# ---- ifu_idu_skid_seg ----
===== src/rtl/ysyx_23060136_pipe_pkg.sv =====
// Shared types and constants for the IF->ID pipeline segment.
//   if_id_beat_t : default-width {pc, inst} payload carried from IFU to IDU
//   state_e      : occupancy of the IF->ID skid segment
//   PC_RST       : pc value loaded on reset/flush
//   NOP_INST     : instruction loaded on reset/flush (addi x0,x0,0)
package ysyx_23060136_pipe_pkg;

  localparam int unsigned PC_W_DEF   = 32;
  localparam int unsigned INST_W_DEF = 32;

  localparam logic [PC_W_DEF-1:0]   PC_RST   = 32'h8000_0000;
  localparam logic [INST_W_DEF-1:0] NOP_INST = 32'h0000_0013;

  typedef struct packed {
    logic [PC_W_DEF-1:0]   pc;
    logic [INST_W_DEF-1:0] inst;
  } if_id_beat_t;

  // EMPTY: main invalid; ONE: main valid; TWO: main and skid valid
  typedef enum logic [1:0] {
    EMPTY = 2'd0,
    ONE   = 2'd1,
    TWO   = 2'd2
  } state_e;

endpackage


===== src/rtl/skid_reg_slot.sv =====
// One payload register (pc, inst) plus valid bit.
//   clk, rst          : clock, async active-high reset
//   load_i            : capture pc_i/inst_i, set valid
//   clr_i             : clear valid, payload holds its last value
//   flush_i           : clear valid, payload returns to PC_RST/NOP_INST
//   pc_i, inst_i      : payload to capture
//   valid_o, pc_o, inst_o : registered slot contents
// Priority: flush_i > load_i > clr_i.
module skid_reg_slot #(
  parameter int unsigned PC_W   = 32,
  parameter int unsigned INST_W = 32,
  parameter logic [PC_W-1:0]   PC_RST   = PC_W'(ysyx_23060136_pipe_pkg::PC_RST),
  parameter logic [INST_W-1:0] NOP_INST = INST_W'(ysyx_23060136_pipe_pkg::NOP_INST)
) (
  input  logic              clk,
  input  logic              rst,
  input  logic              load_i,
  input  logic              clr_i,
  input  logic              flush_i,
  input  logic [PC_W-1:0]   pc_i,
  input  logic [INST_W-1:0] inst_i,
  output logic              valid_o,
  output logic [PC_W-1:0]   pc_o,
  output logic [INST_W-1:0] inst_o
);

  logic              valid_q;
  logic [PC_W-1:0]   pc_q;
  logic [INST_W-1:0] inst_q;

  // Slot register; payload always holds a defined value
  always_ff @(posedge clk or posedge rst) begin
    if (rst) begin
      valid_q <= 1'b0;
      pc_q    <= PC_RST;
      inst_q  <= NOP_INST;
    end else if (flush_i) begin
      valid_q <= 1'b0;
      pc_q    <= PC_RST;
      inst_q  <= NOP_INST;
    end else if (load_i) begin
      valid_q <= 1'b1;
      pc_q    <= pc_i;
      inst_q  <= inst_i;
    end else if (clr_i) begin
      valid_q <= 1'b0;
    end
  end

  assign valid_o = valid_q;
  assign pc_o    = pc_q;
  assign inst_o  = inst_q;

endmodule


===== src/rtl/ifu_idu_skid_seg.sv =====
// IF->ID pipeline register with valid/ready on both sides and a 2-entry
// skid buffer (main slot M drives out_*, skid slot S holds one overflow
// beat). in_ready is registered so decoder ready never reaches fetch
// combinationally. flush empties the stage and loads PC_RST/NOP_INST.
//   clk, rst                    : clock, async active-high reset
//   flush                       : branch flush, drops held and incoming beats
//   in_valid/in_ready/in_pc/in_inst     : IFU side handshake + payload
//   out_valid/out_ready/out_pc/out_inst : IDU side handshake + payload
//   stall_cnt                   : saturating count of out_valid & ~out_ready
module ifu_idu_skid_seg #(
  parameter int unsigned PC_W   = 32,
  parameter int unsigned INST_W = 32,
  parameter logic [PC_W-1:0]   PC_RST   = PC_W'(ysyx_23060136_pipe_pkg::PC_RST),
  parameter logic [INST_W-1:0] NOP_INST = INST_W'(ysyx_23060136_pipe_pkg::NOP_INST),
  parameter int unsigned CNT_W  = 16
) (
  input  logic              clk,
  input  logic              rst,
  input  logic              flush,
  input  logic              in_valid,
  output logic              in_ready,
  input  logic [PC_W-1:0]   in_pc,
  input  logic [INST_W-1:0] in_inst,
  output logic              out_valid,
  input  logic              out_ready,
  output logic [PC_W-1:0]   out_pc,
  output logic [INST_W-1:0] out_inst,
  output logic [CNT_W-1:0]  stall_cnt
);

  import ysyx_23060136_pipe_pkg::*;

  localparam logic [CNT_W-1:0] CNT_MAX = {CNT_W{1'b1}};

  state_e            state_q, state_d;
  logic              in_ready_q, in_ready_d;
  logic [CNT_W-1:0]  stall_cnt_q, stall_cnt_d;

  logic              acc_in_c, acc_out_c;
  logic              m_load, m_clr, s_load, s_clr, seg_flush;
  logic              m_valid, s_valid;
  logic [PC_W-1:0]   s_pc, m_pc_in;
  logic [INST_W-1:0] s_inst, m_inst_in;

  assign acc_in_c  = in_valid & in_ready_q;
  assign acc_out_c = m_valid & out_ready;

  // M refills from S whenever S is occupied, keeping acceptance order
  assign m_pc_in   = s_valid ? s_pc   : in_pc;
  assign m_inst_in = s_valid ? s_inst : in_inst;

  // Next-state and slot control
  always_comb begin
    state_d   = state_q;
    m_load    = 1'b0;
    m_clr     = 1'b0;
    s_load    = 1'b0;
    s_clr     = 1'b0;
    seg_flush = 1'b0;

    unique case (state_q)
      EMPTY: begin
        if (acc_in_c) begin
          state_d = ONE;
          m_load  = 1'b1;
        end
      end
      ONE: begin
        if (acc_in_c && acc_out_c) begin
          m_load = 1'b1;
        end else if (acc_in_c) begin
          state_d = TWO;
          s_load  = 1'b1;
        end else if (acc_out_c) begin
          state_d = EMPTY;
          m_clr   = 1'b1;
        end
      end
      TWO: begin
        if (acc_out_c) begin
          state_d = ONE;
          m_load  = 1'b1;
          s_clr   = 1'b1;
        end
      end
      default: begin
        state_d   = EMPTY;
        seg_flush = 1'b1;
      end
    endcase

    // Flush overrides everything; an acc_out this cycle has already completed
    if (flush) begin
      state_d   = EMPTY;
      m_load    = 1'b0;
      m_clr     = 1'b0;
      s_load    = 1'b0;
      s_clr     = 1'b0;
      seg_flush = 1'b1;
    end

    in_ready_d = (state_d != TWO);
  end

  // Saturating stall counter, not affected by flush
  always_comb begin
    stall_cnt_d = stall_cnt_q;
    if (m_valid && !out_ready && (stall_cnt_q != CNT_MAX)) begin
      stall_cnt_d = stall_cnt_q + CNT_W'(1);
    end
  end

  // State, in_ready and counter registers
  always_ff @(posedge clk or posedge rst) begin
    if (rst) begin
      state_q     <= EMPTY;
      in_ready_q  <= 1'b1;
      stall_cnt_q <= '0;
    end else begin
      state_q     <= state_d;
      in_ready_q  <= in_ready_d;
      stall_cnt_q <= stall_cnt_d;
    end
  end

  skid_reg_slot #(
    .PC_W(PC_W), .INST_W(INST_W), .PC_RST(PC_RST), .NOP_INST(NOP_INST)
  ) u_main (
    .clk     (clk),
    .rst     (rst),
    .load_i  (m_load),
    .clr_i   (m_clr),
    .flush_i (seg_flush),
    .pc_i    (m_pc_in),
    .inst_i  (m_inst_in),
    .valid_o (m_valid),
    .pc_o    (out_pc),
    .inst_o  (out_inst)
  );

  skid_reg_slot #(
    .PC_W(PC_W), .INST_W(INST_W), .PC_RST(PC_RST), .NOP_INST(NOP_INST)
  ) u_skid (
    .clk     (clk),
    .rst     (rst),
    .load_i  (s_load),
    .clr_i   (s_clr),
    .flush_i (seg_flush),
    .pc_i    (in_pc),
    .inst_i  (in_inst),
    .valid_o (s_valid),
    .pc_o    (s_pc),
    .inst_o  (s_inst)
  );

  assign in_ready  = in_ready_q;
  assign out_valid = m_valid;
  assign stall_cnt = stall_cnt_q;

`ifndef SYNTHESIS
  // IFU must hold a stalled beat stable until it is taken (or flushed)
  a_ifu_hold: assert property (@(posedge clk) disable iff (rst)
    (in_valid && !in_ready_q && !flush) |=>
      (in_valid && $stable(in_pc) && $stable(in_inst)));
`endif

endmodule


===== config.mk =====
export PLATFORM = sky130hd
export DESIGN_NAME = ifu_idu_skid_seg
export DESIGN_NICKNAME = d
export VERILOG_FILES = /design/src/rtl/ysyx_23060136_pipe_pkg.sv /design/src/rtl/skid_reg_slot.sv /design/src/rtl/ifu_idu_skid_seg.sv
export SDC_FILE = /design/constraint.sdc
export NUM_CORES = 1
export LEC_CHECK = 0
export ABC_AREA = 1
export CORE_ASPECT_RATIO = 0.9
export CORE_UTILIZATION = 63
export DETAILED_ROUTE_END_ITERATION = 8
export DONT_BUFFER_PORTS = 1
export PLACE_DENSITY = 0.79
export SETUP_SLACK_MARGIN = 0.02
export SYNTH_ARGS = -nofsm -noshare
export SYNTH_HDL_FRONTEND = slang
export SYNTH_HIERARCHICAL = 1
export SYNTH_SLANG_ARGS = --single-unit

===== constraint.sdc =====
create_clock -name clk -period 2.4 [get_ports clk]
set_input_delay 0.48 -clock clk [delete_from_list [all_inputs] [get_ports clk]]
set_output_delay 0.48 -clock clk [all_outputs]
set_load 0.02 [all_outputs]

# ---- ext_pipe ----
**config.mk**
```make
export PLATFORM = sky130hd
export DESIGN_NAME = ext_pipe
export DESIGN_NICKNAME = d
export VERILOG_FILES = /design/src/rtl/ext_pkg.sv /design/src/rtl/ext_core.sv /design/src/rtl/ext_pipe.sv
export SDC_FILE = /design/constraint.sdc
export NUM_CORES = 1
export LEC_CHECK = 0
export CAP_MARGIN = 20
export CORE_MARGIN = 3
export CORE_UTILIZATION = 60
export DETAILED_ROUTE_END_ITERATION = 8
export DONT_BUFFER_PORTS = 1
export GPL_TIMING_DRIVEN = 0
export PLACE_DENSITY = 0.82
export SLEW_MARGIN = 30
export SYNTH_ARGS = -nofsm -noshare
export SYNTH_HDL_FRONTEND = slang
export SYNTH_HIERARCHICAL = 1
export SYNTH_SLANG_ARGS = --single-unit
```
**constraint.sdc**
```tcl
create_clock -name clk -period 2.67 [get_ports clk]
set_clock_uncertainty 0.1 [all_clocks]
set_input_delay 0.534 -clock clk [delete_from_list [all_inputs] [get_ports clk]]
set_output_delay 0.534 -clock clk [all_outputs]
set_load 0.01 [all_outputs]
```
**src/rtl/ext_pkg.sv**
```systemverilog
`timescale 1ns/1ps
`default_nettype none
// ============================================================================
//  Module      : ext_pkg
//  Description : Shared extension-mode encodings for the immediate extender.
//  Revision    : 1.0 - initial release
// ============================================================================
package ext_pkg;

    typedef logic [2:0] eop_t;

    localparam eop_t EXT_SIGN = 3'b000;  // sign-extend full immediate
    localparam eop_t EXT_ZERO = 3'b001;  // zero-extend full immediate
    localparam eop_t EXT_LUI  = 3'b010;  // immediate placed in the upper bits
    localparam eop_t EXT_BR   = 3'b011;  // sign-extended branch offset, shifted
    localparam eop_t EXT_SB   = 3'b100;  // sign-extend low byte
    localparam eop_t EXT_UB   = 3'b101;  // zero-extend low byte
    localparam eop_t EXT_WA   = 3'b110;  // sign-extend, word-aligned
    localparam eop_t EXT_ILL  = 3'b111;  // reserved / illegal

endpackage
`default_nettype wire

```
**src/rtl/ext_core.sv**
```systemverilog
`timescale 1ns/1ps
`default_nettype none
// ============================================================================
//  Module      : ext_core
//  Description : Purely combinational immediate extender. Maps a raw
//                immediate and an extension mode to a DATA_W-bit result and
//                flags the reserved mode.
//  Revision    : 1.0 - initial release
// ============================================================================
module ext_core
    import ext_pkg::*;
#(
    parameter int IMM_W    = 16,
    parameter int DATA_W   = 32,
    parameter int BR_SHIFT = 2
) (
    input  logic [IMM_W-1:0]  imm,
    input  eop_t              EOp,
    output logic [DATA_W-1:0] ext_imm,
    output logic              err
);

    localparam int                c_LUI_SH  = DATA_W - IMM_W;
    localparam logic [DATA_W-1:0] c_WA_MASK = {{(DATA_W-2){1'b1}}, 2'b00};

    logic [DATA_W-1:0] w_sext;
    logic [DATA_W-1:0] w_zext;
    logic [DATA_W-1:0] w_sbyte;
    logic [DATA_W-1:0] w_ubyte;

    // Signed casts replicate the source MSB into the upper result bits.
    assign w_sext  = DATA_W'($signed(imm));
    assign w_zext  = DATA_W'(imm);
    assign w_sbyte = DATA_W'($signed(imm[7:0]));
    assign w_ubyte = DATA_W'(imm[7:0]);

    // Select the extended form; shifts are done at DATA_W so overflow bits drop.
    always_comb begin
        ext_imm = '0;
        err     = 1'b0;
        case (EOp)
            EXT_SIGN: ext_imm = w_sext;
            EXT_ZERO: ext_imm = w_zext;
            EXT_LUI:  ext_imm = w_zext << c_LUI_SH;
            EXT_BR:   ext_imm = w_sext << BR_SHIFT;
            EXT_SB:   ext_imm = w_sbyte;
            EXT_UB:   ext_imm = w_ubyte;
            EXT_WA:   ext_imm = w_sext & c_WA_MASK;
            EXT_ILL:  err     = 1'b1;
        endcase
    end

endmodule
`default_nettype wire

```
**src/rtl/ext_pipe.sv**
```systemverilog
`timescale 1ns/1ps
`default_nettype none
// ============================================================================
//  Module      : ext_pipe
//  Description : Registered immediate extender between ID and EX. One-cycle
//                latency, valid/ready handshake with a main entry (M) driving
//                the outputs and a skid entry (S) absorbing one beat of
//                back-pressure. Flush kills buffered beats; a saturating
//                counter tallies accepted illegal-mode beats.
//  Revision    : 1.0 - initial release
// ============================================================================
module ext_pipe
    import ext_pkg::*;
#(
    parameter int IMM_W    = 16,
    parameter int DATA_W   = 32,
    parameter int BR_SHIFT = 2,
    parameter int CNT_W    = 8
) (
    input  logic              clk,
    input  logic              reset,
    input  logic              flush,
    input  logic              in_valid,
    output logic              in_ready,
    input  logic [IMM_W-1:0]  imm,
    input  logic [2:0]        EOp,
    output logic              out_valid,
    input  logic              out_ready,
    output logic [DATA_W-1:0] ext_imm,
    output logic              out_err,
    output logic [CNT_W-1:0]  err_cnt
);

    logic [DATA_W-1:0] w_ext;
    logic              w_err;
    logic              w_accept;
    logic              w_m_free;

    logic              r_m_valid;
    logic [DATA_W-1:0] r_m_data;
    logic              r_m_err;
    logic              r_s_valid;
    logic [DATA_W-1:0] r_s_data;
    logic              r_s_err;
    logic [CNT_W-1:0]  r_err_cnt;

    ext_core #(
        .IMM_W    (IMM_W),
        .DATA_W   (DATA_W),
        .BR_SHIFT (BR_SHIFT)
    ) u_core (
        .imm     (imm),
        .EOp     (EOp),
        .ext_imm (w_ext),
        .err     (w_err)
    );

    // in_ready depends only on the skid flag, so out_ready never reaches it.
    assign w_accept = in_valid && !r_s_valid;
    // M can take a new beat if it is empty or its current beat leaves this edge.
    assign w_m_free = !r_m_valid || out_ready;

    // M/S storage: S refills M first, otherwise a new beat lands in M or S.
    always_ff @(posedge clk) begin
        if (reset) begin
            r_m_valid <= 1'b0;
            r_m_data  <= '0;
            r_m_err   <= 1'b0;
            r_s_valid <= 1'b0;
            r_s_data  <= '0;
            r_s_err   <= 1'b0;
        end else if (flush) begin
            r_m_valid <= 1'b0;
            r_s_valid <= 1'b0;
        end else if (w_m_free) begin
            if (r_s_valid) begin
                // S is only occupied while M is, so this is the M-drain case.
                r_m_valid <= 1'b1;
                r_m_data  <= r_s_data;
                r_m_err   <= r_s_err;
                r_s_valid <= 1'b0;
            end else begin
                r_m_valid <= w_accept;
                if (w_accept) begin
                    r_m_data <= w_ext;
                    r_m_err  <= w_err;
                end
            end
        end else if (w_accept) begin
            r_s_valid <= 1'b1;
            r_s_data  <= w_ext;
            r_s_err   <= w_err;
        end
    end

    // Count every accepted illegal beat, including ones a flush later discards.
    always_ff @(posedge clk) begin
        if (reset) begin
            r_err_cnt <= '0;
        end else if (w_accept && w_err && (r_err_cnt != {CNT_W{1'b1}})) begin
            r_err_cnt <= r_err_cnt + 1'b1;
        end
    end

    assign in_ready  = !r_s_valid;
    assign out_valid = r_m_valid;
    assign ext_imm   = r_m_data;
    assign out_err   = r_m_err;
    assign err_cnt   = r_err_cnt;

endmodule
`default_nettype wire

```

==> screenshots <==
Gate families picked out.
(a)
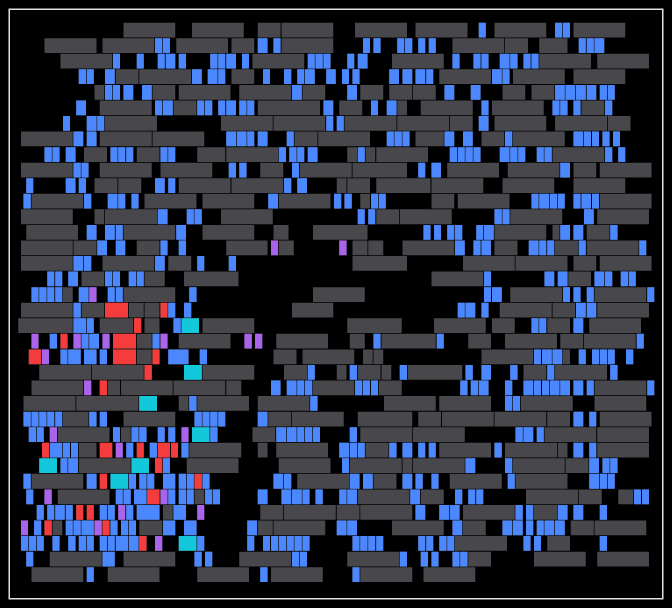
(b)
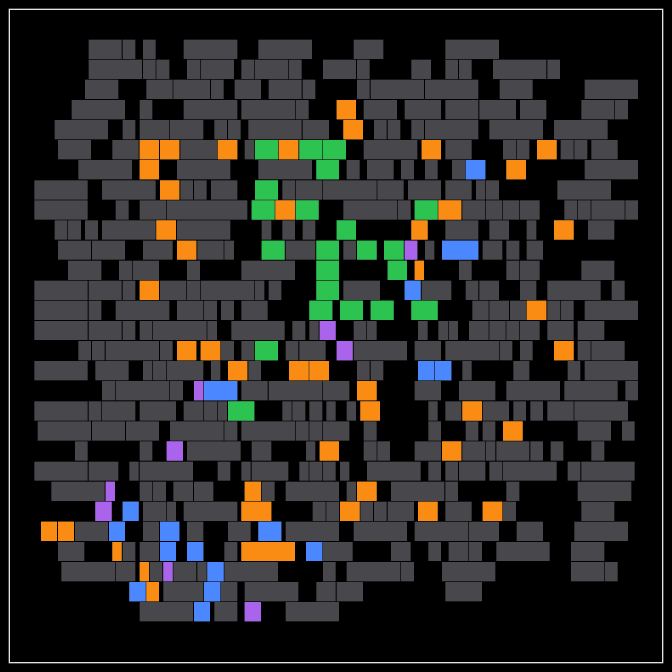
(a) comes from ifu_idu_skid_seg.
(b) comes from ext_pipe.
Of these, most cells: (a)

Key to (b):
| colour | family | cells | most used |
|---|---|---|---|
| orange | nand cells | 44 | nand3b_1 |
| purple | nor cells | 9 | nor2b_1 |
| blue | and/or cells | 17 | and3_1 |
| green | non-inverting ao/oa cells | 22 | a21o_2 |

Fig. 1: ifu_idu_skid_seg, cell classes on the final placement
Scale bar: 20 µm.
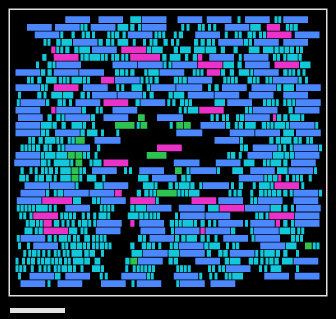
| colour | class | cells |
|---|---|---|
| magenta | clock drivers and dummy loads | 32 |
| blue | sequential cells | 149 |
| green | remaining buffers and delay cells | 16 |
| cyan | combinational and other logic | 612 |
Util after Layout: 71.3%
core area: 10,900 µm²
num rows: 36
Seq area share: 48.1%

==> impl_metrics.py, ifu_idu_skid_seg <==
# Physical implementation metrics
metrics = {
    "run_status": {
        "outcome": "finished, final reports clean",
    },
    "floorplanning": {
        "ios": 151,
        "chipArea_um2": 11700,
        "fp_util_pct": 65.2,
    },
    "clock_tree": {
        "h-tree-depth": 4,
        "cts-root-buf": "clkbuf_16",
        "cts_hold_buf": 1,
        "cts_tree": "done",
    },
    "power": {
        "power.group.top": "registers",
        "pwr-share-seq_pct": 48.1,
        "powerSeq_mw": 2.91,
        "p_comb_share_pct": 9.4,
        "power.internal_mw": 4.46,
    },
    "drt": {
        "drc": 0,
        "vias": 5576,
        "first_iter_violations": 489,
        "drt-pass1-iter-count": 7,
        "viasPerCell": 5.80,
        "route.met3.wl_um": 1340,
        "drtAntennaViolNets": 0,
        "routed.top_layer": "met4",
        "drt-met1-wl_um": 6790,
    },
    "yosys": {
        "synthFlopType": "dfrtp_1",
        "ys_top_logic_family": "simple AND/OR/NAND/NOR gates",
        "edf_count": 0,
        "top_area_share_pct": 49.3,
        "synth_area_per_cell_um2": 8.78,
        "synth_xor_xnor_area_share_pct": 0.985,
        "ys_sh_mux_pct": 10.1,
        "fp_nets": 880,
    },
    "run": {
        "warnings": 26,
    },
    "critical_path": {
        "cp_common_cell": "nand2_1",
        "crit_fanout": 41,
        "rr_endpoint": "u_main/inst_o[29]$_DFFE_PP0P_",
        "crit_path_max_incr_delay_ps": 800,
        "path_buffers": 2,
        "rr_worst_depth": 8,
    },
    "layout": {
        "nets": 866,
        "syn_to_final_growth_pct": 9.29,
    },
    "final_timing": {
        "worst_pin_slew_ps": 1070,
        "hold_viol_final": 0,
        "setup-violations-final": 0,
    },
    "global_routing": {
        "grtUsageMet1_pct": 36.8,
        "use_met3_pct": 8.52,
    },
    "place": {
        "pre_cts_ws_ps": 144,
    },
}
## ifu_idu_skid_seg: final cells by class
class | count | area [µm²] | share of cell area (%)
clock inverters | 10 | 106 | 1.37
flip-flops and latches | 149 | 3740 | 48.1
well taps | 152 | 190 | 2.45
multi-input cells | 591 | 3020 | 38.9
clock buffers | 22 | 474 | 6.10
inverters | 21 | 78.8 | 1.01
repair buffers | 16 | 160 | 2.06
## ifu_idu_skid_seg: cells in the final DEF, fill, tap and decap left out, types with 2 or more instances in the layout
cell / Yosys / final
nor2_2: 4 / 4
nor2_4: 2 / 3
inv_2: 4 / 6
a21oi_1: 10 / 9
nand2_1: 338 / 338
clkinv_2: 0 / 6
o21ai_0: 5 / 5
nand3_1: 125 / 125
dfstp_2: 9 / 9
nor2_1: 18 / 17
xnor2_1: 7 / 7
bufinv_16: 0 / 2
nand4_1: 9 / 9
inv_1: 17 / 15
clkbuf_16: 0 / 17
mux2_2: 64 / 64
clkbuf_1: 2 / 2
nand2_2: 3 / 3
dfrtp_1: 140 / 139
clkbuf_8: 0 / 3
buf_4: 15 / 12
buf_12: 0 / 3
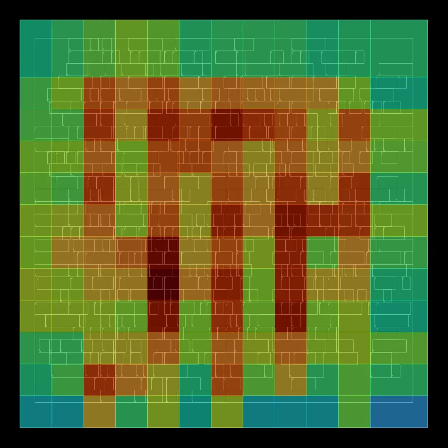
Fig. 2. Track usage over the die (ext_pipe).
GRT Util Overall: 28.6%
Wirelength per Cell: 21.0 µm

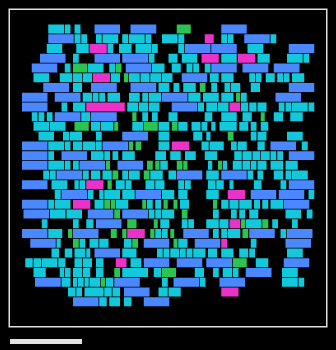
Fig. 3. Cell classes on the final placement (ext_pipe).
Scale bar: 20 µm.
| colour | class | cells |
|---|---|---|
| cyan | combinational and other logic | 310 |
| green | remaining buffers and delay cells | 49 |
| blue | sequential cells | 76 |
| magenta | clock drivers and dummy loads | 16 |
Util after Layout: 67.6%
design area: 4360 µm²

==> impl_metrics.py, ext_pipe <==
# Physical implementation metrics
metrics = {
    "final_timing": {
        "post-route-period-util_pct": 77.4,
        "hold_slack_ps": 248,
        "hold_viol_final": 0,
        "rsz0062_at_grt": "false",
        "tns_ps": 0,
    },
    "critical_path": {
        "cp-startpoint": "r_s_valid$_SDFFE_PP0P_",
        "timing.rr.start": "out_valid$_SDFFE_PP0P_",
        "worstSetupStartpointType": "register",
        "end_kind": "output pin",
    },
    "power": {
        "power_mw": 2.47,
        "power_density_nw_per_um2": 566,
        "power.leakage_nw": 1.47,
    },
    "run_status": {
        "outcome": "finished, final reports clean",
    },
    "yosys": {
        "synthFlopType": "dfxtp_1",
        "yosys-stat-area_um2": 4060,
        "ys_cells": 435,
        "netlist_instances": 435,
        "numSynthFlops": 76,
        "topCellsByArea": "dfxtp_1 37%, a21oi_1 9.4%, a211oi_2 9.2%, mux2i_1 8.6%, nand3b_1 6.1%",
        "synth_area_per_cell_um2": 9.34,
        "yosys-top-cells-count": "76 x a21oi_1, 76 x dfxtp_1, 35 x mux2i_1, 33 x nand3b_1, 30 x a211oi_2",
        "fp_nets": 460,
        "syn_area_um2": 4060,
    },
    "min_path": {
        "hp-start": "reset",
    },
    "drt": {
        "routed.top_layer": "met4",
        "drc": 0,
        "vias": 3620,
        "drtAntennaViolNets": 0,
    },
    "layout": {
        "logic_gate_count": 304,
        "largestClassByArea": "multi-input combinational cells",
        "final_cell_mix": "76 x a21oi_1, 76 x dfxtp_1, 35 x mux2i_1",
        "nClkBuffers": 10,
        "inverters": 6,
    },
    "clock_tree": {
        "clock_sinks": 76,
        "clk_latency_ps": 360,
        "cts_resized": 0,
        "clockBufferDepth": 2,
    },
    "floorplanning": {
        "core-area_um2": 6460,
    },
    "run": {
        "maxCapViolCount": 0,
    },
    "place": {
        "dp_cells": 512,
    },
}
==> ext_pipe: registers in the layout, summed over array words and instances (netlist names) <==
register / flops
out_err: 1
ext_imm: 32
r_s_err: 1
out_valid: 1
err_cnt: 8
r_s_data: 32
r_s_valid: 1
==> ext_pipe: worst max-delay path, stage by stage (launching register included) <==
cell     delay [ps]
dfxtp_1         390
buf_4           220
buf_2           310
inv_1           140
==> ext_pipe: path summary, 6_finish.rpt <==
path,cells after the start,to
worst min-delay path,2,err_cnt[1]$_SDFFE_PP0P_
worst max-delay path,3,in_ready
worst min register to register,2,r_s_data[13]$_SDFFE_PP0P_
worst max register to register,5,ext_imm[31]$_SDFFE_PP0P_
==> ext_pipe: logic make-up after synthesis <==
logic type,synth area share (%)
AND-OR/OR-AND,33.6
adder cells (fa/ha/maj),0.554
buffers and inverters,6.84
flip-flops,37.5
multiplexers,9.18
AND/OR/NAND/NOR,12.4
==> ext_pipe: power breakdown <==
group          total (mW)  internal [mW]  switching, mW
Sequential           1.21           1.17         0.0420
Clock               0.925          0.464          0.462
Combinational       0.333          0.132          0.201
Total                2.47           1.77          0.704

# ---- mem_access_ctrl ----
**src/rtl/mips_pkg.sv**
```systemverilog
// ============================================================================
// mips_pkg
// Shared definitions for the MEM-stage access sequencer:
//   - trunk_mode encodings (access size and extension)
//   - FSM state enum of the MEM sequencer
//   - access-size decode helpers
// ============================================================================
package mips_pkg;

    localparam logic [2:0] TM_WORD   = 3'd0;
    localparam logic [2:0] TM_HALF_U = 3'd1;
    localparam logic [2:0] TM_HALF_S = 3'd2;
    localparam logic [2:0] TM_BYTE_U = 3'd3;
    localparam logic [2:0] TM_BYTE_S = 3'd4;

    typedef enum logic [1:0] {
        ST_IDLE = 2'd0,
        ST_WAIT = 2'd1,
        ST_DONE = 2'd2
    } mem_state_t;

    typedef enum logic [1:0] {
        SZ_WORD = 2'd0,
        SZ_HALF = 2'd1,
        SZ_BYTE = 2'd2
    } access_size_t;

    // Encodings 5-7 are not defined and fall back to a plain word access.
    function automatic access_size_t decode_size(input logic [2:0] tm);
        case (tm)
            TM_HALF_U, TM_HALF_S: decode_size = SZ_HALF;
            TM_BYTE_U, TM_BYTE_S: decode_size = SZ_BYTE;
            default:              decode_size = SZ_WORD;
        endcase
    endfunction

    function automatic logic is_signed_mode(input logic [2:0] tm);
        is_signed_mode = (tm == TM_HALF_S) || (tm == TM_BYTE_S);
    endfunction

endpackage

```
**src/rtl/load_store_align.sv**
```systemverilog
// ============================================================================
// load_store_align
// Purely combinational lane logic for the MEM stage (little-endian: byte n
// lives in bits [8n+7:8n]).
// Ports:
//   trunk_mode  in  3   access size / extension
//   addr_lo     in  2   byte address bits [1:0]
//   is_store    in  1   selects store byte enables (loads always use 4'b1111)
//   wdata       in  32  raw store data
//   rdata       in  32  raw memory read data
//   be          out 4   byte enables
//   wdata_lane  out 32  store data replicated onto the lanes
//   load_value  out 32  selected and sign/zero extended load data
//   misalign    out 1   access not aligned to its size
// ============================================================================
module load_store_align
    import mips_pkg::*;
(
    input  logic [2:0]  trunk_mode,
    input  logic [1:0]  addr_lo,
    input  logic        is_store,
    input  logic [31:0] wdata,
    input  logic [31:0] rdata,
    output logic [3:0]  be,
    output logic [31:0] wdata_lane,
    output logic [31:0] load_value,
    output logic        misalign
);

    access_size_t size;
    logic         sign_ext;
    logic [3:0]   byte_onehot;
    logic [7:0]   rbyte [4];
    logic [7:0]   sel_byte;
    logic [15:0]  sel_half;

    genvar gi;
    generate
        for (gi = 0; gi < 4; gi++) begin : g_lane
            assign byte_onehot[gi] = (addr_lo == 2'(gi));
            assign rbyte[gi]       = rdata[8*gi +: 8];
        end
    endgenerate

    always_comb begin
        size       = decode_size(trunk_mode);
        sign_ext   = is_signed_mode(trunk_mode);
        sel_byte   = rbyte[addr_lo];
        sel_half   = addr_lo[1] ? rdata[31:16] : rdata[15:0];
        be         = 4'b1111;
        wdata_lane = wdata;
        load_value = rdata;
        misalign   = 1'b0;

        case (size)
            SZ_HALF: begin
                misalign   = addr_lo[0];
                load_value = {{16{sign_ext & sel_half[15]}}, sel_half};
                wdata_lane = {2{wdata[15:0]}};
                if (is_store) begin
                    be = addr_lo[1] ? 4'b1100 : 4'b0011;
                end
            end
            SZ_BYTE: begin
                load_value = {{24{sign_ext & sel_byte[7]}}, sel_byte};
                wdata_lane = {4{wdata[7:0]}};
                if (is_store) begin
                    be = byte_onehot;
                end
            end
            default: begin
                misalign = |addr_lo;
            end
        endcase
    end

endmodule

```
**src/rtl/mem_access_ctrl.sv**
```systemverilog
// ============================================================================
// mem_access_ctrl
// MEM-stage sequencer: runs one data-memory transaction per load/store over a
// variable-latency req/ack port and stalls the upstream pipeline meanwhile.
// Optional feature macro: MEM_TIMEOUT_EN (abort a WAIT after TIMEOUT_CYCLES
// cycles without mem_ack; without it, timeout is constant 0).
// Ports:
//   clock, reset                   clock / synchronous active-high reset
//   MemRead_in, MemWrite_in        load / store request (store wins)
//   trunk_mode_in [2:0]            access size and extension
//   addr_in, wdata_in [31:0]       byte address / store data
//   stall                          comb: freeze upstream pipeline registers
//   load_data [31:0]               extended load result, held until next load
//   misalign                       comb: misaligned op in IDLE, not issued
//   timeout                        one-cycle pulse on an aborted access
//   mem_req, mem_we, mem_addr,
//   mem_be, mem_wdata              registered memory request
//   mem_rdata, mem_ack             memory response (ack sampled only in WAIT)
// ============================================================================
module mem_access_ctrl
    import mips_pkg::*;
#(
    parameter int TIMEOUT_CYCLES = 255
) (
    input  logic        clock,
    input  logic        reset,
    input  logic        MemRead_in,
    input  logic        MemWrite_in,
    input  logic [2:0]  trunk_mode_in,
    input  logic [31:0] addr_in,
    input  logic [31:0] wdata_in,
    output logic        stall,
    output logic [31:0] load_data,
    output logic        misalign,
    output logic        timeout,
    output logic        mem_req,
    output logic        mem_we,
    output logic [31:0] mem_addr,
    output logic [3:0]  mem_be,
    output logic [31:0] mem_wdata,
    input  logic [31:0] mem_rdata,
    input  logic        mem_ack
);

    mem_state_t  state_reg, state_next;

    logic        mem_req_reg;
    logic        mem_we_reg;
    logic [31:0] mem_addr_reg;
    logic [3:0]  mem_be_reg;
    logic [31:0] mem_wdata_reg;
    logic [31:0] load_data_reg;
    logic        is_load_reg;
    logic [2:0]  mode_reg;
    logic [1:0]  addr_lo_reg;

    logic        op_present;
    logic        start;
    logic        abort;
    logic [2:0]  align_mode;
    logic [1:0]  align_addr_lo;
    logic [3:0]  be_c;
    logic [31:0] wdata_c;
    logic [31:0] load_c;
    logic        mis_c;

    // In IDLE the lane logic looks at the live EX/MEM inputs; once an access
    // is in flight it uses the captured mode/offset so load extraction does
    // not depend on the upstream registers staying frozen.
    always_comb begin
        align_mode    = trunk_mode_in;
        align_addr_lo = addr_in[1:0];
        if (state_reg != ST_IDLE) begin
            align_mode    = mode_reg;
            align_addr_lo = addr_lo_reg;
        end
    end

    load_store_align u_align (
        .trunk_mode (align_mode),
        .addr_lo    (align_addr_lo),
        .is_store   (MemWrite_in),
        .wdata      (wdata_in),
        .rdata      (mem_rdata),
        .be         (be_c),
        .wdata_lane (wdata_c),
        .load_value (load_c),
        .misalign   (mis_c)
    );

    assign op_present = MemRead_in | MemWrite_in;
    assign start      = (state_reg == ST_IDLE) && op_present && !mis_c;

`ifdef MEM_TIMEOUT_EN
    localparam int CNT_W = ($clog2(TIMEOUT_CYCLES + 1) > 8) ? $clog2(TIMEOUT_CYCLES + 1) : 8;

    logic [CNT_W-1:0] cnt_reg;
    logic             timeout_reg;

    // The counter holds the number of ack-less WAIT cycles already seen, so
    // the abort fires on the cycle that would bring it to TIMEOUT_CYCLES.
    assign abort = (state_reg == ST_WAIT) && !mem_ack &&
                   (cnt_reg == CNT_W'(TIMEOUT_CYCLES - 1));

    always_ff @(posedge clock) begin
        if (reset) begin
            cnt_reg     <= '0;
            timeout_reg <= 1'b0;
        end else begin
            timeout_reg <= abort;
            if (start) begin
                cnt_reg <= '0;
            end else if ((state_reg == ST_WAIT) && !mem_ack) begin
                cnt_reg <= cnt_reg + 1'b1;
            end
        end
    end

    assign timeout = timeout_reg;
`else
    assign abort   = 1'b0;
    // TIMEOUT_CYCLES has no effect without the counter; this folds to 0.
    assign timeout = (TIMEOUT_CYCLES < 0);
`endif

    always_comb begin
        state_next = state_reg;
        case (state_reg)
            ST_IDLE: if (start) state_next = ST_WAIT;
            ST_WAIT: if (mem_ack || abort) state_next = ST_DONE;
            ST_DONE: state_next = ST_IDLE;
            default: state_next = ST_IDLE;
        endcase
    end

    always_comb begin
        stall    = start || (state_reg == ST_WAIT);
        misalign = (state_reg == ST_IDLE) && op_present && mis_c;
    end

    always_ff @(posedge clock) begin
        if (reset) begin
            state_reg     <= ST_IDLE;
            mem_req_reg   <= 1'b0;
            mem_we_reg    <= 1'b0;
            mem_addr_reg  <= '0;
            mem_be_reg    <= '0;
            mem_wdata_reg <= '0;
            load_data_reg <= '0;
            is_load_reg   <= 1'b0;
            mode_reg      <= TM_WORD;
            addr_lo_reg   <= '0;
        end else begin
            state_reg <= state_next;
            case (state_reg)
                ST_IDLE: begin
                    if (start) begin
                        mem_req_reg   <= 1'b1;
                        mem_we_reg    <= MemWrite_in;
                        mem_addr_reg  <= {addr_in[31:2], 2'b00};
                        mem_be_reg    <= be_c;
                        mem_wdata_reg <= wdata_c;
                        is_load_reg   <= !MemWrite_in;
                        mode_reg      <= trunk_mode_in;
                        addr_lo_reg   <= addr_in[1:0];
                    end
                end
                ST_WAIT: begin
                    if (mem_ack) begin
                        mem_req_reg <= 1'b0;
                        if (is_load_reg) load_data_reg <= load_c;
                    end else if (abort) begin
                        mem_req_reg <= 1'b0;
                        if (is_load_reg) load_data_reg <= '0;
                    end
                end
                default: ;
            endcase
        end
    end

    assign mem_req   = mem_req_reg;
    assign mem_we    = mem_we_reg;
    assign mem_addr  = mem_addr_reg;
    assign mem_be    = mem_be_reg;
    assign mem_wdata = mem_wdata_reg;
    assign load_data = load_data_reg;

endmodule
```
**config.mk**
```make
export PLATFORM = sky130hd
export DESIGN_NAME = mem_access_ctrl
export DESIGN_NICKNAME = d
export VERILOG_FILES = /design/src/rtl/mips_pkg.sv /design/src/rtl/load_store_align.sv /design/src/rtl/mem_access_ctrl.sv
export SDC_FILE = /design/constraint.sdc
export NUM_CORES = 1
export LEC_CHECK = 0
export CAP_MARGIN = 5
export CORE_AREA = 2 2 115 117
export DETAILED_ROUTE_END_ITERATION = 12
export DIE_AREA = 0 0 117 119
export GPL_ROUTABILITY_DRIVEN = 0
export PLACE_DENSITY = 0.76
export REMOVE_ABC_BUFFERS = 1
export SETUP_SLACK_MARGIN = 0.02
export SYNTH_ARGS = -nofsm -noshare
export SYNTH_HDL_FRONTEND = slang
export SYNTH_SLANG_ARGS = --single-unit
```
**constraint.sdc**
```tcl
create_clock -name clock -period 3.83 [get_ports clock]
set_input_delay 0.766 -clock clock [delete_from_list [all_inputs] [get_ports clock]]
set_output_delay 0.766 -clock clock [all_outputs]
set_load 0.05 [all_outputs]
```
# ---- menu_scroll_ctrl_flat ----
<file path="config.mk">
export PLATFORM = sky130hd
export DESIGN_NAME = menu_scroll_ctrl_flat
export DESIGN_NICKNAME = d
export VERILOG_FILES = /design/src/rtl/menu_scroll_ctrl_if.sv /design/src/rtl/menu_scroll_ctrl.sv /design/src/flat_wrapper.sv
export SDC_FILE = /design/constraint.sdc
export NUM_CORES = 1
export LEC_CHECK = 0
export CELL_PAD_IN_SITES_DETAIL_PLACEMENT = 1
export CELL_PAD_IN_SITES_GLOBAL_PLACEMENT = 1
export CORE_MARGIN = 3
export CORE_UTILIZATION = 50
export DETAILED_ROUTE_END_ITERATION = 10
export PLACE_DENSITY_LB_ADDON = 0.1
export SLEW_MARGIN = 5
export SYNTH_ARGS = -nofsm -noshare
export SYNTH_HDL_FRONTEND = slang
export SYNTH_SLANG_ARGS = --single-unit
</file>
<file path="constraint.sdc">
create_clock -name clk -period 14.45 [get_ports clk]
set_input_delay 1.445 -clock clk [delete_from_list [all_inputs] [get_ports clk]]
set_output_delay 1.445 -clock clk [all_outputs]
set_load 0.1 [all_outputs]
</file>
<file path="src/rtl/menu_scroll_ctrl_if.sv">
// Signal bundle between the game logic and the menu scroller: character load
// handshake, abort/game-state controls, and the 4-digit display outputs.
interface menu_scroll_ctrl_if;
    logic [2:0]  presente;
    logic        load_valid;
    logic [6:0]  load_char;
    logic        load_last;
    logic        load_ready;
    logic        abort;
    logic [27:0] display_menu;
    logic        busy;
    logic        done;

    modport master (
        output presente, load_valid, load_char, load_last, abort,
        input  load_ready, display_menu, busy, done
    );

    modport slave (
        input  presente, load_valid, load_char, load_last, abort,
        output load_ready, display_menu, busy, done
    );
endinterface

</file>
<file path="src/rtl/menu_scroll_ctrl.sv">
// Scrolling 4-digit menu banner: characters are buffered, then shifted right-to-left
// through the display window. Define MENU_SCROLL_LOOP_EN to repeat the message until abort.
module menu_scroll_ctrl #(
    parameter logic [26:0] STEP_DIV = 27'd6750000,
    parameter int          MSG_MAX  = 16
) (
    input  logic              clk,
    input  logic              rst_n,
    menu_scroll_ctrl_if.slave bus
);
    // state  | meaning
    // IDLE   | no message, display blank, waiting for the first character
    // LOAD   | collecting characters until one arrives with load_last
    // SCROLL | window advances one position every STEP_DIV cycles
    // PAUSE  | game left WLCM/CH; window, display and step counter frozen
    typedef enum logic [1:0] {IDLE, LOAD, SCROLL, PAUSE} state_t;

    localparam int                LEN_W    = $clog2(MSG_MAX + 1);
    localparam int                IDX_W    = $clog2(MSG_MAX);
    localparam int                W_W      = $clog2(MSG_MAX + 4);
    localparam logic [LEN_W-1:0]  LEN_MAX  = LEN_W'(MSG_MAX);
    localparam logic [26:0]       CNT_LAST = STEP_DIV - 27'd1;

    state_t             state, state_nxt;
    logic [LEN_W-1:0]   len, len_nxt;
    logic [LEN_W-1:0]   acc, acc_nxt, acc_inc;
    logic [W_W-1:0]     w, w_nxt;
    logic [26:0]        cnt, cnt_nxt;
    logic               done_q, done_nxt;
    logic [27:0]        disp, win_nxt;
    logic               wr_en;
    logic [IDX_W-1:0]   wr_idx;
    logic [6:0]         buf_q [MSG_MAX];
    logic               xfer, scroll_ok, last_window;

    assign bus.load_ready   = (state == IDLE) || (state == LOAD);
    assign bus.busy         = (state != IDLE);
    assign bus.display_menu = disp;
    assign bus.done         = done_q;

    assign xfer        = bus.load_valid && bus.load_ready;
    assign scroll_ok   = (bus.presente == 3'd1) || (bus.presente == 3'd2);
    assign last_window = (w == W_W'(len) + W_W'(3));
    // Accepted-character count saturates; extra characters are swallowed.
    assign acc_inc     = (acc == LEN_MAX) ? LEN_MAX : acc + LEN_W'(1);

    always_comb begin
        state_nxt = state;
        len_nxt   = len;
        acc_nxt   = acc;
        w_nxt     = w;
        cnt_nxt   = cnt;
        done_nxt  = 1'b0;
        wr_en     = 1'b0;
        wr_idx    = acc[IDX_W-1:0];
        if (bus.abort) begin
            state_nxt = IDLE;
            len_nxt   = '0;
            acc_nxt   = '0;
            w_nxt     = '0;
            cnt_nxt   = '0;
        end else begin
            unique case (state)
                IDLE: begin
                    if (xfer) begin
                        wr_en   = 1'b1;
                        wr_idx  = '0;
                        acc_nxt = LEN_W'(1);
                        if (bus.load_last) begin
                            state_nxt = SCROLL;
                            len_nxt   = LEN_W'(1);
                            w_nxt     = W_W'(1);
                            cnt_nxt   = '0;
                        end else begin
                            state_nxt = LOAD;
                        end
                    end
                end
                LOAD: begin
                    if (xfer) begin
                        wr_en   = (acc != LEN_MAX);
                        acc_nxt = acc_inc;
                        if (bus.load_last) begin
                            state_nxt = SCROLL;
                            len_nxt   = acc_inc;
                            w_nxt     = W_W'(1);
                            cnt_nxt   = '0;
                        end
                    end
                end
                SCROLL: begin
                    if (!scroll_ok) begin
                        state_nxt = PAUSE;
                    end else if (cnt == CNT_LAST) begin
                        cnt_nxt = '0;
                        if (last_window) begin
                            done_nxt = 1'b1;
`ifdef MENU_SCROLL_LOOP_EN
                            w_nxt = W_W'(1);
`else
                            state_nxt = IDLE;
                            w_nxt     = '0;
                            acc_nxt   = '0;
`endif
                        end else begin
                            w_nxt = w + W_W'(1);
                        end
                    end else begin
                        cnt_nxt = cnt + 27'd1;
                    end
                end
                PAUSE: begin
                    if (scroll_ok) state_nxt = SCROLL;
                end
                default: state_nxt = IDLE;
            endcase
        end
    end

    // Window for the next cycle. The slot being written this cycle is bypassed so a
    // single-character message shows up on the entry edge.
    always_comb begin
        int idx;
        idx     = 0;
        win_nxt = '0;
        for (int k = 0; k < 4; k++) begin
            idx = int'(w_nxt) + k - 4;
            if (idx >= 0 && idx < int'(len_nxt)) begin
                if (wr_en && idx == int'(wr_idx))
                    win_nxt[27 - 7*k -: 7] = bus.load_char;
                else
                    win_nxt[27 - 7*k -: 7] = buf_q[idx[IDX_W-1:0]];
            end
        end
    end

    always_ff @(posedge clk or negedge rst_n) begin
        if (!rst_n) begin
            state  <= IDLE;
            len    <= '0;
            acc    <= '0;
            w      <= '0;
            cnt    <= '0;
            done_q <= 1'b0;
            disp   <= '0;
        end else begin
            state  <= state_nxt;
            len    <= len_nxt;
            acc    <= acc_nxt;
            w      <= w_nxt;
            cnt    <= cnt_nxt;
            done_q <= done_nxt;
            if (state_nxt == SCROLL)
                disp <= win_nxt;
            else if (state_nxt != PAUSE)
                disp <= '0;
        end
    end

    // Message buffer is never cleared; the window logic masks anything beyond len.
    always_ff @(posedge clk) begin
        if (wr_en) buf_q[wr_idx] <= bus.load_char;
    end
endmodule

</file>
<file path="src/flat_wrapper.sv">
// flat-port wrapper written by rule: the top's interface ports become plain ports
module menu_scroll_ctrl_flat 
#(
    parameter logic [26:0] STEP_DIV = 27'd6750000,
    parameter int          MSG_MAX  = 16
)
  (clk, rst_n, bus_presente, bus_load_valid, bus_load_char, bus_load_last, bus_abort, bus_load_ready, bus_display_menu, bus_busy, bus_done);
  menu_scroll_ctrl_if bus_i ();
  input  logic clk;
  input  logic rst_n;
  input wire logic [$bits(bus_i.presente)-1:0] bus_presente;
  input wire logic [$bits(bus_i.load_valid)-1:0] bus_load_valid;
  input wire logic [$bits(bus_i.load_char)-1:0] bus_load_char;
  input wire logic [$bits(bus_i.load_last)-1:0] bus_load_last;
  input wire logic [$bits(bus_i.abort)-1:0] bus_abort;
  output wire logic [$bits(bus_i.load_ready)-1:0] bus_load_ready;
  output wire logic [$bits(bus_i.display_menu)-1:0] bus_display_menu;
  output wire logic [$bits(bus_i.busy)-1:0] bus_busy;
  output wire logic [$bits(bus_i.done)-1:0] bus_done;
  assign bus_i.presente = bus_presente;
  assign bus_i.load_valid = bus_load_valid;
  assign bus_i.load_char = bus_load_char;
  assign bus_i.load_last = bus_load_last;
  assign bus_i.abort = bus_abort;
  assign bus_load_ready = bus_i.load_ready;
  assign bus_display_menu = bus_i.display_menu;
  assign bus_busy = bus_i.busy;
  assign bus_done = bus_i.done;
  menu_scroll_ctrl #(.STEP_DIV(STEP_DIV), .MSG_MAX(MSG_MAX)) u_core (.clk(clk), .rst_n(rst_n), .bus(bus_i));
endmodule
</file>
# ---- uart_receiver ----
### src/rtl/uart_receiver.sv
// UART receive stage: two-flop line synchroniser, mid-bit sampling FSM and a
// valid/ack output register with framing-error and overrun pulses.
module uart_receiver (
    input  logic        clk,
    input  logic        resetn,
    input  logic [15:0] comp,
    input  logic        rec_en,
    input  logic        uart_rx,
    output logic [7:0]  rx_data,
    output logic        rx_valid,
    input  logic        rx_ack,
    output logic        frame_err,
    output logic        overrun
);

    typedef enum logic [2:0] {
        S_IDLE    = 3'd0,
        S_START   = 3'd1,
        S_RECEIVE = 3'd2,
        S_STOP    = 3'd3,
        S_WAIT    = 3'd4
    } state_t;

    state_t      state_q, state_d;
    logic [1:0]  sync_q;
    logic [15:0] comp_int_q, comp_int_d;
    logic [15:0] comp_c_q, comp_c_d;
    logic [3:0]  bit_c_q, bit_c_d;
    logic [7:0]  shift_q, shift_d;
    logic [7:0]  rx_data_q, rx_data_d;
    logic        rx_valid_q, rx_valid_d;
    logic        frame_err_q, frame_err_d;
    logic        overrun_q, overrun_d;

    logic        rx_s;
    logic        deliver;
    logic [15:0] half_point;
    logic [15:0] stop_point;

    assign rx_s       = sync_q[1];
    assign half_point = {1'b0, comp_int_q[15:1]};
    // Stop sample sits a quarter bit into the stop bit so a half-bit stop is still caught.
    assign stop_point = half_point + {2'b00, comp_int_q[15:2]};

    always_ff @(posedge clk or negedge resetn) begin
        if (!resetn) begin
            sync_q      <= 2'b11;
            state_q     <= S_IDLE;
            comp_int_q  <= '0;
            comp_c_q    <= '0;
            bit_c_q     <= '0;
            shift_q     <= '0;
            rx_data_q   <= '0;
            rx_valid_q  <= 1'b0;
            frame_err_q <= 1'b0;
            overrun_q   <= 1'b0;
        end else begin
            sync_q      <= {sync_q[0], uart_rx};
            state_q     <= state_d;
            comp_int_q  <= comp_int_d;
            comp_c_q    <= comp_c_d;
            bit_c_q     <= bit_c_d;
            shift_q     <= shift_d;
            rx_data_q   <= rx_data_d;
            rx_valid_q  <= rx_valid_d;
            frame_err_q <= frame_err_d;
            overrun_q   <= overrun_d;
        end
    end

    always_comb begin
        state_d     = state_q;
        comp_int_d  = comp_int_q;
        comp_c_d    = comp_c_q + 16'd1;
        bit_c_d     = bit_c_q;
        shift_d     = shift_q;
        rx_data_d   = rx_data_q;
        rx_valid_d  = rx_valid_q;
        frame_err_d = 1'b0;
        overrun_d   = 1'b0;
        deliver     = 1'b0;

        case (state_q)
            S_IDLE: begin
                comp_c_d = '0;
                if (!rx_s) begin
                    comp_int_d = comp;
                    state_d    = S_START;
                end
            end
            S_START: begin
                if (comp_c_q >= half_point) begin
                    comp_c_d = '0;
                    state_d  = rx_s ? S_IDLE : S_RECEIVE;
                end
            end
            S_RECEIVE: begin
                if (comp_c_q >= comp_int_q) begin
                    comp_c_d = '0;
                    shift_d  = {rx_s, shift_q[7:1]};
                    if (bit_c_q == 4'd7) begin
                        bit_c_d = '0;
                        state_d = S_STOP;
                    end else begin
                        bit_c_d = bit_c_q + 4'd1;
                    end
                end
            end
            S_STOP: begin
                if (comp_c_q >= stop_point) begin
                    comp_c_d = '0;
                    if (rx_s) begin
                        deliver = 1'b1;
                        state_d = S_IDLE;
                    end else begin
                        frame_err_d = 1'b1;
                        state_d     = S_WAIT;
                    end
                end
            end
            S_WAIT: begin
                comp_c_d = '0;
                if (rx_s) begin
                    state_d = S_IDLE;
                end
            end
            default: begin
                comp_c_d = '0;
                state_d  = S_IDLE;
            end
        endcase

        // A same-cycle ack frees the output register, so the new byte replaces the old one.
        if (deliver) begin
            if (!rx_valid_q || rx_ack) begin
                rx_data_d  = shift_q;
                rx_valid_d = 1'b1;
            end else begin
                overrun_d = 1'b1;
            end
        end else if (rx_ack && rx_valid_q) begin
            rx_valid_d = 1'b0;
        end

        if (!rec_en) begin
            state_d     = S_IDLE;
            comp_int_d  = '0;
            comp_c_d    = '0;
            bit_c_d     = '0;
            shift_d     = '0;
            rx_data_d   = '0;
            rx_valid_d  = 1'b0;
            frame_err_d = 1'b0;
            overrun_d   = 1'b0;
        end
    end

    assign rx_data   = rx_data_q;
    assign rx_valid  = rx_valid_q;
    assign frame_err = frame_err_q;
    assign overrun   = overrun_q;

endmodule

### config.mk
export PLATFORM = sky130hd
export DESIGN_NAME = uart_receiver
export DESIGN_NICKNAME = d
export VERILOG_FILES = /design/src/rtl/uart_receiver.sv
export SDC_FILE = /design/constraint.sdc
export NUM_CORES = 1
export LEC_CHECK = 0
export ABC_AREA = 1
export CAP_MARGIN = 20
export CORE_MARGIN = 1.5
export CORE_UTILIZATION = 52
export DETAILED_ROUTE_END_ITERATION = 10
export PLACE_DENSITY = 0.83
export SLEW_MARGIN = 25
export SYNTH_ARGS = -nofsm -noshare
export SYNTH_HDL_FRONTEND = slang
export SYNTH_SLANG_ARGS = --single-unit
export TNS_END_PERCENT = 100
### constraint.sdc
create_clock -name clk -period 5.55 [get_ports clk]
set_input_delay 1.11 -clock clk [delete_from_list [all_inputs] [get_ports clk]]
set_output_delay 1.11 -clock clk [all_outputs]
set_load 0.03 [all_outputs]
Fig. 4: uart_receiver, cell classes on the final placement
Scale bar: 20 µm.
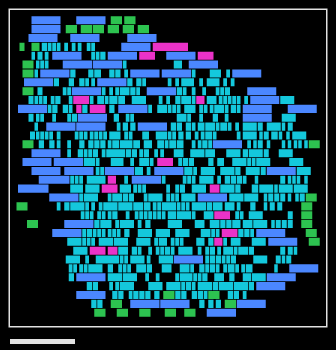
| colour | class | cells |
|---|---|---|
| green | remaining buffers and delay cells | 32 |
| cyan | combinational and other logic | 525 |
| magenta | clock drivers and dummy loads | 16 |
| blue | sequential cells | 60 |

==> impl_metrics.py, uart_receiver <==
# Physical implementation metrics
metrics = {
    "run_status": {
        "outcome": "finished, final reports clean",
    },
    "drt": {
        "routed.top_layer": "met4",
        "viasPerCell": 5.38,
        "wl_met2_um": 5030,
        "wl_per_cell_um": 14.1,
        "drt-met1-wl_um": 4650,
        "route.met3.wl_um": 504,
    },
    "global_routing": {
        "antenna_found_initial": 0,
        "grt_max_degree": 61,
        "busiest_layer": "met2",
        "met2_usage_pct": 40.5,
    },
    "floorplanning": {
        "rows": 34,
        "die_h_um": 97.0,
    },
    "min_path": {
        "hp-start": "sync_q[0]$_DFF_PN1_",
    },
    "critical_path": {
        "reg2reg_slack_ps": 2190,
        "worstSetupEndpoint": "comp_c_q[1]$_DFF_PN0_",
        "criticalPathCategory": "register to register",
    },
    "place": {
        "pre_cts_ws_ps": 2070,
        "placedInstanceArea_um2": 4990,
        "gp_congestion": 0.917,
    },
    "power": {
        "power.group.top": "combinational cells",
        "pwr-share-seq_pct": 33.7,
    },
    "run": {
        "warnings": 27,
    },
    "clock_tree": {
        "cts_tree": "done",
        "clkTransAtPathRegs_ps": 70,
        "clock_sinks": 60,
    },
    "final_timing": {
        "period_minus_slack_ps": 3360,
        "relSlewSlack_pct": 48.3,
        "worst_pin_slew_ps": 775,
    },
    "yosys": {
        "ys_cells": 594,
        "synth_warnings": 0,
        "syn_area_um2": 4590,
    },
    "layout": {
        "flop-count": 60,
    },
}
## uart_receiver: critical path, cell delays in order, from the launching register on
cell and delay [ps]:
dfrtp_1 430, ha_1 370, a21oi_1 170, nand2_1 140, a21boi_2 180, o21ai_0 140
a31oi_1 200, xor2_1 250, ha_1 290, nand2_1 70, inv_1 30, o21bai_1 110
a21oi_1 80, nor2_1 140, nand3_1 110, nand2_2 100, inv_2 50, nand2_4 140
nand2_1 140, nor2_1 130
## uart_receiver: state kept, by name (all words and copies together) (netlist names)
name	flops
overrun	1
rx_data	8
comp_int_q	16
bit_c_q	4
comp_c_q	16
state_q	3
shift_q	8
sync_q	2
frame_err	1
rx_valid	1
## uart_receiver: cells in the mapped netlist, drive strengths merged (2+ instances only)
master | instances | area, µm²
a21o | 2 | 15.0
a21oi | 31 | 155
buf | 5 | 40.0
clkbuf | 4 | 15.0
dfrtp | 58 | 1450
dfstp | 2 | 52.6
ha | 64 | 801
inv | 86 | 323
nand2 | 142 | 553
nand3 | 56 | 300
nand3b | 5 | 37.5
nand4 | 8 | 50.1
nor2 | 44 | 200
nor3 | 13 | 96.4
o21ai | 40 | 204
xnor2 | 7 | 61.3
xor2 | 18 | 158
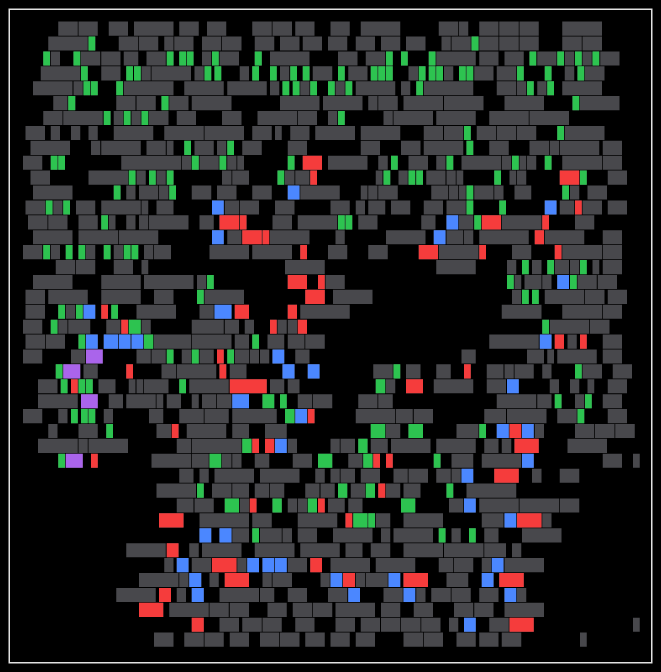
Fig. 5. Gate families picked out (mem_access_ctrl).
| colour | family | cells | most used |
|---|---|---|---|
| green | nand cells | 158 | nand2_1 |
| red | nor cells | 60 | nor2_1 |
| blue | and/or cells | 43 | or3_1 |
| purple | xor and xnor cells | 4 | xnor2_1 |
most frequent logic cell in the layout: clkdlybuf4s50_1
combinational share of cell area: 34.9%

==> impl_metrics.py, mem_access_ctrl <==
# Physical implementation metrics
metrics = {
    "run_status": {
        "outcome": "finished, final reports clean",
    },
    "drt": {
        "wl_met2_um": 8680,
        "drt-met1-wl_um": 6900,
    },
    "layout": {
        "drive_above_1_share_pct": 9.04,
        "nClkBuffers": 9,
        "num-nonclk-buffers": 223,
        "largestClassByArea": "multi-input combinational cells",
        "fin_cells": 1006,
        "seq_share_pct": 28.3,
    },
    "yosys": {
        "synth_top_cell_by_area": "dfxtp_1",
        "ys_cells": 649,
    },
    "critical_path": {
        "rr_endpoint": "mem_be[2]$_SDFFE_PP0P_",
        "end_kind": "output pin",
        "cp_cell_sequence": "clkdlybuf4s50_1, or3_1, o32a_1, inv_1, ha_2, inv_1, o2111a_2, o21bai_4, or2_1, buf_6",
        "criticalPathCategory": "primary input to output pin",
    },
    "final_timing": {
        "period_minus_slack_ps": 3630,
    },
    "floorplanning": {
        "tap_cells": 176,
        "core-area_um2": 12900,
        "fp_util_pct": 40.3,
        "rows": 42,
    },
    "power": {
        "power.internal_mw": 3.28,
        "pwr-share-seq_pct": 25.0,
        "power_mw": 6.57,
    },
    "clock_tree": {
        "post_cts_buffers": 0,
        "clkTransAtPathRegs_ps": 70,
        "clock_sinks": 108,
    },
    "place": {
        "port_buffers": 205,
        "pre_cts_ws_ps": 101,
    },
    "global_routing": {
        "grt_max_degree": 75,
        "use_met3_pct": 3.92,
    },
}
-- mem_access_ctrl: timing repair --
item,4_1_cts,5_1_grt
endpoints found under the setup margin,0,1
hold buffers,0,0
resized,0,3
-- mem_access_ctrl: logic make-up after synthesis --
family | count (synthesis) | share of synthesized area, %
simple gates | 261 | 25.4
compound gates | 184 | 22.0
flops | 108 | 41.7
buf+inv | 80 | 7.52
mux | 9 | 2.17
xor+xnor | 4 | 0.675
fa+ha+maj | 2 | 0.482
other cells | 1 | 0.0723
-- mem_access_ctrl: synthesized netlist by cell type (2+ instances only) --
master and instances:
a211oi_1 27, a21oi_1 82, a221oi_1 9, a22oi_1 7, and3_1 10, buf_2 12
buf_4 4, buf_6 8, clkbuf_1 35, dfxtp_1 108, ha_1 2, inv_1 20
mux2_2 8, nand2_1 139, nand3_1 10, nand3b_1 6, nor2_1 28, nor3_1 5
nor3_2 8, nor4_1 6, nor4_2 10, o21a_1 3, o21ai_0 35, o32ai_1 2
o41ai_1 6, or2_2 2, or3_1 26, or3b_1 2, xnor2_1 4
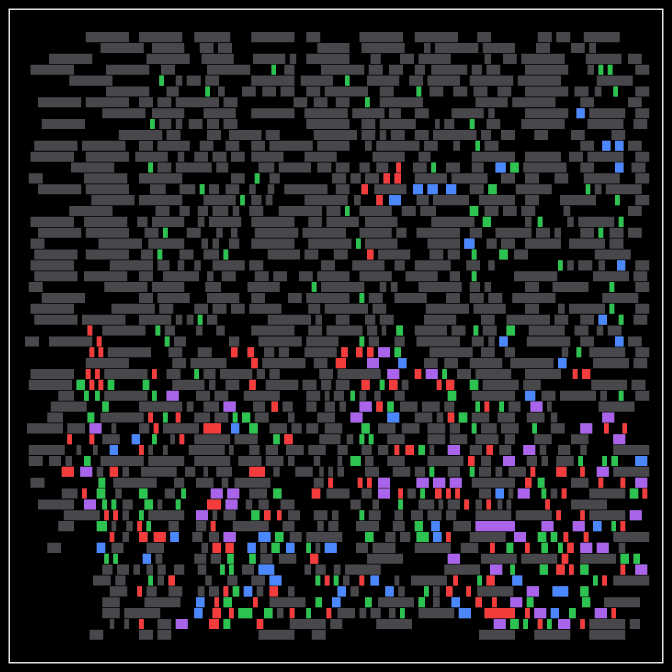
Fig. 6. Gate families picked out (menu_scroll_ctrl_flat).
| colour | family | cells | most used |
|---|---|---|---|
| red | nor cells | 125 | nor2_1 |
| blue | and/or cells | 47 | and2_1 |
| green | nand cells | 152 | nand2_1 |
| purple | xor and xnor cells | 48 | xnor2_1 |
combinational share of cell area: 49.6%
Non-Filler Instances: 1,457
most frequent logic cell in the layout: mux2i_1

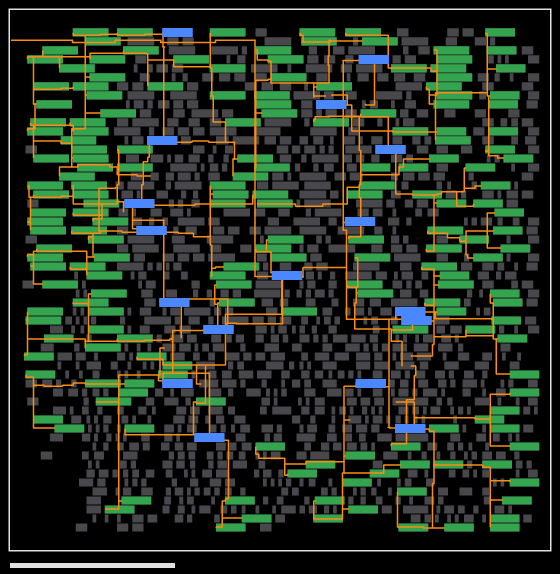
Fig. 7. Clock distribution (menu_scroll_ctrl_flat).
Scale bar: 50 µm.
[green] flip-flops | count: 185
[orange] clock wires | length: 2,760 µm
[blue] clock drivers | count: 17
flops lie: all over the die

==> impl_metrics.py, menu_scroll_ctrl_flat <==
# Physical implementation metrics
metrics = {
    "yosys": {
        "ys_sh_simple_pct": 13.1,
        "ys_seq_share_pct": 42.0,
        "fp_nets": 1168,
        "synth_xor_xnor_area_share_pct": 3.55,
        "synth_warnings": 0,
        "edf_count": 112,
        "topCellsByArea": "edfxtp_1 27%, dfrtp_1 15%, mux2i_1 10%, mux4_2 10%, ha_1 4.3%",
        "synth_area_per_cell_um2": 11.1,
    },
    "clock_tree": {
        "cts-root-buf": "clkbuf_16",
        "clk_latency_ps": 470,
    },
    "final_timing": {
        "slew_violations": 0,
        "finalClockSkew_ps": 16.9,
        "timing.fmax_mhz": 128,
        "post-route-period-util_pct": 53.9,
        "rsz0062_at_grt": "false",
    },
    "critical_path": {
        "cp-startpoint": "bus_abort",
        "reg2reg_slack_ps": 7290,
        "rr_endpoint": "u_core.bus.display_menu[20]$_DFFE_PN0P_",
        "worstSetupPathDepth": 22,
        "end_kind": "register",
        "path_buffers": 5,
    },
    "layout": {
        "fillers": 2496,
        "antenna_cells": 0,
        "nets": 1182,
    },
    "power": {
        "p_comb_share_pct": 36.5,
        "power_density_nw_per_um2": 126,
    },
    "floorplanning": {
        "rows": 56,
        "fp_util_pct": 51.7,
        "die_h_um": 163,
        "fp.dieW_um": 163,
    },
    "place": {
        "port_buffers": 45,
    },
    "min_path": {
        "hp-start": "u_core.bus.display_menu[9]$_DFFE_PN0P_",
    },
    "run_status": {
        "outcome": "finished, final reports clean",
    },
    "drt": {
        "drt-pass1-iter-count": 8,
    },
    "run": {
        "maxCapViolCount": 0,
    },
    "global_routing": {
        "grt_overflow": 0,
    },
}
-- menu_scroll_ctrl_flat: logic make-up after synthesis --
group,Yosys count
AND/OR/NAND/NOR,324
flip-flops,185
AND-OR/OR-AND,220
adder cells (fa/ha/maj),42
multiplexers,195
buffers and inverters,97
XOR/XNOR,48
-- menu_scroll_ctrl_flat: cell type report --
class | instances | area (µm²) | area share [%]
clock inverters | 14 | 176 | 1.29
repair buffers | 64 | 591 | 4.32
multi-input cells | 829 | 6790 | 49.6
flip-flops and latches | 185 | 5190 | 37.9
well taps | 319 | 399 | 2.92
inverters | 28 | 109 | 0.795
clock buffers | 18 | 429 | 3.14
-- menu_scroll_ctrl_flat: worst min-delay path, stage by stage, from the launching register on --
cell and delay, ps:
dfrtp_1 350, nand2_1 50, o21ai_0 60
-- menu_scroll_ctrl_flat: per-stage QoR --
| stage | util (%) | instances | setup WS, ps |
|---|---|---|---|
| 6_report | 57.3 | 1457 | 6650 |
| 3_3_place_gp | 54.7 | 1425 | 6700 |
| 5_1_grt | 57.3 | 1457 | 6050 |
| 2_1_floorplan | - | 1111 | 8070 |
| 4_1_cts | 57.3 | 1457 | 6700 |
| 3_5_place_dp | 54.7 | 1425 | 6400 |

==> screenshots <==
Track usage over the die.
image #1
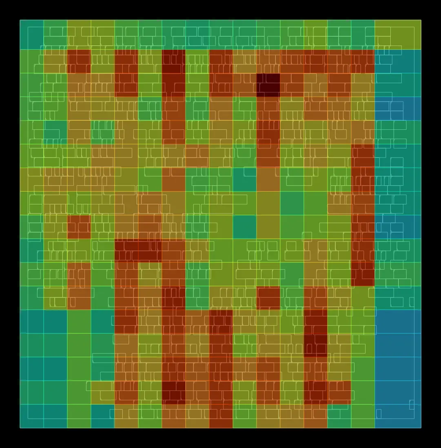
image #2
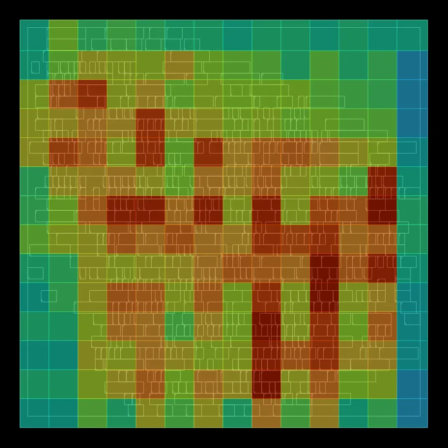
image #3
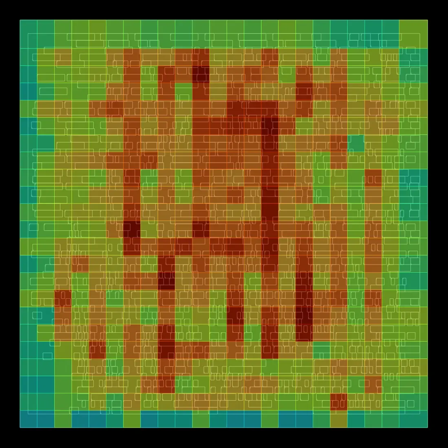
| picture | from |
|---|---|
| image #3 | menu_scroll_ctrl_flat |
| image #2 | uart_receiver |
| image #1 | mem_access_ctrl |


# ---- round_sat_stream_flat ----
Fig. 8: round_sat_stream_flat, clock distribution
Scale bar: 20 µm.
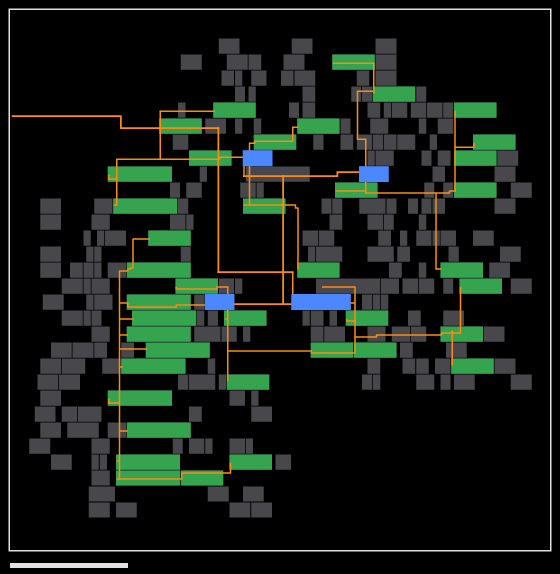

--- config.mk ---
export PLATFORM = sky130hd
export DESIGN_NAME = round_sat_stream_flat
export DESIGN_NICKNAME = d
export VERILOG_FILES = /design/src/rtl/round_pkg.sv /design/src/rtl/round_sat_stream_if.sv /design/src/rtl/round_sat_core.sv /design/src/rtl/round_sat_stream.sv /design/src/flat_wrapper.sv
export SDC_FILE = /design/constraint.sdc
export NUM_CORES = 1
export LEC_CHECK = 0
export ABC_AREA = 0
export CORE_MARGIN = 3
export CORE_UTILIZATION = 25
export DETAILED_ROUTE_END_ITERATION = 8
export PLACE_DENSITY = 0.51
export SYNTH_ARGS = -nofsm -noshare
export SYNTH_HDL_FRONTEND = slang
export SYNTH_SLANG_ARGS = --single-unit
--- constraint.sdc ---
create_clock -name clk -period 3.05 [get_ports clk]
set_input_delay 0.61 -clock clk [delete_from_list [all_inputs] [get_ports clk]]
set_output_delay 0.61 -clock clk [all_outputs]
set_load 0.02 [all_outputs]
--- src/rtl/round_pkg.sv ---
// rtl/round_pkg.sv - rounding mode encodings shared by the round/saturate stream
package round_pkg;

    localparam int MODE_W = 2;

    typedef enum logic [MODE_W-1:0] {
        ROUND_FLOOR     = 2'b00,
        ROUND_HALF_DN   = 2'b01,
        ROUND_HALF_UP   = 2'b10,
        ROUND_HALF_EVEN = 2'b11
    } mode_t;

endpackage

--- src/rtl/round_sat_stream_if.sv ---
// rtl/round_sat_stream_if.sv - sample-in / result-out handshake bundle
interface round_sat_stream_if
    import round_pkg::*;
#(
    parameter int IN_W  = 16,
    parameter int OUT_W = 8
);

    logic              in_valid;
    logic              in_ready;
    logic [IN_W-1:0]   in_data;
    logic [MODE_W-1:0] in_mode;
    logic              out_valid;
    logic              out_ready;
    logic [OUT_W-1:0]  out_data;
    logic              out_sat;

    modport slave (
        input  in_valid, in_data, in_mode, out_ready,
        output in_ready, out_valid, out_data, out_sat
    );

    modport master (
        output in_valid, in_data, in_mode, out_ready,
        input  in_ready, out_valid, out_data, out_sat
    );

endinterface

--- src/rtl/round_sat_core.sv ---
// rtl/round_sat_core.sv - bias add (front half) and shift/tie/clip (back half), purely combinational
module round_sat_core
    import round_pkg::*;
#(
    parameter int IN_W   = 16,
    parameter int FRAC_W = 8,
    parameter int OUT_W  = 8
) (
    input  logic [IN_W-1:0]  in_data,
    input  mode_t            in_mode,
    output logic [IN_W:0]    sum,
    output logic             tie,
    input  logic [IN_W:0]    sum_q,
    input  mode_t            mode_q,
    input  logic             tie_q,
    output logic [OUT_W-1:0] res,
    output logic             sat
);

    localparam int            QW   = IN_W + 1 - FRAC_W;
    localparam logic [IN_W:0] ONE  = {{IN_W{1'b0}}, 1'b1};
    localparam logic [IN_W:0] HALF = ONE << (FRAC_W - 1);

    logic [IN_W:0]     bias;
    logic [QW-1:0]     q;
    logic [QW-OUT_W:0] hi;
    logic              unused_frac;

    always_comb begin
        bias = '0;
        case (in_mode)
            ROUND_FLOOR:   bias = '0;
            ROUND_HALF_DN: bias = HALF - ONE;
            default:       bias = HALF;
        endcase
    end

    // One guard bit above the sign keeps the biased sum from wrapping.
    assign sum = {in_data[IN_W-1], in_data} + bias;
    assign tie = (in_data[FRAC_W-1:0] == HALF[FRAC_W-1:0]);

    always_comb begin
        q = sum_q[IN_W:FRAC_W];
        if (mode_q == ROUND_HALF_EVEN && tie_q) begin
            q[0] = 1'b0;
        end
    end

    // Fits in OUT_W signed bits exactly when all bits from OUT_W-1 upward agree.
    assign hi  = q[QW-1:OUT_W-1];
    assign sat = ~((&hi) | ~(|hi));
    assign res = sat ? {q[QW-1], {(OUT_W-1){~q[QW-1]}}} : q[OUT_W-1:0];

    assign unused_frac = ^sum_q[FRAC_W-1:0];

endmodule

--- src/rtl/round_sat_stream.sv ---
// rtl/round_sat_stream.sv - two-stage round/saturate pipeline with handshake and saturation counter
module round_sat_stream
    import round_pkg::*;
#(
    parameter int IN_W   = 16,
    parameter int FRAC_W = 8,
    parameter int OUT_W  = 8,
    parameter int CNT_W  = 16
) (
    input  logic              clk,
    input  logic              rst,
    round_sat_stream_if.slave bus,
    input  logic              cnt_clr,
    output logic [CNT_W-1:0]  sat_count
);

    localparam logic [CNT_W-1:0] CNT_ONE = {{(CNT_W-1){1'b0}}, 1'b1};
    localparam logic [CNT_W-1:0] CNT_MAX = '1;

    logic             s1_valid;
    logic [IN_W:0]    s1_sum;
    mode_t            s1_mode;
    logic             s1_tie;
    logic             s2_valid;
    logic [OUT_W-1:0] s2_data;
    logic             s2_sat;

    logic [IN_W:0]    sum_d;
    logic             tie_d;
    logic [OUT_W-1:0] res_d;
    logic             sat_d;
    logic             s1_adv;
    logic             s2_adv;

    assign s2_adv       = ~s2_valid | bus.out_ready;
    assign s1_adv       = ~s1_valid | s2_adv;
    assign bus.in_ready = s1_adv;

    assign bus.out_valid = s2_valid;
    assign bus.out_data  = s2_data;
    assign bus.out_sat   = s2_sat;

    round_sat_core #(
        .IN_W   (IN_W),
        .FRAC_W (FRAC_W),
        .OUT_W  (OUT_W)
    ) u_core (
        .in_data (bus.in_data),
        .in_mode (mode_t'(bus.in_mode)),
        .sum     (sum_d),
        .tie     (tie_d),
        .sum_q   (s1_sum),
        .mode_q  (s1_mode),
        .tie_q   (s1_tie),
        .res     (res_d),
        .sat     (sat_d)
    );

    always_ff @(posedge clk) begin
        if (rst) begin
            s1_valid <= 1'b0;
            s2_valid <= 1'b0;
        end else begin
            if (s1_adv) s1_valid <= bus.in_valid;
            if (s2_adv) s2_valid <= s1_valid;
        end
    end

    // Stage-1 payload needs no reset: it is only consumed behind s1_valid.
    always_ff @(posedge clk) begin
        if (s1_adv && bus.in_valid) begin
            s1_sum  <= sum_d;
            s1_mode <= mode_t'(bus.in_mode);
            s1_tie  <= tie_d;
        end
    end

    always_ff @(posedge clk) begin
        if (rst) begin
            s2_data <= '0;
            s2_sat  <= 1'b0;
        end else if (s2_adv && s1_valid) begin
            s2_data <= res_d;
            s2_sat  <= sat_d;
        end
    end

    always_ff @(posedge clk) begin
        if (rst || cnt_clr) begin
            sat_count <= '0;
        end else if (s2_valid && bus.out_ready && s2_sat && sat_count != CNT_MAX) begin
            sat_count <= sat_count + CNT_ONE;
        end
    end

endmodule

--- src/flat_wrapper.sv ---
// flat-port wrapper written by rule: the top's interface ports become plain ports
module round_sat_stream_flat import round_pkg::*;
#(
    parameter int IN_W   = 16,
    parameter int FRAC_W = 8,
    parameter int OUT_W  = 8,
    parameter int CNT_W  = 16
)
  (clk, rst, cnt_clr, sat_count, bus_in_valid, bus_in_data, bus_in_mode, bus_out_ready, bus_in_ready, bus_out_valid, bus_out_data, bus_out_sat);
  round_sat_stream_if #(.IN_W(IN_W), .OUT_W(OUT_W)) bus_i ();
  input  logic clk;
  input  logic rst;
  input  logic cnt_clr;
  output logic [CNT_W-1:0] sat_count;
  input wire logic [$bits(bus_i.in_valid)-1:0] bus_in_valid;
  input wire logic [$bits(bus_i.in_data)-1:0] bus_in_data;
  input wire logic [$bits(bus_i.in_mode)-1:0] bus_in_mode;
  input wire logic [$bits(bus_i.out_ready)-1:0] bus_out_ready;
  output wire logic [$bits(bus_i.in_ready)-1:0] bus_in_ready;
  output wire logic [$bits(bus_i.out_valid)-1:0] bus_out_valid;
  output wire logic [$bits(bus_i.out_data)-1:0] bus_out_data;
  output wire logic [$bits(bus_i.out_sat)-1:0] bus_out_sat;
  assign bus_i.in_valid = bus_in_valid;
  assign bus_i.in_data = bus_in_data;
  assign bus_i.in_mode = bus_in_mode;
  assign bus_i.out_ready = bus_out_ready;
  assign bus_in_ready = bus_i.in_ready;
  assign bus_out_valid = bus_i.out_valid;
  assign bus_out_data = bus_i.out_data;
  assign bus_out_sat = bus_i.out_sat;
  round_sat_stream #(.IN_W(IN_W), .FRAC_W(FRAC_W), .OUT_W(OUT_W), .CNT_W(CNT_W)) u_core (.clk(clk), .rst(rst), .bus(bus_i), .cnt_clr(cnt_clr), .sat_count(sat_count));
endmodule
# ---- dmem_arbiter ----
**src/rtl/dmem_arbiter.sv**
```systemverilog
// Two-port round-robin arbiter with grant locking for a single-port data memory.
// Combinational grant and memory drive; responses registered one cycle after acceptance.
module dmem_arbiter #(
    parameter int ADDR_BITS = 8,
    parameter int LOCK_MAX  = 16
) (
    input  logic        clk,
    input  logic        reset,
    input  logic [1:0]  req_valid,
    input  logic [1:0]  req_we,
    input  logic [1:0]  req_lock,
    input  logic [31:0] req_addr0,
    input  logic [31:0] req_addr1,
    input  logic [31:0] req_wdata0,
    input  logic [31:0] req_wdata1,
    output logic [1:0]  req_ready,
    output logic [1:0]  resp_valid,
    output logic [31:0] resp_rdata,
    output logic        resp_err,
    output logic        mem_we,
    output logic [31:0] mem_addr,
    output logic [31:0] mem_wdata,
    input  logic [31:0] mem_rdata
);

    typedef enum logic [1:0] {
        IDLE  = 2'd0,
        LOCK0 = 2'd1,
        LOCK1 = 2'd2
    } state_t;

    state_t      r_state;
    state_t      w_state_nxt;
    logic        r_prio;
    logic        w_prio_nxt;
    logic [7:0]  r_lock_cnt;
    logic [7:0]  w_lock_cnt_nxt;
    logic [1:0]  r_resp_valid;
    logic [31:0] r_resp_rdata;
    logic        r_resp_err;

    logic [1:0]  w_grant;
    logic        w_sel;
    logic        w_accept;
    logic [31:0] w_addr;
    logic [31:0] w_wdata;
    logic        w_oor;
    logic        w_lock_sel;
    logic        w_owner;

    always_comb begin
        w_grant = 2'b00;
        if (!reset) begin
            case (r_state)
                IDLE: begin
                    if (req_valid == 2'b11) w_grant = r_prio ? 2'b10 : 2'b01;
                    else                    w_grant = req_valid;
                end
                LOCK0:   w_grant = {1'b0, req_valid[0]};
                LOCK1:   w_grant = {req_valid[1], 1'b0};
                default: w_grant = 2'b00;
            endcase
        end
    end

    assign w_sel      = w_grant[1];
    assign w_accept   = |w_grant;
    assign w_addr     = w_sel ? req_addr1  : req_addr0;
    assign w_wdata    = w_sel ? req_wdata1 : req_wdata0;
    assign w_oor      = (w_addr >> ADDR_BITS) != 32'd0;
    assign w_lock_sel = req_lock[w_sel];
    assign w_owner    = (r_state == LOCK1);

    assign req_ready  = w_grant;
    assign mem_we     = w_accept & req_we[w_sel] & ~w_oor;
    assign mem_addr   = w_accept ? w_addr  : 32'd0;
    assign mem_wdata  = w_accept ? w_wdata : 32'd0;

    always_comb begin
        w_state_nxt    = r_state;
        w_prio_nxt     = r_prio;
        w_lock_cnt_nxt = r_lock_cnt;
        case (r_state)
            IDLE: begin
                if (w_accept) begin
                    if (w_lock_sel) begin
                        w_state_nxt    = w_sel ? LOCK1 : LOCK0;
                        w_lock_cnt_nxt = 8'd0;
                    end else begin
                        w_prio_nxt = ~w_sel;
                    end
                end
            end
            LOCK0, LOCK1: begin
                w_lock_cnt_nxt = r_lock_cnt + 8'd1;
                // Forced release bounds the other port's wait even if the owner keeps locking.
                if ((r_lock_cnt == 8'(LOCK_MAX - 1)) || (w_accept && !w_lock_sel)) begin
                    w_state_nxt    = IDLE;
                    w_prio_nxt     = ~w_owner;
                    w_lock_cnt_nxt = 8'd0;
                end
            end
            default: begin
                w_state_nxt    = IDLE;
                w_lock_cnt_nxt = 8'd0;
            end
        endcase
    end

    always_ff @(posedge clk) begin
        if (reset) begin
            r_state      <= IDLE;
            r_prio       <= 1'b0;
            r_lock_cnt   <= 8'd0;
            r_resp_valid <= 2'b00;
            r_resp_rdata <= 32'd0;
            r_resp_err   <= 1'b0;
        end else begin
            r_state      <= w_state_nxt;
            r_prio       <= w_prio_nxt;
            r_lock_cnt   <= w_lock_cnt_nxt;
            r_resp_valid <= w_grant;
            if (w_accept) begin
                // mem_rdata is sampled before the write lands, so writes return the old word.
                r_resp_rdata <= w_oor ? 32'd0 : mem_rdata;
                r_resp_err   <= w_oor;
            end
        end
    end

    assign resp_valid = r_resp_valid;
    assign resp_rdata = r_resp_rdata;
    assign resp_err   = r_resp_err;

endmodule
```
**config.mk**
```make
export PLATFORM = sky130hd
export DESIGN_NAME = dmem_arbiter
export DESIGN_NICKNAME = d
export VERILOG_FILES = /design/src/rtl/dmem_arbiter.sv
export SDC_FILE = /design/constraint.sdc
export NUM_CORES = 1
export LEC_CHECK = 0
export ABC_AREA = 1
export CELL_PAD_IN_SITES_DETAIL_PLACEMENT = 1
export CELL_PAD_IN_SITES_GLOBAL_PLACEMENT = 2
export CORE_AREA = 3 3 155 157
export DETAILED_ROUTE_END_ITERATION = 8
export DIE_AREA = 0 0 158 160
export PLACE_DENSITY = 0.84
export SLEW_MARGIN = 10
export SYNTH_ARGS = -nofsm -noshare
export SYNTH_HDL_FRONTEND = slang
export SYNTH_SLANG_ARGS = --single-unit
```
**constraint.sdc**
```tcl
create_clock -name clk -period 2.7 [get_ports clk]
set_clock_uncertainty 0.05 [all_clocks]
set_input_delay 0.27 -clock clk [delete_from_list [all_inputs] [get_ports clk]]
set_output_delay 0.27 -clock clk [all_outputs]
set_load 0.03 [all_outputs]
```
# ---- sum_latch_ctrl ----
===== src/rtl/sum_latch_ctrl.sv =====
// Front end of the sum-latch UART system: button conditioning, operand capture, A+B, and a start/busy send FSM.
// Build option: define ASCII_HEX_EN to send each sum as two uppercase ASCII hex digits plus CR instead of one raw byte.
module sum_latch_ctrl #(
  parameter int DATA_W          = 4,
  parameter int DEBOUNCE_CYCLES = 50000,
  parameter int DB_CNT_W        = 16
) (
  input  logic              clk,
  input  logic              reset_n,
  input  logic              save_a_n,
  input  logic              save_b_n,
  input  logic [DATA_W-1:0] data_input,
  input  logic              tx_busy,
  output logic              tx_start,
  output logic [7:0]        tx_data,
  output logic [DATA_W-1:0] a_reg,
  output logic [DATA_W-1:0] b_reg,
  output logic [DATA_W:0]   sum_out
);

  localparam int SUM_W = DATA_W + 1;
  localparam logic [DB_CNT_W-1:0] DB_MAX = DB_CNT_W'(DEBOUNCE_CYCLES - 1);

  typedef enum logic [1:0] {
    IDLE      = 2'd0,
    SEND      = 2'd1,
    WAIT_ACK  = 2'd2,
    WAIT_DONE = 2'd3
  } state_e;

  state_e state_q, state_d;

  // Button index 0 is save A, index 1 is save B.
  logic [1:0]          btn_s1_q, btn_s1_d;
  logic [1:0]          btn_s2_q, btn_s2_d;
  logic [1:0]          btn_stable_q, btn_stable_d;
  logic [1:0]          press_q, press_d;
  logic [DB_CNT_W-1:0] db_cnt_q [2];
  logic [DB_CNT_W-1:0] db_cnt_d [2];
  logic [DATA_W-1:0]   data_s1_q, data_s1_d;
  logic [DATA_W-1:0]   data_s2_q, data_s2_d;

  logic [DATA_W-1:0]   a_q, a_d;
  logic [DATA_W-1:0]   b_q, b_d;
  logic [SUM_W-1:0]    sum_q, sum_d;
  logic                b_load_q, b_load_d;
  logic                pending_q, pending_d;
  logic [7:0]          tx_data_q, tx_data_d;

  logic                tx_start_c;
  logic                first_byte;
  logic [7:0]          byte_now;

`ifdef ASCII_HEX_EN
  logic [1:0]          idx_q, idx_d;
  logic [SUM_W-1:0]    snap_q, snap_d;
  logic [SUM_W-1:0]    sum_src;

  function automatic logic [7:0] hex_char(input logic [3:0] n);
    return (n < 4'd10) ? (8'h30 + {4'h0, n}) : (8'h37 + {4'h0, n});
  endfunction

  // Later bytes of a frame use the snapshot so a mid-frame capture cannot split the digits.
  always_comb begin
    sum_src    = (idx_q == 2'd0) ? sum_q : snap_q;
    first_byte = (idx_q == 2'd0);
    case (idx_q)
      2'd0:    byte_now = hex_char(4'(sum_src >> 4));
      2'd1:    byte_now = hex_char(sum_src[3:0]);
      default: byte_now = 8'h0D;
    endcase
    snap_d = (tx_start_c && first_byte) ? sum_q : snap_q;
    idx_d  = idx_q;
    if (state_q == WAIT_DONE && !tx_busy) begin
      idx_d = (idx_q == 2'd2) ? 2'd0 : idx_q + 2'd1;
    end
  end

  always_ff @(posedge clk or negedge reset_n) begin
    if (!reset_n) begin
      idx_q  <= '0;
      snap_q <= '0;
    end else begin
      idx_q  <= idx_d;
      snap_q <= snap_d;
    end
  end
`else
  always_comb begin
    first_byte = 1'b1;
    byte_now   = 8'(sum_q);
  end
`endif

  // Input conditioning, capture and pending bookkeeping.
  always_comb begin
    // NOTE: every signal gets a default before any branch, so no path leaves it unassigned and no latch is inferred.
    btn_s1_d  = {save_b_n, save_a_n};
    btn_s2_d  = btn_s1_q;
    data_s1_d = data_input;
    data_s2_d = data_s1_q;

    for (int i = 0; i < 2; i++) begin
      btn_stable_d[i] = btn_stable_q[i];
      db_cnt_d[i]     = '0;
      if (btn_s2_q[i] != btn_stable_q[i]) begin
        if (db_cnt_q[i] == DB_MAX) begin
          btn_stable_d[i] = btn_s2_q[i];
        end else begin
          db_cnt_d[i] = db_cnt_q[i] + DB_CNT_W'(1);
        end
      end
      press_d[i] = btn_stable_q[i] & ~btn_stable_d[i];
    end

    a_d      = press_q[0] ? data_s2_q : a_q;
    b_d      = press_q[1] ? data_s2_q : b_q;
    b_load_d = press_q[1];
    sum_d    = SUM_W'(a_q) + SUM_W'(b_q);

    // A capture landing on the same cycle as a start must survive, so set wins over clear.
    pending_d = pending_q;
    if (b_load_q) begin
      pending_d = 1'b1;
    end else if (tx_start_c && first_byte) begin
      pending_d = 1'b0;
    end

    tx_data_d = tx_start_c ? byte_now : tx_data_q;
  end

  always_comb begin
    state_d = state_q;
    case (state_q)
      IDLE:      if (pending_q) state_d = SEND;
      SEND:      if (!tx_busy)  state_d = WAIT_ACK;
      WAIT_ACK:  if (tx_busy)   state_d = WAIT_DONE;
      WAIT_DONE: begin
        if (!tx_busy) begin
`ifdef ASCII_HEX_EN
          state_d = (idx_q == 2'd2) ? IDLE : SEND;
`else
          state_d = IDLE;
`endif
        end
      end
      default:   state_d = IDLE;
    endcase
  end

  // Start is gated by live busy so it can never coincide with a busy transmitter.
  always_comb begin
    tx_start_c = (state_q == SEND) && !tx_busy;
    tx_start   = tx_start_c;
    tx_data    = tx_start_c ? byte_now : tx_data_q;
    a_reg      = a_q;
    b_reg      = b_q;
    sum_out    = sum_q;
  end

  always_ff @(posedge clk or negedge reset_n) begin
    if (!reset_n) begin
      state_q <= IDLE;
    end else begin
      state_q <= state_d;
    end
  end

  always_ff @(posedge clk or negedge reset_n) begin
    if (!reset_n) begin
      btn_s1_q     <= 2'b11;
      btn_s2_q     <= 2'b11;
      btn_stable_q <= 2'b11;
      press_q      <= '0;
      for (int i = 0; i < 2; i++) db_cnt_q[i] <= '0;
      data_s1_q    <= '0;
      data_s2_q    <= '0;
      a_q          <= '0;
      b_q          <= '0;
      sum_q        <= '0;
      b_load_q     <= 1'b0;
      pending_q    <= 1'b0;
      tx_data_q    <= '0;
    end else begin
      // NOTE: non-blocking assignments make every flop sample pre-edge values, independent of statement order.
      btn_s1_q     <= btn_s1_d;
      btn_s2_q     <= btn_s2_d;
      btn_stable_q <= btn_stable_d;
      press_q      <= press_d;
      for (int i = 0; i < 2; i++) db_cnt_q[i] <= db_cnt_d[i];
      data_s1_q    <= data_s1_d;
      data_s2_q    <= data_s2_d;
      a_q          <= a_d;
      b_q          <= b_d;
      sum_q        <= sum_d;
      b_load_q     <= b_load_d;
      pending_q    <= pending_d;
      tx_data_q    <= tx_data_d;
    end
  end

endmodule


===== config.mk =====
export PLATFORM = sky130hd
export DESIGN_NAME = sum_latch_ctrl
export DESIGN_NICKNAME = d
export VERILOG_FILES = /design/src/rtl/sum_latch_ctrl.sv
export SDC_FILE = /design/constraint.sdc
export NUM_CORES = 1
export LEC_CHECK = 0
export CORE_MARGIN = 2
export CORE_UTILIZATION = 27
export DETAILED_ROUTE_END_ITERATION = 8
export HOLD_SLACK_MARGIN = 0.06
export SKIP_CTS_REPAIR_TIMING = 1
export SLEW_MARGIN = 10
export SYNTH_ARGS = -nofsm -noshare
export SYNTH_HDL_FRONTEND = slang
export SYNTH_SLANG_ARGS = --single-unit

===== constraint.sdc =====
create_clock -name clk -period 1.6 [get_ports clk]
set_input_delay 0.16 -clock clk [delete_from_list [all_inputs] [get_ports clk]]
set_output_delay 0.16 -clock clk [all_outputs]
set_load 0.005 [all_outputs]

Fig. 9: sum_latch_ctrl, track usage over the die
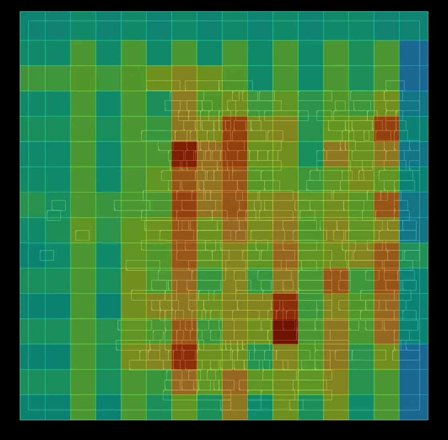
GRT Util Overall: 9.78%
Util after Layout: 40.5%
M2 GR Usage: 14.3%
gr busiest metal: met2

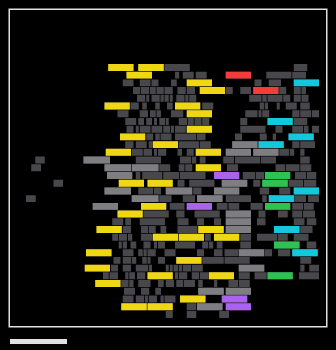
Fig. 10. Where the registers sit (sum_latch_ctrl).
Scale bar: 20 µm.
| colour | netlist name | placed flops |
|---|---|---|
| red | `state_q` | 2 |
| yellow | `db_cnt_q` | 32 |
| purple | `data_s2_q` | 4 |
| cyan | `tx_data_q` | 8 |
| green | `sum_out` | 5 |
sequential group power: 1.96 mW
Seq area share: 40.1%

==> impl_metrics.py, sum_latch_ctrl <==
# Physical implementation metrics
metrics = {
    "run_status": {
        "outcome": "finished, violations left",
        "failed_checks": "setup timing",
    },
    "layout": {
        "fillers": 1041,
        "inverters": 9,
        "flop-count": 73,
        "clock_area_share_pct": 6.17,
    },
    "power": {
        "comb-power_mw": 0.643,
    },
    "critical_path": {
        "end_kind": "output pin",
        "crit_path_max_incr_delay_ps": 390,
        "cp_cell_sequence": "inv_2, ha_4, nor2b_4, buf_6, buf_6, buf_6, mux2_4, buf_6",
        "cp_common_cell": "buf_6",
    },
    "final_timing": {
        "setup-violations-final": 34,
        "fin_ws_ps": -358,
    },
    "place": {
        "gp_congestion": 0.818,
    },
    "floorplanning": {
        "ios": 31,
    },
}
sum_latch_ctrl: stage by stage:
step	setup TNS, ps	setup slack, ps	instances	hold WS, ps	power (mW)
6_report	-2980	-358	484	251	4.45
5_1_grt	-5290	-432	484	258	4.67
4_1_cts	-6270	-632	470	-132	4.30
3_5_place_dp	-2880	-273	454	220	2.41
3_3_place_gp	-2020	-223	454	219	2.39
2_1_floorplan	-418	-46.1	250	-136	2.20
sum_latch_ctrl: worst paths after layout:
check | from | to | cells after the start
max in group asynchronous | reset_n | btn_stable_q[0]$_DFF_PN1_ | 3
hold reg to reg | data_s1_q[1]$_DFF_PN0_ | data_s2_q[1]$_DFF_PN0_ | 0
hold / removal | save_b_n | btn_s1_q[1]$_DFF_PN1_ | 1
setup / recovery | state_q[1]$_DFFE_PN0P_ | tx_data[0] | 8
setup reg to reg | db_cnt_q[17]$_DFF_PN0_ | btn_stable_q[0]$_DFF_PN1_ | 4
min in group asynchronous | reset_n | sum_out[0]$_DFF_PN0_ | 3
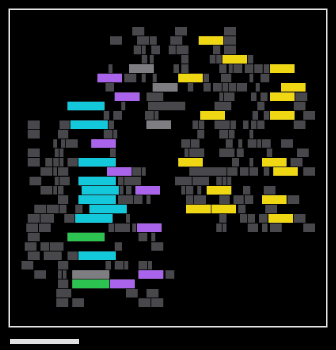
Fig. 11. Where the registers sit (round_sat_stream_flat).
Scale bar: 20 µm.
| colour | netlist name | placed flops |
|---|---|---|
| yellow | `u_core.sat_count` | 16 |
| purple | `u_core.bus.out_data` | 8 |
| green | `u_core.s1_mode` | 2 |
| cyan | `u_core.s1_sum` | 9 |

## Picture notes: Fig. 8
[orange] clock wires | length: 529 µm
[blue] clock drivers | count: 5
[green] flip-flops | count: 39
routed clock nets: 6
Setup Skew: 5.79 ps
clock latency on the worst-skew pair: 290 ps
clk pwr: 0.511 mW
clock share of power: 42.3%

==> impl_metrics.py, round_sat_stream_flat <==
# Physical implementation metrics
metrics = {
    "run_status": {
        "outcome": "finished, final reports clean",
    },
    "global_routing": {
        "grtUsageMet1_pct": 12.1,
    },
    "clock_tree": {
        "cts_hold_buf": 0,
        "post_cts_buffers": 0,
        "cts_tree": "done",
        "cts-root-buf": "clkbuf_8",
    },
    "critical_path": {
        "end_kind": "output pin",
        "worstSetupPathDepth": 4,
        "criticalPathCategory": "primary input to output pin",
        "critPathTopFamily": "buffers and inverters",
        "cp.required_ps": 2440,
    },
    "final_timing": {
        "timing.fmax_mhz": 391,
        "rsz0062_at_grt": "false",
        "period_minus_slack_ps": 2560,
        "post-route-period-util_pct": 83.9,
    },
    "layout": {
        "final_cell_area_um2": 2590,
        "regMostFlops": "u_core.sat_count",
    },
    "power": {
        "power_density_nw_per_um2": 466,
        "power_mw": 1.21,
        "power.internal_mw": 0.950,
        "peakVddDrop_v": 0.000220,
    },
    "run": {
        "warnings": 27,
    },
    "drt": {
        "wl_met2_um": 1890,
        "drc": 0,
    },
    "min_path": {
        "hold_path.class": "register to register",
        "hold_end": "u_core.bus.out_data[7]$_SDFFE_PP0P_",
        "hold_path_depth": 2,
    },
    "place": {
        "pre_cts_ws_ps": 454,
    },
    "yosys": {
        "edf_count": 12,
        "yosys-top-cells-count": "27 x dfxtp_1, 24 x nor2_1, 15 x a21oi_1, 12 x edfxtp_1",
        "ys_seq_share_pct": 48.9,
        "syn_area_um2": 1840,
    },
}
[round_sat_stream_flat: kinds of logic (layout without fill, tap and decap cells)]
logic type                 count (synthesis)  count (layout)  share of synthesized area, %
and+or+nand+nor                           84              84                          25.4
AOI/OAI and AO/OA                         45              45                          16.0
DFF                                       39              39                          48.9
buffers and inverters                     12              66                          2.58
xor gates and xnor gates                   8               8                          3.80
adders and majority gates                  4               4                          2.72
muxes                                      1               1                         0.543
[round_sat_stream_flat: cell type report]
cell class,count,area share (%)
Multi-Input combinational cell,142,34.5
Timing Repair Buffer,52,19.8
Clock inverter,3,2.61
Inverter,6,0.871
Sequential cell,39,34.8
Tap cell,96,4.64
Clock buffer,5,2.66
[round_sat_stream_flat: cells in the final DEF (no fill, tap or decap), drive strengths merged, types with 5 or more instances in the layout]
| cell type | count |
|---|---|
| nand2 | 10 |
| a211oi | 10 |
| nand3 | 7 |
| or4 | 7 |
| clkdlybuf4s50 | 49 |
| inv | 6 |
| nand4 | 7 |
| or3 | 5 |
| nor3 | 5 |
| nor2 | 24 |
| clkbuf | 5 |
| dfxtp | 27 |
| edfxtp | 12 |
| a21oi | 16 |
| o21ai | 5 |
| o31ai | 5 |
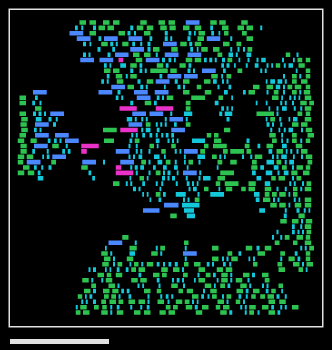
Fig. 12. Cell classes on the final placement (dmem_arbiter).
Scale bar: 50 µm.
| colour | class | cells |
|---|---|---|
| cyan | combinational and other logic | 457 |
| blue | sequential cells | 46 |
| green | remaining buffers and delay cells | 336 |
| magenta | clock drivers and dummy loads | 8 |
Seq area share: 13.7%
design area: 6760 µm²

==> impl_metrics.py, dmem_arbiter <==
# Physical implementation metrics
metrics = {
    "min_path": {
        "hold_path.class": "register to register",
        "hold_path_depth": 2,
    },
    "critical_path": {
        "end_kind": "output pin",
        "cp.required_ps": 2380,
        "cp-startpoint": "r_state[0]$_SDFFE_PP0P_",
        "crit_path_max_incr_delay_ps": 360,
        "path_buffers": 3,
    },
    "layout": {
        "logic_gate_count": 415,
        "final_cell_mix": "201 x clkdlybuf4s50_1, 120 x nor2_1, 118 x buf_4",
        "flop_area_um2": 926,
        "largestClassByArea": "buffers",
        "drive_above_1_share_pct": 20.3,
    },
    "global_routing": {
        "use_met3_pct": 1.60,
        "grt_pass1_wl_um": 26100,
        "grt_pass1_vias": 4707,
    },
    "drt": {
        "wl_per_cell_um": 15.4,
        "vias": 4568,
        "routed.top_layer": "met5",
    },
    "yosys": {
        "top_area_share_pct": 28.9,
        "syn_area_um2": 3180,
        "ys_top_logic_family": "simple AND/OR/NAND/NOR gates",
        "yosys.cell_types.count": 29,
    },
    "clock_tree": {
        "h-tree-depth": 2,
        "cts_tree": "done",
        "numCtsBuffers": 5,
    },
    "run_status": {
        "outcome": "finished, final reports clean",
    },
    "floorplanning": {
        "fp.dieW_um": 158,
    },
}
## dmem_arbiter: stage by stage
step | power, mW | util (%) | instances | setup TNS [ps]
after floorplan | 1.94 | - | 539 | 0
after global placement | 2.98 | 27.9 | 1110 | -163
after detailed placement | 3.01 | 27.9 | 1110 | -2980
after CTS | 3.74 | 29.3 | 1130 | -20.5
after global routing | 4.04 | 29.9 | 1132 | -154
final | 3.76 | 29.9 | 1132 | 0
## dmem_arbiter: registers in the layout (all words and copies together) (netlist names)
signal	count
r_lock_cnt	8
r_prio	1
r_state	2
resp_err	1
resp_rdata	32
resp_valid	2
## dmem_arbiter: what timing repair did
| item | 4_1_cts | 5_1_grt |
|---|---|---|
| resized | 20 | 27 |
| setup endpoints to repair | 22 | 68 |
| cloned | 1 | 2 |
| setup buffers | 11 | 2 |
| pin swaps | 8 | 15 |
## dmem_arbiter: report_power, final
part           switching, mW  total (mW)  internal (mW)
registers             0.0275       0.750          0.722
logic                   1.36        2.37           1.00
clock network          0.292       0.641          0.349
total                   1.68        3.76           2.07

# ---- codma_task_ctrl ----
Fig. 13: codma_task_ctrl, clock distribution
Scale bar: 100 µm.
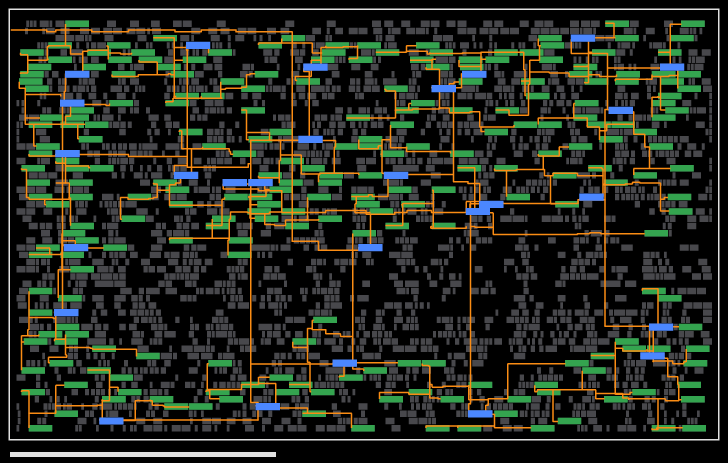

File: src/rtl/codma_task_ctrl.sv
// Descriptor sequencer for the codma copy engine: fetches two-word descriptors,
// validates bounds, issues 8-byte/32-byte copy commands, follows links, writes status.
module codma_task_ctrl #(
  parameter int unsigned MEM_BYTES = 256,
  parameter int unsigned MAX_CHAIN = 4
) (
  input  logic        clk,
  input  logic        reset,
  input  logic        start,
  input  logic [31:0] task_pointer,
  input  logic [31:0] status_pointer,
  output logic        busy,
  output logic        irq,
  output logic        mem_req,
  output logic        mem_we,
  output logic [31:0] mem_addr,
  output logic [63:0] mem_wdata,
  input  logic        mem_gnt,
  input  logic        mem_rvalid,
  input  logic [63:0] mem_rdata,
  output logic        cmd_valid,
  input  logic        cmd_ready,
  output logic        cmd_burst,
  output logic [31:0] cmd_src,
  output logic [31:0] cmd_dst,
  input  logic        cmd_done
);

  localparam int unsigned CW = $clog2(MAX_CHAIN + 1);

  typedef enum logic [3:0] {
    S_IDLE, S_RD0, S_WAIT0, S_RD1, S_WAIT1, S_CHECK,
    S_ISSUE, S_WAITDONE, S_LINK, S_WRSTAT, S_DONE
  } state_t;

  state_t        state, state_n;
  logic [31:0]   ptr, ptr_n;
  logic [31:0]   sptr, sptr_n;
  logic [31:0]   typ, typ_n;
  logic [31:0]   src, src_n;
  logic [31:0]   dst, dst_n;
  logic [31:0]   len, len_n;
  logic [2:0]    status, status_n;
  logic [CW-1:0] chain, chain_n;

  logic [31:0] unit;
  logic        misaligned;
  logic [32:0] src_end;
  logic [32:0] dst_end;

  assign unit       = (typ == 32'd0) ? 32'd8 : 32'd32;
  assign misaligned = (typ == 32'd0) ? (len[2:0] != 3'd0) : (len[4:0] != 5'd0);
  assign src_end    = {1'b0, src} + {1'b0, len};
  assign dst_end    = {1'b0, dst} + {1'b0, len};

  always_comb begin
    state_n  = state;
    ptr_n    = ptr;
    sptr_n   = sptr;
    typ_n    = typ;
    src_n    = src;
    dst_n    = dst;
    len_n    = len;
    status_n = status;
    chain_n  = chain;
    case (state)
      S_IDLE: begin
        if (start) begin
          state_n  = S_RD0;
          ptr_n    = task_pointer;
          sptr_n   = status_pointer;
          status_n = 3'd0;
          chain_n  = CW'(1);
        end
      end
      S_RD0:   if (mem_gnt) state_n = S_WAIT0;
      S_WAIT0: begin
        if (mem_rvalid) begin
          typ_n   = mem_rdata[31:0];
          src_n   = mem_rdata[63:32];
          state_n = S_RD1;
        end
      end
      S_RD1:   if (mem_gnt) state_n = S_WAIT1;
      S_WAIT1: begin
        if (mem_rvalid) begin
          dst_n   = mem_rdata[31:0];
          len_n   = mem_rdata[63:32];
          state_n = S_CHECK;
        end
      end
      S_CHECK: begin
        if (typ > 32'd2) begin
          status_n = 3'd3;
          state_n  = S_WRSTAT;
        end else if (misaligned) begin
          status_n = 3'd2;
          state_n  = S_WRSTAT;
        end else if (src_end > 33'(MEM_BYTES) || dst_end > 33'(MEM_BYTES)) begin
          status_n = 3'd1;
          state_n  = S_WRSTAT;
        end else if (len == 32'd0) begin
          status_n = 3'd0;
          state_n  = S_WRSTAT;
        end else begin
          state_n  = S_ISSUE;
        end
      end
      S_ISSUE: if (cmd_ready) state_n = S_WAITDONE;
      // cmd_done is only sampled here, so a pulse coincident with cmd_ready is dropped
      S_WAITDONE: begin
        if (cmd_done) begin
          src_n = src + unit;
          dst_n = dst + unit;
          len_n = len - unit;
          if (len != unit)          state_n = S_ISSUE;
          else if (typ == 32'd2)    state_n = S_LINK;
          else                      state_n = S_WRSTAT;
        end
      end
      S_LINK: begin
        if (chain == CW'(MAX_CHAIN)) begin
          status_n = 3'd1;
          state_n  = S_WRSTAT;
        end else begin
          ptr_n   = ptr + 32'd32;
          chain_n = chain + CW'(1);
          state_n = S_RD0;
        end
      end
      S_WRSTAT: if (mem_gnt) state_n = S_DONE;
      S_DONE:   state_n = S_IDLE;
      default:  state_n = S_IDLE;
    endcase
  end

  always_ff @(posedge clk or posedge reset) begin
    if (reset) begin
      state  <= S_IDLE;
      ptr    <= '0;
      sptr   <= '0;
      typ    <= '0;
      src    <= '0;
      dst    <= '0;
      len    <= '0;
      status <= '0;
      chain  <= '0;
    end else begin
      state  <= state_n;
      ptr    <= ptr_n;
      sptr   <= sptr_n;
      typ    <= typ_n;
      src    <= src_n;
      dst    <= dst_n;
      len    <= len_n;
      status <= status_n;
      chain  <= chain_n;
    end
  end

  // Outputs are registered from the next-state values so they line up with the state
  always_ff @(posedge clk or posedge reset) begin
    if (reset) begin
      busy      <= 1'b0;
      irq       <= 1'b0;
      mem_req   <= 1'b0;
      mem_we    <= 1'b0;
      mem_addr  <= '0;
      mem_wdata <= '0;
      cmd_valid <= 1'b0;
      cmd_burst <= 1'b0;
      cmd_src   <= '0;
      cmd_dst   <= '0;
    end else begin
      busy      <= (state_n != S_IDLE);
      irq       <= (state_n == S_DONE);
      mem_req   <= (state_n == S_RD0) || (state_n == S_RD1) || (state_n == S_WRSTAT);
      mem_we    <= (state_n == S_WRSTAT);
      cmd_valid <= (state_n == S_ISSUE);
      cmd_src   <= src_n;
      cmd_dst   <= dst_n;
      if (state_n == S_ISSUE) cmd_burst <= (typ_n != 32'd0);
      case (state_n)
        S_RD0:    mem_addr <= ptr_n;
        S_RD1:    mem_addr <= ptr_n + 32'd8;
        S_WRSTAT: begin
          mem_addr  <= sptr_n;
          mem_wdata <= {61'b0, status_n};
        end
        default:  mem_addr <= mem_addr;
      endcase
    end
  end

endmodule

File: config.mk
export PLATFORM = sky130hd
export DESIGN_NAME = codma_task_ctrl
export DESIGN_NICKNAME = d
export VERILOG_FILES = /design/src/rtl/codma_task_ctrl.sv
export SDC_FILE = /design/constraint.sdc
export NUM_CORES = 1
export LEC_CHECK = 0
export ABC_CLOCK_PERIOD_IN_PS = 11320
export CAP_MARGIN = 10
export CELL_PAD_IN_SITES_DETAIL_PLACEMENT = 0
export CELL_PAD_IN_SITES_GLOBAL_PLACEMENT = 1
export CORE_ASPECT_RATIO = 0.6
export CORE_MARGIN = 2
export CORE_UTILIZATION = 44
export DETAILED_ROUTE_END_ITERATION = 8
export PLACE_DENSITY_LB_ADDON = 0.08
export SLEW_MARGIN = 15
export SYNTH_ARGS = -nofsm -noshare
export SYNTH_HDL_FRONTEND = slang
export SYNTH_SLANG_ARGS = --single-unit
File: constraint.sdc
create_clock -name clk -period 11.32 [get_ports clk]
set_input_delay 1.132 -clock clk [delete_from_list [all_inputs] [get_ports clk]]
set_output_delay 1.132 -clock clk [all_outputs]
set_load 0.02 [all_outputs]
# ---- mem_port_arbiter_flat ----
### config.mk
export PLATFORM = sky130hd
export DESIGN_NAME = mem_port_arbiter_flat
export DESIGN_NICKNAME = d
export VERILOG_FILES = /design/src/rtl/mem_port_arbiter_if.sv /design/src/rtl/mem_port_arbiter.sv /design/src/flat_wrapper.sv
export SDC_FILE = /design/constraint.sdc
export NUM_CORES = 1
export LEC_CHECK = 0
export ABC_AREA = 1
export CAP_MARGIN = 0
export CORE_MARGIN = 2
export CORE_UTILIZATION = 40
export DETAILED_ROUTE_END_ITERATION = 6
export PLACE_DENSITY = 0.8
export SETUP_SLACK_MARGIN = 0.2
export SYNTH_ARGS = -nofsm -noshare
export SYNTH_HDL_FRONTEND = slang
export SYNTH_SLANG_ARGS = --single-unit
export TNS_END_PERCENT = 10
### constraint.sdc
create_clock -name clk -period 2.8 [get_ports clk]
set_input_delay 0.28 -clock clk [delete_from_list [all_inputs] [get_ports clk]]
set_output_delay 0.28 -clock clk [all_outputs]
set_load 0.05 [all_outputs]
### src/rtl/mem_port_arbiter_if.sv
// Bundle between requesters, the mem_port_arbiter and the shared memory.
// slave = arbiter side; master = requesters plus memory model side.
// Ports: req_* (per channel, packed k*WORD_SIZE), resp_*, mem_*, busy, num_access.
interface mem_port_arbiter_if #(
  parameter int WORD_SIZE = 16,
  parameter int NUM_CH    = 2
);
  logic [NUM_CH-1:0]           req_valid;
  logic [NUM_CH-1:0]           req_write;
  logic [NUM_CH*WORD_SIZE-1:0] req_addr;
  logic [NUM_CH*WORD_SIZE-1:0] req_wdata;
  logic [NUM_CH-1:0]           req_ready;
  logic [NUM_CH-1:0]           resp_valid;
  logic [WORD_SIZE-1:0]        resp_rdata;
  logic                        mem_readM;
  logic                        mem_writeM;
  logic [WORD_SIZE-1:0]        mem_address;
  logic [WORD_SIZE-1:0]        mem_wdata;
  logic [WORD_SIZE-1:0]        mem_rdata;
  logic                        busy;
  logic [WORD_SIZE-1:0]        num_access;

  modport slave (
    input  req_valid, req_write, req_addr, req_wdata,
    input  mem_rdata,
    output req_ready, resp_valid, resp_rdata,
    output mem_readM, mem_writeM, mem_address, mem_wdata,
    output busy, num_access
  );

  modport master (
    output req_valid, req_write, req_addr, req_wdata,
    output mem_rdata,
    input  req_ready, resp_valid, resp_rdata,
    input  mem_readM, mem_writeM, mem_address, mem_wdata,
    input  busy, num_access
  );
endinterface

### src/rtl/mem_port_arbiter.sv
// NUM_CH requesters share one fixed-latency memory port, one access at a time.
// Ports: clk, reset (async, active-high), bus (mem_port_arbiter_if.slave).
// Round-robin by default; `define MEM_ARB_FIXED_PRIO_EN for fixed priority.
module mem_port_arbiter #(
  parameter int WORD_SIZE   = 16,
  parameter int NUM_CH      = 2,
  parameter int MEM_LATENCY = 2
) (
  input  logic              clk,
  input  logic              reset,
  mem_port_arbiter_if.slave bus
);

  localparam int CH_W  = (NUM_CH > 1) ? $clog2(NUM_CH) : 1;
  localparam int CNT_W = (MEM_LATENCY > 1) ? $clog2(MEM_LATENCY) : 1;
  localparam logic [NUM_CH-1:0] ONE = NUM_CH'(1);

  typedef enum logic [1:0] {
    IDLE,
    ACCESS,
    RESP
  } state_t;

  state_t               r_state;
  state_t               w_next;
  logic [CH_W-1:0]      r_owner;
  logic [CNT_W-1:0]     r_cnt;
  logic                 r_mem_read;
  logic                 r_mem_write;
  logic [WORD_SIZE-1:0] r_mem_addr;
  logic [WORD_SIZE-1:0] r_mem_wdata;
  logic [WORD_SIZE-1:0] r_rdata;
  logic [WORD_SIZE-1:0] r_num;

  logic                 w_found;
  logic [CH_W-1:0]      w_win;
  logic                 w_grant;
  logic                 w_done;
  logic [WORD_SIZE-1:0] w_addr;
  logic [WORD_SIZE-1:0] w_wdata;
  logic                 w_write;

`ifndef MEM_ARB_FIXED_PRIO_EN
  logic [CH_W-1:0]      r_rr_ptr;
`endif

  // Scan channels starting at the priority pointer; first hit wins.
  always_comb begin
    int k;
    w_found = 1'b0;
    w_win   = '0;
    k       = 0;
    for (int i = 0; i < NUM_CH; i++) begin
`ifdef MEM_ARB_FIXED_PRIO_EN
      k = i;
`else
      k = int'(r_rr_ptr) + i;
      if (k >= NUM_CH) k = k - NUM_CH;
`endif
      if (!w_found && bus.req_valid[k]) begin
        w_found = 1'b1;
        w_win   = CH_W'(k);
      end
    end
  end

  assign w_addr  = bus.req_addr[int'(w_win)*WORD_SIZE +: WORD_SIZE];
  assign w_wdata = bus.req_wdata[int'(w_win)*WORD_SIZE +: WORD_SIZE];
  assign w_write = bus.req_write[w_win];

  always_ff @(posedge clk or posedge reset) begin
    if (reset) r_state <= IDLE;
    else       r_state <= w_next;
  end

  always_comb begin
    w_next  = r_state;
    w_grant = 1'b0;
    w_done  = 1'b0;
    unique case (r_state)
      IDLE: begin
        if (w_found) begin
          w_grant = 1'b1;
          w_next  = ACCESS;
        end
      end
      ACCESS: begin
        if (r_cnt == '0) begin
          w_done = 1'b1;
          w_next = RESP;
        end
      end
      RESP:    w_next = IDLE;
      default: w_next = IDLE;
    endcase
  end

  always_ff @(posedge clk or posedge reset) begin
    if (reset) begin
      r_owner     <= '0;
      r_cnt       <= '0;
      r_mem_read  <= 1'b0;
      r_mem_write <= 1'b0;
      r_mem_addr  <= '0;
      r_mem_wdata <= '0;
      r_rdata     <= '0;
      r_num       <= '0;
`ifndef MEM_ARB_FIXED_PRIO_EN
      r_rr_ptr    <= '0;
`endif
    end else begin
      if (w_grant) begin
        r_owner     <= w_win;
        r_mem_read  <= ~w_write;
        r_mem_write <= w_write;
        r_mem_addr  <= w_addr;
        r_mem_wdata <= w_wdata;
        r_cnt       <= CNT_W'(MEM_LATENCY - 1);
      end
      if (r_state == ACCESS && !w_done) begin
        r_cnt <= r_cnt - CNT_W'(1);
      end
      // Commands drop on the same edge the read data is sampled.
      if (w_done) begin
        r_mem_read  <= 1'b0;
        r_mem_write <= 1'b0;
        r_rdata     <= r_mem_write ? '0 : bus.mem_rdata;
      end
      if (r_state == RESP) begin
        r_num <= r_num + WORD_SIZE'(1);
`ifndef MEM_ARB_FIXED_PRIO_EN
        if (int'(r_owner) == NUM_CH - 1) r_rr_ptr <= '0;
        else r_rr_ptr <= r_owner + CH_W'(1);
`endif
      end
    end
  end

  assign bus.req_ready   = w_grant ? (ONE << w_win) : '0;
  assign bus.resp_valid  = (r_state == RESP) ? (ONE << r_owner) : '0;
  assign bus.resp_rdata  = r_rdata;
  assign bus.mem_readM   = r_mem_read;
  assign bus.mem_writeM  = r_mem_write;
  assign bus.mem_address = r_mem_addr;
  assign bus.mem_wdata   = r_mem_wdata;
  assign bus.busy        = (r_state != IDLE);
  assign bus.num_access  = r_num;

endmodule

### src/flat_wrapper.sv
// flat-port wrapper written by rule: the top's interface ports become plain ports
module mem_port_arbiter_flat 
#(
  parameter int WORD_SIZE   = 16,
  parameter int NUM_CH      = 2,
  parameter int MEM_LATENCY = 2
)
  (clk, reset, bus_req_valid, bus_req_write, bus_req_addr, bus_req_wdata, bus_mem_rdata, bus_req_ready, bus_resp_valid, bus_resp_rdata, bus_mem_readM, bus_mem_writeM, bus_mem_address, bus_mem_wdata, bus_busy, bus_num_access);
  mem_port_arbiter_if #(.WORD_SIZE(WORD_SIZE), .NUM_CH(NUM_CH)) bus_i ();
  input  logic clk;
  input  logic reset;
  input wire logic [$bits(bus_i.req_valid)-1:0] bus_req_valid;
  input wire logic [$bits(bus_i.req_write)-1:0] bus_req_write;
  input wire logic [$bits(bus_i.req_addr)-1:0] bus_req_addr;
  input wire logic [$bits(bus_i.req_wdata)-1:0] bus_req_wdata;
  input wire logic [$bits(bus_i.mem_rdata)-1:0] bus_mem_rdata;
  output wire logic [$bits(bus_i.req_ready)-1:0] bus_req_ready;
  output wire logic [$bits(bus_i.resp_valid)-1:0] bus_resp_valid;
  output wire logic [$bits(bus_i.resp_rdata)-1:0] bus_resp_rdata;
  output wire logic [$bits(bus_i.mem_readM)-1:0] bus_mem_readM;
  output wire logic [$bits(bus_i.mem_writeM)-1:0] bus_mem_writeM;
  output wire logic [$bits(bus_i.mem_address)-1:0] bus_mem_address;
  output wire logic [$bits(bus_i.mem_wdata)-1:0] bus_mem_wdata;
  output wire logic [$bits(bus_i.busy)-1:0] bus_busy;
  output wire logic [$bits(bus_i.num_access)-1:0] bus_num_access;
  assign bus_i.req_valid = bus_req_valid;
  assign bus_i.req_write = bus_req_write;
  assign bus_i.req_addr = bus_req_addr;
  assign bus_i.req_wdata = bus_req_wdata;
  assign bus_i.mem_rdata = bus_mem_rdata;
  assign bus_req_ready = bus_i.req_ready;
  assign bus_resp_valid = bus_i.resp_valid;
  assign bus_resp_rdata = bus_i.resp_rdata;
  assign bus_mem_readM = bus_i.mem_readM;
  assign bus_mem_writeM = bus_i.mem_writeM;
  assign bus_mem_address = bus_i.mem_address;
  assign bus_mem_wdata = bus_i.mem_wdata;
  assign bus_busy = bus_i.busy;
  assign bus_num_access = bus_i.num_access;
  mem_port_arbiter #(.WORD_SIZE(WORD_SIZE), .NUM_CH(NUM_CH), .MEM_LATENCY(MEM_LATENCY)) u_core (.clk(clk), .reset(reset), .bus(bus_i));
endmodule
# ---- cordic_cos_iter ----
`config.mk`:
```
export PLATFORM = sky130hd
export DESIGN_NAME = cordic_cos_iter
export DESIGN_NICKNAME = d
export VERILOG_FILES = /design/src/rtl/cordic_cos_iter.sv
export SDC_FILE = /design/constraint.sdc
export NUM_CORES = 1
export LEC_CHECK = 0
export CAP_MARGIN = 5
export CORE_AREA = 2 2 287 147
export DETAILED_ROUTE_END_ITERATION = 8
export DIE_AREA = 0 0 289 149
export MAX_ROUTING_LAYER = met4
export PLACE_DENSITY = 0.9
export SLEW_MARGIN = 20
export SYNTH_ARGS = -nofsm -noshare
export SYNTH_HDL_FRONTEND = slang
export SYNTH_SLANG_ARGS = --single-unit
```
`constraint.sdc`:
```
create_clock -name clk -period 7.7 [get_ports clk]
set_input_delay 1.54 -clock clk [delete_from_list [all_inputs] [get_ports clk]]
set_output_delay 1.54 -clock clk [all_outputs]
set_load 0.02 [all_outputs]
```
`src/rtl/cordic_cos_iter.sv`:
```
`default_nettype none
// +----------------------------------------------------------------------------+
// | cordic_cos_iter: float angle in, iterative CORDIC cos/sin/residual out      |
// | Rev 1.0                                                                     |
// +----------------------------------------------------------------------------+
module cordic_cos_iter #(
    parameter int W    = 32,
    parameter int FRAC = 30,
    parameter int ITER = 16
) (
    input  logic         clk,
    input  logic         reset_n,
    input  logic         in_valid,
    output logic         in_ready,
    input  logic [31:0]  in_angle,
    output logic         out_valid,
    input  logic         out_ready,
    output logic [W-1:0] out_cos,
    output logic [W-1:0] out_sin,
    output logic [W-1:0] out_theta,
    output logic         out_err
);

    localparam logic [1:0] c_st_idle = 2'd0;
    localparam logic [1:0] c_st_conv = 2'd1;
    localparam logic [1:0] c_st_rot  = 2'd2;
    localparam logic [1:0] c_st_done = 2'd3;

    // Elaboration-time constants are built with 62-bit (atan) and 60-bit (gain)
    // integer precision, then rounded once down to FRAC bits.
    function automatic logic [63:0] atan_inv_q62(input logic [63:0] n);
        logic [63:0] p;
        logic [63:0] sum;
        sum = '0;
        p   = (64'd1 << 62) / n;
        for (int k = 0; k < 48; k++) begin
            if (k[0])
                sum = sum - p / 64'(2 * k + 1);
            else
                sum = sum + p / 64'(2 * k + 1);
            p = p / (n * n);
        end
        return sum;
    endfunction

    function automatic logic [63:0] atan_q62(input int i);
        if (i == 0)
            return 64'd4 * atan_inv_q62(64'd5) - atan_inv_q62(64'd239);
        return atan_inv_q62(64'd1 << i);
    endfunction

    function automatic logic [W-1:0] round_q62(input logic [63:0] v);
        logic [63:0] r;
        r = (v + (64'd1 << (61 - FRAC))) >> (62 - FRAC);
        return r[W-1:0];
    endfunction

    function automatic logic [W-1:0] kinv_fix(input int n_iter);
        logic [255:0] p;
        logic [255:0] q;
        logic [255:0] root;
        logic [255:0] bitv;
        p = 256'd1 << 60;
        for (int i = 0; i < n_iter; i++)
            p = p + (p >> (2 * i));
        q    = (256'd1 << 180) / p;
        root = '0;
        for (int b = 127; b >= 0; b--) begin
            bitv = 256'd1 << (2 * b);
            if (q >= root + bitv) begin
                q    = q - (root + bitv);
                root = (root >> 1) + bitv;
            end else begin
                root = root >> 1;
            end
        end
        root = (root + (256'd1 << (59 - FRAC))) >> (60 - FRAC);
        return root[W-1:0];
    endfunction

    localparam logic [W-1:0] c_kinv      = kinv_fix(ITER);
    localparam logic [W-1:0] c_half_pi   = round_q62(64'd2 * atan_q62(0));
    localparam logic [4:0]   c_last_iter = 5'(ITER - 1);

    logic [W-1:0] w_atan_tab [0:30];

    for (genvar gi = 0; gi < 31; gi++) begin : g_atan
        localparam logic [W-1:0] c_atan = round_q62(atan_q62(gi));
        assign w_atan_tab[gi] = c_atan;
    end

    logic [1:0]          r_state;
    logic [1:0]          w_state_next;
    logic [31:0]         r_angle;
    logic [4:0]          r_iter;
    logic signed [W-1:0] r_x;
    logic signed [W-1:0] r_y;
    logic signed [W-1:0] r_z;
    logic [W-1:0]        r_cos;
    logic [W-1:0]        r_sin;
    logic [W-1:0]        r_theta;
    logic                r_err;

    // Float to fixed conversion of the latched angle.
    logic [7:0]   w_exp;
    logic [9:0]   w_shift;
    logic [W-1:0] w_mant_ext;
    logic [W-1:0] w_mag;
    logic [W-1:0] w_z0;
    logic         w_conv_err;

    always_comb begin
        w_exp      = r_angle[30:23];
        w_mant_ext = {{(W - 24){1'b0}}, 1'b1, r_angle[22:0]};
        w_shift    = {2'b00, w_exp} - 10'(150 - FRAC);
        w_mag      = '0;
        // exp >= 128 means |angle| >= 2, always out of range, so the shift never overflows.
        if (w_exp != 8'd0 && !w_exp[7]) begin
            if (!w_shift[9])
                w_mag = w_mant_ext << w_shift;
            else
                w_mag = w_mant_ext >> (-w_shift);
        end
        w_conv_err = w_exp[7] || (w_mag > c_half_pi);
        w_z0       = r_angle[31] ? -w_mag : w_mag;
    end

    logic signed [W-1:0] w_atan;
    logic signed [W-1:0] w_x_sh;
    logic signed [W-1:0] w_y_sh;
    logic signed [W-1:0] w_x_next;
    logic signed [W-1:0] w_y_next;
    logic signed [W-1:0] w_z_next;

    always_comb begin
        w_atan = $signed(w_atan_tab[r_iter]);
        w_x_sh = r_x >>> r_iter;
        w_y_sh = r_y >>> r_iter;
        if (!r_z[W-1]) begin
            w_x_next = r_x - w_y_sh;
            w_y_next = r_y + w_x_sh;
            w_z_next = r_z - w_atan;
        end else begin
            w_x_next = r_x + w_y_sh;
            w_y_next = r_y - w_x_sh;
            w_z_next = r_z + w_atan;
        end
    end

    always_ff @(posedge clk or negedge reset_n) begin
        if (!reset_n)
            r_state <= c_st_idle;
        else
            r_state <= w_state_next;
    end

    always_comb begin
        w_state_next = r_state;
        case (r_state)
            c_st_idle: if (in_valid)  w_state_next = c_st_conv;
            c_st_conv: w_state_next = w_conv_err ? c_st_done : c_st_rot;
            c_st_rot:  if (r_iter == c_last_iter) w_state_next = c_st_done;
            c_st_done: if (out_ready) w_state_next = c_st_idle;
            default:   w_state_next = c_st_idle;
        endcase
    end

    always_comb begin
        in_ready  = (r_state == c_st_idle);
        out_valid = (r_state == c_st_done);
    end

    // Result registers only load on the transition into DONE and hold otherwise.
    always_ff @(posedge clk or negedge reset_n) begin
        if (!reset_n) begin
            r_angle <= '0;
            r_iter  <= '0;
            r_x     <= '0;
            r_y     <= '0;
            r_z     <= '0;
            r_cos   <= '0;
            r_sin   <= '0;
            r_theta <= '0;
            r_err   <= 1'b0;
        end else begin
            case (r_state)
                c_st_idle: begin
                    if (in_valid)
                        r_angle <= in_angle;
                end
                c_st_conv: begin
                    r_iter <= '0;
                    r_x    <= c_kinv;
                    r_y    <= '0;
                    r_z    <= w_z0;
                    if (w_conv_err) begin
                        r_cos   <= '0;
                        r_sin   <= '0;
                        r_theta <= '0;
                        r_err   <= 1'b1;
                    end
                end
                c_st_rot: begin
                    r_x <= w_x_next;
                    r_y <= w_y_next;
                    r_z <= w_z_next;
                    if (r_iter == c_last_iter) begin
                        r_iter  <= '0;
                        r_cos   <= w_x_next;
                        r_sin   <= w_y_next;
                        r_theta <= w_z_next;
                        r_err   <= 1'b0;
                    end else begin
                        r_iter <= r_iter + 5'd1;
                    end
                end
                default: ;
            endcase
        end
    end

    assign out_cos   = r_cos;
    assign out_sin   = r_sin;
    assign out_theta = r_theta;
    assign out_err   = r_err;

endmodule
`default_nettype wire

```
Fig. 14: cordic_cos_iter, clock distribution
Scale bar: 100 µm.
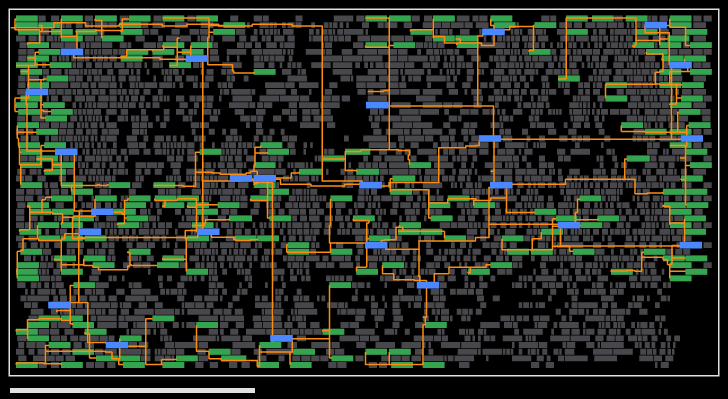
[green] flip-flops | count: 232
[orange] clock wires | length: 3,620 µm
[blue] clock drivers | count: 24
routed clock nets: 25

==> impl_metrics.py, cordic_cos_iter <==
# Physical implementation metrics
metrics = {
    "critical_path": {
        "worstSetupEndpoint": "out_theta[31]$_DFFE_PN0P_",
        "crit_arrival_ps": 7890,
        "crit_path_max_incr_delay_ps": 680,
        "path_buffers": 1,
        "cp_slowest_cell": "dfrtp_2",
        "timing.rr.start": "r_iter[1]$_DFFE_PN0P_",
        "cp_common_cell": "a21oi_1",
        "cp-startpoint": "r_iter[1]$_DFFE_PN0P_",
    },
    "clock_tree": {
        "h-tree-depth": 1,
        "cts-root-buf": "clkbuf_16",
        "clockBufferDepth": 3,
    },
    "final_timing": {
        "tns_ps": 0,
        "rsz0062_at_grt": "false",
        "slew_violations": 0,
    },
    "drt": {
        "drc": 24,
        "first_iter_violations": 4719,
        "drt-pass1-iter-count": 9,
        "routed_wirelength_um": 110000,
    },
    "layout": {
        "fin_cells": 3447,
        "drive_above_1_share_pct": 16.4,
        "nets": 3027,
    },
    "floorplanning": {
        "die_h_um": 149,
        "ios": 135,
        "fp_util_pct": 62.0,
    },
    "yosys": {
        "yosys.area_share.aoi_pct": 22.5,
        "synthAdderAreaFrac_pct": 5.80,
        "ys_seq_share_pct": 22.9,
        "top_cell": "dfrtp_1",
        "synthFlopType": "dfrtp_1",
        "synth_area_per_cell_um2": 8.99,
    },
    "run_status": {
        "failed_checks": "DRC",
        "outcome": "finished, violations left",
    },
    "global_routing": {
        "antenna_found_initial": 4,
    },
}
cordic_cos_iter: area by class of cell:
cell class                      instances  area, µm²  area share [%]
Clock inverter                          8        174           0.618
Sequential cell                       232       5820            20.7
Clock buffer                           35        713            2.53
Timing Repair Buffer                  229       2120            7.52
Multi-Input combinational cell       2306      18300            65.1
Tap cell                              550        688            2.44
Antenna cell                            5       12.5          0.0444
Inverter                               82        308            1.09
cordic_cos_iter: routing by layer:
| metal | GRT usage [%] | wire length, µm | vias up |
|---|---|---|---|
| met1 | 73.1 | 45200 | 12900 |
| met5 | - | 0 | - |
| li1 | - | - | 10800 |
| met4 | 8.43 | 2430 | 0 |
| met3 | 37.6 | 25400 | 282 |
| met2 | 56.5 | 37300 | 2543 |
cordic_cos_iter: cells by family (layout without fill, tap and decap cells):
kind of cell | after synthesis | after routing
DFF | 232 | 232
buffers and inverters | 287 | 354
xor gates and xnor gates | 186 | 186
AOI/OAI and AO/OA | 845 | 845
and+or+nand+nor | 787 | 787
adders and majority gates | 116 | 116
other | 0 | 5
muxes | 372 | 372
cordic_cos_iter: what timing repair did:
item	in CTS	in global routing
setup endpoints to repair	0	3
resized	0	1
buffers inserted	0	1
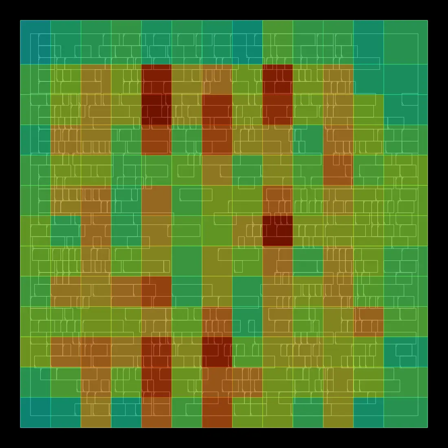
Fig. 15. Track usage over the die (mem_port_arbiter_flat).
met3 usage: 5.29%
Util after Layout: 65.4%
M2 GR Usage: 33.6%
Wirelength per Cell: 13.6 µm

==> impl_metrics.py, mem_port_arbiter_flat <==
# Physical implementation metrics
metrics = {
    "floorplanning": {
        "ios": 157,
        "core-area_um2": 7690,
    },
    "clock_tree": {
        "numCtsBuffers": 9,
        "clk_latency_ps": 340,
        "cts_resized": 0,
        "clockBufferDepth": 2,
    },
    "critical_path": {
        "criticalPathCategory": "register to output pin",
        "worstSetupEndpoint": "bus_resp_valid[1]",
        "cp.required_ps": 2520,
        "crit_arrival_ps": 1950,
    },
    "final_timing": {
        "setup-violations-final": 0,
        "timing.fmax_mhz": 449,
        "hold_viol_final": 0,
        "relSlewSlack_pct": 45.7,
        "hold_slack_ps": 428,
        "slew_violations": 0,
        "post-route-period-util_pct": 79.5,
    },
    "global_routing": {
        "grt_pass1_wl_um": 14100,
    },
    "yosys": {
        "ys_seq_share_pct": 56.3,
        "edf_count": 0,
    },
    "drt": {
        "routed.top_layer": "met4",
        "vias": 3011,
        "drtAntennaViolNets": 0,
        "route.met3.wl_um": 524,
    },
    "layout": {
        "fin_cells": 637,
        "layout_top_cell": "nand2_1",
    },
    "place": {
        "port_buffers": 156,
        "dpl.hpwl_um": 6530,
    },
    "run": {
        "maxCapViolCount": 0,
    },
    "run_status": {
        "outcome": "finished, final reports clean",
    },
}
## mem_port_arbiter_flat: final cells by class
cell class,count,area [µm²],share of cell area [%]
Clock buffer,10,138,2.74
Clock inverter,6,60.1,1.19
Inverter,24,92.6,1.84
Multi-Input combinational cell,264,1200,23.8
Sequential cell,71,1780,35.3
Tap cell,102,128,2.54
Timing Repair Buffer,160,1640,32.5
## mem_port_arbiter_flat: worst register-to-register path, cell delays in order, from the launching register on
cell,delay [ps]
dfrtp_1,410
inv_2,60
nand2_2,90
nor2_4,160
inv_4,180
nor2_8,280
buf_4,280
nand2_1,90
nand3_1,70
## mem_port_arbiter_flat: through the flow
| step | area, µm² |
|---|---|
| floorplan | 3150 |
| global placement | 4830 |
| detailed placement | 4830 |
| CTS | 5030 |
| global route | 5030 |
| finish | 5030 |
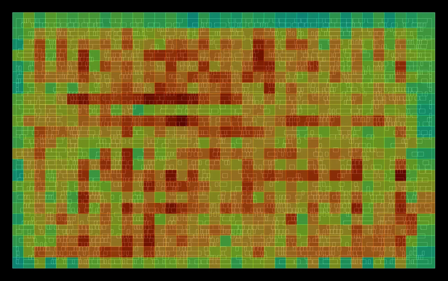
Fig. 16. Track usage over the die (codma_task_ctrl).
GRT Util Overall: 32.4%
M2 GR Usage: 40.1%
Util after Layout: 53.3%
gr busiest metal: met1

About Fig. 13:
[green] flip-flops | count: 243
[blue] clock drivers | count: 27
[orange] clock wires | length: 4,050 µm
flops lie: all over the die
routed clock nets: 28
clock latency on the worst-skew pair: 580 ps
Setup Skew: 26.4 ps

==> impl_metrics.py, codma_task_ctrl <==
# Physical implementation metrics
metrics = {
    "floorplanning": {
        "rows": 57,
    },
    "layout": {
        "drive_above_1_share_pct": 6.69,
        "flop_area_um2": 6080,
        "clock_area_share_pct": 4.13,
        "nClkBuffers": 39,
        "logic_gate_count": 1871,
        "seq_share_pct": 28.1,
        "num-nonclk-buffers": 263,
    },
    "run": {
        "maxCapViolCount": 0,
        "warnings": 30,
    },
    "clock_tree": {
        "clkTransAtPathRegs_ps": 70,
        "clock_sinks": 243,
        "h-tree-depth": 1,
    },
    "critical_path": {
        "critPathTopFamily": "simple AND/OR/NAND/NOR gates",
        "crit_arrival_ps": 6450,
        "crit_path_max_incr_delay_ps": 920,
        "reg2reg_slack_ps": 5330,
        "cp-startpoint": "len[8]$_DFFE_PP0P_",
    },
    "yosys": {
        "yosys-stat-area_um2": 18200,
        "synth_warnings": 0,
        "numSynthFlops": 243,
        "netlist_instances": 2297,
        "synth_top_cell_by_area": "dfrtp_1",
        "top_cell": "nand2_1",
        "synth_area_per_cell_um2": 7.92,
    },
    "drt": {
        "wl_per_cell_um": 23.7,
    },
    "run_status": {
        "outcome": "finished, final reports clean",
    },
    "final_timing": {
        "post-route-period-util_pct": 52.9,
        "slew_violations": 0,
        "hold_viol_final": 0,
        "hold_slack_ps": 468,
    },
    "global_routing": {
        "use_met3_pct": 10.4,
        "grt_pass1_wl_um": 106000,
    },
    "min_path": {
        "hp-start": "sptr[13]$_DFF_PP0_",
        "hold_end": "sptr[13]$_DFF_PP0_",
        "hold_path_depth": 2,
    },
}
[codma_task_ctrl: registers in the layout, summed over array words and instances, names as in the netlist]
signal / count
chain: 3
len: 32
busy: 1
irq: 1
status: 3
mem_req: 1
ptr: 32
sptr: 32
cmd_valid: 1
mem_addr: 32
cmd_dst: 32
state: 4
cmd_src: 32
mem_wdata: 3
cmd_burst: 1
mem_we: 1
typ: 32
[codma_task_ctrl: cell usage in the layout, fill, tap and decap left out, drive strengths merged, types with 39 or more instances in the layout]
cell type	synthesis	routed
nand2	337	337
a21oi	266	266
dfrtp	243	243
clkdlybuf4s50	0	239
nor2	179	179
o21ai	177	177
ha	77	77
nand3	76	76
conb	1	61
inv	58	59
nor3	56	56
mux2	49	49
o22ai	48	48
nand4	48	48
a31oi	43	43
nor4	40	40
clkbuf	95	39
[codma_task_ctrl: layer usage]
layer  vias to the layer above  wire [µm]
li1                       8680          -
met1                      9064      34800
met2                       981      26100
met3                        83       8720
met4                         0       1760
met5                         -          0

# ---- au_inc_c_seq ----
Fig. 17: au_inc_c_seq, track usage over the die
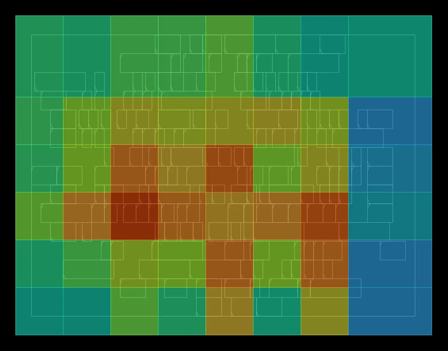

**src/rtl/au_inc_c_seq.sv**
```systemverilog
// rtl/au_inc_c_seq.sv - segment-serial incrementer {co, z} = a + ci, SEGW bits per cycle.
// Optional early completion when the carry dies: define AU_INC_EARLY_EXIT_EN.
module au_inc_c_seq #(
    parameter int WIDTH = 8,
    parameter int SEGW  = 2
) (
    input  logic             clk,
    input  logic             rst,
    input  logic             in_valid,
    output logic             in_ready,
    input  logic [WIDTH-1:0] a,
    input  logic             ci,
    output logic             out_valid,
    input  logic             out_ready,
    output logic [WIDTH-1:0] z,
    output logic             co
);

    localparam int NSEG = (WIDTH + SEGW - 1) / SEGW;
    localparam int TOPW = WIDTH - (NSEG - 1) * SEGW;
    localparam int IDXW = (NSEG > 1) ? $clog2(NSEG) : 1;
    localparam logic [WIDTH-1:0] SEG_MASK = WIDTH'({SEGW{1'b1}});

    typedef enum logic [1:0] {
        IDLE,
        RUN,
        DONE
    } state_t;

    state_t          state;
    logic [IDXW-1:0] idx;
    logic            carry;
    logic            in_ready_r;

    logic [SEGW-1:0]  seg;
    logic [SEGW:0]    seg_sum;
    logic             seg_co;
    logic             last_seg;
    logic             finish_now;
    logic [WIDTH-1:0] z_upd;
    int               off;

    assign in_ready = in_ready_r & ~rst;

    always_comb begin
        off      = int'(idx) * SEGW;
        seg      = SEGW'(z >> off);
        seg_sum  = {1'b0, seg} + {{SEGW{1'b0}}, carry};
        last_seg = (int'(idx) == NSEG - 1);
        // The top segment may be partial: its carry leaves from bit WIDTH-1.
        seg_co   = last_seg ? seg_sum[TOPW] : seg_sum[SEGW];
        z_upd    = (z & ~(SEG_MASK << off)) | (WIDTH'(seg_sum[SEGW-1:0]) << off);
`ifdef AU_INC_EARLY_EXIT_EN
        finish_now = last_seg | ~seg_co;
`else
        finish_now = last_seg;
`endif
    end

    always_ff @(posedge clk) begin
        if (rst) begin
            state      <= IDLE;
            z          <= '0;
            co         <= 1'b0;
            out_valid  <= 1'b0;
            idx        <= '0;
            carry      <= 1'b0;
            in_ready_r <= 1'b1;
        end else begin
            case (state)
                IDLE: begin
                    if (in_valid && in_ready) begin
                        z          <= a;
                        carry      <= ci;
                        idx        <= '0;
                        in_ready_r <= 1'b0;
`ifdef AU_INC_EARLY_EXIT_EN
                        if (!ci) begin
                            co        <= 1'b0;
                            out_valid <= 1'b1;
                            state     <= DONE;
                        end else begin
                            state <= RUN;
                        end
`else
                        state <= RUN;
`endif
                    end
                end
                RUN: begin
                    z     <= z_upd;
                    carry <= seg_co;
                    idx   <= idx + IDXW'(1);
                    if (finish_now) begin
                        co        <= seg_co;
                        out_valid <= 1'b1;
                        state     <= DONE;
                    end
                end
                DONE: begin
                    if (out_ready) begin
                        out_valid  <= 1'b0;
                        in_ready_r <= 1'b1;
                        state      <= IDLE;
                    end
                end
                default: state <= IDLE;
            endcase
        end
    end

endmodule

```
**config.mk**
```make
export PLATFORM = sky130hd
export DESIGN_NAME = au_inc_c_seq
export DESIGN_NICKNAME = d
export VERILOG_FILES = /design/src/rtl/au_inc_c_seq.sv
export SDC_FILE = /design/constraint.sdc
export NUM_CORES = 1
export LEC_CHECK = 0
export ABC_AREA = 1
export CAP_MARGIN = 20
export CORE_ASPECT_RATIO = 0.75
export CORE_MARGIN = 2
export CORE_UTILIZATION = 40
export CTS_CLUSTER_DIAMETER = 150
export DETAILED_ROUTE_END_ITERATION = 10
export PLACE_DENSITY_LB_ADDON = 0.3
export SLEW_MARGIN = 20
export SYNTH_ARGS = -nofsm -noshare
export SYNTH_HDL_FRONTEND = slang
export SYNTH_SLANG_ARGS = --single-unit
export TNS_END_PERCENT = 100
```
**constraint.sdc**
```tcl
create_clock -name clk -period 2.3 [get_ports clk]
set_input_delay 0.575 -clock clk [delete_from_list [all_inputs] [get_ports clk]]
set_output_delay 0.575 -clock clk [all_outputs]
set_load 0.02 [all_outputs]
```
# ---- audio_rec_ctrl ----
==> config.mk <==
export PLATFORM = sky130hd
export DESIGN_NAME = audio_rec_ctrl
export DESIGN_NICKNAME = d
export VERILOG_FILES = /design/src/rtl/audio_rec_ctrl.sv
export SDC_FILE = /design/constraint.sdc
export NUM_CORES = 1
export LEC_CHECK = 0
export ABC_AREA = 1
export CELL_PAD_IN_SITES_DETAIL_PLACEMENT = 0
export CELL_PAD_IN_SITES_GLOBAL_PLACEMENT = 1
export CORE_MARGIN = 3
export CORE_UTILIZATION = 39
export CTS_BUF_LIST = sky130_fd_sc_hd__clkbuf_4
export CTS_CLUSTER_DIAMETER = 100
export DETAILED_ROUTE_END_ITERATION = 6
export PLACE_DENSITY = 0.84
export SYNTH_ARGS = -nofsm -noshare
export SYNTH_HDL_FRONTEND = slang
export SYNTH_SLANG_ARGS = --single-unit
==> constraint.sdc <==
create_clock -name clk50M -period 3.4 [get_ports clk50M]
set_input_delay 0.34 -clock clk50M [delete_from_list [all_inputs] [get_ports clk50M]]
set_output_delay 0.34 -clock clk50M [all_outputs]
set_load 0.01 [all_outputs]
==> src/rtl/audio_rec_ctrl.sv <==
// ---------------------------------------------------------------------------
// audio_rec_ctrl
//   Record/playback sequencer between a multi-channel sample path and an
//   SDRAM controller exposing one write FIFO and one read FIFO.
//   Record  : each captured frame is split into NUM_CH 16-bit FIFO words,
//             channel 0 first, with samples MSB-aligned in the word.
//   Playback: NUM_CH read-FIFO words are gathered into one DAC frame per
//             dac_req, with one-shot or looped replay of the recording.
//
// Ports
//   clk50M, reset_n          clock, asynchronous active-low reset
//   rec_req/play_req/stop_req  1-cycle command pulses (stop > rec > play)
//   loop_en                  restart playback at the end of the recording
//   adc_valid, adc_data      new capture frame strobe and data (ch0 in LSBs)
//   dac_req                  DAC asks for the next frame
//   rd_avail                 read FIFO holds at least NUM_CH words
//   wr_en, wr_data           write-FIFO interface
//   rd_en, rd_data           read-FIFO interface (data one cycle after rd_en)
//   dac_data, dac_valid      playback frame and its update strobe
//   wr_load, rd_load         1-cycle SDRAM address reload pulses
//   busy_rec, busy_play      state decode
//   rec_done, rec_len        recording finished / words stored
//   overrun, underrun        sticky error flags
// ---------------------------------------------------------------------------
module audio_rec_ctrl #(
  parameter int unsigned SAMPLE_W    = 16,
  parameter int unsigned NUM_CH      = 2,
  parameter int unsigned LEN_W       = 22,
  parameter int unsigned MAX_WORDS   = 32'h0010_0000,
  parameter int unsigned PRELOAD_CYC = 1024
) (
  input  logic                       clk50M,
  input  logic                       reset_n,
  input  logic                       rec_req,
  input  logic                       play_req,
  input  logic                       stop_req,
  input  logic                       loop_en,
  input  logic                       adc_valid,
  input  logic [NUM_CH*SAMPLE_W-1:0] adc_data,
  input  logic                       dac_req,
  input  logic                       rd_avail,
  output logic                       wr_en,
  output logic [15:0]                wr_data,
  output logic                       rd_en,
  input  logic [15:0]                rd_data,
  output logic [NUM_CH*SAMPLE_W-1:0] dac_data,
  output logic                       dac_valid,
  output logic                       wr_load,
  output logic                       rd_load,
  output logic                       busy_rec,
  output logic                       busy_play,
  output logic                       rec_done,
  output logic [LEN_W-1:0]           rec_len,
  output logic                       overrun,
  output logic                       underrun
);

  localparam int unsigned FRAME_W = NUM_CH * SAMPLE_W;
  localparam int unsigned IDX_W   = (NUM_CH > 1) ? $clog2(NUM_CH) : 1;
  localparam int unsigned CNT_W   = $clog2(NUM_CH + 1);
  localparam int unsigned WAIT_W  = (PRELOAD_CYC > 1) ? $clog2(PRELOAD_CYC) : 1;

  localparam logic [LEN_W:0]    MAX_EXT   = (LEN_W+1)'(MAX_WORDS);
  localparam logic [LEN_W:0]    NCH_EXT   = (LEN_W+1)'(NUM_CH);
  localparam logic [IDX_W-1:0]  LAST_IDX  = IDX_W'(NUM_CH - 1);
  localparam logic [CNT_W-1:0]  NCH_CNT   = CNT_W'(NUM_CH);
  localparam logic [WAIT_W-1:0] WAIT_LAST = WAIT_W'(PRELOAD_CYC - 1);

  typedef enum logic [2:0] {
    S_IDLE, S_REC_LOAD, S_REC, S_PLAY_LOAD, S_PLAY_WAIT, S_PLAY
  } state_e;

  // Sample placed in the upper bits of a FIFO word, low bits zero.
  function automatic logic [15:0] pack_word(input logic [SAMPLE_W-1:0] s);
    logic [15:0] w;
    w = 16'(s);
    return w << (16 - SAMPLE_W);
  endfunction

  // Upper SAMPLE_W bits of a FIFO word.
  function automatic logic [SAMPLE_W-1:0] top_bits(input logic [15:0] w);
    return w[15 -: SAMPLE_W];
  endfunction

  // Play counter advance by one frame, saturating at all ones.
  function automatic logic [LEN_W-1:0] sat_add_ch(input logic [LEN_W-1:0] a);
    logic [LEN_W:0] sum;
    sum = {1'b0, a} + NCH_EXT;
    if (sum[LEN_W]) begin
      return {LEN_W{1'b1}};
    end else begin
      return sum[LEN_W-1:0];
    end
  endfunction

  state_e              state_q, state_d;
  logic [LEN_W-1:0]    wcnt_q, wcnt_d;
  logic [LEN_W-1:0]    pcnt_q, pcnt_d;
  logic [LEN_W-1:0]    rec_len_q, rec_len_d;
  logic                rec_done_q, rec_done_d;
  logic                overrun_q, overrun_d;
  logic                underrun_q, underrun_d;
  logic [FRAME_W-1:0]  rec_frame_q, rec_frame_d;
  logic                ser_busy_q, ser_busy_d;
  logic [IDX_W-1:0]    ser_idx_q, ser_idx_d;
  logic                wr_en_q, wr_en_d;
  logic [15:0]         wr_data_q, wr_data_d;
  logic                wr_load_q, wr_load_d;
  logic                rd_load_q, rd_load_d;
  logic                rd_en_q, rd_en_d;
  logic [CNT_W-1:0]    rd_cnt_q, rd_cnt_d;
  logic                cap_pend_q, cap_pend_d;
  logic [IDX_W-1:0]    cap_idx_q, cap_idx_d;
  logic                gather_q, gather_d;
  logic [FRAME_W-1:0]  play_frame_q, play_frame_d;
  logic [FRAME_W-1:0]  dac_data_q, dac_data_d;
  logic                dac_valid_q, dac_valid_d;
  logic [WAIT_W-1:0]   wait_cnt_q, wait_cnt_d;

  logic                is_rec_s;
  logic [FRAME_W-1:0]  frame_tmp_s;
  logic [LEN_W-1:0]    pcnt_next_s;

  assign is_rec_s = (state_q == S_REC_LOAD) || (state_q == S_REC);

  // Next-state and output decode for the sequencer.
  always_comb begin
    state_d      = state_q;
    wcnt_d       = wcnt_q;
    pcnt_d       = pcnt_q;
    rec_len_d    = rec_len_q;
    rec_done_d   = rec_done_q;
    overrun_d    = overrun_q;
    underrun_d   = underrun_q;
    rec_frame_d  = rec_frame_q;
    ser_busy_d   = ser_busy_q;
    ser_idx_d    = ser_idx_q;
    wr_en_d      = 1'b0;
    wr_data_d    = wr_data_q;
    wr_load_d    = 1'b0;
    rd_load_d    = 1'b0;
    rd_en_d      = 1'b0;
    rd_cnt_d     = rd_cnt_q;
    cap_pend_d   = rd_en_q;      // read data arrives one cycle after rd_en
    cap_idx_d    = cap_idx_q;
    gather_d     = gather_q;
    play_frame_d = play_frame_q;
    dac_data_d   = dac_data_q;
    dac_valid_d  = 1'b0;
    wait_cnt_d   = wait_cnt_q;
    frame_tmp_s  = play_frame_q;
    pcnt_next_s  = sat_add_ch(pcnt_q);

    if (stop_req) begin
      if (is_rec_s) begin
        rec_len_d  = wcnt_q;
        rec_done_d = 1'b1;
      end else begin
        rec_done_d = rec_done_q;
      end
      state_d    = S_IDLE;
      ser_busy_d = 1'b0;
      ser_idx_d  = {IDX_W{1'b0}};
      gather_d   = 1'b0;
      rd_cnt_d   = {CNT_W{1'b0}};
      cap_idx_d  = {IDX_W{1'b0}};
    end else if (rec_req) begin
      state_d    = S_REC_LOAD;
      wr_load_d  = 1'b1;
      wcnt_d     = {LEN_W{1'b0}};
      rec_done_d = 1'b0;
      overrun_d  = 1'b0;
      ser_busy_d = 1'b0;
      ser_idx_d  = {IDX_W{1'b0}};
      gather_d   = 1'b0;
      rd_cnt_d   = {CNT_W{1'b0}};
      cap_idx_d  = {IDX_W{1'b0}};
    end else if (play_req && (rec_len_q != {LEN_W{1'b0}}) && !is_rec_s) begin
      state_d    = S_PLAY_LOAD;
      rd_load_d  = 1'b1;
      underrun_d = 1'b0;
      pcnt_d     = {LEN_W{1'b0}};
      gather_d   = 1'b0;
      rd_cnt_d   = {CNT_W{1'b0}};
      cap_idx_d  = {IDX_W{1'b0}};
    end else begin
      case (state_q)
        S_IDLE: begin
          state_d = S_IDLE;
        end
        S_REC_LOAD: begin
          wcnt_d  = {LEN_W{1'b0}};
          state_d = S_REC;
        end
        S_REC: begin
          if (ser_busy_q) begin
            // Remaining channels of the latched frame; a new frame now is lost.
            wr_en_d   = 1'b1;
            wr_data_d = pack_word(rec_frame_q[ser_idx_q*SAMPLE_W +: SAMPLE_W]);
            wcnt_d    = wcnt_q + LEN_W'(1);
            if (ser_idx_q == LAST_IDX) begin
              ser_busy_d = 1'b0;
              ser_idx_d  = {IDX_W{1'b0}};
            end else begin
              ser_idx_d  = ser_idx_q + IDX_W'(1);
            end
            if (adc_valid) begin
              overrun_d = 1'b1;
            end else begin
              overrun_d = overrun_q;
            end
          end else if (adc_valid) begin
            if (({1'b0, wcnt_q} + NCH_EXT) <= MAX_EXT) begin
              // Channel 0 goes out immediately, the rest follow back to back.
              rec_frame_d = adc_data;
              wr_en_d     = 1'b1;
              wr_data_d   = pack_word(adc_data[SAMPLE_W-1:0]);
              wcnt_d      = wcnt_q + LEN_W'(1);
              if (NUM_CH > 1) begin
                ser_busy_d = 1'b1;
                ser_idx_d  = IDX_W'(1);
              end else begin
                ser_busy_d = 1'b0;
              end
            end else begin
              // Memory full: only whole frames are ever stored.
              rec_len_d  = wcnt_q;
              rec_done_d = 1'b1;
              state_d    = S_IDLE;
            end
          end else begin
            state_d = S_REC;
          end
        end
        S_PLAY_LOAD: begin
          wait_cnt_d = {WAIT_W{1'b0}};
          state_d    = S_PLAY_WAIT;
        end
        S_PLAY_WAIT: begin
          // SDRAM is still filling the read FIFO: answer requests with silence.
          if (dac_req) begin
            dac_data_d  = {FRAME_W{1'b0}};
            dac_valid_d = 1'b1;
          end else begin
            dac_valid_d = 1'b0;
          end
          if (wait_cnt_q == WAIT_LAST) begin
            wait_cnt_d = {WAIT_W{1'b0}};
            state_d    = S_PLAY;
          end else begin
            wait_cnt_d = wait_cnt_q + WAIT_W'(1);
          end
        end
        S_PLAY: begin
          if (gather_q) begin
            if (rd_cnt_q != NCH_CNT) begin
              rd_en_d  = 1'b1;
              rd_cnt_d = rd_cnt_q + CNT_W'(1);
            end else begin
              rd_en_d  = 1'b0;
            end
            if (cap_pend_q) begin
              frame_tmp_s[cap_idx_q*SAMPLE_W +: SAMPLE_W] = top_bits(rd_data);
              play_frame_d = frame_tmp_s;
              if (cap_idx_q == LAST_IDX) begin
                dac_data_d  = frame_tmp_s;
                dac_valid_d = 1'b1;
                gather_d    = 1'b0;
                rd_cnt_d    = {CNT_W{1'b0}};
                cap_idx_d   = {IDX_W{1'b0}};
                pcnt_d      = pcnt_next_s;
                if (pcnt_next_s >= rec_len_q) begin
                  if (loop_en) begin
                    rd_load_d  = 1'b1;
                    pcnt_d     = {LEN_W{1'b0}};
                    wait_cnt_d = {WAIT_W{1'b0}};
                    state_d    = S_PLAY_WAIT;
                  end else begin
                    state_d    = S_IDLE;
                  end
                end else begin
                  state_d = S_PLAY;
                end
              end else begin
                cap_idx_d = cap_idx_q + IDX_W'(1);
              end
            end else begin
              cap_idx_d = cap_idx_q;
            end
          end else if (dac_req) begin
            if (!rd_avail) begin
              dac_data_d  = {FRAME_W{1'b0}};
              dac_valid_d = 1'b1;
              underrun_d  = 1'b1;
            end else begin
              gather_d  = 1'b1;
              rd_en_d   = 1'b1;
              rd_cnt_d  = CNT_W'(1);
              cap_idx_d = {IDX_W{1'b0}};
            end
          end else begin
            state_d = S_PLAY;
          end
        end
        default: begin
          state_d = S_IDLE;
        end
      endcase
    end
  end

  // State and output registers.
  always_ff @(posedge clk50M or negedge reset_n) begin
    if (!reset_n) begin
      state_q      <= S_IDLE;
      wcnt_q       <= {LEN_W{1'b0}};
      pcnt_q       <= {LEN_W{1'b0}};
      rec_len_q    <= {LEN_W{1'b0}};
      rec_done_q   <= 1'b0;
      overrun_q    <= 1'b0;
      underrun_q   <= 1'b0;
      rec_frame_q  <= {FRAME_W{1'b0}};
      ser_busy_q   <= 1'b0;
      ser_idx_q    <= {IDX_W{1'b0}};
      wr_en_q      <= 1'b0;
      wr_data_q    <= 16'h0000;
      wr_load_q    <= 1'b0;
      rd_load_q    <= 1'b0;
      rd_en_q      <= 1'b0;
      rd_cnt_q     <= {CNT_W{1'b0}};
      cap_pend_q   <= 1'b0;
      cap_idx_q    <= {IDX_W{1'b0}};
      gather_q     <= 1'b0;
      play_frame_q <= {FRAME_W{1'b0}};
      dac_data_q   <= {FRAME_W{1'b0}};
      dac_valid_q  <= 1'b0;
      wait_cnt_q   <= {WAIT_W{1'b0}};
    end else begin
      state_q      <= state_d;
      wcnt_q       <= wcnt_d;
      pcnt_q       <= pcnt_d;
      rec_len_q    <= rec_len_d;
      rec_done_q   <= rec_done_d;
      overrun_q    <= overrun_d;
      underrun_q   <= underrun_d;
      rec_frame_q  <= rec_frame_d;
      ser_busy_q   <= ser_busy_d;
      ser_idx_q    <= ser_idx_d;
      wr_en_q      <= wr_en_d;
      wr_data_q    <= wr_data_d;
      wr_load_q    <= wr_load_d;
      rd_load_q    <= rd_load_d;
      rd_en_q      <= rd_en_d;
      rd_cnt_q     <= rd_cnt_d;
      cap_pend_q   <= cap_pend_d;
      cap_idx_q    <= cap_idx_d;
      gather_q     <= gather_d;
      play_frame_q <= play_frame_d;
      dac_data_q   <= dac_data_d;
      dac_valid_q  <= dac_valid_d;
      wait_cnt_q   <= wait_cnt_d;
    end
  end

  assign wr_en     = wr_en_q;
  assign wr_data   = wr_data_q;
  assign rd_en     = rd_en_q;
  assign dac_data  = dac_data_q;
  assign dac_valid = dac_valid_q;
  assign wr_load   = wr_load_q;
  assign rd_load   = rd_load_q;
  assign busy_rec  = is_rec_s;
  assign busy_play = (state_q == S_PLAY_LOAD) || (state_q == S_PLAY_WAIT) ||
                     (state_q == S_PLAY);
  assign rec_done  = rec_done_q;
  assign rec_len   = rec_len_q;
  assign overrun   = overrun_q;
  assign underrun  = underrun_q;

endmodule
# ---- upc_perf_monitor_flat ----
File: src/rtl/upc_perf_pkg.sv
// Shared types, read-select codes and status-word layout for the UPC performance monitor.
package upc_perf_pkg;

   typedef enum logic [1:0] {
      IDLE = 2'd0,
      BUSY = 2'd1,
      HOLD = 2'd2
   } ch_state_t;

   localparam logic [2:0] RD_TXN    = 3'd0;
   localparam logic [2:0] RD_BUSY   = 3'd1;
   localparam logic [2:0] RD_MIN    = 3'd2;
   localparam logic [2:0] RD_MAX    = 3'd3;
   localparam logic [2:0] RD_ITER   = 3'd4;
   localparam logic [2:0] RD_STALL  = 3'd5;
   localparam logic [2:0] RD_STATUS = 3'd6;

   // Status word: state occupies bits [1:0], flags sit above it.
   localparam int ST_ERR    = 2;
   localparam int ST_OVF    = 3;
   localparam int ST_INC    = 4;
   localparam int ST_FROZEN = 5;

   function automatic int ch_width(input int n);
      return (n > 1) ? $clog2(n) : 1;
   endfunction

endpackage

File: src/rtl/upc_perf_monitor_if.sv
// Observation and read-port bundle between monitored HLS blocks and the performance monitor.
interface upc_perf_monitor_if
   import upc_perf_pkg::*;
#(
   parameter int NUM_CH = 2,
   parameter int CNT_W  = 32
);
   localparam int CH_W = ch_width(NUM_CH);

   logic [NUM_CH-1:0] ch_start;
   logic [NUM_CH-1:0] ch_done;
   logic [NUM_CH-1:0] ch_continue;
   logic [NUM_CH-1:0] iter_start;
   logic [NUM_CH-1:0] stall;
   logic              finish;
   logic              clear;
   logic              rd_en;
   logic [CH_W-1:0]   rd_ch;
   logic [2:0]        rd_sel;
   logic              rd_valid;
   logic [CNT_W-1:0]  rd_data;

   modport master (
      output ch_start, ch_done, ch_continue, iter_start, stall,
      output finish, clear, rd_en, rd_ch, rd_sel,
      input  rd_valid, rd_data
   );

   modport slave (
      input  ch_start, ch_done, ch_continue, iter_start, stall,
      input  finish, clear, rd_en, rd_ch, rd_sel,
      output rd_valid, rd_data
   );

endinterface

File: src/rtl/upc_perf_channel.sv
// One monitored channel: start/done/continue FSM, latency counter, statistics and sticky flags.
module upc_perf_channel
   import upc_perf_pkg::*;
#(
   parameter int CNT_W = 32,
   parameter int LAT_W = 24
) (
   input  logic             clock,
   input  logic             reset,
   input  logic             clear_i,
   input  logic             hold_i,
   input  logic             start_i,
   input  logic             done_i,
   input  logic             cont_i,
   input  logic             iter_i,
   input  logic             stall_i,
   output logic [CNT_W-1:0] txn_o,
   output logic [CNT_W-1:0] busy_o,
   output logic [CNT_W-1:0] iter_o,
   output logic [CNT_W-1:0] stall_o,
   output logic [LAT_W-1:0] min_o,
   output logic [LAT_W-1:0] max_o,
   output ch_state_t        state_o,
   output logic             err_o,
   output logic             ovf_o,
   output logic             inc_o
);

   ch_state_t        state_q, state_d;
   logic [LAT_W-1:0] lat_q, lat_d, min_q, min_d, max_q, max_d, lat_cur;
   logic [CNT_W-1:0] txn_q, txn_d, busy_q, busy_d, iter_q, iter_d, stall_q, stall_d;
   logic             err_q, err_d, ovf_q, ovf_d, inc_q, inc_d, act;
   logic [CNT_W:0]   t;

   // MSB of the result flags that the counter was already pinned at all-ones.
   function automatic logic [CNT_W:0] cnt_inc(input logic [CNT_W-1:0] v);
      return (&v) ? {1'b1, v} : {1'b0, v + CNT_W'(1)};
   endfunction

   always_ff @(posedge clock) begin
      if (reset || clear_i) begin
         state_q <= IDLE;
         lat_q   <= '0;
         txn_q   <= '0;
         busy_q  <= '0;
         iter_q  <= '0;
         stall_q <= '0;
         min_q   <= '1;
         max_q   <= '0;
         err_q   <= 1'b0;
         ovf_q   <= 1'b0;
         inc_q   <= 1'b0;
      end else begin
         state_q <= state_d;
         lat_q   <= lat_d;
         txn_q   <= txn_d;
         busy_q  <= busy_d;
         iter_q  <= iter_d;
         stall_q <= stall_d;
         min_q   <= min_d;
         max_q   <= max_d;
         err_q   <= err_d;
         ovf_q   <= ovf_d;
         inc_q   <= inc_d;
      end
   end

   always_comb begin
      state_d = state_q;
      lat_d   = lat_q;
      txn_d   = txn_q;
      busy_d  = busy_q;
      iter_d  = iter_q;
      stall_d = stall_q;
      min_d   = min_q;
      max_d   = max_q;
      err_d   = err_q;
      ovf_d   = ovf_q;
      inc_d   = inc_q;
      t       = '0;
      act     = 1'b0;
      lat_cur = lat_q;
      if (hold_i) begin
         if (state_q != IDLE) inc_d = 1'b1;
      end else begin
         // A cycle that accepts a start counts as the first busy cycle of the transaction.
         act     = (state_q == BUSY) ||
                   (start_i && ((state_q == IDLE) || ((state_q == HOLD) && cont_i)));
         lat_cur = (state_q == BUSY) ? lat_q : LAT_W'(1);
         if (act || (state_q == HOLD)) begin
            t = cnt_inc(busy_q);  busy_d = t[CNT_W-1:0];  ovf_d = ovf_d | t[CNT_W];
         end
         if (act && iter_i) begin
            t = cnt_inc(iter_q);  iter_d = t[CNT_W-1:0];  ovf_d = ovf_d | t[CNT_W];
         end
         if (act && stall_i) begin
            t = cnt_inc(stall_q); stall_d = t[CNT_W-1:0]; ovf_d = ovf_d | t[CNT_W];
         end
         if (done_i && !act) err_d = 1'b1;
         if (act) begin
            if (done_i) begin
               t = cnt_inc(txn_q);   txn_d = t[CNT_W-1:0];   ovf_d = ovf_d | t[CNT_W];
               if (lat_cur < min_q) min_d = lat_cur;
               if (lat_cur > max_q) max_d = lat_cur;
               lat_d = LAT_W'(1);
               if (!cont_i)      state_d = HOLD;
               else if (start_i) state_d = BUSY;
               else              state_d = IDLE;
            end else begin
               state_d = BUSY;
               if (&lat_cur) ovf_d = 1'b1;
               else          lat_d = lat_cur + LAT_W'(1);
            end
         end else if ((state_q == HOLD) && cont_i) begin
            state_d = IDLE;
         end
      end
   end

   assign txn_o   = txn_q;
   assign busy_o  = busy_q;
   assign iter_o  = iter_q;
   assign stall_o = stall_q;
   assign min_o   = min_q;
   assign max_o   = max_q;
   assign state_o = state_q;
   assign err_o   = err_q;
   assign ovf_o   = ovf_q;
   assign inc_o   = inc_q;

endmodule

File: src/rtl/upc_perf_monitor.sv
// Multi-channel HLS performance monitor: per-channel statistics, global freeze and a registered read port.
module upc_perf_monitor
   import upc_perf_pkg::*;
#(
   parameter int NUM_CH = 2,
   parameter int CNT_W  = 32,
   parameter int LAT_W  = 24
) (
   input logic               clock,
   input logic               reset,
   upc_perf_monitor_if.slave bus
);

   localparam int CH_W = ch_width(NUM_CH);
   localparam int WW0  = (CNT_W > LAT_W) ? CNT_W : LAT_W;
   localparam int WW   = (WW0 > 8) ? WW0 : 8;

   logic             frozen_q, frozen_d, hold;
   logic             rd_valid_q, rd_valid_d;
   logic [CNT_W-1:0] rd_data_q, rd_data_d;
   logic [WW-1:0]    mux;
   logic [7:0]       s;

   logic [CNT_W-1:0] txn_a [NUM_CH];
   logic [CNT_W-1:0] busy_a [NUM_CH];
   logic [CNT_W-1:0] iter_a [NUM_CH];
   logic [CNT_W-1:0] stall_a [NUM_CH];
   logic [LAT_W-1:0] min_a [NUM_CH];
   logic [LAT_W-1:0] max_a [NUM_CH];
   ch_state_t        st_a [NUM_CH];
   logic [NUM_CH-1:0] err_a, ovf_a, inc_a;

   // Clear outranks finish; a finish still high afterwards freezes on the next edge.
   assign frozen_d = frozen_q | bus.finish;
   assign hold     = (bus.finish | frozen_q) & ~bus.clear;

   always_ff @(posedge clock) begin
      if (reset || bus.clear) frozen_q <= 1'b0;
      else                    frozen_q <= frozen_d;
   end

   for (genvar g = 0; g < NUM_CH; g++) begin : g_ch
      upc_perf_channel #(.CNT_W(CNT_W), .LAT_W(LAT_W)) u_ch (
         .clock   (clock),
         .reset   (reset),
         .clear_i (bus.clear),
         .hold_i  (hold),
         .start_i (bus.ch_start[g]),
         .done_i  (bus.ch_done[g]),
         .cont_i  (bus.ch_continue[g]),
         .iter_i  (bus.iter_start[g]),
         .stall_i (bus.stall[g]),
         .txn_o   (txn_a[g]),
         .busy_o  (busy_a[g]),
         .iter_o  (iter_a[g]),
         .stall_o (stall_a[g]),
         .min_o   (min_a[g]),
         .max_o   (max_a[g]),
         .state_o (st_a[g]),
         .err_o   (err_a[g]),
         .ovf_o   (ovf_a[g]),
         .inc_o   (inc_a[g])
      );
   end

   always_comb begin
      mux = '0;
      s   = '0;
      for (int c = 0; c < NUM_CH; c++) begin
         if (bus.rd_ch == CH_W'(c)) begin
            case (bus.rd_sel)
               RD_TXN:    mux = WW'(txn_a[c]);
               RD_BUSY:   mux = WW'(busy_a[c]);
               RD_MIN:    mux = WW'(min_a[c]);
               RD_MAX:    mux = WW'(max_a[c]);
               RD_ITER:   mux = WW'(iter_a[c]);
               RD_STALL:  mux = WW'(stall_a[c]);
               RD_STATUS: begin
                  s[1:0]       = st_a[c];
                  s[ST_ERR]    = err_a[c];
                  s[ST_OVF]    = ovf_a[c];
                  s[ST_INC]    = inc_a[c];
                  s[ST_FROZEN] = frozen_q;
                  mux          = WW'(s);
               end
               default:   mux = '0;
            endcase
         end
      end
      rd_valid_d = bus.rd_en;
      rd_data_d  = bus.rd_en ? mux[CNT_W-1:0] : rd_data_q;
   end

   always_ff @(posedge clock) begin
      if (reset) begin
         rd_valid_q <= 1'b0;
         rd_data_q  <= '0;
      end else begin
         rd_valid_q <= rd_valid_d;
         rd_data_q  <= rd_data_d;
      end
   end

   assign bus.rd_valid = rd_valid_q;
   assign bus.rd_data  = rd_data_q;

endmodule
File: src/flat_wrapper.sv
// flat-port wrapper written by rule: the top's interface ports become plain ports
module upc_perf_monitor_flat import upc_perf_pkg::*;
#(
   parameter int NUM_CH = 2,
   parameter int CNT_W  = 32,
   parameter int LAT_W  = 24
)
  (clock, reset, bus_ch_start, bus_ch_done, bus_ch_continue, bus_iter_start, bus_stall, bus_finish, bus_clear, bus_rd_en, bus_rd_ch, bus_rd_sel, bus_rd_valid, bus_rd_data);
  upc_perf_monitor_if #(.NUM_CH(NUM_CH), .CNT_W(CNT_W)) bus_i ();
  input logic clock;
  input logic reset;
  input wire logic [$bits(bus_i.ch_start)-1:0] bus_ch_start;
  input wire logic [$bits(bus_i.ch_done)-1:0] bus_ch_done;
  input wire logic [$bits(bus_i.ch_continue)-1:0] bus_ch_continue;
  input wire logic [$bits(bus_i.iter_start)-1:0] bus_iter_start;
  input wire logic [$bits(bus_i.stall)-1:0] bus_stall;
  input wire logic [$bits(bus_i.finish)-1:0] bus_finish;
  input wire logic [$bits(bus_i.clear)-1:0] bus_clear;
  input wire logic [$bits(bus_i.rd_en)-1:0] bus_rd_en;
  input wire logic [$bits(bus_i.rd_ch)-1:0] bus_rd_ch;
  input wire logic [$bits(bus_i.rd_sel)-1:0] bus_rd_sel;
  output wire logic [$bits(bus_i.rd_valid)-1:0] bus_rd_valid;
  output wire logic [$bits(bus_i.rd_data)-1:0] bus_rd_data;
  assign bus_i.ch_start = bus_ch_start;
  assign bus_i.ch_done = bus_ch_done;
  assign bus_i.ch_continue = bus_ch_continue;
  assign bus_i.iter_start = bus_iter_start;
  assign bus_i.stall = bus_stall;
  assign bus_i.finish = bus_finish;
  assign bus_i.clear = bus_clear;
  assign bus_i.rd_en = bus_rd_en;
  assign bus_i.rd_ch = bus_rd_ch;
  assign bus_i.rd_sel = bus_rd_sel;
  assign bus_rd_valid = bus_i.rd_valid;
  assign bus_rd_data = bus_i.rd_data;
  upc_perf_monitor #(.NUM_CH(NUM_CH), .CNT_W(CNT_W), .LAT_W(LAT_W)) u_core (.clock(clock), .reset(reset), .bus(bus_i));
endmodule
File: config.mk
export PLATFORM = sky130hd
export DESIGN_NAME = upc_perf_monitor_flat
export DESIGN_NICKNAME = d
export VERILOG_FILES = /design/src/rtl/upc_perf_pkg.sv /design/src/rtl/upc_perf_monitor_if.sv /design/src/rtl/upc_perf_channel.sv /design/src/rtl/upc_perf_monitor.sv /design/src/flat_wrapper.sv
export SDC_FILE = /design/constraint.sdc
export NUM_CORES = 1
export LEC_CHECK = 0
export CAP_MARGIN = 15
export CORE_MARGIN = 2
export CORE_UTILIZATION = 55
export DETAILED_ROUTE_END_ITERATION = 12
export HOLD_SLACK_MARGIN = 0.12
export PLACE_DENSITY = 0.73
export REMOVE_ABC_BUFFERS = 1
export SLEW_MARGIN = 0
export SYNTH_ARGS = -nofsm -noshare
export SYNTH_HDL_FRONTEND = slang
export SYNTH_SLANG_ARGS = --single-unit
File: constraint.sdc
create_clock -name clock -period 4.8 [get_ports clock]
set_input_delay 0.96 -clock clock [delete_from_list [all_inputs] [get_ports clock]]
set_output_delay 0.96 -clock clock [all_outputs]
set_load 0.01 [all_outputs]
Fig. 18: audio_rec_ctrl, where the registers sit
Scale bar: 50 µm.
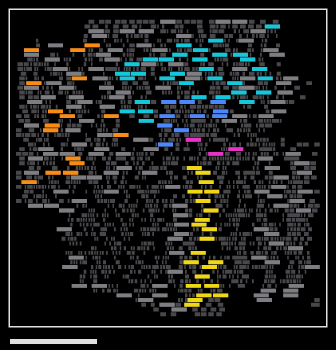
| colour | netlist name | placed flops |
|---|---|---|
| yellow | `rec_len` | 22 |
| blue | `wait_cnt_q` | 10 |
| orange | `wr_data` | 16 |
| cyan | `play_frame_q` | 32 |
| magenta | `state_q` | 3 |
sequential group power: 3.01 mW
Util after Layout: 49.6%
register area: 5160 µm²
Seq area share: 34.6%

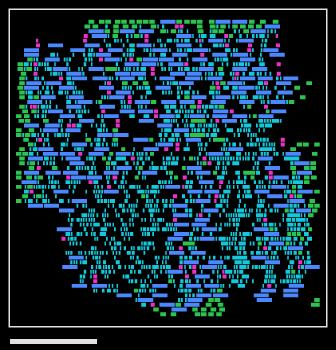
Fig. 19. Cell classes on the final placement (audio_rec_ctrl).
Scale bar: 50 µm.
| colour | class | cells |
|---|---|---|
| magenta | clock drivers and dummy loads | 94 |
| cyan | combinational and other logic | 1,351 |
| green | remaining buffers and delay cells | 181 |
| blue | sequential cells | 206 |

==> impl_metrics.py, audio_rec_ctrl <==
# Physical implementation metrics
metrics = {
    "run_status": {
        "outcome": "finished, final reports clean",
    },
    "drt": {
        "viasPerCell": 5.04,
        "drtAntennaViolNets": 0,
        "routed_wirelength_um": 34300,
        "drt-pass1-iter-count": 7,
    },
    "power": {
        "p_comb_share_pct": 26.8,
        "peakVddDrop_v": 0.000220,
        "pg_clk_mw": 2.17,
    },
    "final_timing": {
        "slew_violations": 0,
        "relSlewSlack_pct": 44.9,
    },
    "clock_tree": {
        "clkTransAtPathRegs_ps": 60,
        "h-tree-depth": 2,
        "cts_tree": "done",
        "cts-root-buf": "clkbuf_4",
        "cts_resized": 3,
    },
    "critical_path": {
        "crit_fanout": 22,
        "critPathTopFamily": "simple AND/OR/NAND/NOR gates",
        "path_buffers": 2,
        "end_kind": "register",
    },
    "floorplanning": {
        "core-area_um2": 30100,
        "die_h_um": 182,
        "fp.dieW_um": 182,
        "fp_util_pct": 40.2,
        "rows": 63,
    },
    "yosys": {
        "syn_area_um2": 12100,
        "synth_warnings": 0,
        "top_area_share_pct": 42.6,
        "synth_xor_xnor_area_share_pct": 2.10,
        "synth_top_cell_by_area": "dfrtp_1",
        "yosys.cell_types.count": 46,
        "async_reset_ff_share_pct": 100,
    },
    "place": {
        "gp_congestion": 0.921,
        "pre_cts_ws_ps": -60.6,
    },
    "global_routing": {
        "grt_pass1_vias": 10900,
    },
    "layout": {
        "flop-count": 206,
        "num-nonclk-buffers": 181,
        "final_cell_mix": "417 x nand2_1, 216 x inv_1, 205 x dfrtp_1",
        "logic_gate_count": 1129,
        "comb_share_pct": 40.0,
    },
    "run": {
        "maxCapViolCount": 0,
    },
}
## audio_rec_ctrl: path summary, 6_finish.rpt
| check | from | end |
|---|---|---|
| min in group asynchronous | reset_n | pcnt_q[19]$_DFFE_PN0P_ |
| max | pcnt_q[1]$_DFFE_PN0P_ | pcnt_q[2]$_DFFE_PN0P_ |
| min reg2reg | rd_en$_DFF_PN0_ | cap_pend_q$_DFF_PN0_ |
| max reg2reg | pcnt_q[1]$_DFFE_PN0P_ | pcnt_q[2]$_DFFE_PN0P_ |
| min | adc_data[17] | rec_frame_q[17]$_DFFE_PN0P_ |
| max in group asynchronous | reset_n | wr_data[12]$_DFFE_PN0P_ |
## audio_rec_ctrl: flip-flops by register name, indices dropped and copies added (netlist names)
name	count
wr_load	1
rd_load	1
state_q	3
cap_idx_q	1
ser_idx_q	1
dac_data	32
rd_cnt_q	2
overrun	1
wcnt_q	22
cap_pend_q	1
ser_busy_q	1
dac_valid	1
wr_data	16
underrun	1
play_frame_q	32
rec_frame_q	32
gather_q	1
rec_len	22
rec_done	1
rd_en	1
wr_en	1
wait_cnt_q	10
pcnt_q	22
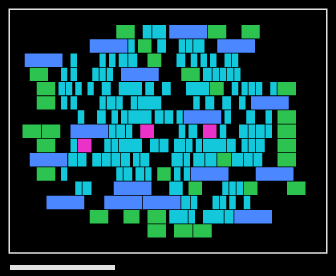
Fig. 20. Cell classes on the final placement (au_inc_c_seq).
Scale bar: 20 µm.
| colour | class | cells |
|---|---|---|
| cyan | combinational and other logic | 126 |
| magenta | clock drivers | 3 |
| blue | sequential cells | 16 |
| green | remaining buffers and delay cells | 30 |

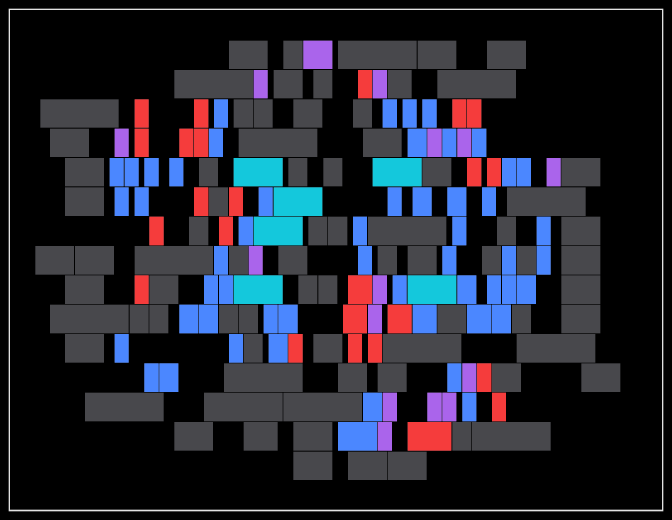
Fig. 21. Gate families picked out (au_inc_c_seq).
| colour | family | cells | most used |
|---|---|---|---|
| blue | nand cells | 53 | nand2_1 |
| cyan | fa/ha/maj cells | 6 | ha_1 |
| purple | inv cells | 15 | inv_1 |
| red | nor cells | 24 | nor2_1 |

About Fig. 17:
GRT Util Overall: 19.1%
met3 usage: 5.90%
met1 Track Usage GR: 29.2%
Wirelength per Cell: 10.9 µm

==> impl_metrics.py, au_inc_c_seq <==
# Physical implementation metrics
metrics = {
    "clock_tree": {
        "clockBufferDepth": 2,
        "clk_latency_ps": 290,
    },
    "drt": {
        "routed.top_layer": "met4",
        "drt-met1-wl_um": 1110,
        "drtAntennaViolNets": 0,
    },
    "yosys": {
        "synthFlopType": "dfxtp_1",
        "ys_cells": 146,
        "syn_area_um2": 955,
    },
    "final_timing": {
        "finalClockSkew_ps": 3.51,
        "setup-violations-final": 0,
    },
    "critical_path": {
        "critPathTopFamily": "buffers and inverters",
        "cp_cell_sequence": "clkdlybuf4s50_1, nor2_2, dlygate4sd2_1",
        "rr_endpoint": "z[3]$_SDFFE_PP0P_",
    },
    "global_routing": {
        "busiest_layer": "met1",
        "grt_overflow": 0,
    },
    "power": {
        "p_comb_share_pct": 31.2,
    },
    "run_status": {
        "outcome": "finished, final reports clean",
    },
    "layout": {
        "syn_to_final_growth_pct": 33.7,
        "fillers": 243,
        "antenna_cells": 0,
        "flop-count": 16,
    },
    "floorplanning": {
        "tap_cells": 34,
    },
}
-- au_inc_c_seq: flip-flops by register name, indices dropped and copies added, names as in the netlist --
| signal | flops |
|---|---|
| z | 8 |
| idx | 2 |
| state | 2 |
| carry | 1 |
| co | 1 |
| in_ready_r | 1 |
| out_valid | 1 |
-- au_inc_c_seq: cell families after synthesis --
group,share of synthesized area [%]
AOI/OAI and AO/OA,14.4
buffers and inverters,8.91
adders and majority gates,7.86
DFF,33.6
and+or+nand+nor,35.3
-- au_inc_c_seq: how the worst max path moves through the flow --
stage	startpoint	end	slack, ps	cells past startpoint
finish	rst	in_ready	200	3
global route	idx[1]$_SDFFE_PP0P_	z[3]$_SDFFE_PP0P_	70	12
CTS	rst	in_ready	190	3
detailed placement	rst	in_ready	-80	3
global placement	rst	in_ready	-60	3
floorplan	idx[0]$_SDFFE_PP0P_	z[3]$_SDFFE_PP0P_	400	13
-- au_inc_c_seq: through the flow --
step,cell area [µm²],std cells,hold WS [ps]
5_1_grt,1280,209,509
4_1_cts,1250,206,476
6_report,1280,209,470
2_1_floorplan,955,146,483
3_5_place_dp,1230,203,464
3_3_place_gp,1230,203,458
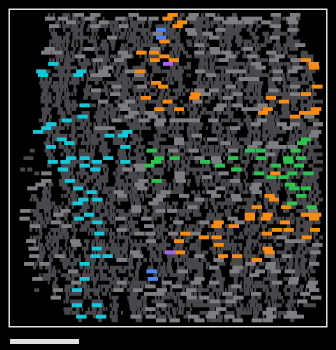
Fig. 22. Where the registers sit (upc_perf_monitor_flat).
Scale bar: 50 µm.
| colour | netlist name | placed flops |
|---|---|---|
| orange | `u_core.g_ch.u_ch.txn_o` | 64 |
| purple | `u_core.g_ch.u_ch.err_o` | 2 |
| blue | `u_core.g_ch.u_ch.state_o` | 4 |
| cyan | `u_core.g_ch.u_ch.max_o` | 48 |
| green | `u_core.bus.rd_data` | 32 |

==> impl_metrics.py, upc_perf_monitor_flat <==
# Physical implementation metrics
metrics = {
    "power": {
        "power.group.top": "clock",
        "power.internal_mw": 6.21,
        "p_sw_mw": 2.15,
    },
    "final_timing": {
        "rsz0062_at_grt": "false",
        "setup-violations-final": 0,
        "tns_ps": 0,
    },
    "layout": {
        "drive_above_1_share_pct": 7.15,
        "flop_area_um2": 8890,
        "logic_area_um2": 17100,
        "syn_to_final_growth_pct": 9.57,
    },
    "critical_path": {
        "rr_worst_depth": 9,
        "cp-startpoint": "u_core.g_ch[1].u_ch.state_o[0]$_SDFFE_PP0P_",
        "reg2reg_slack_ps": 850,
        "cp_cell_sequence": "nor2b_1, and2_1, ha_1, nand4_1, or4_1, o311ai_1, nor2_1, buf_4, o311ai_1",
    },
    "yosys": {
        "synth_xor_xnor_area_share_pct": 6.83,
        "syn_area_um2": 27600,
        "yosys.area_share.aoi_pct": 18.7,
        "synth_top_cell_by_area": "dfxtp_1",
        "synthAdderAreaFrac_pct": 4.43,
        "ys_sh_simple_pct": 27.7,
        "ys_top_logic_family": "simple AND/OR/NAND/NOR gates",
    },
    "drt": {
        "drc": 0,
        "routed_wirelength_um": 91500,
        "wl_per_cell_um": 22.2,
    },
    "min_path": {
        "hp-start": "u_core.g_ch[1].u_ch.inc_o$_SDFFE_PP0P_",
        "hold_path_depth": 2,
    },
    "clock_tree": {
        "clkTransAtPathRegs_ps": 60,
    },
    "global_routing": {
        "use_met3_pct": 6.26,
        "antenna_found_initial": 1,
    },
    "floorplanning": {
        "die_h_um": 228,
    },
    "place": {
        "port_buffers": 51,
    },
    "run_status": {
        "outcome": "finished, final reports clean",
    },
}
-- upc_perf_monitor_flat: layout make-up --
| class | instances | area share (%) |
|---|---|---|
| Inverter | 161 | 2.00 |
| Multi-Input combinational cell | 2637 | 56.6 |
| Antenna cell | 2 | 0.0166 |
| Timing Repair Buffer | 121 | 3.59 |
| Sequential cell | 444 | 29.4 |
| Clock buffer | 82 | 5.24 |
| Clock inverter | 10 | 0.306 |
| Tap cell | 672 | 2.78 |
-- upc_perf_monitor_flat: worst max path at each step --
stage                                                 endpoint  slack [ps]  depth (start not counted)
floorplan           u_core.g_ch[1].u_ch.lat_q[16]$_SDFFE_PP0P_       -3170                          3
global placement    u_core.g_ch[1].u_ch.min_o[18]$_SDFFE_PP1P_         800                          9
detailed placement  u_core.g_ch[1].u_ch.min_o[16]$_SDFFE_PP1P_         670                          9
CTS                  u_core.g_ch[1].u_ch.max_o[1]$_SDFFE_PP0P_        1000                          9
global route         u_core.g_ch[1].u_ch.max_o[1]$_SDFFE_PP0P_         730                          9
finish               u_core.g_ch[1].u_ch.max_o[1]$_SDFFE_PP0P_         850                          9


==> screenshots <==
Gate families picked out.
panel A
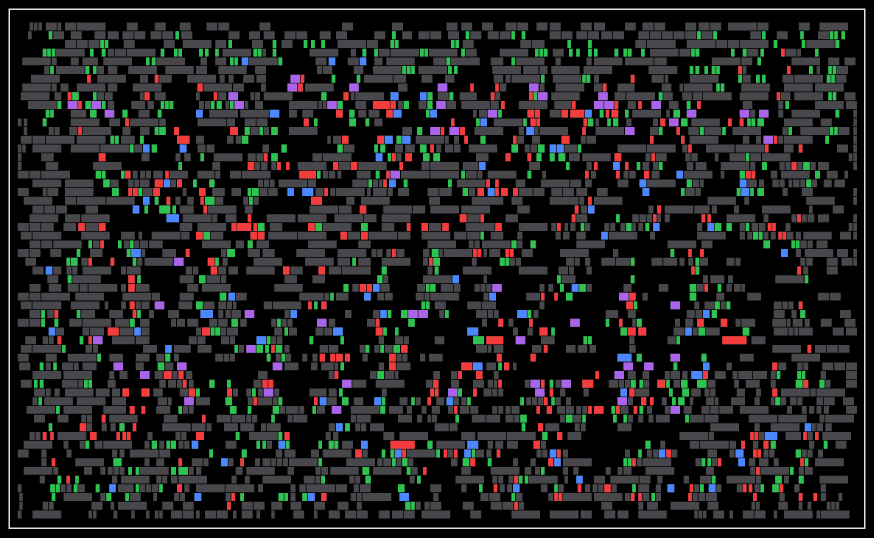
panel B
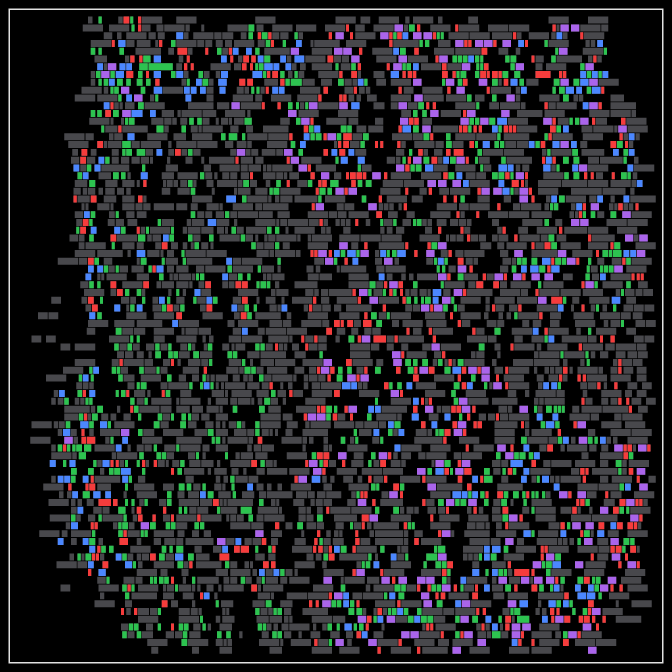
panel C
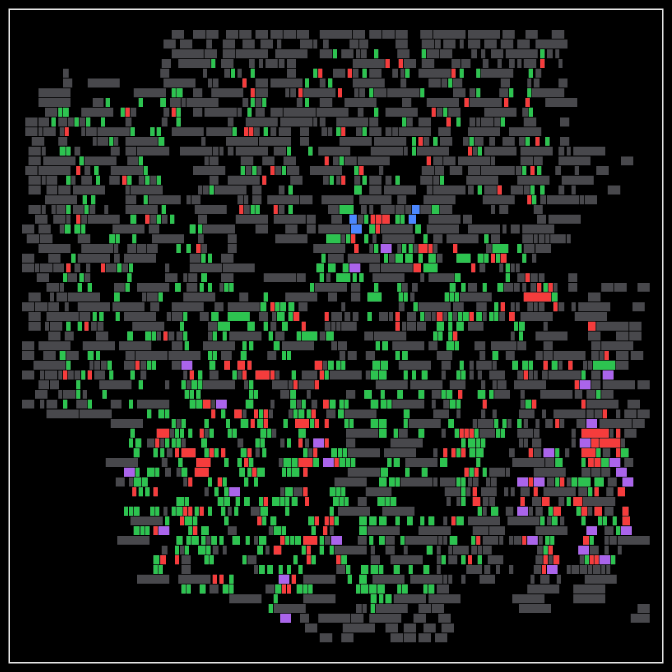
panel D
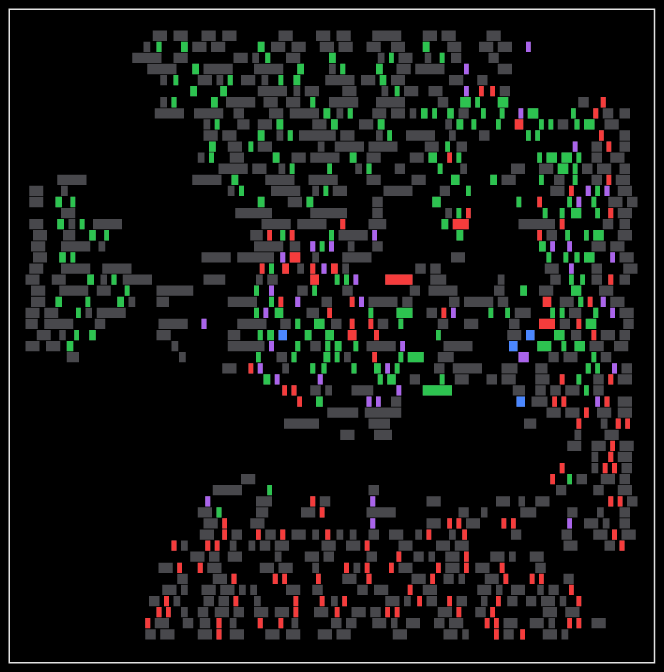
panel E
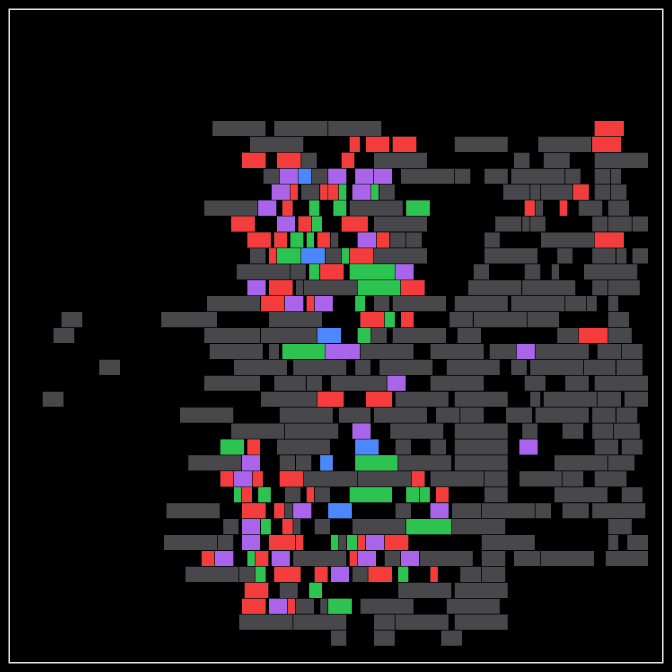
panel F
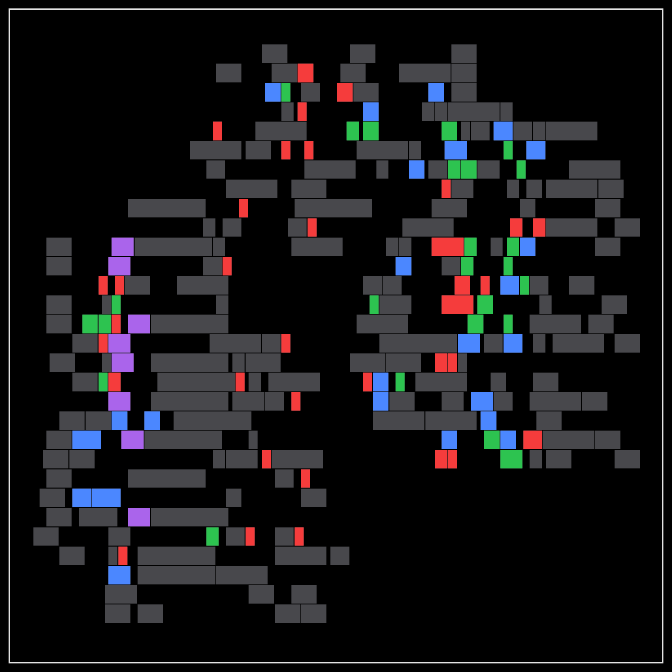
panel A -> codma_task_ctrl
panel E -> sum_latch_ctrl
panel D -> dmem_arbiter
panel B -> upc_perf_monitor_flat
panel F -> round_sat_stream_flat
panel C -> audio_rec_ctrl


==> gallery <==
Clock distribution.
picture 1
Scale bar: 50 µm.
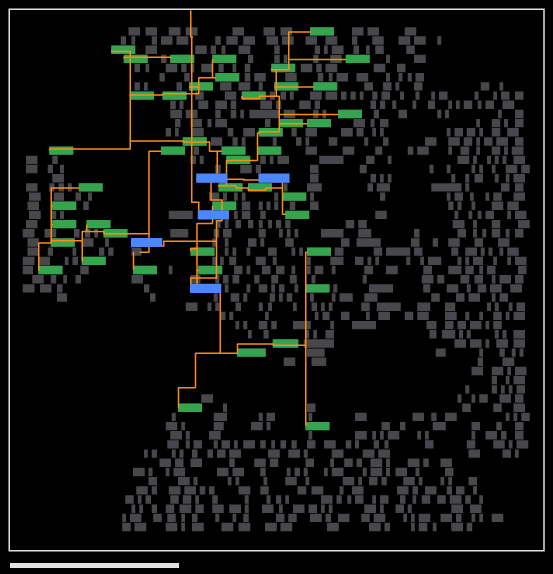
picture 2
Scale bar: 20 µm.
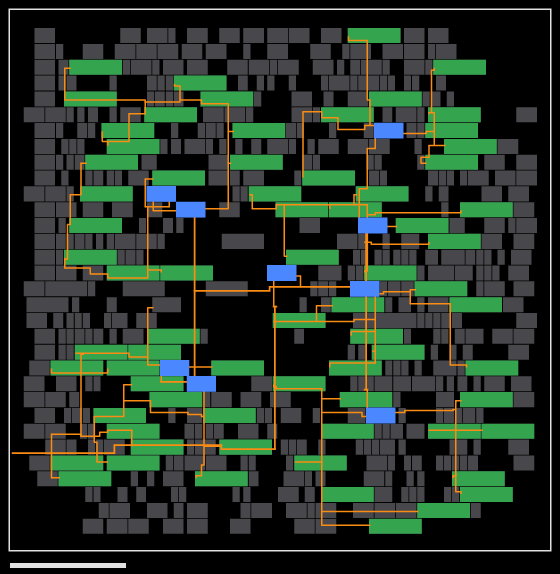
picture 3
Scale bar: 20 µm.
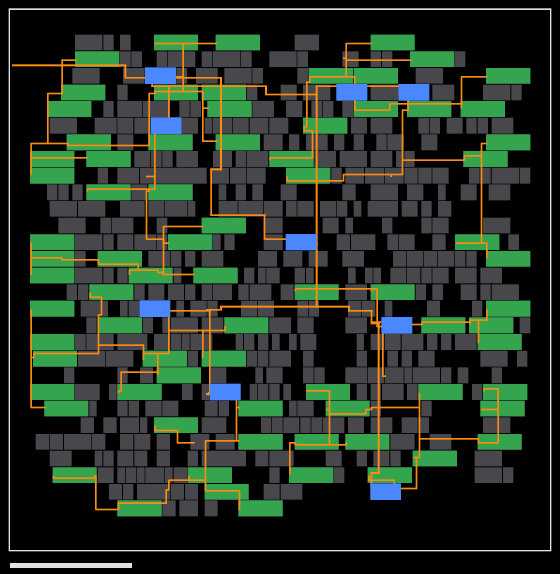
picture 4
Scale bar: 20 µm.
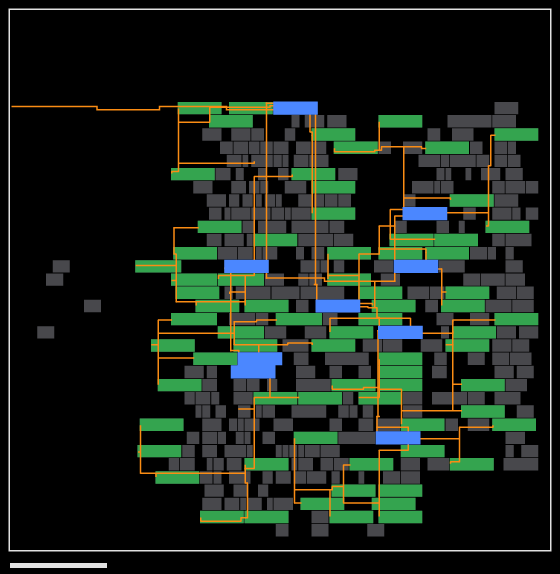
picture 5
Scale bar: 20 µm.
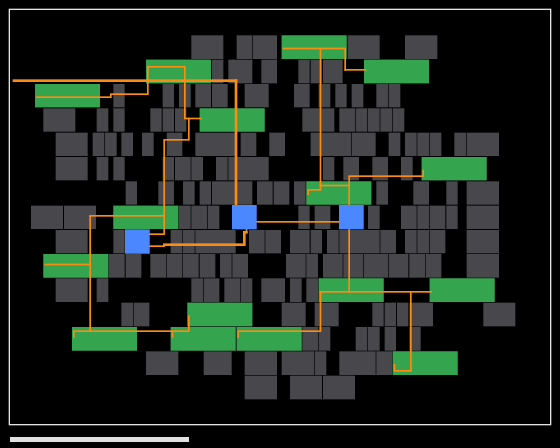
picture 6
Scale bar: 50 µm.
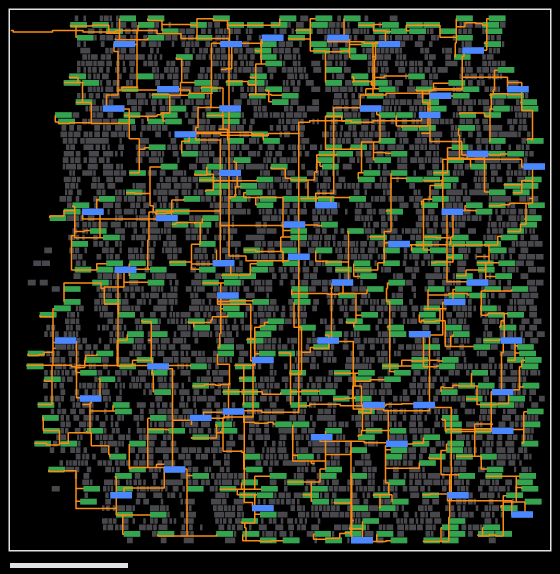
Picture 4 comes from sum_latch_ctrl.
Picture 2 comes from mem_port_arbiter_flat.
Picture 6 comes from upc_perf_monitor_flat.
Picture 5 comes from au_inc_c_seq.
Picture 1 comes from dmem_arbiter.
Picture 3 comes from ext_pipe.
The one with the fewest sequential cells is picture 5.
The one with the smallest die is picture 5.

Key to picture 5:
[green] flip-flops | count: 16
[blue] clock drivers | count: 3
[orange] clock wires | length: 248 µm
routed clock nets: 4
flops lie: all over the die

Power figures rest on the tool's default switching activity, not on a simulated workload.
